######## ps2_key_decoder ########
File: src/rtl/ps2_defs.sv
// ps2_defs: shared PS/2 set-2 scan-code constants and decoder FSM state encoding.
// Used by ps2_key_decoder.
package ps2_defs;

  // Prefix and modifier codes
  localparam logic [7:0] SC_BREAK  = 8'hF0;
  localparam logic [7:0] SC_EXT    = 8'hE0;
  localparam logic [7:0] SC_LSHIFT = 8'h12;
  localparam logic [7:0] SC_RSHIFT = 8'h59;

  // Digits
  localparam logic [7:0] SC_0 = 8'h45;
  localparam logic [7:0] SC_1 = 8'h16;
  localparam logic [7:0] SC_2 = 8'h1E;
  localparam logic [7:0] SC_3 = 8'h26;
  localparam logic [7:0] SC_4 = 8'h25;
  localparam logic [7:0] SC_5 = 8'h2E;
  localparam logic [7:0] SC_6 = 8'h36;
  localparam logic [7:0] SC_7 = 8'h3D;
  localparam logic [7:0] SC_8 = 8'h3E;
  localparam logic [7:0] SC_9 = 8'h46;

  // Letters
  localparam logic [7:0] SC_A = 8'h1C;
  localparam logic [7:0] SC_B = 8'h32;
  localparam logic [7:0] SC_C = 8'h21;
  localparam logic [7:0] SC_D = 8'h23;
  localparam logic [7:0] SC_E = 8'h24;
  localparam logic [7:0] SC_F = 8'h2B;
  localparam logic [7:0] SC_G = 8'h34;
  localparam logic [7:0] SC_H = 8'h33;
  localparam logic [7:0] SC_I = 8'h43;
  localparam logic [7:0] SC_J = 8'h3B;
  localparam logic [7:0] SC_K = 8'h42;
  localparam logic [7:0] SC_L = 8'h4B;
  localparam logic [7:0] SC_M = 8'h3A;
  localparam logic [7:0] SC_N = 8'h31;
  localparam logic [7:0] SC_O = 8'h44;
  localparam logic [7:0] SC_P = 8'h4D;
  localparam logic [7:0] SC_Q = 8'h15;
  localparam logic [7:0] SC_R = 8'h2D;
  localparam logic [7:0] SC_S = 8'h1B;
  localparam logic [7:0] SC_T = 8'h2C;
  localparam logic [7:0] SC_U = 8'h3C;
  localparam logic [7:0] SC_V = 8'h2A;
  localparam logic [7:0] SC_W = 8'h1D;
  localparam logic [7:0] SC_X = 8'h22;
  localparam logic [7:0] SC_Y = 8'h35;
  localparam logic [7:0] SC_Z = 8'h1A;

  // Control keys
  localparam logic [7:0] SC_SPACE = 8'h29;
  localparam logic [7:0] SC_ENTER = 8'h5A;
  localparam logic [7:0] SC_BKSP  = 8'h66;

  typedef enum logic [1:0] {
    ST_IDLE    = 2'd0,
    ST_BRK     = 2'd1,
    ST_EXT     = 2'd2,
    ST_EXT_BRK = 2'd3
  } state_t;

endpackage

File: src/rtl/ps2_key_decoder_sync_fifo.sv
// sync_fifo: show-ahead synchronous FIFO.
// Ports: clock, reset (async, active-high), push/din write side, pop/dout read side,
//        full, empty, count (occupied entries).
// A push while full is accepted only if a pop happens in the same cycle.
// dout is forced to zero while empty so the head reads 0 out of reset.
module sync_fifo #(
  parameter int DATA_W = 8,
  parameter int DEPTH  = 4
) (
  input  logic                       clock,
  input  logic                       reset,
  input  logic                       push,
  input  logic [DATA_W-1:0]          din,
  input  logic                       pop,
  output logic [DATA_W-1:0]          dout,
  output logic                       full,
  output logic                       empty,
  output logic [$clog2(DEPTH+1)-1:0] count
);

  localparam int AW = $clog2(DEPTH);
  localparam int CW = $clog2(DEPTH + 1);

  logic [DATA_W-1:0] mem [DEPTH];
  logic [AW-1:0]     wr_ptr;
  logic [AW-1:0]     rd_ptr;
  logic              wr_en;
  logic              rd_en;

  assign full  = (count == CW'(DEPTH));
  assign empty = (count == '0);
  assign wr_en = push && (!full || pop);
  assign rd_en = pop && !empty;
  assign dout  = empty ? '0 : mem[rd_ptr];

  // DEPTH is a power of two, so pointers wrap naturally.
  always_ff @(posedge clock or posedge reset) begin
    if (reset) begin
      wr_ptr <= '0;
      rd_ptr <= '0;
      count  <= '0;
    end else begin
      if (wr_en) wr_ptr <= wr_ptr + AW'(1);
      if (rd_en) rd_ptr <= rd_ptr + AW'(1);
      count <= count + CW'(wr_en) - CW'(rd_en);
    end
  end

  always_ff @(posedge clock) begin
    if (wr_en) mem[wr_ptr] <= din;
  end

endmodule

File: src/rtl/ps2_key_decoder.sv
// ps2_key_decoder: PS/2 set-2 scan-code to ASCII decoder with output FIFO.
// Ports:
//   clock, reset      single clock, async active-high reset
//   scan_code/valid   one received PS/2 byte per strobe
//   ascii/ascii_valid head of output FIFO (show-ahead), ascii_ready pops it
//   fifo_count        occupied FIFO entries
//   shift_active      either shift key held
//   overflow          sticky drop flag, cleared by clr_overflow (set wins)
//
// state      | meaning
// ST_IDLE    | no prefix pending; bytes are make codes or prefixes
// ST_BRK     | F0 seen; next byte is a released key
// ST_EXT     | E0 seen; next byte is an extended key (ignored) or F0
// ST_EXT_BRK | E0 F0 seen; next byte is an extended release (ignored)
import ps2_defs::*;

module ps2_key_decoder #(
  parameter int         FIFO_DEPTH = 4,
  parameter bit         HEX_ONLY   = 1'b1,
  parameter bit         EMIT_ERR   = 1'b1,
  parameter logic [7:0] ERR_CHAR   = 8'h78
) (
  input  logic                            clock,
  input  logic                            reset,
  input  logic [7:0]                      scan_code,
  input  logic                            scan_valid,
  output logic [7:0]                      ascii,
  output logic                            ascii_valid,
  input  logic                            ascii_ready,
  output logic [$clog2(FIFO_DEPTH+1)-1:0] fifo_count,
  output logic                            shift_active,
  output logic                            overflow,
  input  logic                            clr_overflow
);

  state_t     state, state_n;
  logic       lshift, lshift_n;
  logic       rshift, rshift_n;
  logic       push;
  logic [7:0] push_data;
  logic       pop;
  logic       full;
  logic       empty;

  logic       map_hit;
  logic       map_full_only;
  logic       map_letter;
  logic [7:0] map_char;
  logic       hit;
  logic [7:0] char_out;

  assign shift_active = lshift | rshift;

  // Letters are looked up as uppercase; the full map lowercases them unless shifted.
  always_comb begin
    map_hit       = 1'b1;
    map_full_only = 1'b0;
    map_letter    = 1'b0;
    map_char      = 8'h00;
    case (scan_code)
      SC_0: map_char = 8'h30;
      SC_1: map_char = 8'h31;
      SC_2: map_char = 8'h32;
      SC_3: map_char = 8'h33;
      SC_4: map_char = 8'h34;
      SC_5: map_char = 8'h35;
      SC_6: map_char = 8'h36;
      SC_7: map_char = 8'h37;
      SC_8: map_char = 8'h38;
      SC_9: map_char = 8'h39;
      SC_A: begin map_char = 8'h41; map_letter = 1'b1; end
      SC_B: begin map_char = 8'h42; map_letter = 1'b1; end
      SC_C: begin map_char = 8'h43; map_letter = 1'b1; end
      SC_D: begin map_char = 8'h44; map_letter = 1'b1; end
      SC_E: begin map_char = 8'h45; map_letter = 1'b1; end
      SC_F: begin map_char = 8'h46; map_letter = 1'b1; end
      SC_G: begin map_char = 8'h47; map_letter = 1'b1; map_full_only = 1'b1; end
      SC_H: begin map_char = 8'h48; map_letter = 1'b1; map_full_only = 1'b1; end
      SC_I: begin map_char = 8'h49; map_letter = 1'b1; map_full_only = 1'b1; end
      SC_J: begin map_char = 8'h4A; map_letter = 1'b1; map_full_only = 1'b1; end
      SC_K: begin map_char = 8'h4B; map_letter = 1'b1; map_full_only = 1'b1; end
      SC_L: begin map_char = 8'h4C; map_letter = 1'b1; map_full_only = 1'b1; end
      SC_M: begin map_char = 8'h4D; map_letter = 1'b1; map_full_only = 1'b1; end
      SC_N: begin map_char = 8'h4E; map_letter = 1'b1; map_full_only = 1'b1; end
      SC_O: begin map_char = 8'h4F; map_letter = 1'b1; map_full_only = 1'b1; end
      SC_P: begin map_char = 8'h50; map_letter = 1'b1; map_full_only = 1'b1; end
      SC_Q: begin map_char = 8'h51; map_letter = 1'b1; map_full_only = 1'b1; end
      SC_R: begin map_char = 8'h52; map_letter = 1'b1; map_full_only = 1'b1; end
      SC_S: begin map_char = 8'h53; map_letter = 1'b1; map_full_only = 1'b1; end
      SC_T: begin map_char = 8'h54; map_letter = 1'b1; map_full_only = 1'b1; end
      SC_U: begin map_char = 8'h55; map_letter = 1'b1; map_full_only = 1'b1; end
      SC_V: begin map_char = 8'h56; map_letter = 1'b1; map_full_only = 1'b1; end
      SC_W: begin map_char = 8'h57; map_letter = 1'b1; map_full_only = 1'b1; end
      SC_X: begin map_char = 8'h58; map_letter = 1'b1; map_full_only = 1'b1; end
      SC_Y: begin map_char = 8'h59; map_letter = 1'b1; map_full_only = 1'b1; end
      SC_Z: begin map_char = 8'h5A; map_letter = 1'b1; map_full_only = 1'b1; end
      SC_SPACE: begin map_char = 8'h20; map_full_only = 1'b1; end
      SC_ENTER: begin map_char = 8'h0D; map_full_only = 1'b1; end
      SC_BKSP:  begin map_char = 8'h08; map_full_only = 1'b1; end
      default: map_hit = 1'b0;
    endcase
  end

  assign hit      = map_hit && !(HEX_ONLY && map_full_only);
  assign char_out = (map_letter && !HEX_ONLY && !shift_active) ? (map_char | 8'h20) : map_char;

  always_ff @(posedge clock or posedge reset) begin
    if (reset) begin
      state  <= ST_IDLE;
      lshift <= 1'b0;
      rshift <= 1'b0;
    end else begin
      state  <= state_n;
      lshift <= lshift_n;
      rshift <= rshift_n;
    end
  end

  always_comb begin
    state_n   = state;
    lshift_n  = lshift;
    rshift_n  = rshift;
    push      = 1'b0;
    push_data = char_out;
    if (scan_valid) begin
      case (state)
        ST_IDLE: begin
          if (scan_code == SC_EXT) begin
            state_n = ST_EXT;
          end else if (scan_code == SC_BREAK) begin
            state_n = ST_BRK;
          end else if (scan_code == SC_LSHIFT) begin
            lshift_n = 1'b1;
          end else if (scan_code == SC_RSHIFT) begin
            rshift_n = 1'b1;
          end else if (hit) begin
            push = 1'b1;
          end else if (EMIT_ERR) begin
            push      = 1'b1;
            push_data = ERR_CHAR;
          end
        end
        ST_BRK: begin
          if (scan_code == SC_LSHIFT) lshift_n = 1'b0;
          else if (scan_code == SC_RSHIFT) rshift_n = 1'b0;
          state_n = ST_IDLE;
        end
        ST_EXT: begin
          state_n = (scan_code == SC_BREAK) ? ST_EXT_BRK : ST_IDLE;
        end
        default: state_n = ST_IDLE;
      endcase
    end
  end

  assign ascii_valid = !empty;
  assign pop         = ascii_valid && ascii_ready;

  sync_fifo #(
    .DATA_W (8),
    .DEPTH  (FIFO_DEPTH)
  ) u_fifo (
    .clock (clock),
    .reset (reset),
    .push  (push),
    .din   (push_data),
    .pop   (pop),
    .dout  (ascii),
    .full  (full),
    .empty (empty),
    .count (fifo_count)
  );

  // A same-cycle pop frees the slot, so only a full push without pop drops.
  always_ff @(posedge clock or posedge reset) begin
    if (reset) begin
      overflow <= 1'b0;
    end else if (push && full && !pop) begin
      overflow <= 1'b1;
    end else if (clr_overflow) begin
      overflow <= 1'b0;
    end
  end

endmodule

File: config.mk
export PLATFORM = sky130hd
export DESIGN_NAME = ps2_key_decoder
export DESIGN_NICKNAME = d
export VERILOG_FILES = /design/src/rtl/ps2_defs.sv /design/src/rtl/ps2_key_decoder_sync_fifo.sv /design/src/rtl/ps2_key_decoder.sv
export SDC_FILE = /design/constraint.sdc
export NUM_CORES = 1
export LEC_CHECK = 0
export CAP_MARGIN = 20
export CELL_PAD_IN_SITES_DETAIL_PLACEMENT = 0
export CELL_PAD_IN_SITES_GLOBAL_PLACEMENT = 2
export CORE_MARGIN = 4
export CORE_UTILIZATION = 41
export CTS_CLUSTER_DIAMETER = 30
export CTS_CLUSTER_SIZE = 40
export DETAILED_ROUTE_END_ITERATION = 10
export PLACE_DENSITY_LB_ADDON = 0.3
export SLEW_MARGIN = 0
export SYNTH_ARGS = -nofsm -noshare
export SYNTH_HDL_FRONTEND = slang
export SYNTH_HIERARCHICAL = 1
export SYNTH_SLANG_ARGS = --single-unit
File: constraint.sdc
create_clock -name clock -period 8.1 [get_ports clock]
set_clock_uncertainty 0.15 [all_clocks]
set_input_delay 1.215 -clock clock [delete_from_list [all_inputs] [get_ports clock]]
set_output_delay 1.215 -clock clock [all_outputs]
set_load 0.005 [all_outputs]
######## phys_free_list ########
==> src/rtl/phys_free_list_pkg.sv <==
// Shared rename-stage types: architectural register count, physical register index and the
// commit-side release record.
package phys_free_list_pkg;

  localparam int unsigned ARCH_REGS = 32;

  typedef logic [5:0] pr_idx_t;

  typedef struct packed {
    logic    valid;
    pr_idx_t pr;
  } fl_push_t;

endpackage

==> src/rtl/fl_compact.sv <==
// Prefix count over per-lane valids: each lane gets the number of valid lanes below it, which
// is its write offset from the tail, and npush is the total.
module fl_compact
  import phys_free_list_pkg::*;
#(
  parameter int unsigned SS = 2,
  localparam int unsigned CW = $clog2(SS + 1)
) (
  input  logic [SS-1:0]         valid,
  output logic [SS-1:0][CW-1:0] offset,
  output logic [CW-1:0]         npush
);

  logic [CW-1:0] run;

  always_comb begin
    run    = '0;
    offset = '0;
    for (int i = 0; i < SS; i++) begin
      offset[i] = run;
      run       = run + CW'(valid[i]);
    end
    npush = run;
  end

endmodule

==> src/rtl/phys_free_list.sv <==
// Circular FIFO of free physical registers: SS-wide all-or-nothing pops toward rename,
// per-lane compacted pushes from commit, sticky overflow flag when a release is dropped.
module phys_free_list
  import phys_free_list_pkg::*;
#(
  parameter int unsigned SS         = 2,
  parameter int unsigned PR_ENTRIES = 64,
  parameter int unsigned ARCH_REGS  = 32,
  parameter int unsigned FL_DEPTH   = PR_ENTRIES - ARCH_REGS,
  localparam int unsigned PR_W      = $clog2(PR_ENTRIES),
  localparam int unsigned CNT_W     = $clog2(FL_DEPTH) + 1
) (
  input  logic                    clk,
  input  logic                    rst,
  input  logic                    pop,
  output logic [SS-1:0][PR_W-1:0] free_list_regs,
  output logic                    fl_avail,
  input  logic [SS-1:0]           push_valid,
  input  logic [SS-1:0][PR_W-1:0] push_reg,
  output logic [CNT_W-1:0]        fl_count,
  output logic                    overflow_err
);

  localparam int unsigned PTR_W = $clog2(FL_DEPTH);
  localparam int unsigned CW    = $clog2(SS + 1);

  if ((FL_DEPTH & (FL_DEPTH - 1)) != 0 || FL_DEPTH < SS) begin : g_depth_check
    $error("phys_free_list: FL_DEPTH must be a power of two and at least SS");
  end

  logic [PR_W-1:0]  mem_q [FL_DEPTH];
  logic [PTR_W-1:0] head_q, tail_q;
  logic [CNT_W-1:0] count_q;
  logic             overflow_q;

  fl_push_t [SS-1:0]         lane;
  logic [SS-1:0]             lane_valid;
  logic [SS-1:0]             lane_accept;
  logic [SS-1:0][CW-1:0]     lane_offset;
  logic [CW-1:0]             npush;
  logic                      do_pop;
  logic                      drop;
  int unsigned               remain;
  int unsigned               room;
  int unsigned               n_acc;

  // p0 is hardwired x0, so a release of register 0 is never a real free entry.
  always_comb begin
    for (int i = 0; i < SS; i++) begin
      lane[i].valid = push_valid[i] && (push_reg[i] != '0);
      lane[i].pr    = pr_idx_t'(push_reg[i]);
      lane_valid[i] = lane[i].valid;
    end
  end

  fl_compact #(
    .SS(SS)
  ) u_compact (
    .valid (lane_valid),
    .offset(lane_offset),
    .npush (npush)
  );

  assign do_pop = pop && fl_avail;

  // Lanes beyond the room left after this cycle's pop are dropped, highest lane first.
  always_comb begin
    remain      = 32'(count_q) - (do_pop ? SS : 32'd0);
    room        = FL_DEPTH - remain;
    n_acc       = 0;
    lane_accept = '0;
    for (int i = 0; i < SS; i++) begin
      lane_accept[i] = lane_valid[i] && (32'(lane_offset[i]) < room);
      n_acc          = n_acc + 32'(lane_accept[i]);
    end
    drop = 32'(npush) > room;
  end

  always_ff @(posedge clk or negedge rst) begin
    if (!rst) begin
      for (int i = 0; i < FL_DEPTH; i++) begin
        mem_q[i] <= PR_W'(ARCH_REGS + i);
      end
      head_q     <= '0;
      tail_q     <= '0;
      count_q    <= CNT_W'(FL_DEPTH);
      overflow_q <= 1'b0;
    end else begin
      for (int i = 0; i < SS; i++) begin
        if (lane_accept[i]) begin
          mem_q[tail_q + PTR_W'(lane_offset[i])] <= PR_W'(lane[i].pr);
        end
      end
      if (do_pop) begin
        head_q <= head_q + PTR_W'(SS);
      end
      tail_q  <= tail_q + PTR_W'(n_acc);
      count_q <= CNT_W'(remain + n_acc);
      if (drop) begin
        overflow_q <= 1'b1;
      end
    end
  end

  always_comb begin
    for (int i = 0; i < SS; i++) begin
      free_list_regs[i] = (CNT_W'(i) < count_q) ? mem_q[head_q + PTR_W'(i)] : '0;
    end
  end

  assign fl_avail     = count_q >= CNT_W'(SS);
  assign fl_count     = count_q;
  assign overflow_err = overflow_q;

  // Commit should never release more registers than the list can hold.
  a_no_overflow : assert property (@(posedge clk) disable iff (!rst) !drop)
    else $warning("phys_free_list: release dropped, free list already full");

endmodule
==> config.mk <==
export PLATFORM = sky130hd
export DESIGN_NAME = phys_free_list
export DESIGN_NICKNAME = d
export VERILOG_FILES = /design/src/rtl/phys_free_list_pkg.sv /design/src/rtl/fl_compact.sv /design/src/rtl/phys_free_list.sv
export SDC_FILE = /design/constraint.sdc
export NUM_CORES = 1
export LEC_CHECK = 0
export CORE_MARGIN = 2
export CORE_UTILIZATION = 37
export CTS_BUF_LIST = sky130_fd_sc_hd__clkbuf_4 sky130_fd_sc_hd__clkbuf_8
export CTS_CLUSTER_DIAMETER = 60
export DETAILED_ROUTE_END_ITERATION = 8
export MAX_ROUTING_LAYER = met4
export SLEW_MARGIN = 20
export SYNTH_ARGS = -nofsm -noshare
export SYNTH_HDL_FRONTEND = slang
export SYNTH_SLANG_ARGS = --single-unit
==> constraint.sdc <==
create_clock -name clk -period 6 [get_ports clk]
set_input_delay 1.2 -clock clk [delete_from_list [all_inputs] [get_ports clk]]
set_output_delay 1.2 -clock clk [all_outputs]
set_load 0.005 [all_outputs]
######## cpu7_ifu_fcl ########
File: src/rtl/cpu7_ifu_fcl.sv
// IFU fetch controller: sequences 64-bit line requests to the ICU, filters
// returned data for the IQ and kills stale fetches when EXU redirects.
module cpu7_ifu_fcl #(
  parameter logic [31:0] RESET_PC = 32'h1c000000
) (
  input  logic        clk,
  input  logic        resetn,
  input  logic        exu_ifu_br_taken,
  input  logic [31:0] exu_ifu_br_target,
  input  logic        iq_not_empty,
  input  logic        fetch_ahead,
  input  logic        icu_ifu_ack_ic1,
  input  logic        icu_ifu_data_valid_ic2,
  output logic        ifu_icu_req_ic1,
  output logic [31:0] ifu_icu_addr_ic1,
  output logic        ifu_iq_data_valid,
  output logic        flush_iq,
  output logic        ifu_fetch_busy
);

  typedef enum logic [1:0] {
    IDLE    = 2'd0,
    REQ     = 2'd1,
    WAIT    = 2'd2,
    DISCARD = 2'd3
  } state_t;

  state_t      state_q;
  state_t      state_d;
  logic [31:0] fetch_addr_q;
  logic [31:0] fetch_addr_d;

  logic flush;
  logic need_fetch;
  logic ack;
  logic data_valid;

  assign flush      = exu_ifu_br_taken;
  assign need_fetch = ~iq_not_empty | fetch_ahead;
  assign ack        = icu_ifu_ack_ic1;
  assign data_valid = icu_ifu_data_valid_ic2;

  // Masking the whole target (rather than slicing [31:3]) keeps every input bit used.
  logic [31:0] redirect_line;
  assign redirect_line = exu_ifu_br_target & ~32'h7;

  // NOTE: every always_comb output gets a default first so no path leaves it
  // unassigned; otherwise synthesis infers a latch.
  always_comb begin
    state_d      = state_q;
    fetch_addr_d = fetch_addr_q;

    if (flush) begin
      fetch_addr_d = redirect_line;
      unique case (state_q)
        IDLE:    state_d = REQ;
        REQ:     state_d = ack ? DISCARD : REQ;
        WAIT:    state_d = data_valid ? IDLE : DISCARD;
        DISCARD: state_d = data_valid ? IDLE : DISCARD;
        default: state_d = IDLE;
      endcase
    end else begin
      unique case (state_q)
        IDLE: begin
          if (need_fetch) state_d = REQ;
        end
        REQ: begin
          if (ack) begin
            state_d      = WAIT;
            fetch_addr_d = fetch_addr_q + 32'd8;
          end
        end
        WAIT: begin
          if (data_valid) state_d = IDLE;
        end
        DISCARD: begin
          // The line returning here belongs to a killed fetch and is dropped.
          if (data_valid) state_d = IDLE;
        end
        default: state_d = IDLE;
      endcase
    end
  end

  // NOTE: state registers use non-blocking assignments so every flop samples
  // the pre-edge values regardless of process ordering.
  always_ff @(posedge clk or negedge resetn) begin
    if (!resetn) begin
      state_q      <= IDLE;
      fetch_addr_q <= RESET_PC;
    end else begin
      state_q      <= state_d;
      fetch_addr_q <= fetch_addr_d;
    end
  end

  assign ifu_icu_req_ic1   = (state_q == REQ);
  assign ifu_icu_addr_ic1  = fetch_addr_q;
  assign ifu_fetch_busy    = (state_q != IDLE);
  assign flush_iq          = flush;
  assign ifu_iq_data_valid = data_valid & (state_q == WAIT) & ~flush;

endmodule

File: config.mk
export PLATFORM = sky130hd
export DESIGN_NAME = cpu7_ifu_fcl
export DESIGN_NICKNAME = d
export VERILOG_FILES = /design/src/rtl/cpu7_ifu_fcl.sv
export SDC_FILE = /design/constraint.sdc
export NUM_CORES = 1
export LEC_CHECK = 0
export CAP_MARGIN = 20
export CORE_MARGIN = 2
export CORE_UTILIZATION = 43
export CTS_CLUSTER_DIAMETER = 100
export DETAILED_ROUTE_END_ITERATION = 16
export GPL_ROUTABILITY_DRIVEN = 0
export GPL_TIMING_DRIVEN = 0
export HOLD_SLACK_MARGIN = 0.08
export PLACE_DENSITY = 0.86
export SYNTH_ARGS = -nofsm -noshare
export SYNTH_HDL_FRONTEND = slang
export SYNTH_SLANG_ARGS = --single-unit
File: constraint.sdc
create_clock -name clk -period 2.93 [get_ports clk]
set_clock_uncertainty 0.1 [all_clocks]
set_input_delay 0.293 -clock clk [delete_from_list [all_inputs] [get_ports clk]]
set_output_delay 0.293 -clock clk [all_outputs]
set_load 0.05 [all_outputs]
######## sim_trace_collector ########
[src/rtl/sim_trace_pkg.sv]
// rtl/sim_trace_pkg.sv - shared record type and width helpers for the commit-trace collector
package sim_trace_pkg;

   // Stored record field widths; the collector's ADDR_W/XLEN/SEQ_W must not exceed these.
   localparam int REC_ADDR_W = 32;
   localparam int REC_XLEN   = 64;
   localparam int REC_SEQ_W  = 16;
   localparam int DROP_W     = 16;

   typedef struct packed {
      logic [REC_ADDR_W-1:0] inst_addr;
      logic [31:0]           inst_hex;
      logic                  reg_wren;
      logic [4:0]            reg_wraddr;
      logic [REC_XLEN-1:0]   reg_wrdata;
      logic [REC_SEQ_W-1:0]  seq;
      logic                  lost;
   } trace_rec_t;

   function automatic int hid_w(input int n);
      return (n <= 1) ? 1 : $clog2(n);
   endfunction

endpackage

[src/rtl/sim_trace_fifo.sv]
// rtl/sim_trace_fifo.sv - single-clock FIFO of trace records
module sim_trace_fifo
   import sim_trace_pkg::*;
#(
   parameter int DEPTH = 8
) (
   input  logic       clock,
   input  logic       reset,
   input  logic       push,
   input  trace_rec_t push_data,
   input  logic       pop,
   output trace_rec_t pop_data,
   output logic       full,
   output logic       empty
);

   localparam int AW = $clog2(DEPTH);

   trace_rec_t  mem [DEPTH];
   logic [AW:0] wptr;
   logic [AW:0] rptr;

   // The extra pointer bit tells a full ring apart from an empty one.
   assign empty    = (wptr == rptr);
   assign full     = (wptr[AW] != rptr[AW]) && (wptr[AW-1:0] == rptr[AW-1:0]);
   assign pop_data = mem[rptr[AW-1:0]];

   always_ff @(posedge clock or posedge reset) begin
      if (reset) begin
         wptr <= '0;
         rptr <= '0;
      end else begin
         if (push) wptr <= wptr + (AW+1)'(1);
         if (pop)  rptr <= rptr + (AW+1)'(1);
      end
   end

   always_ff @(posedge clock) begin
      if (push) mem[wptr[AW-1:0]] <= push_data;
   end

endmodule

[src/rtl/sim_trace_collector.sv]
// rtl/sim_trace_collector.sv - per-hart retire capture, FIFO buffering and round-robin merge onto one trace stream
module sim_trace_collector
   import sim_trace_pkg::*;
#(
   parameter int NUM_HARTS = 2,
   parameter int XLEN      = 64,
   parameter int ADDR_W    = 32,
   parameter int DEPTH     = 8,
   parameter int SEQ_W     = 16,
   parameter bit PRINT_EN  = 1'b1,
   localparam int HID_W    = hid_w(NUM_HARTS)
) (
   input  logic                        clock,
   input  logic                        reset,
   input  logic                        trace_en,
   input  logic [NUM_HARTS-1:0]        dbg_valid,
   input  logic [NUM_HARTS*ADDR_W-1:0] dbg_inst_addr,
   input  logic [NUM_HARTS*32-1:0]     dbg_inst_hex,
   input  logic [NUM_HARTS-1:0]        dbg_reg_wren,
   input  logic [NUM_HARTS*5-1:0]      dbg_reg_wraddr,
   input  logic [NUM_HARTS*XLEN-1:0]   dbg_reg_wrdata,
   output logic                        trc_valid,
   input  logic                        trc_ready,
   output logic [HID_W-1:0]            trc_hart_id,
   output logic [SEQ_W-1:0]            trc_seq,
   output logic                        trc_lost,
   output logic [ADDR_W-1:0]           trc_inst_addr,
   output logic [31:0]                 trc_inst_hex,
   output logic                        trc_reg_wren,
   output logic [4:0]                  trc_reg_wraddr,
   output logic [XLEN-1:0]             trc_reg_wrdata,
   output logic [NUM_HARTS*16-1:0]     drop_cnt
);

   trace_rec_t           head_rec [NUM_HARTS];
   trace_rec_t           out_rec;
   logic [NUM_HARTS-1:0] sample;
   logic [NUM_HARTS-1:0] push;
   logic [NUM_HARTS-1:0] pop;
   logic [NUM_HARTS-1:0] full;
   logic [NUM_HARTS-1:0] empty;
   logic [HID_W-1:0]     rr_q;
   logic [HID_W-1:0]     winner;
   logic                 found;
   logic                 load;

   for (genvar h = 0; h < NUM_HARTS; h++) begin : g_hart
      logic [SEQ_W-1:0]  seq_q;
      logic [DROP_W-1:0] drop_q;
      logic              lost_q;
      trace_rec_t        rec_in;

      assign sample[h] = dbg_valid[h] & trace_en;
      assign pop[h]    = load & found & (winner == HID_W'(h));
      // A full FIFO still takes the record when its head leaves this same cycle.
      assign push[h]   = sample[h] & (~full[h] | pop[h]);

      assign rec_in = '{inst_addr:  REC_ADDR_W'(dbg_inst_addr[h*ADDR_W +: ADDR_W]),
                        inst_hex:   dbg_inst_hex[h*32 +: 32],
                        reg_wren:   dbg_reg_wren[h],
                        reg_wraddr: dbg_reg_wraddr[h*5 +: 5],
                        reg_wrdata: REC_XLEN'(dbg_reg_wrdata[h*XLEN +: XLEN]),
                        seq:        REC_SEQ_W'(seq_q),
                        lost:       lost_q};

      always_ff @(posedge clock or posedge reset) begin
         if (reset) begin
            seq_q  <= '0;
            drop_q <= '0;
            lost_q <= 1'b0;
         end else if (sample[h]) begin
            seq_q <= seq_q + SEQ_W'(1);
            if (push[h]) begin
               lost_q <= 1'b0;
            end else begin
               lost_q <= 1'b1;
               if (drop_q != '1) drop_q <= drop_q + DROP_W'(1);
            end
         end
      end

      assign drop_cnt[h*DROP_W +: DROP_W] = drop_q;

      sim_trace_fifo #(.DEPTH(DEPTH)) u_fifo (
         .clock     (clock),
         .reset     (reset),
         .push      (push[h]),
         .push_data (rec_in),
         .pop       (pop[h]),
         .pop_data  (head_rec[h]),
         .full      (full[h]),
         .empty     (empty[h])
      );
   end

   assign load = ~trc_valid | trc_ready;

   // First non-empty hart at or after the round-robin pointer, wrapping.
   always_comb begin
      int idx;
      idx    = 0;
      found  = 1'b0;
      winner = '0;
      for (int i = 0; i < NUM_HARTS; i++) begin
         idx = int'(rr_q) + i;
         if (idx >= NUM_HARTS) idx = idx - NUM_HARTS;
         if (!found && !empty[idx]) begin
            found  = 1'b1;
            winner = idx[HID_W-1:0];
         end
      end
   end

   always_ff @(posedge clock or posedge reset) begin
      if (reset) begin
         trc_valid   <= 1'b0;
         trc_hart_id <= '0;
         out_rec     <= '0;
         rr_q        <= '0;
      end else if (load) begin
         trc_valid <= found;
         if (found) begin
            out_rec     <= head_rec[winner];
            trc_hart_id <= winner;
            rr_q        <= (winner == HID_W'(NUM_HARTS-1)) ? '0 : winner + HID_W'(1);
         end
      end
   end

   assign trc_seq        = out_rec.seq[SEQ_W-1:0];
   assign trc_lost       = out_rec.lost;
   assign trc_inst_addr  = out_rec.inst_addr[ADDR_W-1:0];
   assign trc_inst_hex   = out_rec.inst_hex;
   assign trc_reg_wren   = out_rec.reg_wren;
   assign trc_reg_wraddr = out_rec.reg_wraddr;
   assign trc_reg_wrdata = out_rec.reg_wrdata[XLEN-1:0];

`ifndef SYNTHESIS
   if (PRINT_EN) begin : g_printer
      always @(posedge clock) begin
         if (!reset && trc_valid && trc_ready) begin
            if (trc_lost)
               $write("%t HART%0d #%0d [L] %h:%h", $time, trc_hart_id, trc_seq, trc_inst_addr, trc_inst_hex);
            else
               $write("%t HART%0d #%0d %h:%h", $time, trc_hart_id, trc_seq, trc_inst_addr, trc_inst_hex);
            if (trc_reg_wren)
               $write(" R%02d<=%h\n", trc_reg_wraddr, trc_reg_wrdata);
            else
               $write("%s\n", {(6 + XLEN/4){" "}});
         end
      end
   end
`endif

endmodule

[config.mk]
export PLATFORM = sky130hd
export DESIGN_NAME = sim_trace_collector
export DESIGN_NICKNAME = d
export VERILOG_FILES = /design/src/rtl/sim_trace_pkg.sv /design/src/rtl/sim_trace_fifo.sv /design/src/rtl/sim_trace_collector.sv
export SDC_FILE = /design/constraint.sdc
export NUM_CORES = 2
export LEC_CHECK = 0
export ABC_CLOCK_PERIOD_IN_PS = 17610
export CORE_ASPECT_RATIO = 0.8
export CORE_UTILIZATION = 50
export CTS_BUF_LIST = sky130_fd_sc_hd__clkbuf_16
export DETAILED_ROUTE_END_ITERATION = 8
export GPL_ROUTABILITY_DRIVEN = 0
export PLACE_DENSITY = 0.78
export RECOVER_POWER = 100
export SLEW_MARGIN = 0
export SYNTH_ARGS = -nofsm -noshare
export SYNTH_HDL_FRONTEND = slang
export SYNTH_SLANG_ARGS = --single-unit
[constraint.sdc]
create_clock -name clock -period 17.61 [get_ports clock]
set_input_delay 5.283 -clock clock [delete_from_list [all_inputs] [get_ports clock]]
set_output_delay 5.283 -clock clock [all_outputs]
set_load 0.05 [all_outputs]
**sim_trace_collector: signal wires by layer**

(1 px per µm) Only two layers are drawn.
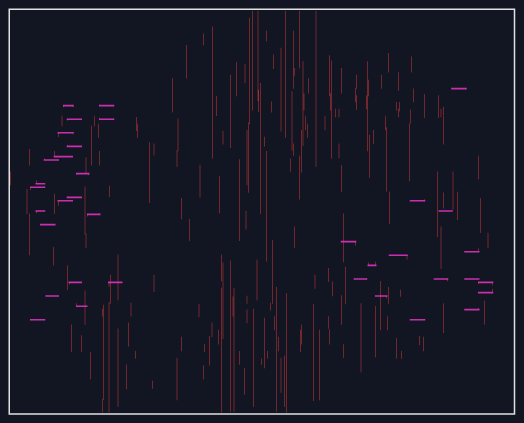
- red: M4 (wire length 6460 µm)
- magenta: M5 (wire length 465 µm)
vias: 48500
WL/cell: 29.6 µm
gr usage total: 23.5%
final wirelength: 237000 µm

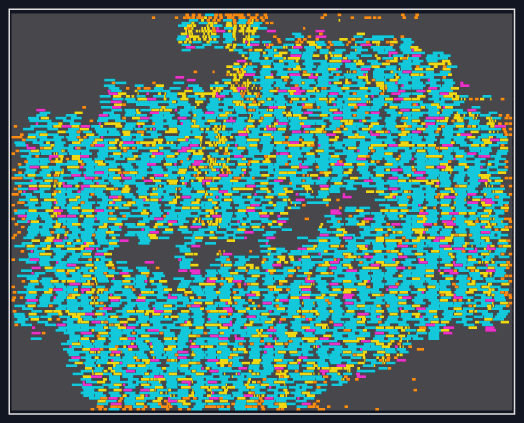
**Above:** sim_trace_collector (placed cells, one colour a class).
(1 px per µm) Fill, decap, tap and diode cells in grey.
- cyan: registers (cells 2652; share of their area 70%)
- orange: remaining buffers and delay cells (cells 543; share of their area 4.5%)
- magenta: clock drivers and dummy loads (cells 449; share of their area 6.9%)
- yellow: remaining logic cells (cells 1649; share of their area 19%)

==> results_slide.txt, sim_trace_collector <==
Synthesis and Place & Route Summary

Outcome
  • Outcome: complete, but fails checks
  • Failing checks: max-capacitance violations, max-slew violations

Worst setup path
  • Reg2Reg Depth: 6
  • Crit end category: register
  • R2r setup slk: 8.09 ns
  • Arr. time, crit path: 13.96 ns
  • Top delay family on crit path: buffers and inverters

Timing
  • Fin. max-slew vios: 2218
  • Crit share post-route: 74.8%
  • Setup TNS Final: 0 ns
  • WHS: 0.465 ns
  • Final Setup Violations: 0
  • Final worst slack: 4.43 ns
  • Final Skew: 0.0368 ns
  • Slew @ Worst Pin: 8.36 ns
  • RSZ-0062 raised after global routing: no

Power
  • P_int: 0.0129 W
  • Pwr top: registers
  • Power density over cell area: 162 mW/mm²
  • Sw Ratio: 31.2%
  • Total sequential power: 0.00809 W

Layout
  • Fillers: 13800
  • Comb gate area: 0.0212 mm²
  • Flop share of the area: 67.6%
  • Finished Layout Cells: 8002
  • Largest register FFs: 2416
  • Nets: 5364

Global route
  • Initial antenna violation count: 139
  • GR Util met3: 5.22%
  • Most used routing layer: met2

Placed design
  • Placed cell areas: 0.108 mm²

Clock network
  • Reg clk slew, reported paths: 0.07 ns
  • Setup Buffers After CTS: 0

Logic synthesis
  • AO/OA Area Share: 1.24%
  • Simple share: 2.03%
  • Xor/xnor share: 0.687%
  • Syn_nets: 4816

Route
  • Routed wl met3: 19100 µm

Flow run
  • Log Warnings: 39
  • Max Cap Viol: 49

Hold path
  • Worst Hold End: trc_inst_hex[8]$_DFFE_PP0N_
  • WHS Path Cells: 2
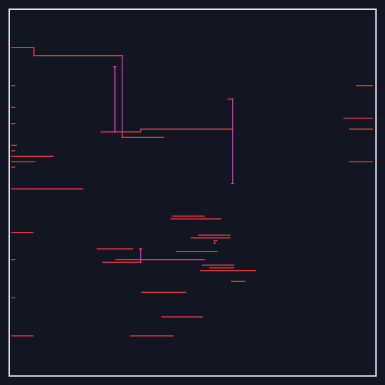
**Above:** ps2_key_decoder (signal wires by layer).
(4 px per µm) Only two layers are drawn.
- magenta: M4 (wire length 61.2 µm)
- red: M3 (wire length 301 µm)

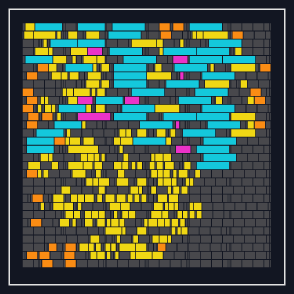
**Above:** ps2_key_decoder (placed cells, one colour a class).
(3 px per µm) Fill, decap, tap and diode cells in grey.
- cyan: registers (cells 44; share of their area 40%)
- orange: remaining buffers and delay cells (cells 28; share of their area 8.8%)
- yellow: remaining logic cells (cells 201; share of their area 48%)
- magenta: clock drivers and dummy loads (cells 8; share of their area 3.4%)
flop share of the area: 38.9%
Final Util: 48.0%

==> results_slide.txt, ps2_key_decoder <==
Synthesis and Place & Route Summary

Outcome
  • Outcome: finished clean

Die
  • Cell row count: 30

Global route
  • First-pass GRT wire length: 10700 µm

Route
  • DR vias/cell: 5.81
  • WL/cell: 17.4 µm

Layout
  • Comb area share: 44.3%
  • Leading cell kind: combinational gates
  • Largest register FFs: 32
  • Nets: 300

Worst setup path
  • CP max FO: 24
  • WP depth: 12
  • Crit end category: register
  • Worst endpoint required time: 8.13 ns
  • CP Launch Type: input pin

Logic synthesis
  • Adder share: 3.34%
  • Largest area contributor in the netlist: edfxtp_1
  • Synth flops: 44
  • Yosys cell types: 64
  • Mapped Area: 0.00285 mm²
  • Simple share: 24.1%

Power
  • Clock Power Share: 19.7%
  • Total sequential power: 0.000345 W

Placed design
  • Placed cell areas: 0.00314 mm²
  • Pre-CTS setup slack: 3.26 ns
  • Placed Cells: 353

Hold path
  • Worst Hold End: state[1]$_DFFE_PP0P_

Timing
  • Fin. max-slew vios: 0
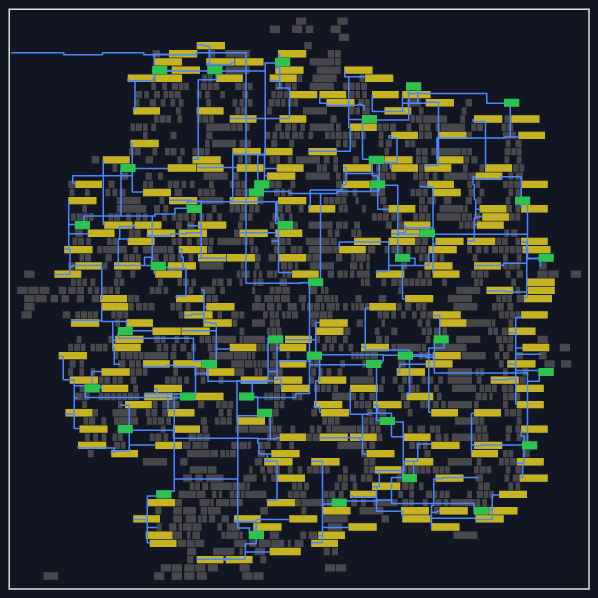
**Above:** phys_free_list (clock distribution).
(3 px per µm)
- yellow: flip-flops (count 208)
- green: clock-net drivers (count 40)
- blue: clock wires (length 3380 µm)
- routed clock nets: 41
Power Clock: 0.00151 W
Worst-Skew Late Latency: 0.55 ns
Final Skew: 0.0297 ns

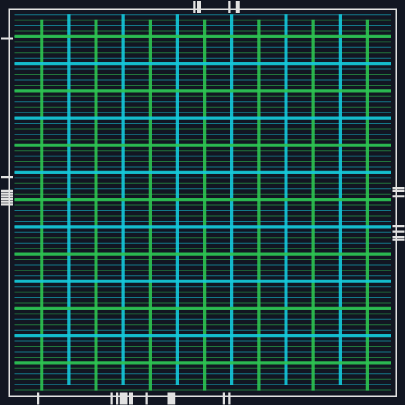
**Above:** phys_free_list (power grid).
(2 px per µm) Pins as bars on the die edge.
- green: VSS
- cyan: VDD
- rows: 69
- signal pins: 37
- met4 straps: 13
- met1 rails: 70
- met5 straps: 13
worst vdd ir: 0.262 mV
Placeable Area: 0.0353 mm²
Die Y: 193 µm

==> results_slide.txt, phys_free_list <==
Synthesis and Place & Route Summary

Timing
  • Final worst slack: 1.11 ns
  • Fmax: 204 MHz
  • Slew @ Worst Pin: 1.11 ns
  • Rel. slew slack: 26.1%
  • RSZ-0062 raised after global routing: no
  • Crit share post-route: 81.5%
  • WHS: 0.484 ns
  • Final Hold Fails: 0
  • Fin. max-slew vios: 0

Layout
  • Finished Layout Cells: 1893
  • Clock Buffer Count: 68
  • Final Util: 41.0%
  • Comb area share: 48.3%
  • Largest register FFs: 192
  • Clock-cell share of area: 5.79%
  • Flop share of the area: 37.0%
  • Flop count: 208
  • Diodes inserted: 2

Logic synthesis
  • Yosys warns: 0
  • Largest area contributor in the netlist: dfstp_2
  • Yosys cell types: 50
  • Syn_nets: 1524
  • Yosys chip area: 0.0132 mm²
  • Ys async rst share: 100%
  • Mapped Area: 0.0132 mm²
  • Top comb family, area: simple AND/OR/NAND/NOR gates
  • AO/OA Area Share: 18.3%
  • Ranking of synthesized cells by area: dfstp_2, dfrtp_1, mux4_2
  • Syn Area/Cell: 8.85 µm²
  • Xor/xnor share: 1.13%

Outcome
  • Outcome: finished clean

Route
  • Iter 0 DRT Violations: 1415
  • 1st-pass router iterations: 7
  • # DRC: 0
  • Routed wl met3: 4460 µm
  • Post-route met1 wirelength: 19200 µm
  • Antenna-violating nets left: 0
  • Final wirelength: 46100 µm
  • WL/cell: 24.3 µm
  • DR top layer: met4

Flow run
  • Log Warnings: 31

Clock network
  • Clock buffer depth: 3
  • CTS Buf Count: 40
  • PostCTS Resize Cnt: 0
  • Cts hold-fix bufs: 0
  • Setup Buffers After CTS: 0

Worst setup path
  • Reg2Reg Depth: 16
  • Reg2Reg Capture Point: tail_q[4]$_DFF_PN0_
  • CP Launch Type: register
  • Top delay family on crit path: simple AND/OR/NAND/NOR gates
  • Reg2Reg Launch Point: fl_count[4]$_DFF_PN0_
  • Worst endpoint required time: 6.40 ns
  • Crit Path Class: reg2reg

Power
  • Total sequential power: 0.00303 W
  • Power density over cell area: 591 mW/mm²

Global route
  • Total gr overflow: 0
  • Most used routing layer: met2
  • First-pass GRT wire length: 72400 µm
  • Vias in the first global route: 12200

Hold path
  • WHS Path Cells: 1
  • Hold wc startpoint: overflow_err$_DFFE_PN0N_
  • Worst min-delay path class: reg2reg

Placed design
  • I/O Buffers: 36
  • Routability Congestion: 0.888

Die
  • DIE WIDTH: 193 µm
  • Fp_density: 37.3%
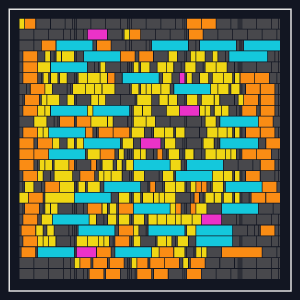
**Above:** cpu7_ifu_fcl (placed cells, one colour a class).
(4 px per µm) Fill, decap, tap and diode cells in grey.
- yellow: remaining logic cells (cells 173; share of their area 38%)
- cyan: registers (cells 31; share of their area 29%)
- orange: remaining buffers and delay cells (cells 85; share of their area 30%)
- magenta: clock drivers and dummy loads (cells 6; share of their area 2.7%)
flop share of the area: 28.5%
Final Util: 64.1%
Placeable Area: 0.00426 mm²
final instance area: 0.00273 mm²
cell row count: 24

==> results_slide.txt, cpu7_ifu_fcl <==
Synthesis and Place & Route Summary

Outcome
  • Outcome: finished clean

Layout
  • Comb gate area: 995 µm²
  • Nets: 336
  • Clock Buffer Count: 6
  • Largest register FFs: 29
  • Top Layout Cells: clkdlybuf4s50_1, dfrtp_1, nand2_1, nor2_1, or4_1

Route
  • DR top layer: met4
  • 1st-pass router iterations: 4
  • # DRC: 0

Power
  • Power Clock: 0.000314 W
  • P_int: 0.000850 W
  • Flop pwr share: 39.8%
  • Power Total: 0.00141 W

Timing
  • RSZ-0062 raised after global routing: no
  • WHS: 0.303 ns

Worst setup path
  • Crit path max-delay cell type: clkdlybuf4s50_1

Global route
  • Largest net degree at the start of global routing: 21

Clock network
  • CTS Buf Count: 5
  • Reg clk slew, reported paths: 0.06 ns

Logic synthesis
  • Syn Area/Cell: 8.61 µm²
  • Yosys cell types: 34
  • Mux cell area share: 0.533%

Die
  • Fp_density: 44.0%
  • Tap cells: 52
  • Die area: 0.00491 mm²

Placed design
  • Final HPWL DP: 3860 µm

Flow run
  • Log Warnings: 29

## Gallery

Placed standard cells.
picture 1
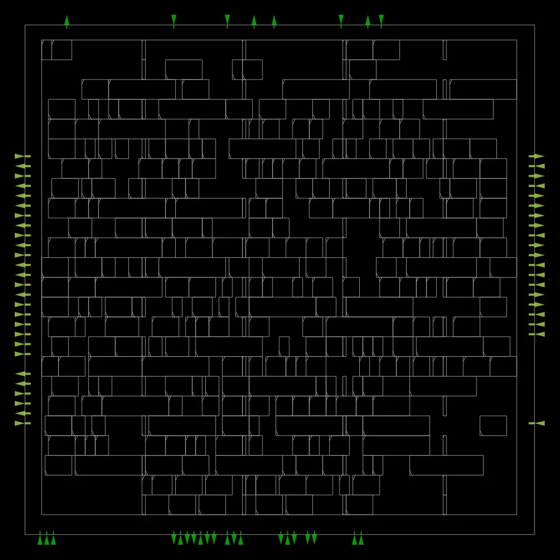
picture 2
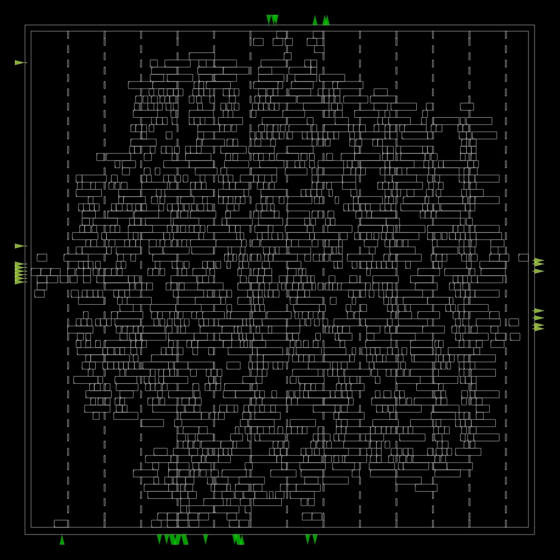
picture 3
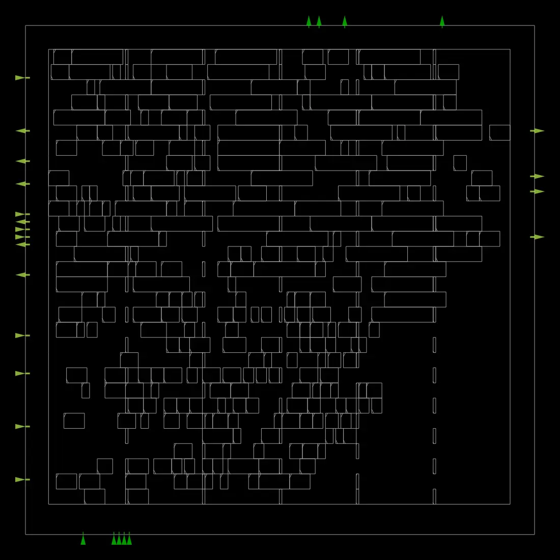
picture 4
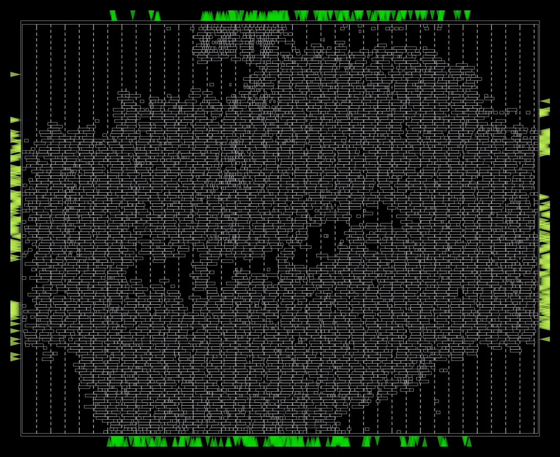
The one with the most cells is picture 4.
The one with the lowest utilization is picture 2.
ps2_key_decoder is picture 3.
phys_free_list is picture 2.
cpu7_ifu_fcl is picture 1.
sim_trace_collector is picture 4.


######## reg_file_param ########
**reg_file_param: signal wires by layer**

(3 px per µm) Only two layers are drawn.
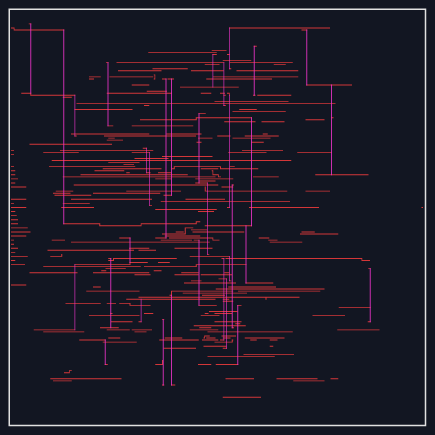

==> src/rtl/reg_file_param.sv <==
// reg_file_param: parametrised register file with byte-enabled write port,
// two combinational read ports, optional hardwired-zero R0, optional
// write-to-read bypass and a one-cycle shadow snapshot/restore bank.
module reg_file_param #(
  parameter int unsigned WIDTH   = 16,
  parameter int unsigned DEPTH   = 8,
  parameter int unsigned AW      = 3,
  parameter int unsigned ZERO_R0 = 1,
  parameter int unsigned BYPASS  = 1
) (
  input  logic               clk,
  input  logic               rst,
  input  logic               we,
  input  logic [AW-1:0]      waddr,
  input  logic [WIDTH-1:0]   wdata,
  input  logic [WIDTH/8-1:0] wbe,
  input  logic [AW-1:0]      raddr_a,
  output logic [WIDTH-1:0]   rdata_a,
  input  logic [AW-1:0]      raddr_b,
  output logic [WIDTH-1:0]   rdata_b,
  input  logic               snap,
  input  logic               restore
);

  localparam int unsigned NB = WIDTH / 8;

  typedef logic [WIDTH-1:0] word_t;

  word_t regs       [DEPTH];
  word_t shadow     [DEPTH];
  word_t regs_nxt   [DEPTH];
  word_t shadow_nxt [DEPTH];

  logic  wr_eff;
  logic  hit_a;
  logic  hit_b;
  word_t stored_a;
  word_t stored_b;

  // Replace the enabled byte lanes of old_v with those of new_v.
  function automatic word_t lane_merge(input word_t old_v, input word_t new_v,
                                       input logic [NB-1:0] be);
    word_t r;
    r = old_v;
    for (int unsigned b = 0; b < NB; b++) begin
      if (be[b]) r[8*b +: 8] = new_v[8*b +: 8];
    end
    return r;
  endfunction

  function automatic logic in_range(input logic [AW-1:0] a);
    return 32'(a) < DEPTH;
  endfunction

  function automatic logic is_zero_reg(input logic [AW-1:0] a);
    return (ZERO_R0 != 0) && (a == '0);
  endfunction

  // A write only takes effect when restore is idle and the target is a real, writable register.
  assign wr_eff = we && !restore && in_range(waddr) && !is_zero_reg(waddr);
  assign hit_a  = (BYPASS != 0) && wr_eff && (raddr_a == waddr);
  assign hit_b  = (BYPASS != 0) && wr_eff && (raddr_b == waddr);

  // Stored-value lookup for both read ports; out-of-range and hardwired R0 read zero.
  always_comb begin
    stored_a = '0;
    stored_b = '0;
    for (int unsigned i = 0; i < DEPTH; i++) begin
      if (!((ZERO_R0 != 0) && (i == 0))) begin
        if (raddr_a == AW'(i)) stored_a = regs[i];
        if (raddr_b == AW'(i)) stored_b = regs[i];
      end
    end
  end

  // Read ports with optional forwarding of this cycle's effective write.
  always_comb begin
    rdata_a = hit_a ? lane_merge(stored_a, wdata, wbe) : stored_a;
    rdata_b = hit_b ? lane_merge(stored_b, wdata, wbe) : stored_b;
  end

  // Next-state for registers and shadow; snapshot reads pre-write values, restore overrides writes.
  always_comb begin
    regs_nxt   = regs;
    shadow_nxt = shadow;
    if (snap) shadow_nxt = regs;
    if (restore) begin
      regs_nxt = shadow;
    end else begin
      for (int unsigned i = 0; i < DEPTH; i++) begin
        if (wr_eff && (waddr == AW'(i))) regs_nxt[i] = lane_merge(regs[i], wdata, wbe);
      end
    end
    if (ZERO_R0 != 0) regs_nxt[0] = '0;
  end

  // State update with asynchronous active-low clear of both banks.
  always_ff @(posedge clk or negedge rst) begin
    if (!rst) begin
      regs   <= '{default: '0};
      shadow <= '{default: '0};
    end else begin
      regs   <= regs_nxt;
      shadow <= shadow_nxt;
    end
  end

endmodule

==> config.mk <==
export PLATFORM = sky130hd
export DESIGN_NAME = reg_file_param
export DESIGN_NICKNAME = d
export VERILOG_FILES = /design/src/rtl/reg_file_param.sv
export SDC_FILE = /design/constraint.sdc
export NUM_CORES = 1
export LEC_CHECK = 0
export CORE_UTILIZATION = 60
export CTS_BUF_LIST = sky130_fd_sc_hd__clkbuf_4
export DETAILED_ROUTE_END_ITERATION = 8
export HOLD_SLACK_MARGIN = 0.05
export MAX_ROUTING_LAYER = met4
export PLACE_DENSITY = 0.8
export SKIP_CTS_REPAIR_TIMING = 1
export SLEW_MARGIN = 25
export SYNTH_ARGS = -nofsm -noshare
export SYNTH_HDL_FRONTEND = slang
export SYNTH_SLANG_ARGS = --single-unit
==> constraint.sdc <==
create_clock -name clk -period 4.55 [get_ports clk]
set_input_delay 0.91 -clock clk [delete_from_list [all_inputs] [get_ports clk]]
set_output_delay 0.91 -clock clk [all_outputs]
set_load 0.005 [all_outputs]
######## sum_tree_sat ########
--- config.mk ---
export PLATFORM = sky130hd
export DESIGN_NAME = sum_tree_sat
export DESIGN_NICKNAME = d
export VERILOG_FILES = /design/src/rtl/sum_tree_pkg.sv /design/src/rtl/sum_tree_level.sv /design/src/rtl/sum_tree_sat.sv
export SDC_FILE = /design/constraint.sdc
export NUM_CORES = 1
export LEC_CHECK = 0
export CAP_MARGIN = 20
export CELL_PAD_IN_SITES_DETAIL_PLACEMENT = 1
export CELL_PAD_IN_SITES_GLOBAL_PLACEMENT = 1
export CORE_UTILIZATION = 42
export DETAILED_ROUTE_END_ITERATION = 12
export GPL_ROUTABILITY_DRIVEN = 1
export PLACE_DENSITY_LB_ADDON = 0.1
export SLEW_MARGIN = 20
export SYNTH_ARGS = -nofsm -noshare
export SYNTH_HDL_FRONTEND = slang
export SYNTH_SLANG_ARGS = --single-unit
--- constraint.sdc ---
create_clock -name iClk_12M -period 4.66 [get_ports iClk_12M]
set_clock_uncertainty 0.1 [all_clocks]
set_input_delay 0.466 -clock iClk_12M [delete_from_list [all_inputs] [get_ports iClk_12M]]
set_output_delay 0.466 -clock iClk_12M [all_outputs]
set_load 0.05 [all_outputs]
--- src/rtl/sum_tree_pkg.sv ---
// Shared constants and helpers for the saturating adder tree (sum_tree_sat).
package sum_tree_pkg;

  localparam int unsigned DEF_NUM_IN = 4;
  localparam int unsigned DEF_IN_W   = 16;
  localparam int unsigned DEF_OUT_W  = 16;

  function automatic int unsigned clog2(input int unsigned v);
    int unsigned r;
    r = 0;
    for (int unsigned p = 1; p < v; p = p << 1) r++;
    return r;
  endfunction

  // Two's-complement limits of a w-bit signed value, widened to 64 bits
  function automatic logic signed [63:0] sat_max(input int unsigned w);
    return (64'sd1 <<< (w - 1)) - 64'sd1;
  endfunction

  function automatic logic signed [63:0] sat_min(input int unsigned w);
    return -(64'sd1 <<< (w - 1));
  endfunction

endpackage

--- src/rtl/sum_tree_level.sv ---
// One registered level of the adder tree: CNT signed W-bit inputs -> CNT/2 sums of W+1 bits.
module sum_tree_level #(
  parameter int unsigned CNT = 2,
  parameter int unsigned W   = 16
) (
  input  logic                       clk,
  input  logic                       rst_n,
  input  logic                       src_valid,
  input  logic [CNT*W-1:0]           src_data,
  output logic                       sum_valid,
  output logic [(CNT/2)*(W+1)-1:0]   sum_data
);

  logic [(CNT/2)*(W+1)-1:0] sum_next;

  // Operands are sign-extended by one bit before adding, so the pair sum never wraps
  always_comb begin
    sum_next = '0;
    for (int unsigned k = 0; k < CNT / 2; k++) begin
      sum_next[k*(W+1) +: W+1] = (W+1)'($signed(src_data[(2*k)*W +: W]))
                               + (W+1)'($signed(src_data[(2*k+1)*W +: W]));
    end
  end

  always_ff @(posedge clk or negedge rst_n) begin
    if (!rst_n) begin
      sum_valid <= 1'b0;
      sum_data  <= '0;
    end else begin
      sum_valid <= src_valid;
      if (src_valid) sum_data <= sum_next;
    end
  end

endmodule

--- src/rtl/sum_tree_sat.sv ---
// Pipelined signed adder tree with output saturation and sticky clamp flags.
// Define SUM_SATCNT_EN to add the 16-bit saturation event counter port oSatCnt.
module sum_tree_sat
  import sum_tree_pkg::*;
#(
  parameter int unsigned NUM_IN = DEF_NUM_IN,
  parameter int unsigned IN_W   = DEF_IN_W,
  parameter int unsigned OUT_W  = DEF_OUT_W
) (
  input  logic                    iClk_12M,
  input  logic                    iRsn,
  input  logic                    iEnSample_600k,
  input  logic                    iEnDelay,
  input  logic [NUM_IN*IN_W-1:0]  iMac,
  input  logic                    iClrStat,
  output logic [OUT_W-1:0]        oFirOut,
  output logic                    oValid,
`ifdef SUM_SATCNT_EN
  output logic [15:0]             oSatCnt,
`endif
  output logic                    oSatPos,
  output logic                    oSatNeg
);

  localparam int unsigned L  = clog2(NUM_IN);
  localparam int unsigned SW = IN_W + L;

  localparam logic signed [SW-1:0]    MAX_S = SW'(sat_max(OUT_W));
  localparam logic signed [SW-1:0]    MIN_S = SW'(sat_min(OUT_W));
  localparam logic signed [OUT_W-1:0] MAX_O = OUT_W'(sat_max(OUT_W));
  localparam logic signed [OUT_W-1:0] MIN_O = OUT_W'(sat_min(OUT_W));

  logic                   accept;
  logic [NUM_IN*IN_W-1:0] s0_data;
  logic                   s0_valid;

  assign accept = iEnSample_600k & iEnDelay;

  always_ff @(posedge iClk_12M or negedge iRsn) begin
    if (!iRsn) begin
      s0_data  <= '0;
      s0_valid <= 1'b0;
    end else begin
      s0_valid <= accept;
      if (accept) s0_data <= iMac;
    end
  end

  for (genvar l = 0; l < L; l++) begin : g_lvl
    localparam int unsigned CNT = NUM_IN >> l;
    localparam int unsigned W   = IN_W + l;

    logic [CNT*W-1:0]         src_data;
    logic                     src_valid;
    logic [(CNT/2)*(W+1)-1:0] data;
    logic                     valid;

    if (l == 0) begin : g_src
      assign src_data  = s0_data;
      assign src_valid = s0_valid;
    end else begin : g_src
      assign src_data  = g_lvl[l-1].data;
      assign src_valid = g_lvl[l-1].valid;
    end

    sum_tree_level #(
      .CNT (CNT),
      .W   (W)
    ) u_level (
      .clk       (iClk_12M),
      .rst_n     (iRsn),
      .src_valid (src_valid),
      .src_data  (src_data),
      .sum_valid (valid),
      .sum_data  (data)
    );
  end

  logic signed [SW-1:0]    tree_sum;
  logic                    tree_valid;
  logic                    over_pos;
  logic                    over_neg;
  logic signed [OUT_W-1:0] clamped;

  assign tree_sum   = g_lvl[L-1].data;
  assign tree_valid = g_lvl[L-1].valid;

  always_comb begin
    over_pos = tree_sum > MAX_S;
    over_neg = tree_sum < MIN_S;
    if (over_pos)      clamped = MAX_O;
    else if (over_neg) clamped = MIN_O;
    else               clamped = tree_sum[OUT_W-1:0];
  end

  // Clamp decision is registered first; the output stage then only muxes and updates flags
  logic [OUT_W-1:0] sat_data;
  logic             sat_valid;
  logic             sat_pos_evt;
  logic             sat_neg_evt;

  always_ff @(posedge iClk_12M or negedge iRsn) begin
    if (!iRsn) begin
      sat_data    <= '0;
      sat_valid   <= 1'b0;
      sat_pos_evt <= 1'b0;
      sat_neg_evt <= 1'b0;
    end else begin
      sat_valid   <= tree_valid;
      sat_pos_evt <= tree_valid & over_pos;
      sat_neg_evt <= tree_valid & over_neg;
      if (tree_valid) sat_data <= clamped;
    end
  end

  always_ff @(posedge iClk_12M or negedge iRsn) begin
    if (!iRsn) begin
      oFirOut <= '0;
      oValid  <= 1'b0;
      oSatPos <= 1'b0;
      oSatNeg <= 1'b0;
    end else begin
      oValid <= sat_valid;
      if (sat_valid) oFirOut <= sat_data;
      // A fresh clamp event takes priority over a coincident clear
      if (sat_pos_evt)   oSatPos <= 1'b1;
      else if (iClrStat) oSatPos <= 1'b0;
      if (sat_neg_evt)   oSatNeg <= 1'b1;
      else if (iClrStat) oSatNeg <= 1'b0;
    end
  end

`ifdef SUM_SATCNT_EN
  always_ff @(posedge iClk_12M or negedge iRsn) begin
    if (!iRsn) begin
      oSatCnt <= '0;
    end else if (sat_pos_evt | sat_neg_evt) begin
      if (iClrStat)           oSatCnt <= 16'd1;
      else if (oSatCnt != '1) oSatCnt <= oSatCnt + 16'd1;
    end else if (iClrStat) begin
      oSatCnt <= '0;
    end
  end
`endif

endmodule

######## accum_readout_flat ########
File: src/rtl/accum_readout_if.sv
// rtl/accum_readout_if.sv - accumulator readout bus: start, acc mux side, result handshake
interface accum_readout_if;
    logic        start;
    logic        busy;
    logic [7:0]  acc_data;
    logic [1:0]  acc_sel;
    logic        freeze;
    logic [15:0] sum;
    logic [7:0]  count;
    logic [7:0]  carry;
    logic        overflow;
    logic        result_valid;
    logic        result_ready;

    modport master (
        input  start, acc_data, result_ready,
        output busy, acc_sel, freeze, sum, count, carry, overflow, result_valid
    );

    modport slave (
        output start, acc_data, result_ready,
        input  busy, acc_sel, freeze, sum, count, carry, overflow, result_valid
    );
endinterface

File: src/rtl/accum_readout.sv
// rtl/accum_readout.sv - steps the accumulator output mux and captures a coherent snapshot
module accum_readout #(
    parameter int         SETTLE_CYCLES          = 1,
    parameter logic [1:0] MUX_SEL_COUNTER_VALUE  = 2'd0,
    parameter logic [1:0] MUX_SEL_COUNTER_CARRY  = 2'd1,
    parameter logic [1:0] MUX_SEL_REGISTER_2_LSB = 2'd2,
    parameter logic [1:0] MUX_SEL_REGISTER_2_MSB = 2'd3,
    parameter logic [1:0] IDLE_SEL               = MUX_SEL_REGISTER_2_LSB
) (
    input  logic               clock,
    input  logic               reset,
    accum_readout_if.master    bus
);

    generate
        if (SETTLE_CYCLES < 1 || SETTLE_CYCLES > 15) begin : g_bad_settle
            $error("accum_readout: SETTLE_CYCLES must be within 1..15");
        end
    endgenerate

    localparam logic [3:0] SETTLE = 4'(SETTLE_CYCLES);

    typedef enum logic [2:0] {
        IDLE      = 3'd0,
        CAP_MSB   = 3'd1,
        CAP_LSB   = 3'd2,
        CAP_CNT   = 3'd3,
        CAP_CARRY = 3'd4,
        VALID     = 3'd5
    } state_t;

    state_t      state_q, state_d;
    logic [3:0]  cnt_q, cnt_d;
    logic [1:0]  sel_q, sel_d;
    logic        freeze_q, freeze_d;
    logic        busy_q, busy_d;
    logic        valid_q, valid_d;
    logic [15:0] sum_q, sum_d;
    logic [7:0]  count_q, count_d;
    logic [7:0]  carry_q, carry_d;
    logic        ovf_q, ovf_d;

    // cnt_q counts the remaining settle edges; the capture happens on the edge where it reads zero
    always_comb begin
        state_d = state_q;
        cnt_d   = cnt_q;
        sel_d   = sel_q;
        sum_d   = sum_q;
        count_d = count_q;
        carry_d = carry_q;
        ovf_d   = ovf_q;

        case (state_q)
            IDLE: begin
                if (bus.start) begin
                    state_d = CAP_MSB;
                    sel_d   = MUX_SEL_REGISTER_2_MSB;
                    cnt_d   = SETTLE;
                end
            end
            CAP_MSB: begin
                if (cnt_q != 4'd0) begin
                    cnt_d = cnt_q - 4'd1;
                end else begin
                    sum_d[15:8] = bus.acc_data;
                    state_d     = CAP_LSB;
                    sel_d       = MUX_SEL_REGISTER_2_LSB;
                    cnt_d       = SETTLE;
                end
            end
            CAP_LSB: begin
                if (cnt_q != 4'd0) begin
                    cnt_d = cnt_q - 4'd1;
                end else begin
                    sum_d[7:0] = bus.acc_data;
                    state_d    = CAP_CNT;
                    sel_d      = MUX_SEL_COUNTER_VALUE;
                    cnt_d      = SETTLE;
                end
            end
            CAP_CNT: begin
                if (cnt_q != 4'd0) begin
                    cnt_d = cnt_q - 4'd1;
                end else begin
                    count_d = bus.acc_data;
                    state_d = CAP_CARRY;
                    sel_d   = MUX_SEL_COUNTER_CARRY;
                    cnt_d   = SETTLE;
                end
            end
            CAP_CARRY: begin
                if (cnt_q != 4'd0) begin
                    cnt_d = cnt_q - 4'd1;
                end else begin
                    carry_d = bus.acc_data;
                    ovf_d   = |bus.acc_data;
                    state_d = VALID;
                    sel_d   = IDLE_SEL;
                    cnt_d   = 4'd0;
                end
            end
            VALID: begin
                if (bus.result_ready) begin
                    state_d = IDLE;
                end
            end
            default: begin
                state_d = IDLE;
                sel_d   = IDLE_SEL;
                cnt_d   = 4'd0;
            end
        endcase

        freeze_d = (state_d == CAP_MSB) || (state_d == CAP_LSB) ||
                   (state_d == CAP_CNT) || (state_d == CAP_CARRY);
        busy_d   = (state_d != IDLE);
        valid_d  = (state_d == VALID);
    end

    always_ff @(posedge clock or posedge reset) begin
        if (reset) begin
            state_q  <= IDLE;
            cnt_q    <= 4'd0;
            sel_q    <= IDLE_SEL;
            freeze_q <= 1'b0;
            busy_q   <= 1'b0;
            valid_q  <= 1'b0;
            sum_q    <= 16'd0;
            count_q  <= 8'd0;
            carry_q  <= 8'd0;
            ovf_q    <= 1'b0;
        end else begin
            state_q  <= state_d;
            cnt_q    <= cnt_d;
            sel_q    <= sel_d;
            freeze_q <= freeze_d;
            busy_q   <= busy_d;
            valid_q  <= valid_d;
            sum_q    <= sum_d;
            count_q  <= count_d;
            carry_q  <= carry_d;
            ovf_q    <= ovf_d;
        end
    end

    assign bus.acc_sel      = sel_q;
    assign bus.freeze       = freeze_q;
    assign bus.busy         = busy_q;
    assign bus.result_valid = valid_q;
    assign bus.sum          = sum_q;
    assign bus.count        = count_q;
    assign bus.carry        = carry_q;
    assign bus.overflow     = ovf_q;

endmodule

File: src/flat_wrapper.sv
// flat-port wrapper written by rule: the top's interface ports become plain ports
module accum_readout_flat 
#(
    parameter int         SETTLE_CYCLES          = 1,
    parameter logic [1:0] MUX_SEL_COUNTER_VALUE  = 2'd0,
    parameter logic [1:0] MUX_SEL_COUNTER_CARRY  = 2'd1,
    parameter logic [1:0] MUX_SEL_REGISTER_2_LSB = 2'd2,
    parameter logic [1:0] MUX_SEL_REGISTER_2_MSB = 2'd3,
    parameter logic [1:0] IDLE_SEL               = MUX_SEL_REGISTER_2_LSB
)
  (clock, reset, bus_start, bus_acc_data, bus_result_ready, bus_busy, bus_acc_sel, bus_freeze, bus_sum, bus_count, bus_carry, bus_overflow, bus_result_valid);
  accum_readout_if bus_i ();
  input  logic clock;
  input  logic reset;
  input wire logic [$bits(bus_i.start)-1:0] bus_start;
  input wire logic [$bits(bus_i.acc_data)-1:0] bus_acc_data;
  input wire logic [$bits(bus_i.result_ready)-1:0] bus_result_ready;
  output wire logic [$bits(bus_i.busy)-1:0] bus_busy;
  output wire logic [$bits(bus_i.acc_sel)-1:0] bus_acc_sel;
  output wire logic [$bits(bus_i.freeze)-1:0] bus_freeze;
  output wire logic [$bits(bus_i.sum)-1:0] bus_sum;
  output wire logic [$bits(bus_i.count)-1:0] bus_count;
  output wire logic [$bits(bus_i.carry)-1:0] bus_carry;
  output wire logic [$bits(bus_i.overflow)-1:0] bus_overflow;
  output wire logic [$bits(bus_i.result_valid)-1:0] bus_result_valid;
  assign bus_i.start = bus_start;
  assign bus_i.acc_data = bus_acc_data;
  assign bus_i.result_ready = bus_result_ready;
  assign bus_busy = bus_i.busy;
  assign bus_acc_sel = bus_i.acc_sel;
  assign bus_freeze = bus_i.freeze;
  assign bus_sum = bus_i.sum;
  assign bus_count = bus_i.count;
  assign bus_carry = bus_i.carry;
  assign bus_overflow = bus_i.overflow;
  assign bus_result_valid = bus_i.result_valid;
  accum_readout #(.SETTLE_CYCLES(SETTLE_CYCLES), .MUX_SEL_COUNTER_VALUE(MUX_SEL_COUNTER_VALUE), .MUX_SEL_COUNTER_CARRY(MUX_SEL_COUNTER_CARRY), .MUX_SEL_REGISTER_2_LSB(MUX_SEL_REGISTER_2_LSB), .MUX_SEL_REGISTER_2_MSB(MUX_SEL_REGISTER_2_MSB), .IDLE_SEL(IDLE_SEL)) u_core (.clock(clock), .reset(reset), .bus(bus_i));
endmodule
File: config.mk
export PLATFORM = sky130hd
export DESIGN_NAME = accum_readout_flat
export DESIGN_NICKNAME = d
export VERILOG_FILES = /design/src/rtl/accum_readout_if.sv /design/src/rtl/accum_readout.sv /design/src/flat_wrapper.sv
export SDC_FILE = /design/constraint.sdc
export NUM_CORES = 1
export LEC_CHECK = 0
export CAP_MARGIN = 10
export CORE_UTILIZATION = 34
export CTS_BUF_LIST = sky130_fd_sc_hd__clkbuf_16
export CTS_CLUSTER_DIAMETER = 120
export DETAILED_ROUTE_END_ITERATION = 10
export SLEW_MARGIN = 20
export SYNTH_ARGS = -nofsm -noshare
export SYNTH_HDL_FRONTEND = slang
export SYNTH_SLANG_ARGS = --single-unit
File: constraint.sdc
create_clock -name clock -period 3.2 [get_ports clock]
set_input_delay 0.32 -clock clock [delete_from_list [all_inputs] [get_ports clock]]
set_output_delay 0.32 -clock clock [all_outputs]
set_load 0.005 [all_outputs]
**sum_tree_sat: clock distribution**

(4 px per µm)
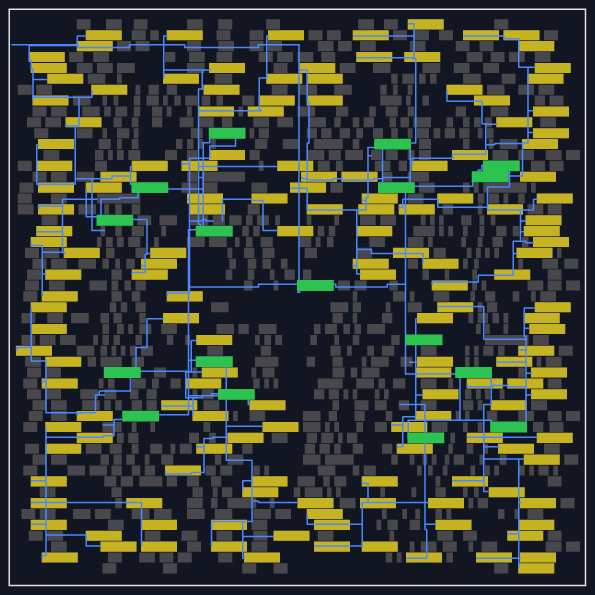
- yellow: flip-flops (count 157)
- blue: clock wires (length 2180 µm)
- green: clock-net drivers (count 17)
- flops lie: all over the die

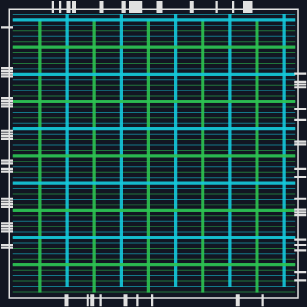
**Above:** sum_tree_sat (power grid).
(2 px per µm) Pins as bars on the die edge.
- green: VSS
- cyan: VDD
- met5 straps: 10
- signal pins: 88

==> results_slide.txt, sum_tree_sat <==
Synthesis and Place & Route Summary

Layout
  • Mi-comb count: 551
  • Buffers, non-clock: 92
  • Flop count: 157
  • Comb gate area: 0.00423 mm²
  • Final Util: 51.9%
  • Commonest Layout Cell: dfrtp_1

Logic synthesis
  • AO/OA Area Share: 16.1%
  • Yosys cell types: 66
  • Mapped Area: 0.00843 mm²
  • Yosys chip area: 0.00843 mm²
  • Yosys top cell by instances: dfrtp_1
  • Ranking of synthesized cells by area: dfrtp_1, mux2_2, ha_1
  • Synth Flop Type: dfrtp_1

Outcome
  • Outcome: finished clean

Timing
  • Final Hold Fails: 0
  • Crit share post-route: 57.5%

Worst setup path
  • CP Launch Type: register
  • Reg2Reg Depth: 8
  • Crit-path max cell delay: 0.44 ns
  • Reg2Reg Capture Point: g_lvl[0].u_level.sum_data[16]$_DFFE_PN0P_
  • Worst endpoint required time: 4.85 ns

Clock network
  • H-tree depth: 4
  • CTS tree: built
  • PostCTS Resize Cnt: 0
  • Reg clk slew, reported paths: 0.07 ns
  • CTS sink count: 157

Global route
  • M2 GR Usage: 35.5%
  • First-pass GRT wire length: 33100 µm
  • Vias in the first global route: 6514
  • Total gr overflow: 0
  • Largest net degree at the start of global routing: 74
  • Initial antenna violation count: 0

Placed design
  • Pre-CTS setup slack: 2.10 ns
  • Routability Congestion: 0.811

Die
  • Placeable Area: 0.0196 mm²
  • Fp_density: 43.0%
  • Tap cells: 265
  • I/O pins: 88

Route
  • Wire length on met2: 9670 µm
  • Post-route met1 wirelength: 9170 µm
  • Routed wl met3: 466 µm

Flow run
  • Max Cap Viol: 0
  • Log Warnings: 26

Power
  • Pwr top: combinational cells
  • Flop pwr share: 33.6%
  • P_int: 0.00395 W
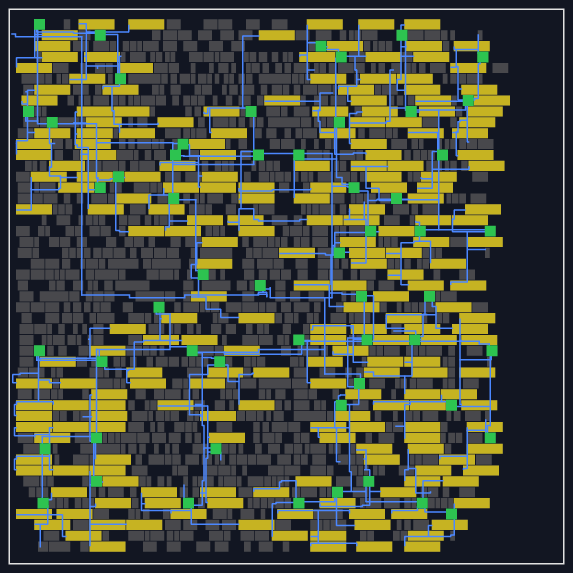
**Above:** reg_file_param (clock distribution).
(4 px per µm)
- green: clock-net drivers (count 55)
- yellow: flip-flops (count 224)
- blue: clock wires (length 2830 µm)
- routed clock nets: 56
- flops lie: all over the die

Notes on 'signal wires by layer' of reg_file_param above:
- magenta: M4 (wire length 768 µm)
- red: M3 (wire length 2880 µm)

==> results_slide.txt, reg_file_param <==
Synthesis and Place & Route Summary

Worst setup path
  • Reg2Reg Launch Point: regs[102]$_DFFE_PN0P_
  • Crit-path cells: clkdlybuf4s50_1 > nor3_4 > nor3_1 > and2_1 > buf_4 > o31ai_1 > clkdlybuf4s50_1
  • Cell mode on critical path: clkdlybuf4s50_1
  • Reg2Reg Depth: 1
  • Crit end category: output pin

Route
  • Vias: 9248
  • Final wirelength: 29800 µm
  • 1st-pass router iterations: 5

Layout
  • Buffers, non-clock: 103
  • Area grow syn2layout: 13.7%
  • Nets: 1210
  • Inverter count: 8
  • Layout cell share with drive strength beyond 1: 22.6%
  • Clock Buffer Count: 72
  • Diodes inserted: 1

Hold path
  • Worst min-delay path class: in2async

Outcome
  • Outcome: finished clean

Logic synthesis
  • Yosys warns: 0
  • Ys async rst share: 100%
  • Yosys cell types: 41
  • Mux cell area share: 16.5%

Global route
  • Met1 GRT Util: 47.1%
  • Initial antenna violation count: 1
  • Gr usage total: 33.1%
  • GR Util met3: 7.55%

Timing
  • WHS: 0.159 ns
  • Final Skew: 0.0170 ns

Placed design
  • Placed Cells: 1349
  • Placed cell areas: 0.0120 mm²
  • Pre-CTS setup slack: 0.276 ns
  • Routability Congestion: 0.887

Clock network
  • CTS root buf: clkbuf_4
  • CTS tree: built
  • CTS Buf Count: 55

Power
  • Power Total: 0.00508 W
  • Sw Ratio: 30.4%
  • P_int: 0.00354 W
  • Power density over cell area: 401 mW/mm²
  • Pwr top: registers

Die
  • DIE WIDTH: 138 µm
  • Die area: 0.0191 mm²
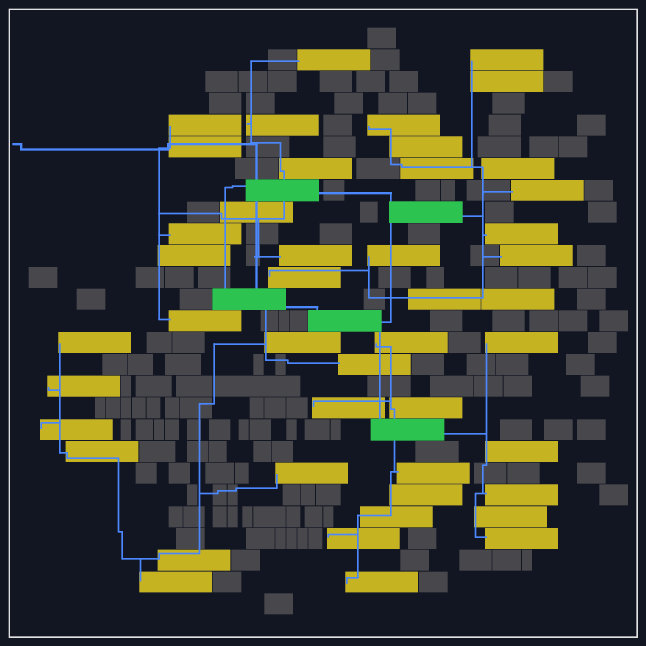
**Above:** accum_readout_flat (clock distribution).
(8 px per µm)
- yellow: flip-flops (count 45)
- green: clock-net drivers (count 5)
- blue: clock wires (length 513 µm)
- routed clock nets: 6
Final Skew: 0.00726 ns
Clock Power Share: 20.0%

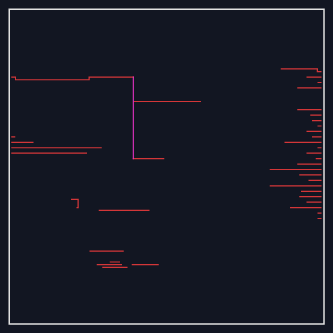
**Above:** accum_readout_flat (signal wires by layer).
(4 px per µm) Only two layers are drawn.
- magenta: M4 (wire length 20.4 µm)
- red: M3 (wire length 261 µm)

==> results_slide.txt, accum_readout_flat <==
Synthesis and Place & Route Summary

Layout
  • Nets: 217
  • Comb area share: 29.8%
  • Commonest Layout Cell: clkdlybuf4s50_1
  • Clock-cell share of area: 5.92%
  • Finished Layout Cells: 275
  • Inverter count: 4
  • Final instance area: 0.00270 mm²
  • Final Util: 48.5%

Route
  • DR vias/cell: 5.01
  • Iter 0 DRT Violations: 49
  • DR top layer: met4

Logic synthesis
  • Yosys top cell by instances: dfrtp_1
  • Xor/xnor share: 1.33%
  • Yosys warns: 0
  • Adder share: 1.26%
  • Dominant cell area share: 55.6%
  • AO/OA Area Share: 6.76%
  • Post-synth top cells: dfrtp_1, mux2_2, nor2_1

Hold path
  • Worst min-delay path class: in2async

Power
  • Power Clock: 0.000555 W
  • Power density over cell area: 1030 mW/mm²
  • Comb pwr: 0.00115 W
  • Sw Ratio: 29.0%

Worst setup path
  • Crit path max-delay cell type: nor3b_2
  • Arr. time, crit path: 2.50 ns
  • CP max FO: 8
  • Reg2Reg Launch Point: u_core.cnt_q[0]$_DFFE_PP0P_
  • Crit-path cells: inv_1 > ha_1 > nor3b_2 > and2_1 > nor2b_1 > buf_4 > mux2_2
  • WP depth: 7
  • Reg2Reg Depth: 7

Placed design
  • Placed Cells: 268
  • Placed cell areas: 0.00254 mm²

Clock network
  • Reg clk slew, reported paths: 0.06 ns
  • CTS Buf Count: 5
  • H-tree depth: 2

Global route
  • Gr usage total: 15.6%

Timing
  • WHS: 0.440 ns
  • Crit share post-route: 73.2%
  • Final Setup Violations: 0

Outcome
  • Outcome: finished clean

######## addition_aligner ########
## src/rtl/addition_aligner.sv

```systemverilog
// Pre-add exponent alignment: right-shifts the smaller-exponent mantissa by the
// exponent difference, SHIFT_STEP bits per cycle, collecting guard and sticky bits.
module addition_aligner #(
  parameter int MW         = 24,
  parameter int GUARD      = 2,
  parameter int SHIFT_STEP = 4
) (
  input  logic                clk,
  input  logic                rst,
  input  logic                in_valid,
  output logic                in_ready,
  input  logic [7:0]          a_e,
  input  logic [MW-1:0]       a_m,
  input  logic [7:0]          b_e,
  input  logic [MW-1:0]       b_m,
  output logic                out_valid,
  input  logic                out_ready,
  output logic [7:0]          output_e,
  output logic [MW+GUARD-1:0] out_ml,
  output logic [MW+GUARD-1:0] out_ms,
  output logic                out_sticky,
  output logic                out_swap
);

  localparam int W = MW + GUARD;
  localparam logic [7:0] STEP8 = 8'(SHIFT_STEP);

  typedef enum logic [1:0] {IDLE, SHIFT, DONE} state_t;

  state_t         state_q, state_d;
  logic [7:0]     rem_q, rem_d;
  logic [7:0]     exp_q, exp_d;
  logic [W-1:0]   ml_q, ml_d;
  logic [W-1:0]   ms_q, ms_d;
  logic           sticky_q, sticky_d;
  logic           swap_q, swap_d;

  logic           swap_in;
  logic [7:0]     le, se, diff, k;
  logic [MW-1:0]  lm, sm;
  logic [W-1:0]   drop_mask;

  assign in_ready   = (state_q == IDLE) && !rst;
  assign out_valid  = (state_q == DONE);
  assign output_e   = exp_q;
  assign out_ml     = ml_q;
  assign out_ms     = ms_q;
  assign out_sticky = sticky_q;
  assign out_swap   = swap_q;

  always_comb begin
    swap_in = (b_e > a_e);
    le      = swap_in ? b_e : a_e;
    se      = swap_in ? a_e : b_e;
    lm      = swap_in ? b_m : a_m;
    sm      = swap_in ? a_m : b_m;
    diff    = le - se;
  end

  // Per-cycle step is clamped to the remaining distance; drop_mask selects the bits leaving the LSB.
  always_comb begin
    k         = (rem_q < STEP8) ? rem_q : STEP8;
    drop_mask = ~({W{1'b1}} << k);
  end

  always_comb begin
    state_d  = state_q;
    rem_d    = rem_q;
    exp_d    = exp_q;
    ml_d     = ml_q;
    ms_d     = ms_q;
    sticky_d = sticky_q;
    swap_d   = swap_q;
    unique case (state_q)
      IDLE: begin
        if (in_valid) begin
          exp_d    = le;
          ml_d     = {lm, {GUARD{1'b0}}};
          ms_d     = {sm, {GUARD{1'b0}}};
          sticky_d = 1'b0;
          swap_d   = swap_in;
          rem_d    = diff;
          if (diff == '0) begin
            state_d = DONE;
          end else if (int'(diff) >= W) begin
            ms_d     = '0;
            sticky_d = |sm;
            rem_d    = '0;
            state_d  = DONE;
          end else begin
            state_d = SHIFT;
          end
        end
      end
      SHIFT: begin
        sticky_d = sticky_q | (|(ms_q & drop_mask));
        ms_d     = ms_q >> k;
        rem_d    = rem_q - k;
        if (rem_d == '0) state_d = DONE;
      end
      DONE: begin
        if (out_ready) state_d = IDLE;
      end
      default: state_d = IDLE;
    endcase
  end

  always_ff @(posedge clk) begin
    if (rst) begin
      state_q  <= IDLE;
      rem_q    <= '0;
      exp_q    <= '0;
      ml_q     <= '0;
      ms_q     <= '0;
      sticky_q <= 1'b0;
      swap_q   <= 1'b0;
    end else begin
      state_q  <= state_d;
      rem_q    <= rem_d;
      exp_q    <= exp_d;
      ml_q     <= ml_d;
      ms_q     <= ms_d;
      sticky_q <= sticky_d;
      swap_q   <= swap_d;
    end
  end

endmodule
```

## config.mk

```make
export PLATFORM = sky130hd
export DESIGN_NAME = addition_aligner
export DESIGN_NICKNAME = d
export VERILOG_FILES = /design/src/rtl/addition_aligner.sv
export SDC_FILE = /design/constraint.sdc
export NUM_CORES = 1
export LEC_CHECK = 0
export CAP_MARGIN = 20
export CELL_PAD_IN_SITES_DETAIL_PLACEMENT = 1
export CELL_PAD_IN_SITES_GLOBAL_PLACEMENT = 1
export CORE_AREA = 2 2 121 123
export DETAILED_ROUTE_END_ITERATION = 7
export DIE_AREA = 0 0 123 125
export HOLD_SLACK_MARGIN = 0.12
export PLACE_DENSITY_LB_ADDON = 0.1
export REMOVE_ABC_BUFFERS = 1
export SETUP_SLACK_MARGIN = 0.2
export SLEW_MARGIN = 5
export SYNTH_ARGS = -nofsm -noshare
export SYNTH_HDL_FRONTEND = slang
export SYNTH_SLANG_ARGS = --single-unit
```

## constraint.sdc

```tcl
create_clock -name clk -period 10.4 [get_ports clk]
set_input_delay 1.04 -clock clk [delete_from_list [all_inputs] [get_ports clk]]
set_output_delay 1.04 -clock clk [all_outputs]
set_load 0.01 [all_outputs]
```

######## roi_window_mask ########
==> config.mk <==
export PLATFORM = sky130hd
export DESIGN_NAME = roi_window_mask
export DESIGN_NICKNAME = d
export VERILOG_FILES = /design/src/rtl/roi_pkg.sv /design/src/rtl/roi_cfg_ctrl.sv /design/src/rtl/roi_window_mask.sv
export SDC_FILE = /design/constraint.sdc
export NUM_CORES = 1
export LEC_CHECK = 0
export CAP_MARGIN = 0
export CELL_PAD_IN_SITES_DETAIL_PLACEMENT = 0
export CELL_PAD_IN_SITES_GLOBAL_PLACEMENT = 1
export CORE_UTILIZATION = 43
export DETAILED_ROUTE_END_ITERATION = 12
export GPL_TIMING_DRIVEN = 0
export PLACE_DENSITY = 0.91
export REMOVE_ABC_BUFFERS = 1
export SLEW_MARGIN = 10
export SYNTH_ARGS = -nofsm -noshare
export SYNTH_HDL_FRONTEND = slang
export SYNTH_SLANG_ARGS = --single-unit
==> constraint.sdc <==
create_clock -name iCLK -period 9.4 [get_ports iCLK]
set_input_delay 2.82 -clock iCLK [delete_from_list [all_inputs] [get_ports iCLK]]
set_output_delay 2.82 -clock iCLK [all_outputs]
set_load 0.01 [all_outputs]
==> src/rtl/roi_pkg.sv <==
// rtl/roi_pkg.sv - shared widths, config FSM encoding and bounds type for the ROI masker
package roi_pkg;

  localparam int DATA_W_DEF  = 10;
  localparam int COORD_W_DEF = 13;
  localparam int CNT_W_DEF   = 20;

  typedef enum logic {
    ST_IDLE    = 1'b0,
    ST_PENDING = 1'b1
  } cfgState_t;

  typedef struct packed {
    logic [COORD_W_DEF-1:0] hmin;
    logic [COORD_W_DEF-1:0] hmax;
    logic [COORD_W_DEF-1:0] vmin;
    logic [COORD_W_DEF-1:0] vmax;
  } bounds_t;

  function automatic logic boundsOk(input bounds_t b);
    return (b.hmin <= b.hmax) && (b.vmin <= b.vmax);
  endfunction

endpackage

==> src/rtl/roi_cfg_ctrl.sv <==
// rtl/roi_cfg_ctrl.sv - bounds handshake, validity check and frame-synchronous apply
module roi_cfg_ctrl
  import roi_pkg::*;
#(
  parameter int H_MIN_RST = 256,
  parameter int H_MAX_RST = 639,
  parameter int V_MIN_RST = 0,
  parameter int V_MAX_RST = 479
) (
  input  logic    iCLK,
  input  logic    iRST,
  input  logic    iFs,
  input  logic    iCfg_Valid,
  input  bounds_t iCfg_Bounds,
  output logic    oCfg_Ready,
  output logic    oCfg_Err,
  output bounds_t oBounds
);

  localparam bounds_t RST_BOUNDS = '{
    hmin: COORD_W_DEF'(H_MIN_RST),
    hmax: COORD_W_DEF'(H_MAX_RST),
    vmin: COORD_W_DEF'(V_MIN_RST),
    vmax: COORD_W_DEF'(V_MAX_RST)
  };

  cfgState_t state;
  bounds_t   activeBounds;
  bounds_t   pendingBounds;

  always_ff @(posedge iCLK) begin
    if (iRST) begin
      state         <= ST_IDLE;
      activeBounds  <= RST_BOUNDS;
      pendingBounds <= '0;
      oCfg_Ready    <= 1'b1;
      oCfg_Err      <= 1'b0;
    end else begin
      oCfg_Err <= 1'b0;
      case (state)
        ST_IDLE: begin
          if (iCfg_Valid) begin
            if (boundsOk(iCfg_Bounds)) begin
              pendingBounds <= iCfg_Bounds;
              state         <= ST_PENDING;
              oCfg_Ready    <= 1'b0;
            end else begin
              oCfg_Err <= 1'b1;
            end
          end
        end
        ST_PENDING: begin
          if (iFs) begin
            activeBounds <= pendingBounds;
            state        <= ST_IDLE;
            oCfg_Ready   <= 1'b1;
          end
        end
        default: begin
          state      <= ST_IDLE;
          oCfg_Ready <= 1'b1;
        end
      endcase
    end
  end

  // The frame-start pixel already sees the new window, so bypass the register here.
  assign oBounds = (state == ST_PENDING && iFs) ? pendingBounds : activeBounds;

endmodule

==> src/rtl/roi_window_mask.sv <==
// rtl/roi_window_mask.sv - masks RGB pixels outside a programmable 2D ROI and counts in-ROI pixels
// Optional border highlight on the ROI outline when ROI_BORDER_EN is defined.
module roi_window_mask
  import roi_pkg::*;
#(
  parameter int DATA_W       = DATA_W_DEF,
  parameter int COORD_W      = COORD_W_DEF,
  parameter int FILL_VALUE   = 0,
  parameter int H_MIN_RST    = 256,
  parameter int H_MAX_RST    = 639,
  parameter int V_MIN_RST    = 0,
  parameter int V_MAX_RST    = 479,
  parameter int CNT_W        = CNT_W_DEF,
  parameter int BORDER_VALUE = 1023
) (
  input  logic               iCLK,
  input  logic               iRST,
  input  logic               iDVAL,
  input  logic [COORD_W-1:0] iH_Cont,
  input  logic [COORD_W-1:0] iV_Cont,
  input  logic [DATA_W-1:0]  iRed,
  input  logic [DATA_W-1:0]  iGreen,
  input  logic [DATA_W-1:0]  iBlue,
  input  logic               iCfg_Valid,
  output logic               oCfg_Ready,
  input  logic [COORD_W-1:0] iCfg_Hmin,
  input  logic [COORD_W-1:0] iCfg_Hmax,
  input  logic [COORD_W-1:0] iCfg_Vmin,
  input  logic [COORD_W-1:0] iCfg_Vmax,
  output logic               oCfg_Err,
  output logic               oDVAL,
  output logic [DATA_W-1:0]  oDATA_R,
  output logic [DATA_W-1:0]  oDATA_G,
  output logic [DATA_W-1:0]  oDATA_B,
  output logic               oIn_ROI,
  output logic               oFrame_Done,
  output logic [CNT_W-1:0]   oROI_Count
);

  localparam logic [DATA_W-1:0] FILL_PIX = DATA_W'(FILL_VALUE);
  localparam logic [CNT_W-1:0]  CNT_MAX  = {CNT_W{1'b1}};

  logic              frameStart;
  logic              inWin;
  bounds_t           cfgOffer;
  bounds_t           effBounds;
  logic [DATA_W-1:0] pixR, pixG, pixB;
  logic [CNT_W-1:0]  runCnt;
  logic              seenFrame;

  assign frameStart = iDVAL && (iH_Cont == '0) && (iV_Cont == '0);

  assign cfgOffer = '{hmin: iCfg_Hmin, hmax: iCfg_Hmax, vmin: iCfg_Vmin, vmax: iCfg_Vmax};

  roi_cfg_ctrl #(
    .H_MIN_RST(H_MIN_RST),
    .H_MAX_RST(H_MAX_RST),
    .V_MIN_RST(V_MIN_RST),
    .V_MAX_RST(V_MAX_RST)
  ) uCfg (
    .iCLK       (iCLK),
    .iRST       (iRST),
    .iFs        (frameStart),
    .iCfg_Valid (iCfg_Valid),
    .iCfg_Bounds(cfgOffer),
    .oCfg_Ready (oCfg_Ready),
    .oCfg_Err   (oCfg_Err),
    .oBounds    (effBounds)
  );

  assign inWin = (iH_Cont >= effBounds.hmin) && (iH_Cont <= effBounds.hmax) &&
                 (iV_Cont >= effBounds.vmin) && (iV_Cont <= effBounds.vmax);

`ifdef ROI_BORDER_EN
  localparam logic [DATA_W-1:0] BORDER_PIX = DATA_W'(BORDER_VALUE);
  logic onEdge;

  assign onEdge = (iH_Cont == effBounds.hmin) || (iH_Cont == effBounds.hmax) ||
                  (iV_Cont == effBounds.vmin) || (iV_Cont == effBounds.vmax);

  always_comb begin
    pixR = FILL_PIX;
    pixG = FILL_PIX;
    pixB = FILL_PIX;
    if (inWin) begin
      if (iDVAL && onEdge) begin
        pixR = BORDER_PIX;
        pixG = BORDER_PIX;
        pixB = BORDER_PIX;
      end else begin
        pixR = iRed;
        pixG = iGreen;
        pixB = iBlue;
      end
    end
  end
`else
  always_comb begin
    pixR = FILL_PIX;
    pixG = FILL_PIX;
    pixB = FILL_PIX;
    if (inWin) begin
      pixR = iRed;
      pixG = iGreen;
      pixB = iBlue;
    end
  end
`endif

  always_ff @(posedge iCLK) begin
    if (iRST) begin
      oDVAL       <= 1'b0;
      oDATA_R     <= '0;
      oDATA_G     <= '0;
      oDATA_B     <= '0;
      oIn_ROI     <= 1'b0;
      oFrame_Done <= 1'b0;
      oROI_Count  <= '0;
      runCnt      <= '0;
      seenFrame   <= 1'b0;
    end else begin
      oDVAL       <= iDVAL;
      oDATA_R     <= pixR;
      oDATA_G     <= pixG;
      oDATA_B     <= pixB;
      oIn_ROI     <= iDVAL && inWin;
      oFrame_Done <= frameStart && seenFrame;
      // The fs pixel belongs to the new frame: it seeds the count rather than closing the old one.
      if (frameStart) begin
        if (seenFrame) begin
          oROI_Count <= runCnt;
        end
        seenFrame <= 1'b1;
        runCnt    <= inWin ? CNT_W'(1) : '0;
      end else if (iDVAL && inWin && runCnt != CNT_MAX) begin
        runCnt <= runCnt + CNT_W'(1);
      end
    end
  end

endmodule

**roi_window_mask: placed standard cells**

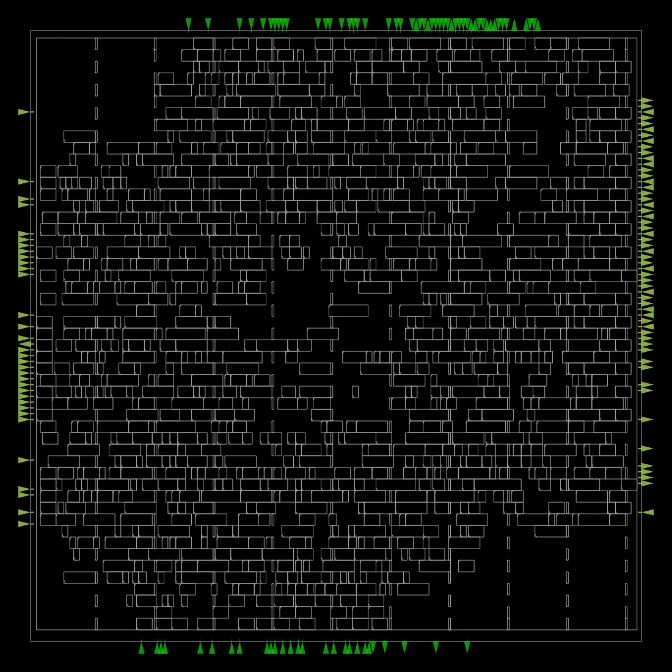
cell row count: 51
flop count: 181

==> results_slide.txt, roi_window_mask <==
Synthesis and Place & Route Summary

Route
  • Iter 0 DRT Violations: 312
  • DR vias/cell: 5.07
  • WL/cell: 14.6 µm
  • Wire length on met2: 9070 µm

Timing
  • Final Critical Period: 7.89 ns
  • WHS: 0.455 ns
  • Setup TNS Final: 0 ns

Power
  • Comb pwr: 0.000198 W
  • Power density over cell area: 152 mW/mm²
  • Clock Power Share: 40.8%

Logic synthesis
  • Synthesized instance count: 918
  • Xor/xnor share: 0%
  • Mapped Area: 0.00857 mm²
  • Synth Flop Type: dfxtp_1

Worst setup path
  • R2r setup slk: 5.16 ns
  • CP max FO: 30

Placed design
  • Routability Congestion: 0.816
  • Placed Cells: 1309

Global route
  • M2 GR Usage: 32.7%

Flow run
  • Max Cap Viol: 0

Clock network
  • H-tree depth: 4

Layout
  • Top Layout Cells: dfxtp_1, clkdlybuf4s50_1, nand2_1, mux2i_1, ha_1
  • Comb gate area: 0.00456 mm²
  • Final Util: 56.7%
  • Commonest Layout Cell: dfxtp_1

Die
  • Die Y: 143 µm

Outcome
  • Outcome: finished clean
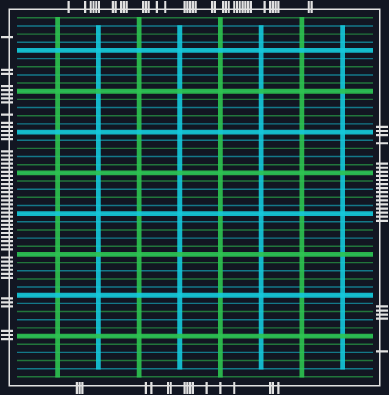
**Above:** addition_aligner (power grid).
(3 px per µm) Pins as bars on the die edge.
- green: VSS
- cyan: VDD
- signal pins: 132
- met5 straps: 8
- rows: 44
- met1 rails: 45

==> results_slide.txt, addition_aligner <==
Synthesis and Place & Route Summary

Outcome
  • Outcome: finished clean

Layout
  • Final Util: 47.8%
  • Top Layout Cells: nand2_1, clkdlybuf4s50_1, nor2_1, dfxtp_1, a311oi_1
  • Clock Buffer Count: 12
  • Nets: 885
  • Comb area share: 51.3%

Logic synthesis
  • Yosys chip area: 0.00524 mm²
  • Adder share: 2.39%
  • Dominant cell area share: 26.8%
  • Ranking of synthesized cells by area: dfxtp_1, nand2_1, a311oi_1
  • Top comb family, area: simple AND/OR/NAND/NOR gates
  • Xor/xnor share: 0.502%
  • Simple share: 30.0%
  • Mapped Area: 0.00524 mm²
  • Yosys cell types: 63
  • Yosys top cell by instances: nand2_1
  • Post-synth EDFFs: 0
  • Synth flops: 70

Worst setup path
  • Crit path max-delay cell type: buf_4
  • Crit Path Class: in2reg
  • WP buf/inv: 4
  • Crit path to: out_ms[6]$_SDFFE_PP0P_
  • R2r setup slk: 7.37 ns

Global route
  • Gr usage total: 24.9%
  • Initial antenna violation count: 0
  • Vias in the first global route: 5839
  • Largest net degree at the start of global routing: 72
  • M2 GR Usage: 38.6%
  • First-pass GRT wire length: 30400 µm

Die
  • DIE WIDTH: 123 µm
  • Cell row count: 44

Timing
  • Fin. max-slew vios: 0
  • Crit share post-route: 55.8%
  • Final Critical Period: 5.80 ns
  • Final Setup Violations: 0
  • Final Skew: 0.00484 ns

Clock network
  • Worst-Skew Late Latency: 0.34 ns
  • CTS Buf Count: 9
  • CTS sink count: 70
  • Reg clk slew, reported paths: 0.05 ns

Route
  • Iter 0 DRT Violations: 342
  • Post-route met1 wirelength: 8680 µm
  • Vias: 5681
  • DR top layer: met4
  • WL/cell: 18.4 µm

Hold path
  • Hold wc startpoint: out_swap$_SDFFE_PP0P_
  • Worst Hold End: out_swap$_SDFFE_PP0P_

Power
  • Total sequential power: 0.000329 W
  • Comb pwr: 0.000361 W

######## mem_stage ########
**mem_stage: clock distribution**

(2 px per µm)
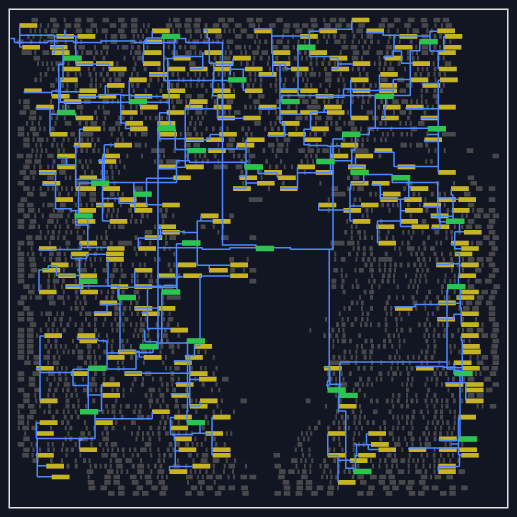

==> src/rtl/mem_pkg.sv <==
// Shared encodings for the memory-access stage: access sizes, FSM states,
// byte-enable masks and size helpers.
package mem_pkg;

    localparam logic [1:0] SZ_B = 2'b00;
    localparam logic [1:0] SZ_H = 2'b01;
    localparam logic [1:0] SZ_W = 2'b10;
    localparam logic [1:0] SZ_D = 2'b11;

    typedef enum logic [0:0] {
        ST_IDLE = 1'b0,
        ST_WAIT = 1'b1
    } state_e;

    localparam logic [7:0] BE_B = 8'h01;
    localparam logic [7:0] BE_H = 8'h03;
    localparam logic [7:0] BE_W = 8'h0F;
    localparam logic [7:0] BE_D = 8'hFF;

    function automatic logic [3:0] size_bytes(input logic [1:0] size);
        case (size)
            SZ_B:    size_bytes = 4'd1;
            SZ_H:    size_bytes = 4'd2;
            SZ_W:    size_bytes = 4'd4;
            default: size_bytes = 4'd8;
        endcase
    endfunction

    function automatic logic [7:0] size_mask(input logic [1:0] size);
        case (size)
            SZ_B:    size_mask = BE_B;
            SZ_H:    size_mask = BE_H;
            SZ_W:    size_mask = BE_W;
            default: size_mask = BE_D;
        endcase
    endfunction

endpackage

==> src/rtl/load_extend.sv <==
// Extracts the addressed lane from a 64-bit read beat and sign- or
// zero-extends it to the full register width.
module load_extend
    import mem_pkg::*;
(
    input  logic [63:0] rdata,
    input  logic [2:0]  offset,
    input  logic [1:0]  size,
    input  logic        sign_ext,
    output logic [63:0] data
);

    logic [63:0] shifted;

    assign shifted = rdata >> {offset, 3'b000};

    always_comb begin
        data = shifted;
        case (size)
            SZ_B:    data = {{56{sign_ext & shifted[7]}},  shifted[7:0]};
            SZ_H:    data = {{48{sign_ext & shifted[15]}}, shifted[15:0]};
            SZ_W:    data = {{32{sign_ext & shifted[31]}}, shifted[31:0]};
            default: data = shifted;
        endcase
    end

endmodule

==> src/rtl/mem_stage.sv <==
// Memory-access pipeline stage: issues aligned loads/stores over a req/ack
// data-memory port and registers the write-back result set.
module mem_stage
    import mem_pkg::*;
(
    input  logic        clk,
    input  logic        rst_n,
    input  logic        ex_valid,
    output logic        mem_ready,
    input  logic        flush,
    input  logic [63:0] ex_alu_result,
    input  logic [63:0] ex_store_data,
    input  logic        ex_mem_read,
    input  logic        ex_mem_write,
    input  logic [1:0]  ex_size,
    input  logic        ex_signed,
    input  logic [4:0]  ex_rd,
    input  logic        ex_reg_write,
    input  logic        ex_mem_to_reg,
    output logic        dm_req,
    output logic        dm_we,
    output logic [63:0] dm_addr,
    output logic [7:0]  dm_be,
    output logic [63:0] dm_wdata,
    input  logic        dm_ack,
    input  logic [63:0] dm_rdata,
    output logic        wb_valid,
    output logic [63:0] wb_alu_result,
    output logic [63:0] wb_load_data,
    output logic        wb_mem_to_reg,
    output logic [4:0]  wb_rd,
    output logic        wb_reg_write,
    output logic        wb_exc_align
);

    state_e      state_q, state_d;

    logic [63:0] addr_q, wdata_q;
    logic [7:0]  be_q;
    logic [1:0]  size_q;
    logic        we_q, load_q, signed_q, reg_write_q, mem_to_reg_q;
    logic [4:0]  rd_q;

    logic        wb_valid_q, wb_mem_to_reg_q, wb_reg_write_q, wb_exc_align_q;
    logic [63:0] wb_alu_result_q, wb_load_data_q;
    logic [4:0]  wb_rd_q;

    logic        accept, is_mem, aligned, start_req, ack_done;
    logic [3:0]  nbytes;
    logic [2:0]  align_mask;
    logic [63:0] ext_data;

    assign accept     = ex_valid & mem_ready & ~flush;
    assign is_mem     = ex_mem_read | ex_mem_write;
    assign nbytes     = size_bytes(ex_size);
    assign align_mask = 3'(nbytes - 4'd1);
    assign aligned    = (ex_alu_result[2:0] & align_mask) == 3'b000;
    assign start_req  = accept & is_mem & aligned;
    assign ack_done   = (state_q == ST_WAIT) & dm_ack;

    assign mem_ready = (state_q == ST_IDLE);
    assign dm_req    = (state_q == ST_WAIT);

    // Request fields are gated by dm_req so an async reset clears the port at once.
    assign dm_we    = dm_req & we_q;
    assign dm_addr  = dm_req ? {addr_q[63:3], 3'b000} : 64'd0;
    assign dm_be    = dm_req ? be_q : 8'd0;
    assign dm_wdata = dm_req ? wdata_q : 64'd0;

    load_extend u_load_extend (
        .rdata    (dm_rdata),
        .offset   (addr_q[2:0]),
        .size     (size_q),
        .sign_ext (signed_q),
        .data     (ext_data)
    );

    always_comb begin
        state_d = state_q;
        case (state_q)
            ST_IDLE: if (start_req) state_d = ST_WAIT;
            ST_WAIT: if (dm_ack)    state_d = ST_IDLE;
            default:                state_d = ST_IDLE;
        endcase
    end

    always_ff @(posedge clk or negedge rst_n) begin
        if (!rst_n) begin
            state_q      <= ST_IDLE;
            addr_q       <= '0;
            wdata_q      <= '0;
            be_q         <= '0;
            size_q       <= '0;
            we_q         <= 1'b0;
            load_q       <= 1'b0;
            signed_q     <= 1'b0;
            reg_write_q  <= 1'b0;
            mem_to_reg_q <= 1'b0;
            rd_q         <= '0;
        end else begin
            state_q <= state_d;
            if (start_req) begin
                addr_q       <= ex_alu_result;
                wdata_q      <= ex_store_data << {ex_alu_result[2:0], 3'b000};
                be_q         <= size_mask(ex_size) << ex_alu_result[2:0];
                size_q       <= ex_size;
                we_q         <= ex_mem_write;
                load_q       <= ex_mem_read & ~ex_mem_write;
                signed_q     <= ex_signed;
                reg_write_q  <= ex_reg_write;
                mem_to_reg_q <= ex_mem_to_reg;
                rd_q         <= ex_rd;
            end
        end
    end

    // Retire either on the memory ack or directly for non-memory/misaligned ops.
    always_ff @(posedge clk or negedge rst_n) begin
        if (!rst_n) begin
            wb_valid_q      <= 1'b0;
            wb_alu_result_q <= '0;
            wb_load_data_q  <= '0;
            wb_mem_to_reg_q <= 1'b0;
            wb_rd_q         <= '0;
            wb_reg_write_q  <= 1'b0;
            wb_exc_align_q  <= 1'b0;
        end else begin
            wb_valid_q <= 1'b0;
            if (ack_done) begin
                wb_valid_q      <= 1'b1;
                wb_alu_result_q <= addr_q;
                wb_load_data_q  <= load_q ? ext_data : 64'd0;
                wb_mem_to_reg_q <= mem_to_reg_q;
                wb_rd_q         <= rd_q;
                wb_reg_write_q  <= reg_write_q;
                wb_exc_align_q  <= 1'b0;
            end else if (accept && !start_req) begin
                wb_valid_q      <= 1'b1;
                wb_alu_result_q <= ex_alu_result;
                wb_load_data_q  <= 64'd0;
                wb_mem_to_reg_q <= ex_mem_to_reg;
                wb_rd_q         <= ex_rd;
                wb_reg_write_q  <= ex_reg_write & ~is_mem;
                wb_exc_align_q  <= is_mem;
            end
        end
    end

    assign wb_valid      = wb_valid_q;
    assign wb_alu_result = wb_alu_result_q;
    assign wb_load_data  = wb_load_data_q;
    assign wb_mem_to_reg = wb_mem_to_reg_q;
    assign wb_rd         = wb_rd_q;
    assign wb_reg_write  = wb_reg_write_q;
    assign wb_exc_align  = wb_exc_align_q;

endmodule

==> config.mk <==
export PLATFORM = sky130hd
export DESIGN_NAME = mem_stage
export DESIGN_NICKNAME = d
export VERILOG_FILES = /design/src/rtl/mem_pkg.sv /design/src/rtl/load_extend.sv /design/src/rtl/mem_stage.sv
export SDC_FILE = /design/constraint.sdc
export NUM_CORES = 1
export LEC_CHECK = 0
export ABC_AREA = 1
export CAP_MARGIN = 20
export CELL_PAD_IN_SITES_DETAIL_PLACEMENT = 1
export CELL_PAD_IN_SITES_GLOBAL_PLACEMENT = 2
export CORE_MARGIN = 3
export CORE_UTILIZATION = 27
export CTS_CLUSTER_DIAMETER = 100
export DETAILED_ROUTE_END_ITERATION = 10
export HOLD_SLACK_MARGIN = 0.15
export PLACE_DENSITY = 0.89
export SLEW_MARGIN = 10
export SYNTH_ARGS = -nofsm -noshare
export SYNTH_HDL_FRONTEND = slang
export SYNTH_SLANG_ARGS = --single-unit
export TNS_END_PERCENT = 20
==> constraint.sdc <==
create_clock -name clk -period 3 [get_ports clk]
set_input_delay 0.45 -clock clk [delete_from_list [all_inputs] [get_ports clk]]
set_output_delay 0.45 -clock clk [all_outputs]
set_load 0.01 [all_outputs]
######## memory_arbiter ########
<file path="config.mk">
export PLATFORM = sky130hd
export DESIGN_NAME = memory_arbiter
export DESIGN_NICKNAME = d
export VERILOG_FILES = /design/src/rtl/memory_arbiter.sv
export SDC_FILE = /design/constraint.sdc
export NUM_CORES = 1
export LEC_CHECK = 0
export ABC_AREA = 0
export ABC_CLOCK_PERIOD_IN_PS = 3100
export CAP_MARGIN = 20
export CELL_PAD_IN_SITES_DETAIL_PLACEMENT = 0
export CELL_PAD_IN_SITES_GLOBAL_PLACEMENT = 1
export CORE_MARGIN = 2
export CORE_UTILIZATION = 16
export CTS_CLUSTER_DIAMETER = 80
export CTS_CLUSTER_SIZE = 16
export DETAILED_ROUTE_END_ITERATION = 16
export PLACE_DENSITY_LB_ADDON = 0.15
export SLEW_MARGIN = 15
export SYNTH_ARGS = -nofsm -noshare
export SYNTH_HDL_FRONTEND = slang
export SYNTH_SLANG_ARGS = --single-unit
</file>
<file path="constraint.sdc">
create_clock -name CLK -period 3.1 [get_ports CLK]
set_input_delay 0.465 -clock CLK [delete_from_list [all_inputs] [get_ports CLK]]
set_output_delay 0.465 -clock CLK [all_outputs]
set_load 0.005 [all_outputs]
</file>
<file path="src/rtl/memory_arbiter.sv">
// Single-port RAM arbiter between instruction fetch and data access: data has
// priority, instruction fetch is protected from starvation, stalled RAM accesses abort.
module memory_arbiter #(
  parameter int unsigned STARVE_MAX = 4,
  parameter int unsigned TIMEOUT    = 64
) (
  input  logic        CLK,
  input  logic        nRST,
  input  logic        iREN,
  input  logic [31:0] iaddr,
  input  logic        dREN,
  input  logic        dWEN,
  input  logic [31:0] daddr,
  input  logic [31:0] dstore,
  input  logic        ram_ready,
  input  logic [31:0] ram_load,
  output logic        iwait,
  output logic [31:0] iload,
  output logic        dwait,
  output logic [31:0] dload,
  output logic        ramREN,
  output logic        ramWEN,
  output logic [31:0] ramaddr,
  output logic [31:0] ramstore,
  output logic        bus_err
);

  typedef enum logic [1:0] {
    IDLE    = 2'd0,
    SERVE_I = 2'd1,
    SERVE_D = 2'd2
  } state_t;

  localparam logic [3:0] STREAK_LIM = 4'(STARVE_MAX);
  localparam logic [7:0] TIMER_LIM  = 8'(TIMEOUT - 1);

  state_t      state_q, state_d;
  logic [3:0]  streak_q, streak_d;
  logic [7:0]  timer_q, timer_d;
  logic        berr_q, berr_d;

  logic        dreq;
  logic        served_req;
  logic        done_ok;
  logic        timed_out;
  logic        finish;

  // Request of whichever side currently owns the RAM; a drop here is a withdrawal.
  always_comb begin
    dreq       = dREN | dWEN;
    served_req = 1'b0;
    case (state_q)
      SERVE_I: served_req = iREN;
      SERVE_D: served_req = dreq;
      default: served_req = 1'b0;
    endcase
    done_ok   = served_req & ram_ready;
    timed_out = served_req & ~ram_ready & (timer_q == TIMER_LIM);
    finish    = done_ok | timed_out;
  end

  always_ff @(posedge CLK or negedge nRST) begin
    if (!nRST) begin
      state_q <= IDLE;
    end else begin
      state_q <= state_d;
    end
  end

  always_comb begin
    state_d = state_q;
    case (state_q)
      IDLE: begin
        if (iREN && (!dreq || streak_q == STREAK_LIM)) begin
          state_d = SERVE_I;
        end else if (dreq) begin
          state_d = SERVE_D;
        end
      end
      SERVE_I, SERVE_D: begin
        if (!served_req || finish) begin
          state_d = IDLE;
        end
      end
      default: state_d = IDLE;
    endcase
  end

  // RAM side follows the live requester inputs so a withdrawal drops enables at once.
  always_comb begin
    ramREN   = 1'b0;
    ramWEN   = 1'b0;
    ramaddr  = '0;
    ramstore = '0;
    iwait    = iREN;
    dwait    = dreq;
    iload    = '0;
    dload    = '0;
    case (state_q)
      SERVE_I: begin
        ramREN  = iREN;
        ramaddr = iaddr;
        iwait   = iREN & ~finish;
        iload   = done_ok ? ram_load : '0;
      end
      SERVE_D: begin
        ramWEN   = dWEN;
        ramREN   = dREN & ~dWEN;
        ramaddr  = daddr;
        ramstore = dstore;
        dwait    = dreq & ~finish;
        dload    = done_ok ? ram_load : '0;
      end
      default: ;
    endcase
  end

  // Streak counts data completions that overtook a pending fetch; timer bounds a SERVE.
  always_comb begin
    streak_d = streak_q;
    if (!iREN) begin
      streak_d = '0;
    end else if (state_q == SERVE_I && done_ok) begin
      streak_d = '0;
    end else if (state_q == SERVE_D && done_ok && streak_q < STREAK_LIM) begin
      streak_d = streak_q + 4'd1;
    end

    timer_d = timer_q;
    if (state_q == IDLE) begin
      timer_d = '0;
    end else if (!ram_ready && !finish) begin
      timer_d = timer_q + 8'd1;
    end

    berr_d = berr_q | timed_out;
  end

  always_ff @(posedge CLK or negedge nRST) begin
    if (!nRST) begin
      streak_q <= '0;
      timer_q  <= '0;
      berr_q   <= 1'b0;
    end else begin
      streak_q <= streak_d;
      timer_q  <= timer_d;
      berr_q   <= berr_d;
    end
  end

  assign bus_err = berr_q;

endmodule
</file>
######## freq_detector_square_ext ########
**src/rtl/freq_detector_square_ext.sv**
```systemverilog
// freq_detector_square_ext: square-wave period meter with averaging, stability flag and loss-of-signal
// Measures the clk-cycle period between selected edges of signal_in, keeps a
// running-sum average over the last HIST_DEPTH periods and flags stability.
// Ports:
//   clk, rst_n     system clock, asynchronous active-low reset
//   en             measurement enable; low disarms and clears measurement state
//   edge_mode      00 rising, 01 falling, 10 both edges (half periods), 11 rising
//   signal_in      asynchronous square-wave input
//   period_out     last captured period; period_valid strobes for one cycle on capture
//   avg_period     mean of the last HIST_DEPTH periods; avg_valid once the window is full
//   stable         STABLE_CYCLES consecutive matching periods with a full window
//   signal_lost    no selected edge for TIMEOUT_CYCLES clk cycles
module freq_detector_square_ext #(
  parameter int CNT_W          = 18,
  parameter int HIST_DEPTH     = 4,
  parameter int THRESHOLD      = 1,
  parameter int STABLE_CYCLES  = 4,
  parameter int TIMEOUT_CYCLES = 200000
) (
  input  logic             clk,
  input  logic             rst_n,
  input  logic             en,
  input  logic [1:0]       edge_mode,
  input  logic             signal_in,
  output logic [CNT_W-1:0] period_out,
  output logic             period_valid,
  output logic [CNT_W-1:0] avg_period,
  output logic             avg_valid,
  output logic             stable,
  output logic             signal_lost
);
  localparam int L   = $clog2(HIST_DEPTH);
  localparam int SW  = CNT_W + L;
  localparam int FW  = $clog2(HIST_DEPTH + 1);
  localparam int SCW = $clog2(STABLE_CYCLES + 1);

  typedef enum logic [1:0] {DISARMED, ARMED, RUN} state_t;

  state_t             state, state_nx;
  logic [2:0]         sync;
  logic [1:0]         mode_r;
  logic               sel, e;
  logic [CNT_W-1:0]   count;
  logic [CNT_W-1:0]   hist [HIST_DEPTH];
  logic [L-1:0]       ptr;
  logic [FW-1:0]      fill;
  logic [SW-1:0]      sum;
  logic [SCW-1:0]     stable_cnt;
  logic [CNT_W-1:0]   evicted;
  logic signed [CNT_W:0] diff;
  logic [CNT_W:0]     mag;
  logic               disarm, timeout, capture, compare, match, full;

  // sync[1:0] is the two-flop synchroniser, sync[2] the delay stage used for edge decode;
  // the decoded edge is registered once more so capture lands three clocks after sampling
  always_ff @(posedge clk or negedge rst_n)
    if (!rst_n) begin
      sync   <= '0;
      e      <= 1'b0;
      mode_r <= 2'b00;
    end else begin
      sync   <= {sync[1:0], signal_in};
      e      <= sel;
      mode_r <= edge_mode;
    end

  always_ff @(posedge clk or negedge rst_n)
    if (!rst_n) state <= DISARMED;
    else        state <= state_nx;

  always_comb begin
    state_nx = state;
    if (disarm || timeout) state_nx = DISARMED;
    else if (e)            state_nx = (state == DISARMED) ? ARMED : RUN;
  end

  always_comb begin
    sel     = (edge_mode == 2'b01) ? (!sync[1] && sync[2]) :
              (edge_mode == 2'b10) ? (sync[1] ^ sync[2]) :
                                     (sync[1] && !sync[2]);
    disarm  = !en || (edge_mode != mode_r);
    // an edge in the timeout cycle wins and is captured instead
    timeout = !disarm && (state != DISARMED) && !e && (count == CNT_W'(TIMEOUT_CYCLES));
    capture = !disarm && e && (state != DISARMED);
    compare = capture && (state == RUN);
    full    = (fill == FW'(HIST_DEPTH));
    evicted = full ? hist[ptr] : '0;
    // signed difference one bit wider than the counter so values near 0 or max never wrap
    diff    = $signed({1'b0, count}) - $signed({1'b0, period_out});
    mag     = diff[CNT_W] ? $unsigned(-diff) : $unsigned(diff);
    match   = (mag <= (CNT_W+1)'(THRESHOLD));
  end

  always_ff @(posedge clk or negedge rst_n)
    if (!rst_n) begin
      period_out   <= '0;
      period_valid <= 1'b0;
      avg_period   <= '0;
      avg_valid    <= 1'b0;
      stable       <= 1'b0;
      signal_lost  <= 1'b0;
      count        <= '0;
      ptr          <= '0;
      fill         <= '0;
      sum          <= '0;
      stable_cnt   <= '0;
      for (int i = 0; i < HIST_DEPTH; i++) hist[i] <= '0;
    end else begin
      period_valid <= capture;
      if (disarm || timeout) begin
        count       <= '0;
        ptr         <= '0;
        fill        <= '0;
        sum         <= '0;
        stable_cnt  <= '0;
        avg_valid   <= 1'b0;
        stable      <= 1'b0;
        signal_lost <= timeout || (en && signal_lost);
      end else begin
        // registered summary follows the cycle after each capture
        if (period_valid) begin
          avg_period <= sum[SW-1:L];
          avg_valid  <= full;
          stable     <= (stable_cnt == SCW'(STABLE_CYCLES)) && full;
        end
        if (e) begin
          count <= CNT_W'(1);
          if (state == DISARMED) signal_lost <= 1'b0;
        end else if (state != DISARMED) begin
          count <= count + 1'b1;
        end
        if (capture) begin
          period_out <= count;
          hist[ptr]  <= count;
          ptr        <= ptr + 1'b1;
          sum        <= sum + SW'(count) - SW'(evicted);
          fill       <= full ? fill : fill + 1'b1;
          if (compare)
            stable_cnt <= !match ? '0 :
                          (stable_cnt == SCW'(STABLE_CYCLES)) ? stable_cnt : stable_cnt + 1'b1;
        end
      end
    end
endmodule

```
**config.mk**
```make
export PLATFORM = sky130hd
export DESIGN_NAME = freq_detector_square_ext
export DESIGN_NICKNAME = d
export VERILOG_FILES = /design/src/rtl/freq_detector_square_ext.sv
export SDC_FILE = /design/constraint.sdc
export NUM_CORES = 1
export LEC_CHECK = 0
export CORE_ASPECT_RATIO = 1.4
export CORE_UTILIZATION = 49
export DETAILED_ROUTE_END_ITERATION = 7
export GPL_TIMING_DRIVEN = 0
export PLACE_DENSITY_LB_ADDON = 0.2
export SLEW_MARGIN = 40
export SYNTH_ARGS = -nofsm -noshare
export SYNTH_HDL_FRONTEND = slang
export SYNTH_SLANG_ARGS = --single-unit
```
**constraint.sdc**
```tcl
create_clock -name clk -period 11.5 [get_ports clk]
set_clock_uncertainty 0.05 [all_clocks]
set_input_delay 2.3 -clock clk [delete_from_list [all_inputs] [get_ports clk]]
set_output_delay 2.3 -clock clk [all_outputs]
set_load 0.02 [all_outputs]
```
######## ex_mdu_ctrl ########
`src/rtl/ex_mdu_ctrl.sv`:
```
// EX-stage sequencer for the shared multiplier and divider: owns the EX valid bit,
// issues start/cancel pulses and holds the selected result until MEM accepts it.
module ex_mdu_ctrl #(
    parameter int XLEN    = 32,
    parameter int MUL_LAT = 2
) (
    input  logic                clk,
    input  logic                rst_n,
    input  logic                pipe_flush,
    input  logic                id_ex_valid,
    output logic                ex_allowin,
    output logic                ex_valid,
    output logic                ex_mem_valid,
    input  logic                mem_allowin,
    input  logic                ex_is_mul_inst,
    input  logic                ex_is_div_inst,
    input  logic                ex_word_sel,
    input  logic                ex_div_sign,
    input  logic                ex_div_res_sel,
    input  logic [XLEN-1:0]     ex_rs1,
    input  logic [XLEN-1:0]     ex_rs2,
    output logic                mul_start,
    input  logic [2*XLEN-1:0]   mul_product,
    output logic                div_start,
    output logic                div_cancel,
    input  logic                div_done,
    input  logic [XLEN-1:0]     div_quotient,
    input  logic [XLEN-1:0]     div_remainder,
    output logic                mdu_busy,
    output logic [XLEN-1:0]     mdu_result
);

    localparam int CNT_W = (MUL_LAT > 1) ? $clog2(MUL_LAT) : 1;
    localparam logic [CNT_W-1:0] CNT_LOAD = CNT_W'(MUL_LAT - 1);

    localparam logic [1:0] S_IDLE     = 2'd0;
    localparam logic [1:0] S_MUL_WAIT = 2'd1;
    localparam logic [1:0] S_DIV_WAIT = 2'd2;
    localparam logic [1:0] S_DONE     = 2'd3;

    localparam logic [XLEN-1:0] ALL_ONES = {XLEN{1'b1}};
    localparam logic [XLEN-1:0] INT_MIN  = {1'b1, {(XLEN-1){1'b0}}};

    logic [1:0]       r_state;
    logic [CNT_W-1:0] r_cnt;
    logic             r_ex_valid;
    logic [XLEN-1:0]  r_mdu_result;

    logic [1:0]       w_state_nxt;
    logic [CNT_W-1:0] w_cnt_nxt;
    logic             w_res_load;
    logic [XLEN-1:0]  w_res_nxt;
    logic             w_mul_start;
    logic             w_div_start;
    logic             w_div_by_zero;
    logic             w_div_ovf;
    logic             w_ready_go;
    logic             w_allowin;

    // Divide corner cases that RISC-V defines without needing the divider
    assign w_div_by_zero = (ex_rs2 == {XLEN{1'b0}});
    assign w_div_ovf     = ex_div_sign & (ex_rs1 == INT_MIN) & (ex_rs2 == ALL_ONES);

    assign w_ready_go = (~ex_is_mul_inst & ~ex_is_div_inst) | (r_state == S_DONE);
    assign w_allowin  = ~r_ex_valid | (w_ready_go & mem_allowin);

    assign ex_allowin   = w_allowin;
    assign ex_valid     = r_ex_valid;
    assign ex_mem_valid = r_ex_valid & w_ready_go;
    assign mul_start    = w_mul_start;
    assign div_start    = w_div_start;
    assign div_cancel   = pipe_flush & (r_state == S_DIV_WAIT);
    assign mdu_busy     = (r_state != S_IDLE);
    assign mdu_result   = r_mdu_result;

    // Next-state, start pulses and result capture
    always_comb begin
        w_state_nxt = r_state;
        w_cnt_nxt   = r_cnt;
        w_res_load  = 1'b0;
        w_res_nxt   = {XLEN{1'b0}};
        w_mul_start = 1'b0;
        w_div_start = 1'b0;
        if (pipe_flush) begin
            w_state_nxt = S_IDLE;
            w_cnt_nxt   = {CNT_W{1'b0}};
        end else begin
            case (r_state)
                S_IDLE: begin
                    if (r_ex_valid & ex_is_mul_inst) begin
                        w_mul_start = 1'b1;
                        w_cnt_nxt   = CNT_LOAD;
                        w_state_nxt = S_MUL_WAIT;
                    end else if (r_ex_valid & ex_is_div_inst) begin
                        if (w_div_by_zero) begin
                            w_res_load  = 1'b1;
                            w_res_nxt   = ex_div_res_sel ? ex_rs1 : ALL_ONES;
                            w_state_nxt = S_DONE;
                        end else if (w_div_ovf) begin
                            w_res_load  = 1'b1;
                            w_res_nxt   = ex_div_res_sel ? {XLEN{1'b0}} : ex_rs1;
                            w_state_nxt = S_DONE;
                        end else begin
                            w_div_start = 1'b1;
                            w_state_nxt = S_DIV_WAIT;
                        end
                    end else begin
                        w_state_nxt = S_IDLE;
                    end
                end
                S_MUL_WAIT: begin
                    if (r_cnt == {CNT_W{1'b0}}) begin
                        w_res_load  = 1'b1;
                        w_res_nxt   = ex_word_sel ? mul_product[2*XLEN-1:XLEN]
                                                  : mul_product[XLEN-1:0];
                        w_state_nxt = S_DONE;
                    end else begin
                        w_cnt_nxt = r_cnt - CNT_W'(1);
                    end
                end
                S_DIV_WAIT: begin
                    if (div_done) begin
                        w_res_load  = 1'b1;
                        w_res_nxt   = ex_div_res_sel ? div_remainder : div_quotient;
                        w_state_nxt = S_DONE;
                    end else begin
                        w_state_nxt = S_DIV_WAIT;
                    end
                end
                S_DONE: begin
                    // Leaving DONE coincides with the next instruction loading into EX
                    if (mem_allowin) begin
                        w_state_nxt = S_IDLE;
                    end else begin
                        w_state_nxt = S_DONE;
                    end
                end
                default: begin
                    w_state_nxt = S_IDLE;
                    w_cnt_nxt   = {CNT_W{1'b0}};
                end
            endcase
        end
    end

    // State, latency counter, EX valid bit and held result
    always_ff @(posedge clk) begin
        if (!rst_n) begin
            r_state      <= S_IDLE;
            r_cnt        <= {CNT_W{1'b0}};
            r_ex_valid   <= 1'b0;
            r_mdu_result <= {XLEN{1'b0}};
        end else begin
            r_state <= w_state_nxt;
            r_cnt   <= w_cnt_nxt;
            if (pipe_flush) begin
                r_ex_valid <= 1'b0;
            end else if (w_allowin) begin
                r_ex_valid <= id_ex_valid;
            end else begin
                r_ex_valid <= r_ex_valid;
            end
            if (w_res_load) begin
                r_mdu_result <= w_res_nxt;
            end else begin
                r_mdu_result <= r_mdu_result;
            end
        end
    end

endmodule

```
`config.mk`:
```
export PLATFORM = sky130hd
export DESIGN_NAME = ex_mdu_ctrl
export DESIGN_NICKNAME = d
export VERILOG_FILES = /design/src/rtl/ex_mdu_ctrl.sv
export SDC_FILE = /design/constraint.sdc
export NUM_CORES = 1
export LEC_CHECK = 0
export CAP_MARGIN = 15
export CELL_PAD_IN_SITES_DETAIL_PLACEMENT = 0
export CELL_PAD_IN_SITES_GLOBAL_PLACEMENT = 2
export CORE_MARGIN = 8
export CORE_UTILIZATION = 16
export DETAILED_ROUTE_END_ITERATION = 10
export PLACE_DENSITY = 0.89
export SKIP_CTS_REPAIR_TIMING = 1
export SKIP_LAST_GASP = 1
export SYNTH_ARGS = -nofsm -noshare
export SYNTH_HDL_FRONTEND = slang
export SYNTH_SLANG_ARGS = --single-unit
```
`constraint.sdc`:
```
create_clock -name clk -period 2.8 [get_ports clk]
set_input_delay 0.28 -clock clk [delete_from_list [all_inputs] [get_ports clk]]
set_output_delay 0.28 -clock clk [all_outputs]
set_load 0.01 [all_outputs]
```
**mem_stage: power grid**

(1.5 px per µm) Pins as bars on the die edge.
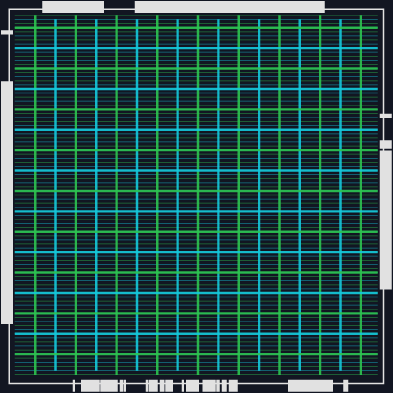
- cyan: VDD
- green: VSS
- signal pins: 485
- met4 straps: 17
- rows: 88

About 'clock distribution' of mem_stage:
- green: clock-net drivers (count 37)
- yellow: flip-flops (count 286)
- blue: clock wires (length 4850 µm)
- routed clock nets: 38
- flops lie: all over the die
Worst-Skew Late Latency: 0.56 ns
Clock Power Share: 20.8%
Power Clock: 0.00430 W
Final Skew: 0.0159 ns

==> results_slide.txt, mem_stage <==
Synthesis and Place & Route Summary

Outcome
  • Outcome: finished clean

Logic synthesis
  • Synthesized instance count: 2282
  • Largest area contributor in the netlist: dfrtp_1
  • Synth flops: 286
  • Mapped Area: 0.0159 mm²
  • AO/OA Area Share: 16.3%
  • Synth Flop Type: dfrtp_1
  • Mux cell area share: 0.820%
  • Seq share, synth: 45.1%
  • Top comb family, area: simple AND/OR/NAND/NOR gates
  • Yosys warns: 0
  • Simple share: 26.9%
  • Adder share: 0%

Die
  • Placeable Area: 0.0579 mm²
  • DIE WIDTH: 248 µm
  • Die area: 0.0617 mm²
  • Cell row count: 88

Route
  • 1st-pass router iterations: 5
  • DR top layer: met4
  • Antenna-violating nets left: 0
  • Vias: 17000
  • WL/cell: 20.2 µm
  • Post-route met1 wirelength: 29500 µm
  • # DRC: 0
  • DR vias/cell: 4.87

Layout
  • Buffers, non-clock: 530
  • Comb gate area: 0.00703 mm²
  • Final instance area: 0.0226 mm²
  • Leading cell kind: sequential cells
  • Final Util: 39.0%
  • Clock-cell share of area: 5.08%
  • Mi-comb count: 1583
  • Signal buf overhead: 23.6%

Worst setup path
  • Crit path max-delay cell type: dfrtp_4
  • Top delay family on crit path: buffers and inverters
  • CP Launch Type: register
  • Arr. time, crit path: 2.30 ns
  • Crit-path max cell delay: 0.59 ns
  • Crit Path Class: reg2out
  • Reg2Reg Depth: 11
  • Crit end category: output pin

Clock network
  • CTS Buf Count: 37
  • Cts hold-fix bufs: 1

Timing
  • Final worst slack: 0.245 ns
  • Setup TNS Final: 0 ns
  • Crit share post-route: 91.8%
  • Fin. max-slew vios: 0

Power
  • Comb pwr share: 46.8%
  • Flop pwr share: 32.4%
  • Pwr top: combinational cells
  • P_leak: 11.4 nW
  • Total sequential power: 0.00671 W

Global route
  • Most used routing layer: met2
  • Initial antenna violation count: 4
  • Vias in the first global route: 18300
  • Gr usage total: 22.2%

Placed design
  • Final HPWL DP: 52300 µm

Hold path
  • WHS Path Cells: 3
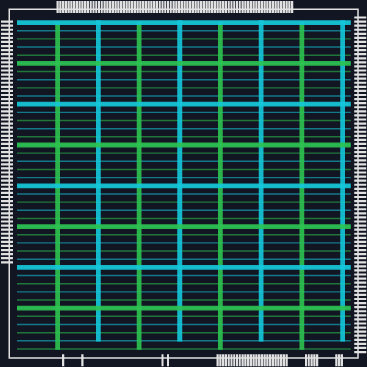
**Above:** memory_arbiter (power grid).
(3 px per µm) Pins as bars on the die edge.
- green: VSS
- cyan: VDD
- met4 straps: 8
- signal pins: 267
- met1 rails: 41
- met5 straps: 8
worst vdd ir: 0.281 mV
Die Y: 116 µm
Placeable Area: 0.0121 mm²
DIE WIDTH: 116 µm

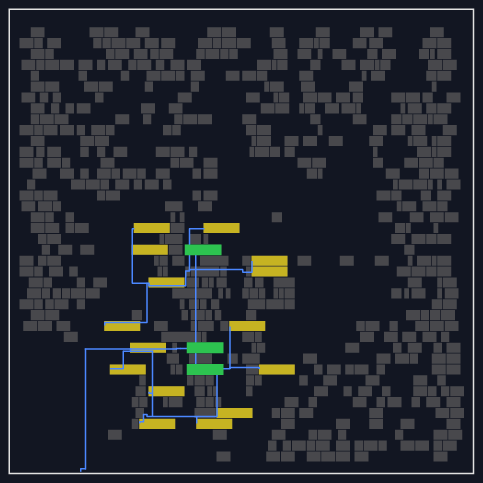
**Above:** memory_arbiter (clock distribution).
(4 px per µm)
- blue: clock wires (length 279 µm)
- yellow: flip-flops (count 15)
- green: clock-net drivers (count 3)
- routed clock nets: 4
Power Clock: 0.000257 W
Clock Power Share: 12.1%
Final Skew: 0.00140 ns

==> results_slide.txt, memory_arbiter <==
Synthesis and Place & Route Summary

Worst setup path
  • Crit Path Class: in2out
  • Crit. Startpoint: dWEN
  • Crit path max-delay cell type: clkdlybuf4s50_1
  • Crit-path max cell delay: 0.49 ns

Route
  • 1st-pass router iterations: 4

Logic synthesis
  • Syn Area/Cell: 7.16 µm²
  • Post-synth EDFFs: 0
  • Yosys warns: 0

Clock network
  • Reg clk slew, reported paths: 0.05 ns

Timing
  • Final Critical Period: 2.85 ns
  • WHS: 0.475 ns

Global route
  • Most used routing layer: met2

Outcome
  • Outcome: finished clean

Die
  • Die area: 0.0134 mm²

Layout
  • Clock Buffer Count: 4
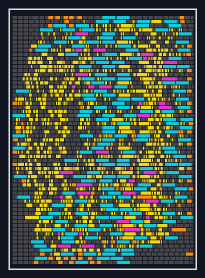
**Above:** freq_detector_square_ext (placed cells, one colour a class).
(1.5 px per µm) Fill, decap, tap and diode cells in grey.
- cyan: registers (cells 166; share of their area 37%)
- magenta: clock drivers and dummy loads (cells 31; share of their area 5.5%)
- orange: remaining buffers and delay cells (cells 91; share of their area 6.1%)
- yellow: remaining logic cells (cells 898; share of their area 52%)

==> results_slide.txt, freq_detector_square_ext <==
Synthesis and Place & Route Summary

Worst setup path
  • Crit path to: sum[17]$_DFFE_PN0P_
  • Crit path max-delay cell type: clkbuf_1
  • Crit-path cells: clkdlybuf4s50_1 > xnor2_1 > nand3_1 > or3b_2 > inv_1 > clkbuf_1 > clkbuf_1 > a32o_1
  • Crit end category: register
  • Cell mode on critical path: clkbuf_1
  • Reg2Reg Capture Point: sum[18]$_DFFE_PN0P_
  • CP max FO: 10

Logic synthesis
  • Top comb family, area: AND-OR/OR-AND gates
  • Dominant cell area share: 40.9%
  • Largest area contributor in the netlist: dfrtp_1
  • Ys async rst share: 100%
  • Yosys Instances: 1107
  • Xor/xnor share: 3.28%
  • Ranking of synthesized cells by area: dfrtp_1, o21ai_0, ha_1
  • Synthesized instance count: 1107
  • Seq share, synth: 40.9%
  • Adder share: 10.0%

Global route
  • Gr usage total: 25.7%
  • Most used routing layer: met2
  • GR Util met3: 3.63%

Layout
  • Flop share of the area: 35.8%
  • Top Layout Cells: nand2_1, dfrtp_1, o21ai_0, inv_1, ha_1
  • Clock-cell share of area: 5.39%
  • Finished Layout Cells: 1438
  • Signal buf overhead: 5.94%
  • Nets: 1250
  • Buffers, non-clock: 91
  • Comb gate area: 0.00540 mm²

Timing
  • RSZ-0062 raised after global routing: no
  • Fin. max-slew vios: 0
  • Final Setup Violations: 0
  • Final Critical Period: 5.05 ns
  • Fmax: 198 MHz
  • Slew @ Worst Pin: 0.881 ns

Clock network
  • Clock buffer depth: 2
  • CTS tree: built
  • CTS Buf Count: 17
  • Cts hold-fix bufs: 0

Route
  • Wire length on met2: 13600 µm
  • # DRC: 0
  • DR vias/cell: 5.71

Power
  • Pwr top: registers
  • Flop pwr share: 41.2%
  • Power Clock: 0.000608 W
  • Comb pwr share: 17.7%
  • Power Total: 0.00148 W

Die
  • DIE WIDTH: 124 µm
  • Die Y: 172 µm
  • Cell row count: 61
  • Placeable Area: 0.0201 mm²

Placed design
  • Routability Congestion: 0.936
  • Pre-CTS setup slack: 6.04 ns
  • I/O Buffers: 45

Outcome
  • Outcome: finished clean
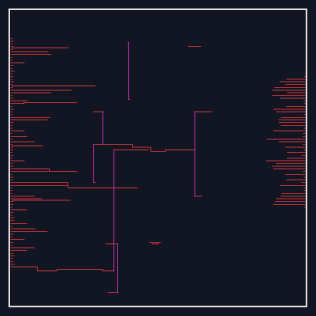
**Above:** ex_mdu_ctrl (signal wires by layer).
(2 px per µm) Only two layers are drawn.
- red: M3 (wire length 1250 µm)
- magenta: M4 (wire length 191 µm)
vias: 3580
final wirelength: 16300 µm

==> results_slide.txt, ex_mdu_ctrl <==
Synthesis and Place & Route Summary

Power
  • Switching power: 0.000403 W
  • Clock Power Share: 36.0%
  • Power density over cell area: 286 mW/mm²
  • Comb pwr: 0.000528 W

Logic synthesis
  • Ys async rst share: 0%
  • Ranking of synthesized cells by area: dfxtp_1, mux2i_1, o221a_1
  • Largest area contributor in the netlist: dfxtp_1
  • Seq share, synth: 25.9%
  • Yosys warns: 0
  • Yosys chip area: 0.00278 mm²
  • Dominant cell area share: 25.9%
  • Top comb family, area: AND-OR/OR-AND gates
  • Yosys cell types: 38
  • Adder share: 0%
  • Mux cell area share: 23.0%

Layout
  • Clock Buffer Count: 7
  • Finished Layout Cells: 775
  • Inverter count: 1
  • Comb area share: 33.9%
  • Flop share of the area: 12.4%
  • Commonest Layout Cell: clkdlybuf4s50_1
  • Fillers: 1737

Worst setup path
  • Crit-path cells: clkdlybuf4s50_1 > or4b_1 > nor4_2 > nand4_1 > o211ai_2 > o211ai_1 > buf_4 > o221a_1
  • Worst endpoint required time: 2.98 ns
  • WP depth: 8
  • Crit Path Class: in2reg
  • R2r setup slk: 0.78 ns
  • Crit path to: mdu_result[16]$_SDFFE_PN0P_
  • Arr. time, crit path: 2.70 ns

Global route
  • Initial antenna violation count: 0
  • Largest net degree at the start of global routing: 33
  • GR Util met3: 4.65%

Die
  • I/O pins: 242
  • DIE WIDTH: 148 µm
  • Tap cells: 225
  • Cell row count: 48
  • Die area: 0.0219 mm²

Route
  • 1st-pass router iterations: 4
  • # DRC: 0
  • DR vias/cell: 4.62
  • Post-route met1 wirelength: 6680 µm
  • Iter 0 DRT Violations: 68

Hold path
  • Worst Hold End: r_cnt$_SDFFE_PP0P_
  • WHS Path Cells: 2
  • Hold wc startpoint: r_cnt$_SDFFE_PP0P_

Clock network
  • H-tree depth: 2
  • CTS Buf Count: 5
  • CTS root buf: clkbuf_16

Timing
  • RSZ-0062 raised after global routing: no
  • Setup TNS Final: 0 ns
  • Fmax: 396 MHz
  • Slew @ Worst Pin: 0.634 ns
  • WHS: 0.507 ns

Flow run
  • Max Cap Viol: 0

Placed design
  • Pre-CTS setup slack: -0.154 ns
  • Placed Cells: 768
  • Final HPWL DP: 13500 µm

Outcome
  • Outcome: finished clean

######## alu_rf_sequencer_flat ########
**alu_rf_sequencer_flat: placed cells, one colour a class**

(2 px per µm) Fill, decap, tap and diode cells in grey.
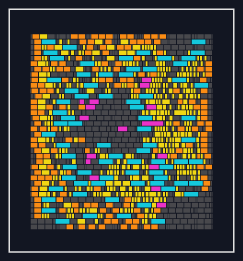

`src/rtl/alu_rf_sequencer_pkg.sv`:
```
// Shared ALU op encoding and default widths for the register-file/ALU sequencer slice.
package alu_rf_sequencer_pkg;

  typedef enum logic [1:0] {
    ADD = 2'b00,
    SUB = 2'b01,
    AND = 2'b10,
    OR  = 2'b11
  } alu_op_e;

  localparam int ADDR_WIDTH_DEF = 5;
  localparam int DATA_WIDTH_DEF = 32;
  localparam int ALU_LAT_DEF    = 1;
  localparam int CNT_WIDTH_DEF  = 16;

endpackage

```
`src/rtl/alu_rf_sequencer_if.sv`:
```
// Instruction, host-load and RF/ALU signals of the sequencer; master is the instruction/host/ALU side.
interface alu_rf_sequencer_if
  import alu_rf_sequencer_pkg::*;
#(
  parameter int ADDR_WIDTH = ADDR_WIDTH_DEF,
  parameter int DATA_WIDTH = DATA_WIDTH_DEF,
  parameter int CNT_WIDTH  = CNT_WIDTH_DEF
);

  logic                  instr_valid_i;
  logic                  instr_ready_o;
  alu_op_e               instr_op_i;
  logic [ADDR_WIDTH-1:0] instr_src_a_i;
  logic [ADDR_WIDTH-1:0] instr_src_b_i;
  logic [ADDR_WIDTH-1:0] instr_dst_i;
  logic                  host_we_i;
  logic [ADDR_WIDTH-1:0] host_waddr_i;
  logic [DATA_WIDTH-1:0] host_wdata_i;
  logic                  host_ready_o;
  logic [ADDR_WIDTH-1:0] raddr_a_o;
  logic [ADDR_WIDTH-1:0] raddr_b_o;
  alu_op_e               op_o;
  logic [DATA_WIDTH-1:0] data_c_i;
  logic                  c_i;
  logic [ADDR_WIDTH-1:0] waddr_c_o;
  logic [DATA_WIDTH-1:0] wdata_c_o;
  logic                  we_c_o;
  logic                  carry_o;
  logic                  busy_o;
  logic [CNT_WIDTH-1:0]  retired_o;

  modport master (
    output instr_valid_i, instr_op_i, instr_src_a_i, instr_src_b_i, instr_dst_i,
           host_we_i, host_waddr_i, host_wdata_i, data_c_i, c_i,
    input  instr_ready_o, host_ready_o, raddr_a_o, raddr_b_o, op_o,
           waddr_c_o, wdata_c_o, we_c_o, carry_o, busy_o, retired_o
  );

  modport slave (
    input  instr_valid_i, instr_op_i, instr_src_a_i, instr_src_b_i, instr_dst_i,
           host_we_i, host_waddr_i, host_wdata_i, data_c_i, c_i,
    output instr_ready_o, host_ready_o, raddr_a_o, raddr_b_o, op_o,
           waddr_c_o, wdata_c_o, we_c_o, carry_o, busy_o, retired_o
  );

endinterface

```
`src/rtl/seq_hazard_check.sv`:
```
// Flags a read-after-write hazard when either source matches the destination of any in-flight result.
module seq_hazard_check
  import alu_rf_sequencer_pkg::*;
#(
  parameter int ADDR_WIDTH = ADDR_WIDTH_DEF,
  parameter int DEPTH      = ALU_LAT_DEF + 1
) (
  input  logic [ADDR_WIDTH-1:0]            src_a,
  input  logic [ADDR_WIDTH-1:0]            src_b,
  input  logic [DEPTH-1:0]                 dst_valid,
  input  logic [DEPTH-1:0][ADDR_WIDTH-1:0] dst_vec,
  output logic                             hazard
);

  always_comb begin
    hazard = 1'b0;
    for (int i = 0; i < DEPTH; i++) begin
      if (dst_valid[i] && ((dst_vec[i] == src_a) || (dst_vec[i] == src_b))) begin
        hazard = 1'b1;
      end
    end
  end

endmodule

```
`src/rtl/alu_rf_sequencer.sv`:
```
// Issues 3-address instructions to the RF/ALU, tracks them through the ALU latency, writes results
// back and shares the single RF write port with host loads.
module alu_rf_sequencer
  import alu_rf_sequencer_pkg::*;
#(
  parameter int ADDR_WIDTH = ADDR_WIDTH_DEF,
  parameter int DATA_WIDTH = DATA_WIDTH_DEF,
  parameter int ALU_LAT    = ALU_LAT_DEF,
  parameter int CNT_WIDTH  = CNT_WIDTH_DEF
) (
  input logic               clk,
  input logic               rst_n,
  alu_rf_sequencer_if.slave bus
);

  logic                               fire;
  logic                               hazard;
  logic [ALU_LAT-1:0]                 pipe_valid;
  logic [ALU_LAT-1:0][ADDR_WIDTH-1:0] pipe_dst;
  logic                               wb_valid;
  logic [ADDR_WIDTH-1:0]              wb_dst;
  logic [DATA_WIDTH-1:0]              wb_data;
  logic                               wb_carry;
  logic [ADDR_WIDTH-1:0]              last_a;
  logic [ADDR_WIDTH-1:0]              last_b;
  alu_op_e                            last_op;
  logic                               carry_q;
  logic [CNT_WIDTH-1:0]               retired_q;
  logic [ALU_LAT:0]                   flight_valid;
  logic [ALU_LAT:0][ADDR_WIDTH-1:0]   flight_dst;
  logic                               host_sel;

  // The writeback stage is included because the RF has no write-through bypass.
  assign flight_valid = {wb_valid, pipe_valid};
  assign flight_dst   = {wb_dst, pipe_dst};

  seq_hazard_check #(
    .ADDR_WIDTH(ADDR_WIDTH),
    .DEPTH     (ALU_LAT + 1)
  ) u_hazard (
    .src_a    (bus.instr_src_a_i),
    .src_b    (bus.instr_src_b_i),
    .dst_valid(flight_valid),
    .dst_vec  (flight_dst),
    .hazard   (hazard)
  );

  assign bus.instr_ready_o = ~hazard;
  assign fire              = bus.instr_valid_i & ~hazard;

  assign bus.raddr_a_o = fire ? bus.instr_src_a_i : last_a;
  assign bus.raddr_b_o = fire ? bus.instr_src_b_i : last_b;
  assign bus.op_o      = fire ? bus.instr_op_i    : last_op;

  always_ff @(posedge clk) begin
    if (!rst_n) begin
      last_a  <= '0;
      last_b  <= '0;
      last_op <= ADD;
    end else if (fire) begin
      last_a  <= bus.instr_src_a_i;
      last_b  <= bus.instr_src_b_i;
      last_op <= bus.instr_op_i;
    end
  end

  // The last pipeline stage lines up with the registered ALU result.
  always_ff @(posedge clk) begin
    if (!rst_n) begin
      pipe_valid <= '0;
      pipe_dst   <= '0;
      wb_valid   <= 1'b0;
      wb_dst     <= '0;
      wb_data    <= '0;
      wb_carry   <= 1'b0;
    end else begin
      pipe_valid[0] <= fire;
      pipe_dst[0]   <= bus.instr_dst_i;
      for (int i = 1; i < ALU_LAT; i++) begin
        pipe_valid[i] <= pipe_valid[i-1];
        pipe_dst[i]   <= pipe_dst[i-1];
      end
      wb_valid <= pipe_valid[ALU_LAT-1];
      if (pipe_valid[ALU_LAT-1]) begin
        wb_dst   <= pipe_dst[ALU_LAT-1];
        wb_data  <= bus.data_c_i;
        wb_carry <= bus.c_i;
      end
    end
  end

  always_ff @(posedge clk) begin
    if (!rst_n) begin
      carry_q   <= 1'b0;
      retired_q <= '0;
    end else if (wb_valid) begin
      carry_q   <= wb_carry;
      retired_q <= retired_q + CNT_WIDTH'(1);
    end
  end

  // Writeback owns the write port; a host load only gets through when no result is pending.
  assign host_sel          = ~wb_valid & bus.host_we_i;
  assign bus.host_ready_o  = ~wb_valid;
  assign bus.we_c_o        = wb_valid | bus.host_we_i;
  assign bus.waddr_c_o     = host_sel ? bus.host_waddr_i : wb_dst;
  assign bus.wdata_c_o     = host_sel ? bus.host_wdata_i : wb_data;
  assign bus.carry_o       = carry_q;
  assign bus.retired_o     = retired_q;
  assign bus.busy_o        = (|pipe_valid) | wb_valid;

endmodule

```
`src/flat_wrapper.sv`:
```
// flat-port wrapper written by rule: the top's interface ports become plain ports
module alu_rf_sequencer_flat import alu_rf_sequencer_pkg::*;
#(
  parameter int ADDR_WIDTH = ADDR_WIDTH_DEF,
  parameter int DATA_WIDTH = DATA_WIDTH_DEF,
  parameter int ALU_LAT    = ALU_LAT_DEF,
  parameter int CNT_WIDTH  = CNT_WIDTH_DEF
)
  (clk, rst_n, bus_instr_valid_i, bus_instr_op_i, bus_instr_src_a_i, bus_instr_src_b_i, bus_instr_dst_i, bus_host_we_i, bus_host_waddr_i, bus_host_wdata_i, bus_data_c_i, bus_c_i, bus_instr_ready_o, bus_host_ready_o, bus_raddr_a_o, bus_raddr_b_o, bus_op_o, bus_waddr_c_o, bus_wdata_c_o, bus_we_c_o, bus_carry_o, bus_busy_o, bus_retired_o);
  alu_rf_sequencer_if #(.ADDR_WIDTH(ADDR_WIDTH), .DATA_WIDTH(DATA_WIDTH), .CNT_WIDTH(CNT_WIDTH)) bus_i ();
  input logic clk;
  input logic rst_n;
  input wire logic [$bits(bus_i.instr_valid_i)-1:0] bus_instr_valid_i;
  input wire logic [$bits(bus_i.instr_op_i)-1:0] bus_instr_op_i;
  input wire logic [$bits(bus_i.instr_src_a_i)-1:0] bus_instr_src_a_i;
  input wire logic [$bits(bus_i.instr_src_b_i)-1:0] bus_instr_src_b_i;
  input wire logic [$bits(bus_i.instr_dst_i)-1:0] bus_instr_dst_i;
  input wire logic [$bits(bus_i.host_we_i)-1:0] bus_host_we_i;
  input wire logic [$bits(bus_i.host_waddr_i)-1:0] bus_host_waddr_i;
  input wire logic [$bits(bus_i.host_wdata_i)-1:0] bus_host_wdata_i;
  input wire logic [$bits(bus_i.data_c_i)-1:0] bus_data_c_i;
  input wire logic [$bits(bus_i.c_i)-1:0] bus_c_i;
  output wire logic [$bits(bus_i.instr_ready_o)-1:0] bus_instr_ready_o;
  output wire logic [$bits(bus_i.host_ready_o)-1:0] bus_host_ready_o;
  output wire logic [$bits(bus_i.raddr_a_o)-1:0] bus_raddr_a_o;
  output wire logic [$bits(bus_i.raddr_b_o)-1:0] bus_raddr_b_o;
  output wire logic [$bits(bus_i.op_o)-1:0] bus_op_o;
  output wire logic [$bits(bus_i.waddr_c_o)-1:0] bus_waddr_c_o;
  output wire logic [$bits(bus_i.wdata_c_o)-1:0] bus_wdata_c_o;
  output wire logic [$bits(bus_i.we_c_o)-1:0] bus_we_c_o;
  output wire logic [$bits(bus_i.carry_o)-1:0] bus_carry_o;
  output wire logic [$bits(bus_i.busy_o)-1:0] bus_busy_o;
  output wire logic [$bits(bus_i.retired_o)-1:0] bus_retired_o;
  assign bus_i.instr_valid_i = bus_instr_valid_i;
  assign bus_i.instr_op_i = bus_instr_op_i;
  assign bus_i.instr_src_a_i = bus_instr_src_a_i;
  assign bus_i.instr_src_b_i = bus_instr_src_b_i;
  assign bus_i.instr_dst_i = bus_instr_dst_i;
  assign bus_i.host_we_i = bus_host_we_i;
  assign bus_i.host_waddr_i = bus_host_waddr_i;
  assign bus_i.host_wdata_i = bus_host_wdata_i;
  assign bus_i.data_c_i = bus_data_c_i;
  assign bus_i.c_i = bus_c_i;
  assign bus_instr_ready_o = bus_i.instr_ready_o;
  assign bus_host_ready_o = bus_i.host_ready_o;
  assign bus_raddr_a_o = bus_i.raddr_a_o;
  assign bus_raddr_b_o = bus_i.raddr_b_o;
  assign bus_op_o = bus_i.op_o;
  assign bus_waddr_c_o = bus_i.waddr_c_o;
  assign bus_wdata_c_o = bus_i.wdata_c_o;
  assign bus_we_c_o = bus_i.we_c_o;
  assign bus_carry_o = bus_i.carry_o;
  assign bus_busy_o = bus_i.busy_o;
  assign bus_retired_o = bus_i.retired_o;
  alu_rf_sequencer #(.ADDR_WIDTH(ADDR_WIDTH), .DATA_WIDTH(DATA_WIDTH), .ALU_LAT(ALU_LAT), .CNT_WIDTH(CNT_WIDTH)) u_core (.clk(clk), .rst_n(rst_n), .bus(bus_i));
endmodule
```
`config.mk`:
```
export PLATFORM = sky130hd
export DESIGN_NAME = alu_rf_sequencer_flat
export DESIGN_NICKNAME = d
export VERILOG_FILES = /design/src/rtl/alu_rf_sequencer_pkg.sv /design/src/rtl/alu_rf_sequencer_if.sv /design/src/rtl/seq_hazard_check.sv /design/src/rtl/alu_rf_sequencer.sv /design/src/flat_wrapper.sv
export SDC_FILE = /design/constraint.sdc
export NUM_CORES = 1
export LEC_CHECK = 0
export ABC_AREA = 1
export CORE_ASPECT_RATIO = 1.1
export CORE_MARGIN = 10
export CORE_UTILIZATION = 40
export CTS_BUF_LIST = sky130_fd_sc_hd__clkbuf_4 sky130_fd_sc_hd__clkbuf_8 sky130_fd_sc_hd__clkbuf_16
export CTS_CLUSTER_SIZE = 24
export DETAILED_ROUTE_END_ITERATION = 7
export PLACE_DENSITY = 0.78
export SKIP_LAST_GASP = 1
export SYNTH_ARGS = -nofsm -noshare
export SYNTH_HDL_FRONTEND = slang
export SYNTH_SLANG_ARGS = --single-unit
```
`constraint.sdc`:
```
create_clock -name clk -period 6.1 [get_ports clk]
set_input_delay 1.83 -clock clk [delete_from_list [all_inputs] [get_ports clk]]
set_output_delay 1.83 -clock clk [all_outputs]
set_load 0.02 [all_outputs]
```
######## pkt_arbiter ########
File: config.mk
export PLATFORM = sky130hd
export DESIGN_NAME = pkt_arbiter
export DESIGN_NICKNAME = d
export VERILOG_FILES = /design/src/rtl/pkt_pkg.sv /design/src/rtl/rr_arbiter.sv /design/src/rtl/pkt_arbiter.sv
export SDC_FILE = /design/constraint.sdc
export NUM_CORES = 1
export LEC_CHECK = 0
export ABC_AREA = 1
export CAP_MARGIN = 20
export CORE_UTILIZATION = 30
export DETAILED_ROUTE_END_ITERATION = 16
export HOLD_SLACK_MARGIN = 0.12
export SETUP_SLACK_MARGIN = 0.02
export SLEW_MARGIN = 25
export SYNTH_ARGS = -nofsm -noshare
export SYNTH_HDL_FRONTEND = slang
export SYNTH_SLANG_ARGS = --single-unit
File: constraint.sdc
create_clock -name clk -period 4.15 [get_ports clk]
set_input_delay 0.83 -clock clk [delete_from_list [all_inputs] [get_ports clk]]
set_output_delay 0.83 -clock clk [all_outputs]
set_load 0.005 [all_outputs]
File: src/rtl/pkt_pkg.sv
// Shared types for the packet arbiter slice.
//   SRC_ID_W    : width of a source id (fixed at 2, up to four sources)
//   arb_state_t : arbiter FSM states (IDLE, XFER)
//   pkt_beat_t  : one beat, {dst_addr, p_type, payload, eop}, eop in bit 0
//   BEAT_W      : packed width of pkt_beat_t
package pkt_pkg;

   localparam int unsigned SRC_ID_W = 2;

   typedef enum logic [0:0] {
      IDLE = 1'b0,
      XFER = 1'b1
   } arb_state_t;

   typedef struct packed {
      logic [1:0] dst_addr;
      logic [1:0] p_type;
      logic [7:0] payload;
      logic       eop;
   } pkt_beat_t;

   localparam int unsigned BEAT_W = $bits(pkt_beat_t);

endpackage

File: src/rtl/rr_arbiter.sv
// Combinational round-robin selector.
//   req     : per-source request vector
//   ptr     : last granted source; search starts at ptr+1 and wraps
//   winner  : first requesting source found (0 when none)
//   any_req : at least one request is present
module rr_arbiter
   import pkt_pkg::*;
#(
   parameter int unsigned NUM_SRC = 4
) (
   input  logic [NUM_SRC-1:0]  req,
   input  logic [SRC_ID_W-1:0] ptr,
   output logic [SRC_ID_W-1:0] winner,
   output logic                any_req
);

   always_comb begin
      int unsigned idx;
      idx     = 0;
      winner  = '0;
      any_req = 1'b0;
      // i = NUM_SRC revisits ptr itself, so the last owner still wins when alone
      for (int unsigned i = 1; i <= NUM_SRC; i++) begin
         idx = 32'(ptr) + i;
         if (idx >= NUM_SRC) begin
            idx = idx - NUM_SRC;
         end
         if (!any_req && req[idx]) begin
            winner  = SRC_ID_W'(idx);
            any_req = 1'b1;
         end
      end
   end

endmodule

File: src/rtl/pkt_arbiter.sv
// Packet-level round-robin arbiter: one source owns the output from its first
// beat until its eop beat, with a single registered output stage.
//   clk, rst_n       : clock, asynchronous active-low reset
//   in_valid/ready   : per-source beat handshake
//   in_beat          : per-source beats, source s at [s*BEAT_W +: BEAT_W]
//   out_valid/ready  : output beat handshake
//   out_beat/out_src : forwarded beat and its source id
//   busy             : a packet currently holds the grant
//   err_timeout      : one-cycle pulse when a stalled grant is forcibly released
// Build option: define PKT_ARB_TIMEOUT_EN to release a grant whose source has
// not offered a beat for TIMEOUT_CYC cycles; otherwise the grant is held.
module pkt_arbiter
   import pkt_pkg::*;
#(
   parameter int unsigned NUM_SRC     = 4,
   parameter int unsigned TIMEOUT_CYC = 16
) (
   input  logic                      clk,
   input  logic                      rst_n,
   input  logic [NUM_SRC-1:0]        in_valid,
   output logic [NUM_SRC-1:0]        in_ready,
   input  logic [NUM_SRC*BEAT_W-1:0] in_beat,
   output logic                      out_valid,
   input  logic                      out_ready,
   output logic [BEAT_W-1:0]         out_beat,
   output logic [SRC_ID_W-1:0]       out_src,
   output logic                      busy,
   output logic                      err_timeout
);

   arb_state_t          state_q, state_d;
   logic [SRC_ID_W-1:0] grant_q, grant_d;
   logic [SRC_ID_W-1:0] ptr_q, ptr_d;
   logic [SRC_ID_W-1:0] winner;
   logic                any_req;
   logic                out_valid_q, out_valid_d;
   pkt_beat_t           out_beat_q, out_beat_d;
   logic [SRC_ID_W-1:0] out_src_q, out_src_d;
   pkt_beat_t           beat_sel;
   logic                cur_valid;
   logic                can_load;
   logic                xfer;
   logic                force_rel;

   rr_arbiter #(
      .NUM_SRC (NUM_SRC)
   ) u_rr_arbiter (
      .req     (in_valid),
      .ptr     (ptr_q),
      .winner  (winner),
      .any_req (any_req)
   );

   // Mux the granted source's beat and valid
   always_comb begin
      beat_sel  = '0;
      cur_valid = 1'b0;
      for (int unsigned s = 0; s < NUM_SRC; s++) begin
         if (grant_q == SRC_ID_W'(s)) begin
            beat_sel  = pkt_beat_t'(in_beat[s*BEAT_W +: BEAT_W]);
            cur_valid = in_valid[s];
         end
      end
   end

   // Output register can take a beat when empty or draining this cycle
   assign can_load = !out_valid_q || out_ready;
   assign xfer     = (state_q == XFER) && cur_valid && can_load;

   always_comb begin
      in_ready = '0;
      for (int unsigned s = 0; s < NUM_SRC; s++) begin
         in_ready[s] = (state_q == XFER) && (grant_q == SRC_ID_W'(s)) && can_load;
      end
   end

`ifdef PKT_ARB_TIMEOUT_EN
   localparam int unsigned CNT_W = $clog2(TIMEOUT_CYC + 1);

   logic [CNT_W-1:0] cnt_q, cnt_d;
   logic             err_q;

   // Counts only cycles where the owner offers nothing; output back-pressure
   // neither advances nor clears the count.
   always_comb begin
      cnt_d     = cnt_q;
      force_rel = 1'b0;
      if (state_q != XFER || xfer) begin
         cnt_d = '0;
      end else if (!cur_valid) begin
         if (cnt_q == CNT_W'(TIMEOUT_CYC - 1)) begin
            cnt_d     = '0;
            force_rel = 1'b1;
         end else begin
            cnt_d = cnt_q + 1'b1;
         end
      end
   end

   always_ff @(posedge clk or negedge rst_n) begin
      if (!rst_n) begin
         cnt_q <= '0;
         err_q <= 1'b0;
      end else begin
         cnt_q <= cnt_d;
         err_q <= force_rel;
      end
   end

   assign err_timeout = err_q;
`else
   logic unused_timeout_cfg;

   assign unused_timeout_cfg = ^TIMEOUT_CYC;
   assign force_rel          = 1'b0;
   assign err_timeout        = 1'b0;
`endif

   always_comb begin
      state_d = state_q;
      grant_d = grant_q;
      ptr_d   = ptr_q;
      unique case (state_q)
         IDLE: begin
            if (any_req) begin
               grant_d = winner;
               state_d = XFER;
            end
         end
         XFER: begin
            if ((xfer && beat_sel.eop) || force_rel) begin
               state_d = IDLE;
               ptr_d   = grant_q;
            end
         end
      endcase
   end

   always_comb begin
      out_valid_d = out_valid_q;
      out_beat_d  = out_beat_q;
      out_src_d   = out_src_q;
      if (xfer) begin
         out_valid_d = 1'b1;
         out_beat_d  = beat_sel;
         out_src_d   = grant_q;
      end else if (out_ready) begin
         out_valid_d = 1'b0;
      end
   end

   always_ff @(posedge clk or negedge rst_n) begin
      if (!rst_n) begin
         state_q     <= IDLE;
         grant_q     <= '0;
         ptr_q       <= SRC_ID_W'(NUM_SRC - 1);
         out_valid_q <= 1'b0;
         out_beat_q  <= '0;
         out_src_q   <= '0;
      end else begin
         state_q     <= state_d;
         grant_q     <= grant_d;
         ptr_q       <= ptr_d;
         out_valid_q <= out_valid_d;
         out_beat_q  <= out_beat_d;
         out_src_q   <= out_src_d;
      end
   end

   assign out_valid = out_valid_q;
   assign out_beat  = out_beat_q;
   assign out_src   = out_src_q;
   assign busy      = (state_q == XFER);

endmodule

######## lru_burst_sched_flat ########
## src/rtl/lru_burst_sched_if.sv

```systemverilog
// Handshake bundle between requester masters and the burst scheduler.
// The master side drives request/last/enable; the slave side returns the grant.
interface lru_burst_sched_if #(
    parameter int REQ_NUM = 11,
    parameter int IDW     = $clog2(REQ_NUM)
);
    logic               arb_en;
    logic [REQ_NUM-1:0] req;
    logic [REQ_NUM-1:0] last;
    logic [REQ_NUM-1:0] grant;
    logic [IDW-1:0]     grant_id;
    logic               busy;
    logic               timeout;

    modport master (
        output arb_en, req, last,
        input  grant, grant_id, busy, timeout
    );

    modport slave (
        input  arb_en, req, last,
        output grant, grant_id, busy, timeout
    );
endinterface

```

## src/rtl/lru_burst_sched.sv

```systemverilog
// Least-recently-granted burst scheduler: the winner holds the grant until last,
// request withdrawal or the MAX_HOLD limit, then one turnaround cycle follows.
module lru_burst_sched #(
    parameter int REQ_NUM  = 11,
    parameter int MAX_HOLD = 16,
    parameter int IDW      = $clog2(REQ_NUM),
    parameter int CNT_W    = $clog2(MAX_HOLD + 1)
) (
    input  logic             clk,
    input  logic             rst_n,
    lru_burst_sched_if.slave bus
);

    typedef enum logic [1:0] {
        ST_IDLE  = 2'd0,
        ST_GRANT = 2'd1,
        ST_GAP   = 2'd2
    } state_t;

    state_t             r_state;
    logic [CNT_W-1:0]   r_hold_cnt;
    logic [IDW-1:0]     r_prio [REQ_NUM];

    logic               w_found;
    logic [IDW-1:0]     w_win_id;
    logic [REQ_NUM-1:0] w_shift;
    logic               w_at_limit;
    logic               w_hold_req;
    logic               w_hold_last;
    logic               w_rel;

    // Walk the list from highest priority; w_shift marks the winner's slot and
    // everything below it, i.e. the entries that move up by one on a grant.
    // NOTE: every combinational output gets a default first so no latch is inferred.
    always_comb begin
        w_found  = 1'b0;
        w_win_id = '0;
        w_shift  = '0;
        for (int k = 0; k < REQ_NUM; k++) begin
            if (!w_found && bus.req[r_prio[k]]) begin
                w_found  = 1'b1;
                w_win_id = r_prio[k];
            end
            w_shift[k] = w_found;
        end
    end

    assign w_at_limit  = (r_hold_cnt == CNT_W'(MAX_HOLD));
    assign w_hold_req  = bus.req[bus.grant_id];
    assign w_hold_last = bus.last[bus.grant_id];
    assign w_rel       = !w_hold_req || w_hold_last || w_at_limit;

    // NOTE: all state and outputs use non-blocking assignments so every register
    // sees pre-edge values regardless of statement order.
    always_ff @(posedge clk) begin
        if (!rst_n) begin
            r_state      <= ST_IDLE;
            r_hold_cnt   <= '0;
            bus.grant    <= '0;
            bus.grant_id <= '0;
            bus.busy     <= 1'b0;
            bus.timeout  <= 1'b0;
            // NOTE: the priority list is small register state that must restart at
            // identity order, so it is reset, unlike a datapath memory would be.
            for (int k = 0; k < REQ_NUM; k++) begin
                r_prio[k] <= IDW'(k);
            end
        end else begin
            case (r_state)
                ST_IDLE: begin
                    bus.timeout <= 1'b0;
                    if (bus.arb_en && w_found) begin
                        r_state      <= ST_GRANT;
                        r_hold_cnt   <= CNT_W'(1);
                        bus.grant    <= {{(REQ_NUM-1){1'b0}}, 1'b1} << w_win_id;
                        bus.grant_id <= w_win_id;
                        bus.busy     <= 1'b1;
                        for (int k = 0; k < REQ_NUM - 1; k++) begin
                            if (w_shift[k]) begin
                                r_prio[k] <= r_prio[k+1];
                            end
                        end
                        r_prio[REQ_NUM-1] <= w_win_id;
                    end
                end
                ST_GRANT: begin
                    if (w_rel) begin
                        r_state     <= ST_GAP;
                        bus.grant   <= '0;
                        bus.busy    <= 1'b0;
                        // Only a forced cut pulses timeout; a voluntary end on the
                        // limit cycle does not.
                        bus.timeout <= w_at_limit && w_hold_req && !w_hold_last;
                    end else begin
                        r_hold_cnt <= r_hold_cnt + CNT_W'(1);
                    end
                end
                ST_GAP: begin
                    r_state     <= ST_IDLE;
                    bus.timeout <= 1'b0;
                end
                default: begin
                    r_state     <= ST_IDLE;
                    bus.grant   <= '0;
                    bus.busy    <= 1'b0;
                    bus.timeout <= 1'b0;
                end
            endcase
        end
    end

endmodule
```

## src/flat_wrapper.sv

```systemverilog
// flat-port wrapper written by rule: the top's interface ports become plain ports
module lru_burst_sched_flat 
#(
    parameter int REQ_NUM  = 11,
    parameter int MAX_HOLD = 16,
    parameter int IDW      = $clog2(REQ_NUM),
    parameter int CNT_W    = $clog2(MAX_HOLD + 1)
)
  (clk, rst_n, bus_arb_en, bus_req, bus_last, bus_grant, bus_grant_id, bus_busy, bus_timeout);
  lru_burst_sched_if #(.REQ_NUM(REQ_NUM), .IDW(IDW)) bus_i ();
  input  logic clk;
  input  logic rst_n;
  input wire logic [$bits(bus_i.arb_en)-1:0] bus_arb_en;
  input wire logic [$bits(bus_i.req)-1:0] bus_req;
  input wire logic [$bits(bus_i.last)-1:0] bus_last;
  output wire logic [$bits(bus_i.grant)-1:0] bus_grant;
  output wire logic [$bits(bus_i.grant_id)-1:0] bus_grant_id;
  output wire logic [$bits(bus_i.busy)-1:0] bus_busy;
  output wire logic [$bits(bus_i.timeout)-1:0] bus_timeout;
  assign bus_i.arb_en = bus_arb_en;
  assign bus_i.req = bus_req;
  assign bus_i.last = bus_last;
  assign bus_grant = bus_i.grant;
  assign bus_grant_id = bus_i.grant_id;
  assign bus_busy = bus_i.busy;
  assign bus_timeout = bus_i.timeout;
  lru_burst_sched #(.REQ_NUM(REQ_NUM), .MAX_HOLD(MAX_HOLD), .IDW(IDW), .CNT_W(CNT_W)) u_core (.clk(clk), .rst_n(rst_n), .bus(bus_i));
endmodule
```

## config.mk

```make
export PLATFORM = sky130hd
export DESIGN_NAME = lru_burst_sched_flat
export DESIGN_NICKNAME = d
export VERILOG_FILES = /design/src/rtl/lru_burst_sched_if.sv /design/src/rtl/lru_burst_sched.sv /design/src/flat_wrapper.sv
export SDC_FILE = /design/constraint.sdc
export NUM_CORES = 1
export LEC_CHECK = 0
export ABC_AREA = 1
export CAP_MARGIN = 20
export CORE_ASPECT_RATIO = 0.7
export CORE_MARGIN = 10
export CORE_UTILIZATION = 45
export DETAILED_ROUTE_END_ITERATION = 12
export PLACE_DENSITY = 0.76
export REMOVE_ABC_BUFFERS = 1
export SLEW_MARGIN = 0
export SYNTH_ARGS = -nofsm -noshare
export SYNTH_HDL_FRONTEND = slang
export SYNTH_SLANG_ARGS = --single-unit
```

## constraint.sdc

```tcl
create_clock -name clk -period 3.44 [get_ports clk]
set_input_delay 0.516 -clock clk [delete_from_list [all_inputs] [get_ports clk]]
set_output_delay 0.516 -clock clk [all_outputs]
set_load 0.005 [all_outputs]
```

######## led_scan_display ########
$ cat config.mk
export PLATFORM = sky130hd
export DESIGN_NAME = led_scan_display
export DESIGN_NICKNAME = d
export VERILOG_FILES = /design/src/rtl/led_scan_display_pkg.sv /design/src/rtl/seg7_hex_decoder.sv /design/src/rtl/led_scan_display.sv
export SDC_FILE = /design/constraint.sdc
export NUM_CORES = 1
export LEC_CHECK = 0
export CAP_MARGIN = 10
export CORE_MARGIN = 4
export CORE_UTILIZATION = 44
export CTS_CLUSTER_SIZE = 14
export DETAILED_ROUTE_END_ITERATION = 8
export GPL_TIMING_DRIVEN = 0
export PLACE_DENSITY = 0.88
export SKIP_CTS_REPAIR_TIMING = 1
export SLEW_MARGIN = 0
export SYNTH_ARGS = -nofsm -noshare
export SYNTH_HDL_FRONTEND = slang
export SYNTH_HIERARCHICAL = 1
export SYNTH_SLANG_ARGS = --single-unit
$ cat constraint.sdc
create_clock -name clk -period 2.35 [get_ports clk]
set_input_delay 0.47 -clock clk [delete_from_list [all_inputs] [get_ports clk]]
set_output_delay 0.47 -clock clk [all_outputs]
set_load 0.005 [all_outputs]
$ cat src/rtl/led_scan_display_pkg.sv
// -----------------------------------------------------------------------------
// led_scan_display_pkg
// Shared definitions for the LED scan display:
//   - disp_sel encodings selecting which 32-bit value is shown
//   - active-low 7-segment patterns {dp,g,f,e,d,c,b,a} for blank and dash
//   - hex_to_seg: 4-bit nibble -> active-low {g,f,e,d,c,b,a} pattern
// -----------------------------------------------------------------------------
package led_scan_display_pkg;

   typedef enum logic [1:0] {
      DSEL_LED    = 2'd0,
      DSEL_TOTAL  = 2'd1,
      DSEL_UNCOND = 2'd2,
      DSEL_COND   = 2'd3
   } disp_sel_e;

   localparam logic [7:0] SEG_DASH = 8'hBF;
   localparam logic [7:0] SEG_OFF  = 8'hFF;

   // Segment order is {g,f,e,d,c,b,a}; a 0 bit lights the segment.
   function automatic logic [6:0] hex_to_seg(input logic [3:0] nibble);
      logic [6:0] seg;
      seg = 7'h7F;
      case (nibble)
         4'h0: seg = 7'h40;
         4'h1: seg = 7'h79;
         4'h2: seg = 7'h24;
         4'h3: seg = 7'h30;
         4'h4: seg = 7'h19;
         4'h5: seg = 7'h12;
         4'h6: seg = 7'h02;
         4'h7: seg = 7'h78;
         4'h8: seg = 7'h00;
         4'h9: seg = 7'h10;
         4'hA: seg = 7'h08;
         4'hB: seg = 7'h03;
         4'hC: seg = 7'h46;
         4'hD: seg = 7'h21;
         4'hE: seg = 7'h06;
         4'hF: seg = 7'h0E;
         default: seg = 7'h7F;
      endcase
      return seg;
   endfunction

endpackage

$ cat src/rtl/seg7_hex_decoder.sv
// -----------------------------------------------------------------------------
// seg7_hex_decoder
// Combinational hex digit decoder for a common-anode 7-segment digit.
// Ports:
//   nibble  in  4  hex value 0-F
//   seg     out 7  active-low segments {g,f,e,d,c,b,a}
// -----------------------------------------------------------------------------
module seg7_hex_decoder
   import led_scan_display_pkg::*;
(
   input  logic [3:0] nibble,
   output logic [6:0] seg
);

   assign seg = hex_to_seg(nibble);

endmodule

$ cat src/rtl/led_scan_display.sv
// -----------------------------------------------------------------------------
// led_scan_display
// Captures the CPU's syscall-34 LED value and drives a time-multiplexed 8-digit
// 7-segment display. The shown value is either the captured data or one of the
// CPU performance counters, chosen by disp_sel and latched once per frame so a
// frame never mixes two values.
// Ports:
//   clk                 in   1   system clock, rising edge
//   rst                 in   1   synchronous active-low reset
//   led_cpu_enable      in   1   capture strobe (one cycle per syscall-34)
//   led_data_in         in   32  value captured on the strobe
//   total_cycles        in   32  CPU cycle counter
//   uncondi_branch_num  in   32  CPU unconditional-branch counter
//   condi_branch_num    in   32  CPU conditional-branch counter
//   disp_sel            in   2   0=LED data, 1=total, 2=uncondi, 3=condi
//   seg_an              out  8   digit enables, active-low, bit0 = rightmost
//   seg_cat             out  8   segments {dp,g,f,e,d,c,b,a}, active-low
//   led_valid           out  1   at least one capture since reset
// -----------------------------------------------------------------------------
module led_scan_display
   import led_scan_display_pkg::*;
#(
   parameter int SCAN_DIV = 100000,
   parameter int DIGITS   = 8
) (
   input  logic        clk,
   input  logic        rst,
   input  logic        led_cpu_enable,
   input  logic [31:0] led_data_in,
   input  logic [31:0] total_cycles,
   input  logic [31:0] uncondi_branch_num,
   input  logic [31:0] condi_branch_num,
   input  logic [1:0]  disp_sel,
   output logic [7:0]  seg_an,
   output logic [7:0]  seg_cat,
   output logic        led_valid
);

   localparam int                 PRESC_W    = (SCAN_DIV > 1) ? $clog2(SCAN_DIV) : 1;
   localparam logic [PRESC_W-1:0] PRESC_LAST = PRESC_W'(SCAN_DIV - 1);
   localparam logic [2:0]         IDX_LAST   = 3'(DIGITS - 1);

   logic [31:0]        cap_reg;
   logic [31:0]        shadow;
   logic [31:0]        src_value;
   logic [PRESC_W-1:0] presc;
   logic [2:0]         idx;
   logic               load_pending;
   disp_sel_e          mode_sel;
   logic               mode_blank;
   logic               digit_tick;
   logic               frame_wrap;
   logic [3:0]         nibble;
   logic [6:0]         hex_seg;
   logic               dp_n;

   // Capture register: the last strobe wins when strobes are back to back.
   always_ff @(posedge clk) begin
      if (!rst) begin
         cap_reg   <= 32'h0;
         led_valid <= 1'b0;
      end else if (led_cpu_enable) begin
         cap_reg   <= led_data_in;
         led_valid <= 1'b1;
      end
   end

   assign digit_tick = (presc == PRESC_LAST);
   assign frame_wrap = digit_tick && (idx == IDX_LAST);

   // Scan timing: each digit is lit for SCAN_DIV clocks.
   always_ff @(posedge clk) begin
      if (!rst) begin
         presc <= '0;
         idx   <= 3'd0;
      end else if (digit_tick) begin
         presc <= '0;
         idx   <= idx + 3'd1;
      end else begin
         presc <= presc + 1'b1;
      end
   end

   // Source selection, evaluated on pre-edge values.
   always_comb begin
      src_value = cap_reg;
      case (disp_sel_e'(disp_sel))
         DSEL_LED:    src_value = cap_reg;
         DSEL_TOTAL:  src_value = total_cycles;
         DSEL_UNCOND: src_value = uncondi_branch_num;
         DSEL_COND:   src_value = condi_branch_num;
         default:     src_value = cap_reg;
      endcase
   end

   // Frame shadow: value and display mode only change on a frame boundary, or
   // on the first edge after reset so the first frame reflects current inputs.
   // Reset mode is blank so the very first digit after release shows a dash.
   always_ff @(posedge clk) begin
      if (!rst) begin
         shadow       <= 32'h0;
         mode_sel     <= DSEL_LED;
         mode_blank   <= 1'b1;
         load_pending <= 1'b1;
      end else begin
         load_pending <= 1'b0;
         if (frame_wrap || load_pending) begin
            shadow     <= src_value;
            mode_sel   <= disp_sel_e'(disp_sel);
            mode_blank <= (disp_sel == DSEL_LED) && !led_valid;
         end
      end
   end

   assign nibble = shadow[{idx, 2'b00} +: 4];

   seg7_hex_decoder u_decoder (
      .nibble (nibble),
      .seg    (hex_seg)
   );

   // Decimal point marks the leftmost digit when a counter is displayed.
   assign dp_n = !((mode_sel != DSEL_LED) && (idx == IDX_LAST));

   // Registered outputs, one cycle behind (idx, shadow).
   always_ff @(posedge clk) begin
      if (!rst) begin
         seg_an  <= SEG_OFF;
         seg_cat <= SEG_OFF;
      end else begin
         seg_an <= ~(8'b0000_0001 << idx);
         if (mode_blank) begin
            seg_cat <= SEG_DASH;
         end else begin
            seg_cat <= {dp_n, hex_seg};
         end
      end
   end

endmodule
**alu_rf_sequencer_flat: placed standard cells**

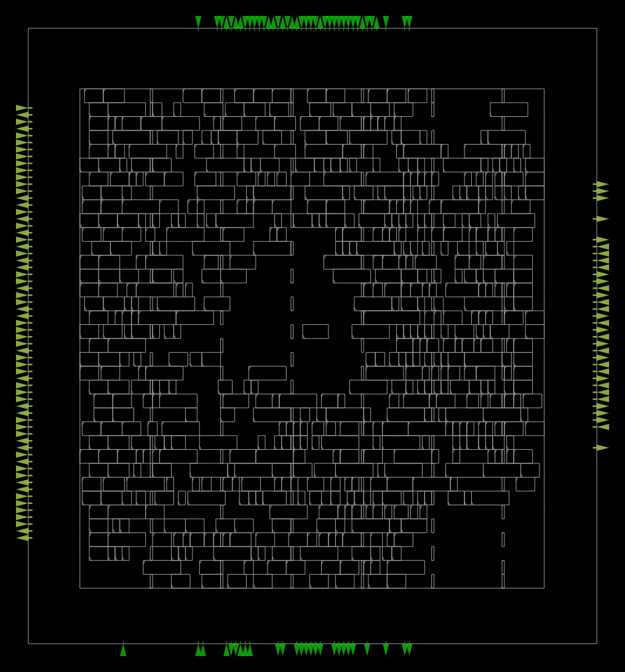
Placeable Area: 0.00892 mm²
flop count: 74
Final Util: 62.4%

About 'placed cells, one colour a class' of alu_rf_sequencer_flat:
- cyan: registers (cells 74; share of their area 27%)
- yellow: remaining logic cells (cells 409; share of their area 38%)
- magenta: clock drivers and dummy loads (cells 16; share of their area 4.1%)
- orange: remaining buffers and delay cells (cells 165; share of their area 30%)

==> results_slide.txt, alu_rf_sequencer_flat <==
Synthesis and Place & Route Summary

Outcome
  • Outcome: finished clean

Timing
  • Rel. slew slack: 39.1%
  • Crit share post-route: 96.8%
  • Final Critical Period: 5.91 ns
  • Final worst slack: 0.194 ns
  • Final Skew: 0.0133 ns

Global route
  • Initial antenna violation count: 0
  • First-pass GRT wire length: 18400 µm
  • Total gr overflow: 0
  • Largest net degree at the start of global routing: 57
  • GR Util met3: 6.92%

Flow run
  • Log Warnings: 26
  • Max Cap Viol: 0

Layout
  • Finished Layout Cells: 778
  • Flop area: 0.00148 mm²
  • Buffers, non-clock: 165
  • Comb gate area: 0.00184 mm²
  • Signal buf overhead: 29.4%
  • Diodes inserted: 0
  • Clock-cell share of area: 4.02%
  • Inverter count: 64

Worst setup path
  • Top delay family on crit path: buffers and inverters
  • Crit-path cells: clkdlybuf4s50_1 > inv_1 > nand2_1 > nand2_1 > nor2_1 > nand3_1 > nand2_1 > nand2_2 > nand3_4 > nand2_1 > nand2_1 > inv_1 > clkdlybuf4s50_1

Clock network
  • Reg clk slew, reported paths: 0.08 ns
  • Setup Buffers After CTS: 0
  • Clock buffer depth: 2

Logic synthesis
  • Synth flops: 74
  • Xor/xnor share: 2.61%
  • AO/OA Area Share: 8.90%

Hold path
  • Worst Hold End: u_core.bus.retired_o[9]$_SDFFE_PN0P_
  • Worst min-delay path class: reg2reg

Route
  • WL/cell: 14.6 µm
  • Final wirelength: 11400 µm
  • DR top layer: met4
  • Iter 0 DRT Violations: 111
  • Post-route met1 wirelength: 4650 µm

Power
  • Total sequential power: 0.000526 W
  • Clock Power Share: 33.4%
  • Power Clock: 0.000414 W
  • Comb pwr: 0.000299 W

Placed design
  • Placed Cells: 762

Die
  • Fp_density: 41.3%
  • Die Y: 121 µm
  • Die area: 0.0135 mm²
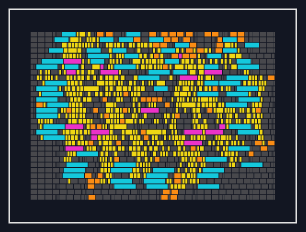
**Above:** lru_burst_sched_flat (placed cells, one colour a class).
(2 px per µm) Fill, decap, tap and diode cells in grey.
- magenta: clock drivers and dummy loads (cells 16; share of their area 5.6%)
- cyan: registers (cells 68; share of their area 32%)
- yellow: remaining logic cells (cells 595; share of their area 51%)
- orange: remaining buffers and delay cells (cells 73; share of their area 12%)
cell row count: 31
Placeable Area: 0.0103 mm²

==> results_slide.txt, lru_burst_sched_flat <==
Synthesis and Place & Route Summary

Worst setup path
  • Reg2Reg Capture Point: u_core.bus.grant[3]$_SDFFE_PN0P_
  • Reg2Reg Depth: 17
  • Arr. time, crit path: 3.21 ns
  • CP Launch Type: input pin
  • WP buf/inv: 5
  • WP depth: 16
  • Reg2Reg Launch Point: u_core.r_prio[0][0]$_SDFFCE_PN0P_
  • Crit path max-delay cell type: clkdlybuf4s50_1

Layout
  • Diodes inserted: 0
  • Flop share of the area: 31.2%
  • Mi-comb count: 491
  • Nets: 774
  • Signal buf overhead: 11.3%
  • Final instance area: 0.00577 mm²
  • Largest register FFs: 44
  • Flop count: 68
  • Layout cell share with drive strength beyond 1: 13.7%
  • Clock Buffer Count: 12
  • Finished Layout Cells: 884

Timing
  • Final Critical Period: 3.18 ns
  • Crit share post-route: 92.3%
  • Final Setup Violations: 0
  • Fmax: 315 MHz
  • Final Skew: 0.00543 ns
  • Fin. max-slew vios: 0
  • RSZ-0062 raised after global routing: no
  • Rel. slew slack: 72.3%

Clock network
  • Worst-Skew Late Latency: 0.34 ns
  • CTS Buf Count: 9
  • H-tree depth: 3
  • CTS root buf: clkbuf_16
  • PostCTS Resize Cnt: 0

Logic synthesis
  • Mapped Area: 0.00475 mm²
  • Largest area contributor in the netlist: edfxtp_1
  • Synth Flop Type: edfxtp_1
  • Top comb family, area: simple AND/OR/NAND/NOR gates
  • Synth flops: 68
  • Yosys Instances: 681
  • Yosys cell types: 42
  • Seq share, synth: 37.9%
  • Xor/xnor share: 0%
  • Ys async rst share: 0%
  • Synthesized instance count: 681
  • Yosys top cell by instances: nand2_1
  • Adder share: 0.527%

Placed design
  • Placed Cells: 868
  • Routability Congestion: 1.02
  • Pre-CTS setup slack: 0.0393 ns

Outcome
  • Outcome: finished clean

Hold path
  • Hold wc startpoint: u_core.bus.grant[5]$_SDFFE_PN0P_

Power
  • Total sequential power: 0.00111 W
  • Switching power: 0.00118 W
  • P_int: 0.00195 W
  • Power Clock: 0.000949 W
  • Comb pwr: 0.00108 W
  • Clock Power Share: 30.2%
  • P_leak: 2.49 nW
  • Sw Ratio: 37.7%

Global route
  • Met1 GRT Util: 27.2%
  • Initial antenna violation count: 0
  • Vias in the first global route: 4847
  • Gr usage total: 20.6%
  • Total gr overflow: 0

Route
  • DR top layer: met4
  • Wire length on met2: 6840 µm
  • # DRC: 0
  • Antenna-violating nets left: 0
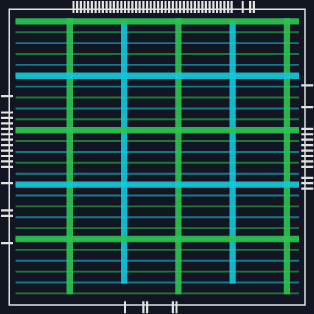
**Above:** pkt_arbiter (power grid).
(4 px per µm) Pins as bars on the die edge.
- cyan: VDD
- green: VSS
- met1 rails: 26
- rows: 25
- met4 straps: 5
- met5 straps: 5
- signal pins: 81
Die Y: 73.6 µm
DIE WIDTH: 73.6 µm
Placeable Area: 0.00482 mm²

==> results_slide.txt, pkt_arbiter <==
Synthesis and Place & Route Summary

Layout
  • Final Util: 49.2%
  • Fillers: 517
  • Diodes inserted: 0
  • Signal buf overhead: 33.2%

Route
  • Vias: 1640
  • 1st-pass router iterations: 4
  • Post-route met1 wirelength: 2200 µm
  • Final wirelength: 4510 µm

Logic synthesis
  • Largest area contributor in the netlist: dfrtp_1
  • Post-synth EDFFs: 0
  • Yosys warns: 0

Global route
  • Most used routing layer: met2
  • M2 GR Usage: 26.0%
  • First-pass GRT wire length: 7020 µm

Placed design
  • Placed cell areas: 0.00233 mm²

Outcome
  • Outcome: finished clean

Clock network
  • CTS Buf Count: 3

Timing
  • Final Critical Period: 3.18 ns

Power
  • Comb pwr share: 64.8%
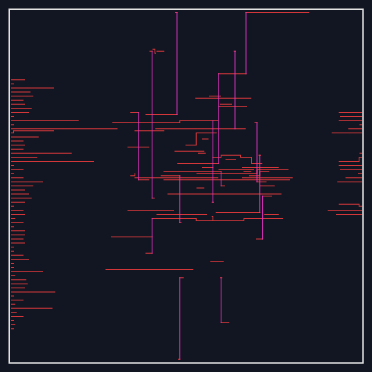
**Above:** led_scan_display (signal wires by layer).
(3 px per µm) Only two layers are drawn.
- red: M3 (wire length 1090 µm)
- magenta: M4 (wire length 336 µm)

==> results_slide.txt, led_scan_display <==
Synthesis and Place & Route Summary

Die
  • Die Y: 117 µm

Power
  • Pwr top: registers
  • Comb pwr: 0.000726 W
  • Total sequential power: 0.00193 W
  • Power density over cell area: 564 mW/mm²
  • Power Total: 0.00418 W
  • Switching power: 0.00103 W

Timing
  • Final Setup Violations: 1
  • Final worst slack: -0.0191 ns

Route
  • # DRC: 0
  • WL/cell: 17.3 µm
  • Vias: 4397
  • Routed wl met3: 1090 µm
  • Post-route met1 wirelength: 5100 µm

Logic synthesis
  • Ys async rst share: 0%
  • Yosys warns: 6
  • Syn Area/Cell: 10.5 µm²
  • Post-synth EDFFs: 0
  • Seq share, synth: 39.9%

Hold path
  • Worst min-delay path class: reg2reg

Global route
  • Met1 GRT Util: 21.1%
  • M2 GR Usage: 37.1%
  • Vias in the first global route: 4740
  • Initial antenna violation count: 0

Flow run
  • Log Warnings: 37
  • Max Cap Viol: 0

Worst setup path
  • Crit Path Class: reg2reg
  • Top delay family on crit path: multiplexers
  • Crit path max-delay cell type: mux4_2
  • Crit end category: register
  • Arr. time, crit path: 2.60 ns

Layout
  • Area grow syn2layout: 40.6%
  • Fillers: 866
  • Final instance area: 0.00741 mm²
  • Flop count: 105
  • Commonest Layout Cell: clkdlybuf4s50_1
  • Layout cell share with drive strength beyond 1: 17.0%
  • Signal buf overhead: 24.4%

Clock network
  • CTS tree: built
  • Reg clk slew, reported paths: 0.07 ns

Outcome
  • Failing checks: negative setup slack
  • Outcome: complete, but fails checks

Placed design
  • Pre-CTS setup slack: -0.173 ns

==> screenshots <==
Clock distribution.
image #1
(4 px per µm)
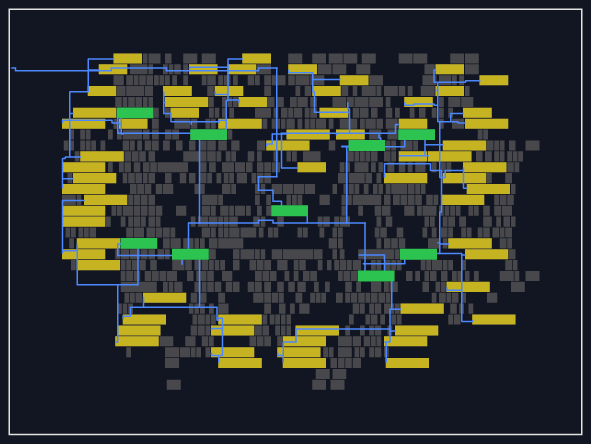
image #2
(8 px per µm)
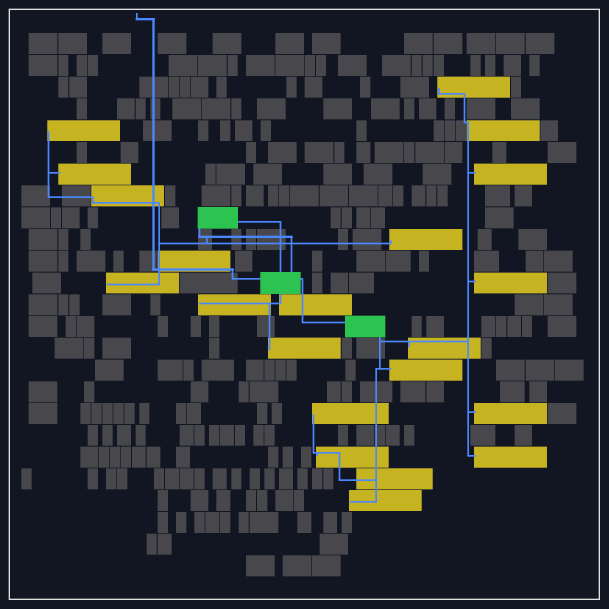
image #3
(4 px per µm)
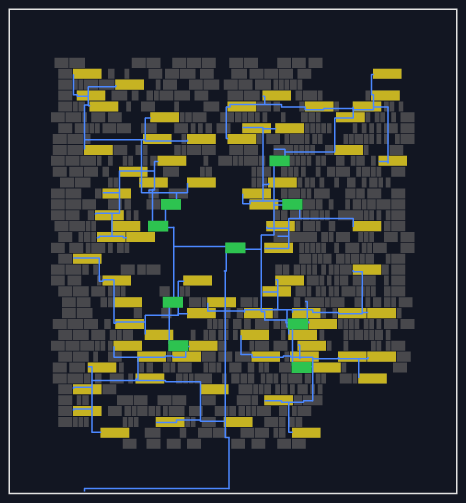
image #4
(4 px per µm)
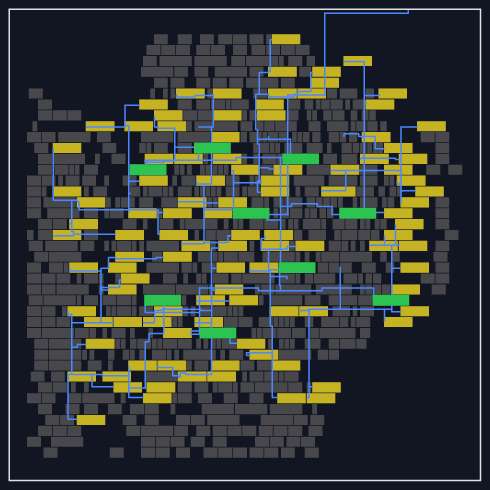
The one with the smallest die is image #2.
image #2 -> pkt_arbiter
image #4 -> led_scan_display
image #1 -> lru_burst_sched_flat
image #3 -> alu_rf_sequencer_flat

Key to image #3:
- blue: clock wires (length 936 µm)
- green: clock-net drivers (count 9)
- yellow: flip-flops (count 74)
- routed clock nets: 10



==> notes/layouts.md <==
Pictures saved along the way, in no particular order.

Signal wires by layer.
panel A
(2 px per µm) Only two layers are drawn.
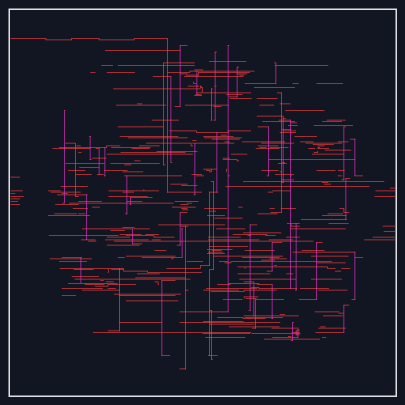
panel B
(2 px per µm) Only two layers are drawn.
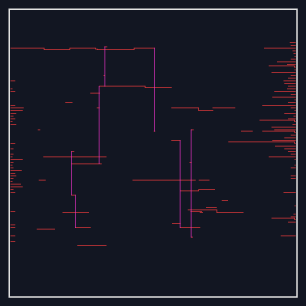
panel C
(2 px per µm) Only two layers are drawn.
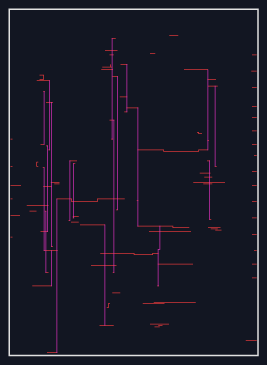
panel D
(6 px per µm) Only two layers are drawn.
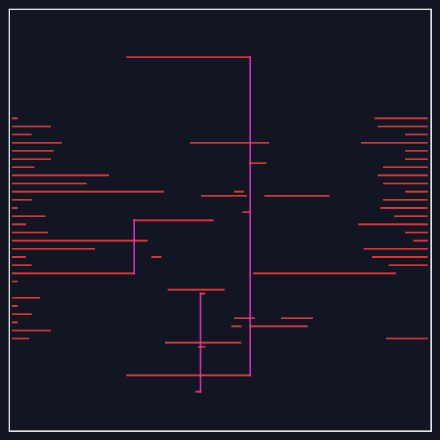
panel E
(1.5 px per µm) Only two layers are drawn.
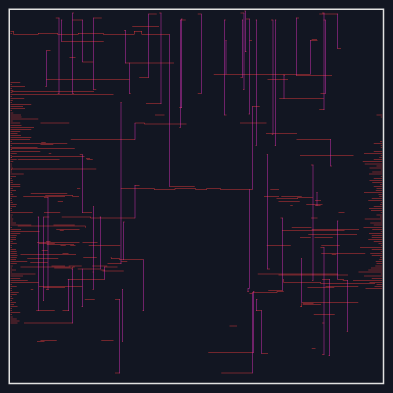
panel F
(3 px per µm) Only two layers are drawn.
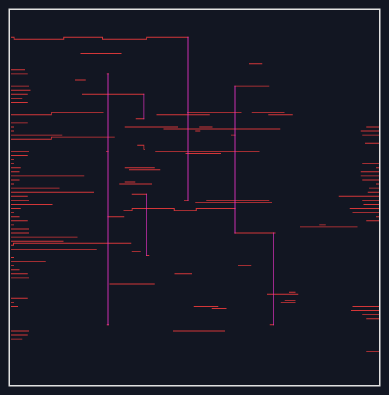
- largest die: panel E
- smallest die: panel D
Panel E comes from mem_stage.
Panel A comes from phys_free_list.
Panel D comes from cpu7_ifu_fcl.
Panel C comes from freq_detector_square_ext.
Panel F comes from addition_aligner.
Panel B comes from roi_window_mask.


## Gallery

Signal wires by layer.
shot_01.png
(3 px per µm) Only two layers are drawn.
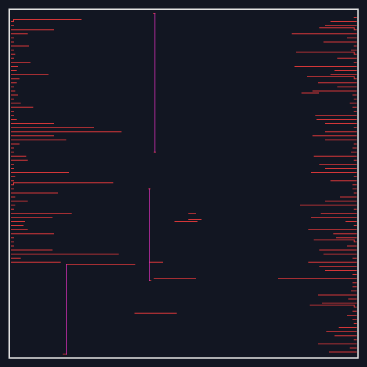
shot_02.png
(3 px per µm) Only two layers are drawn.
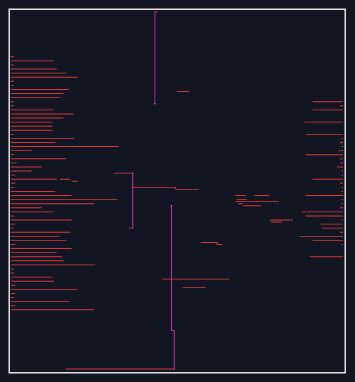
shot_03.png
(2 px per µm) Only two layers are drawn.
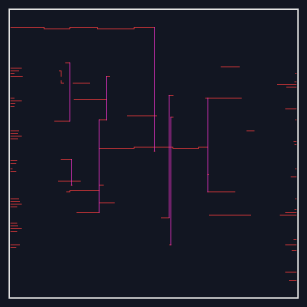
shot_04.png
(4 px per µm) Only two layers are drawn.
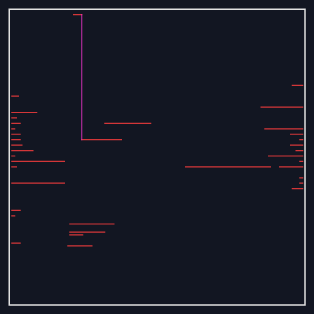
shot_05.png
(2 px per µm) Only two layers are drawn.
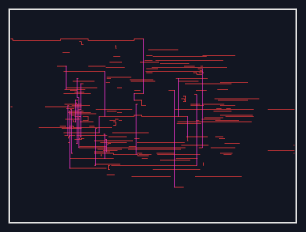
shot_02.png comes from alu_rf_sequencer_flat.
shot_03.png comes from sum_tree_sat.
shot_01.png comes from memory_arbiter.
shot_05.png comes from lru_burst_sched_flat.
shot_04.png comes from pkt_arbiter.

No activity file was given, so power comes from the tool's default toggle rates.
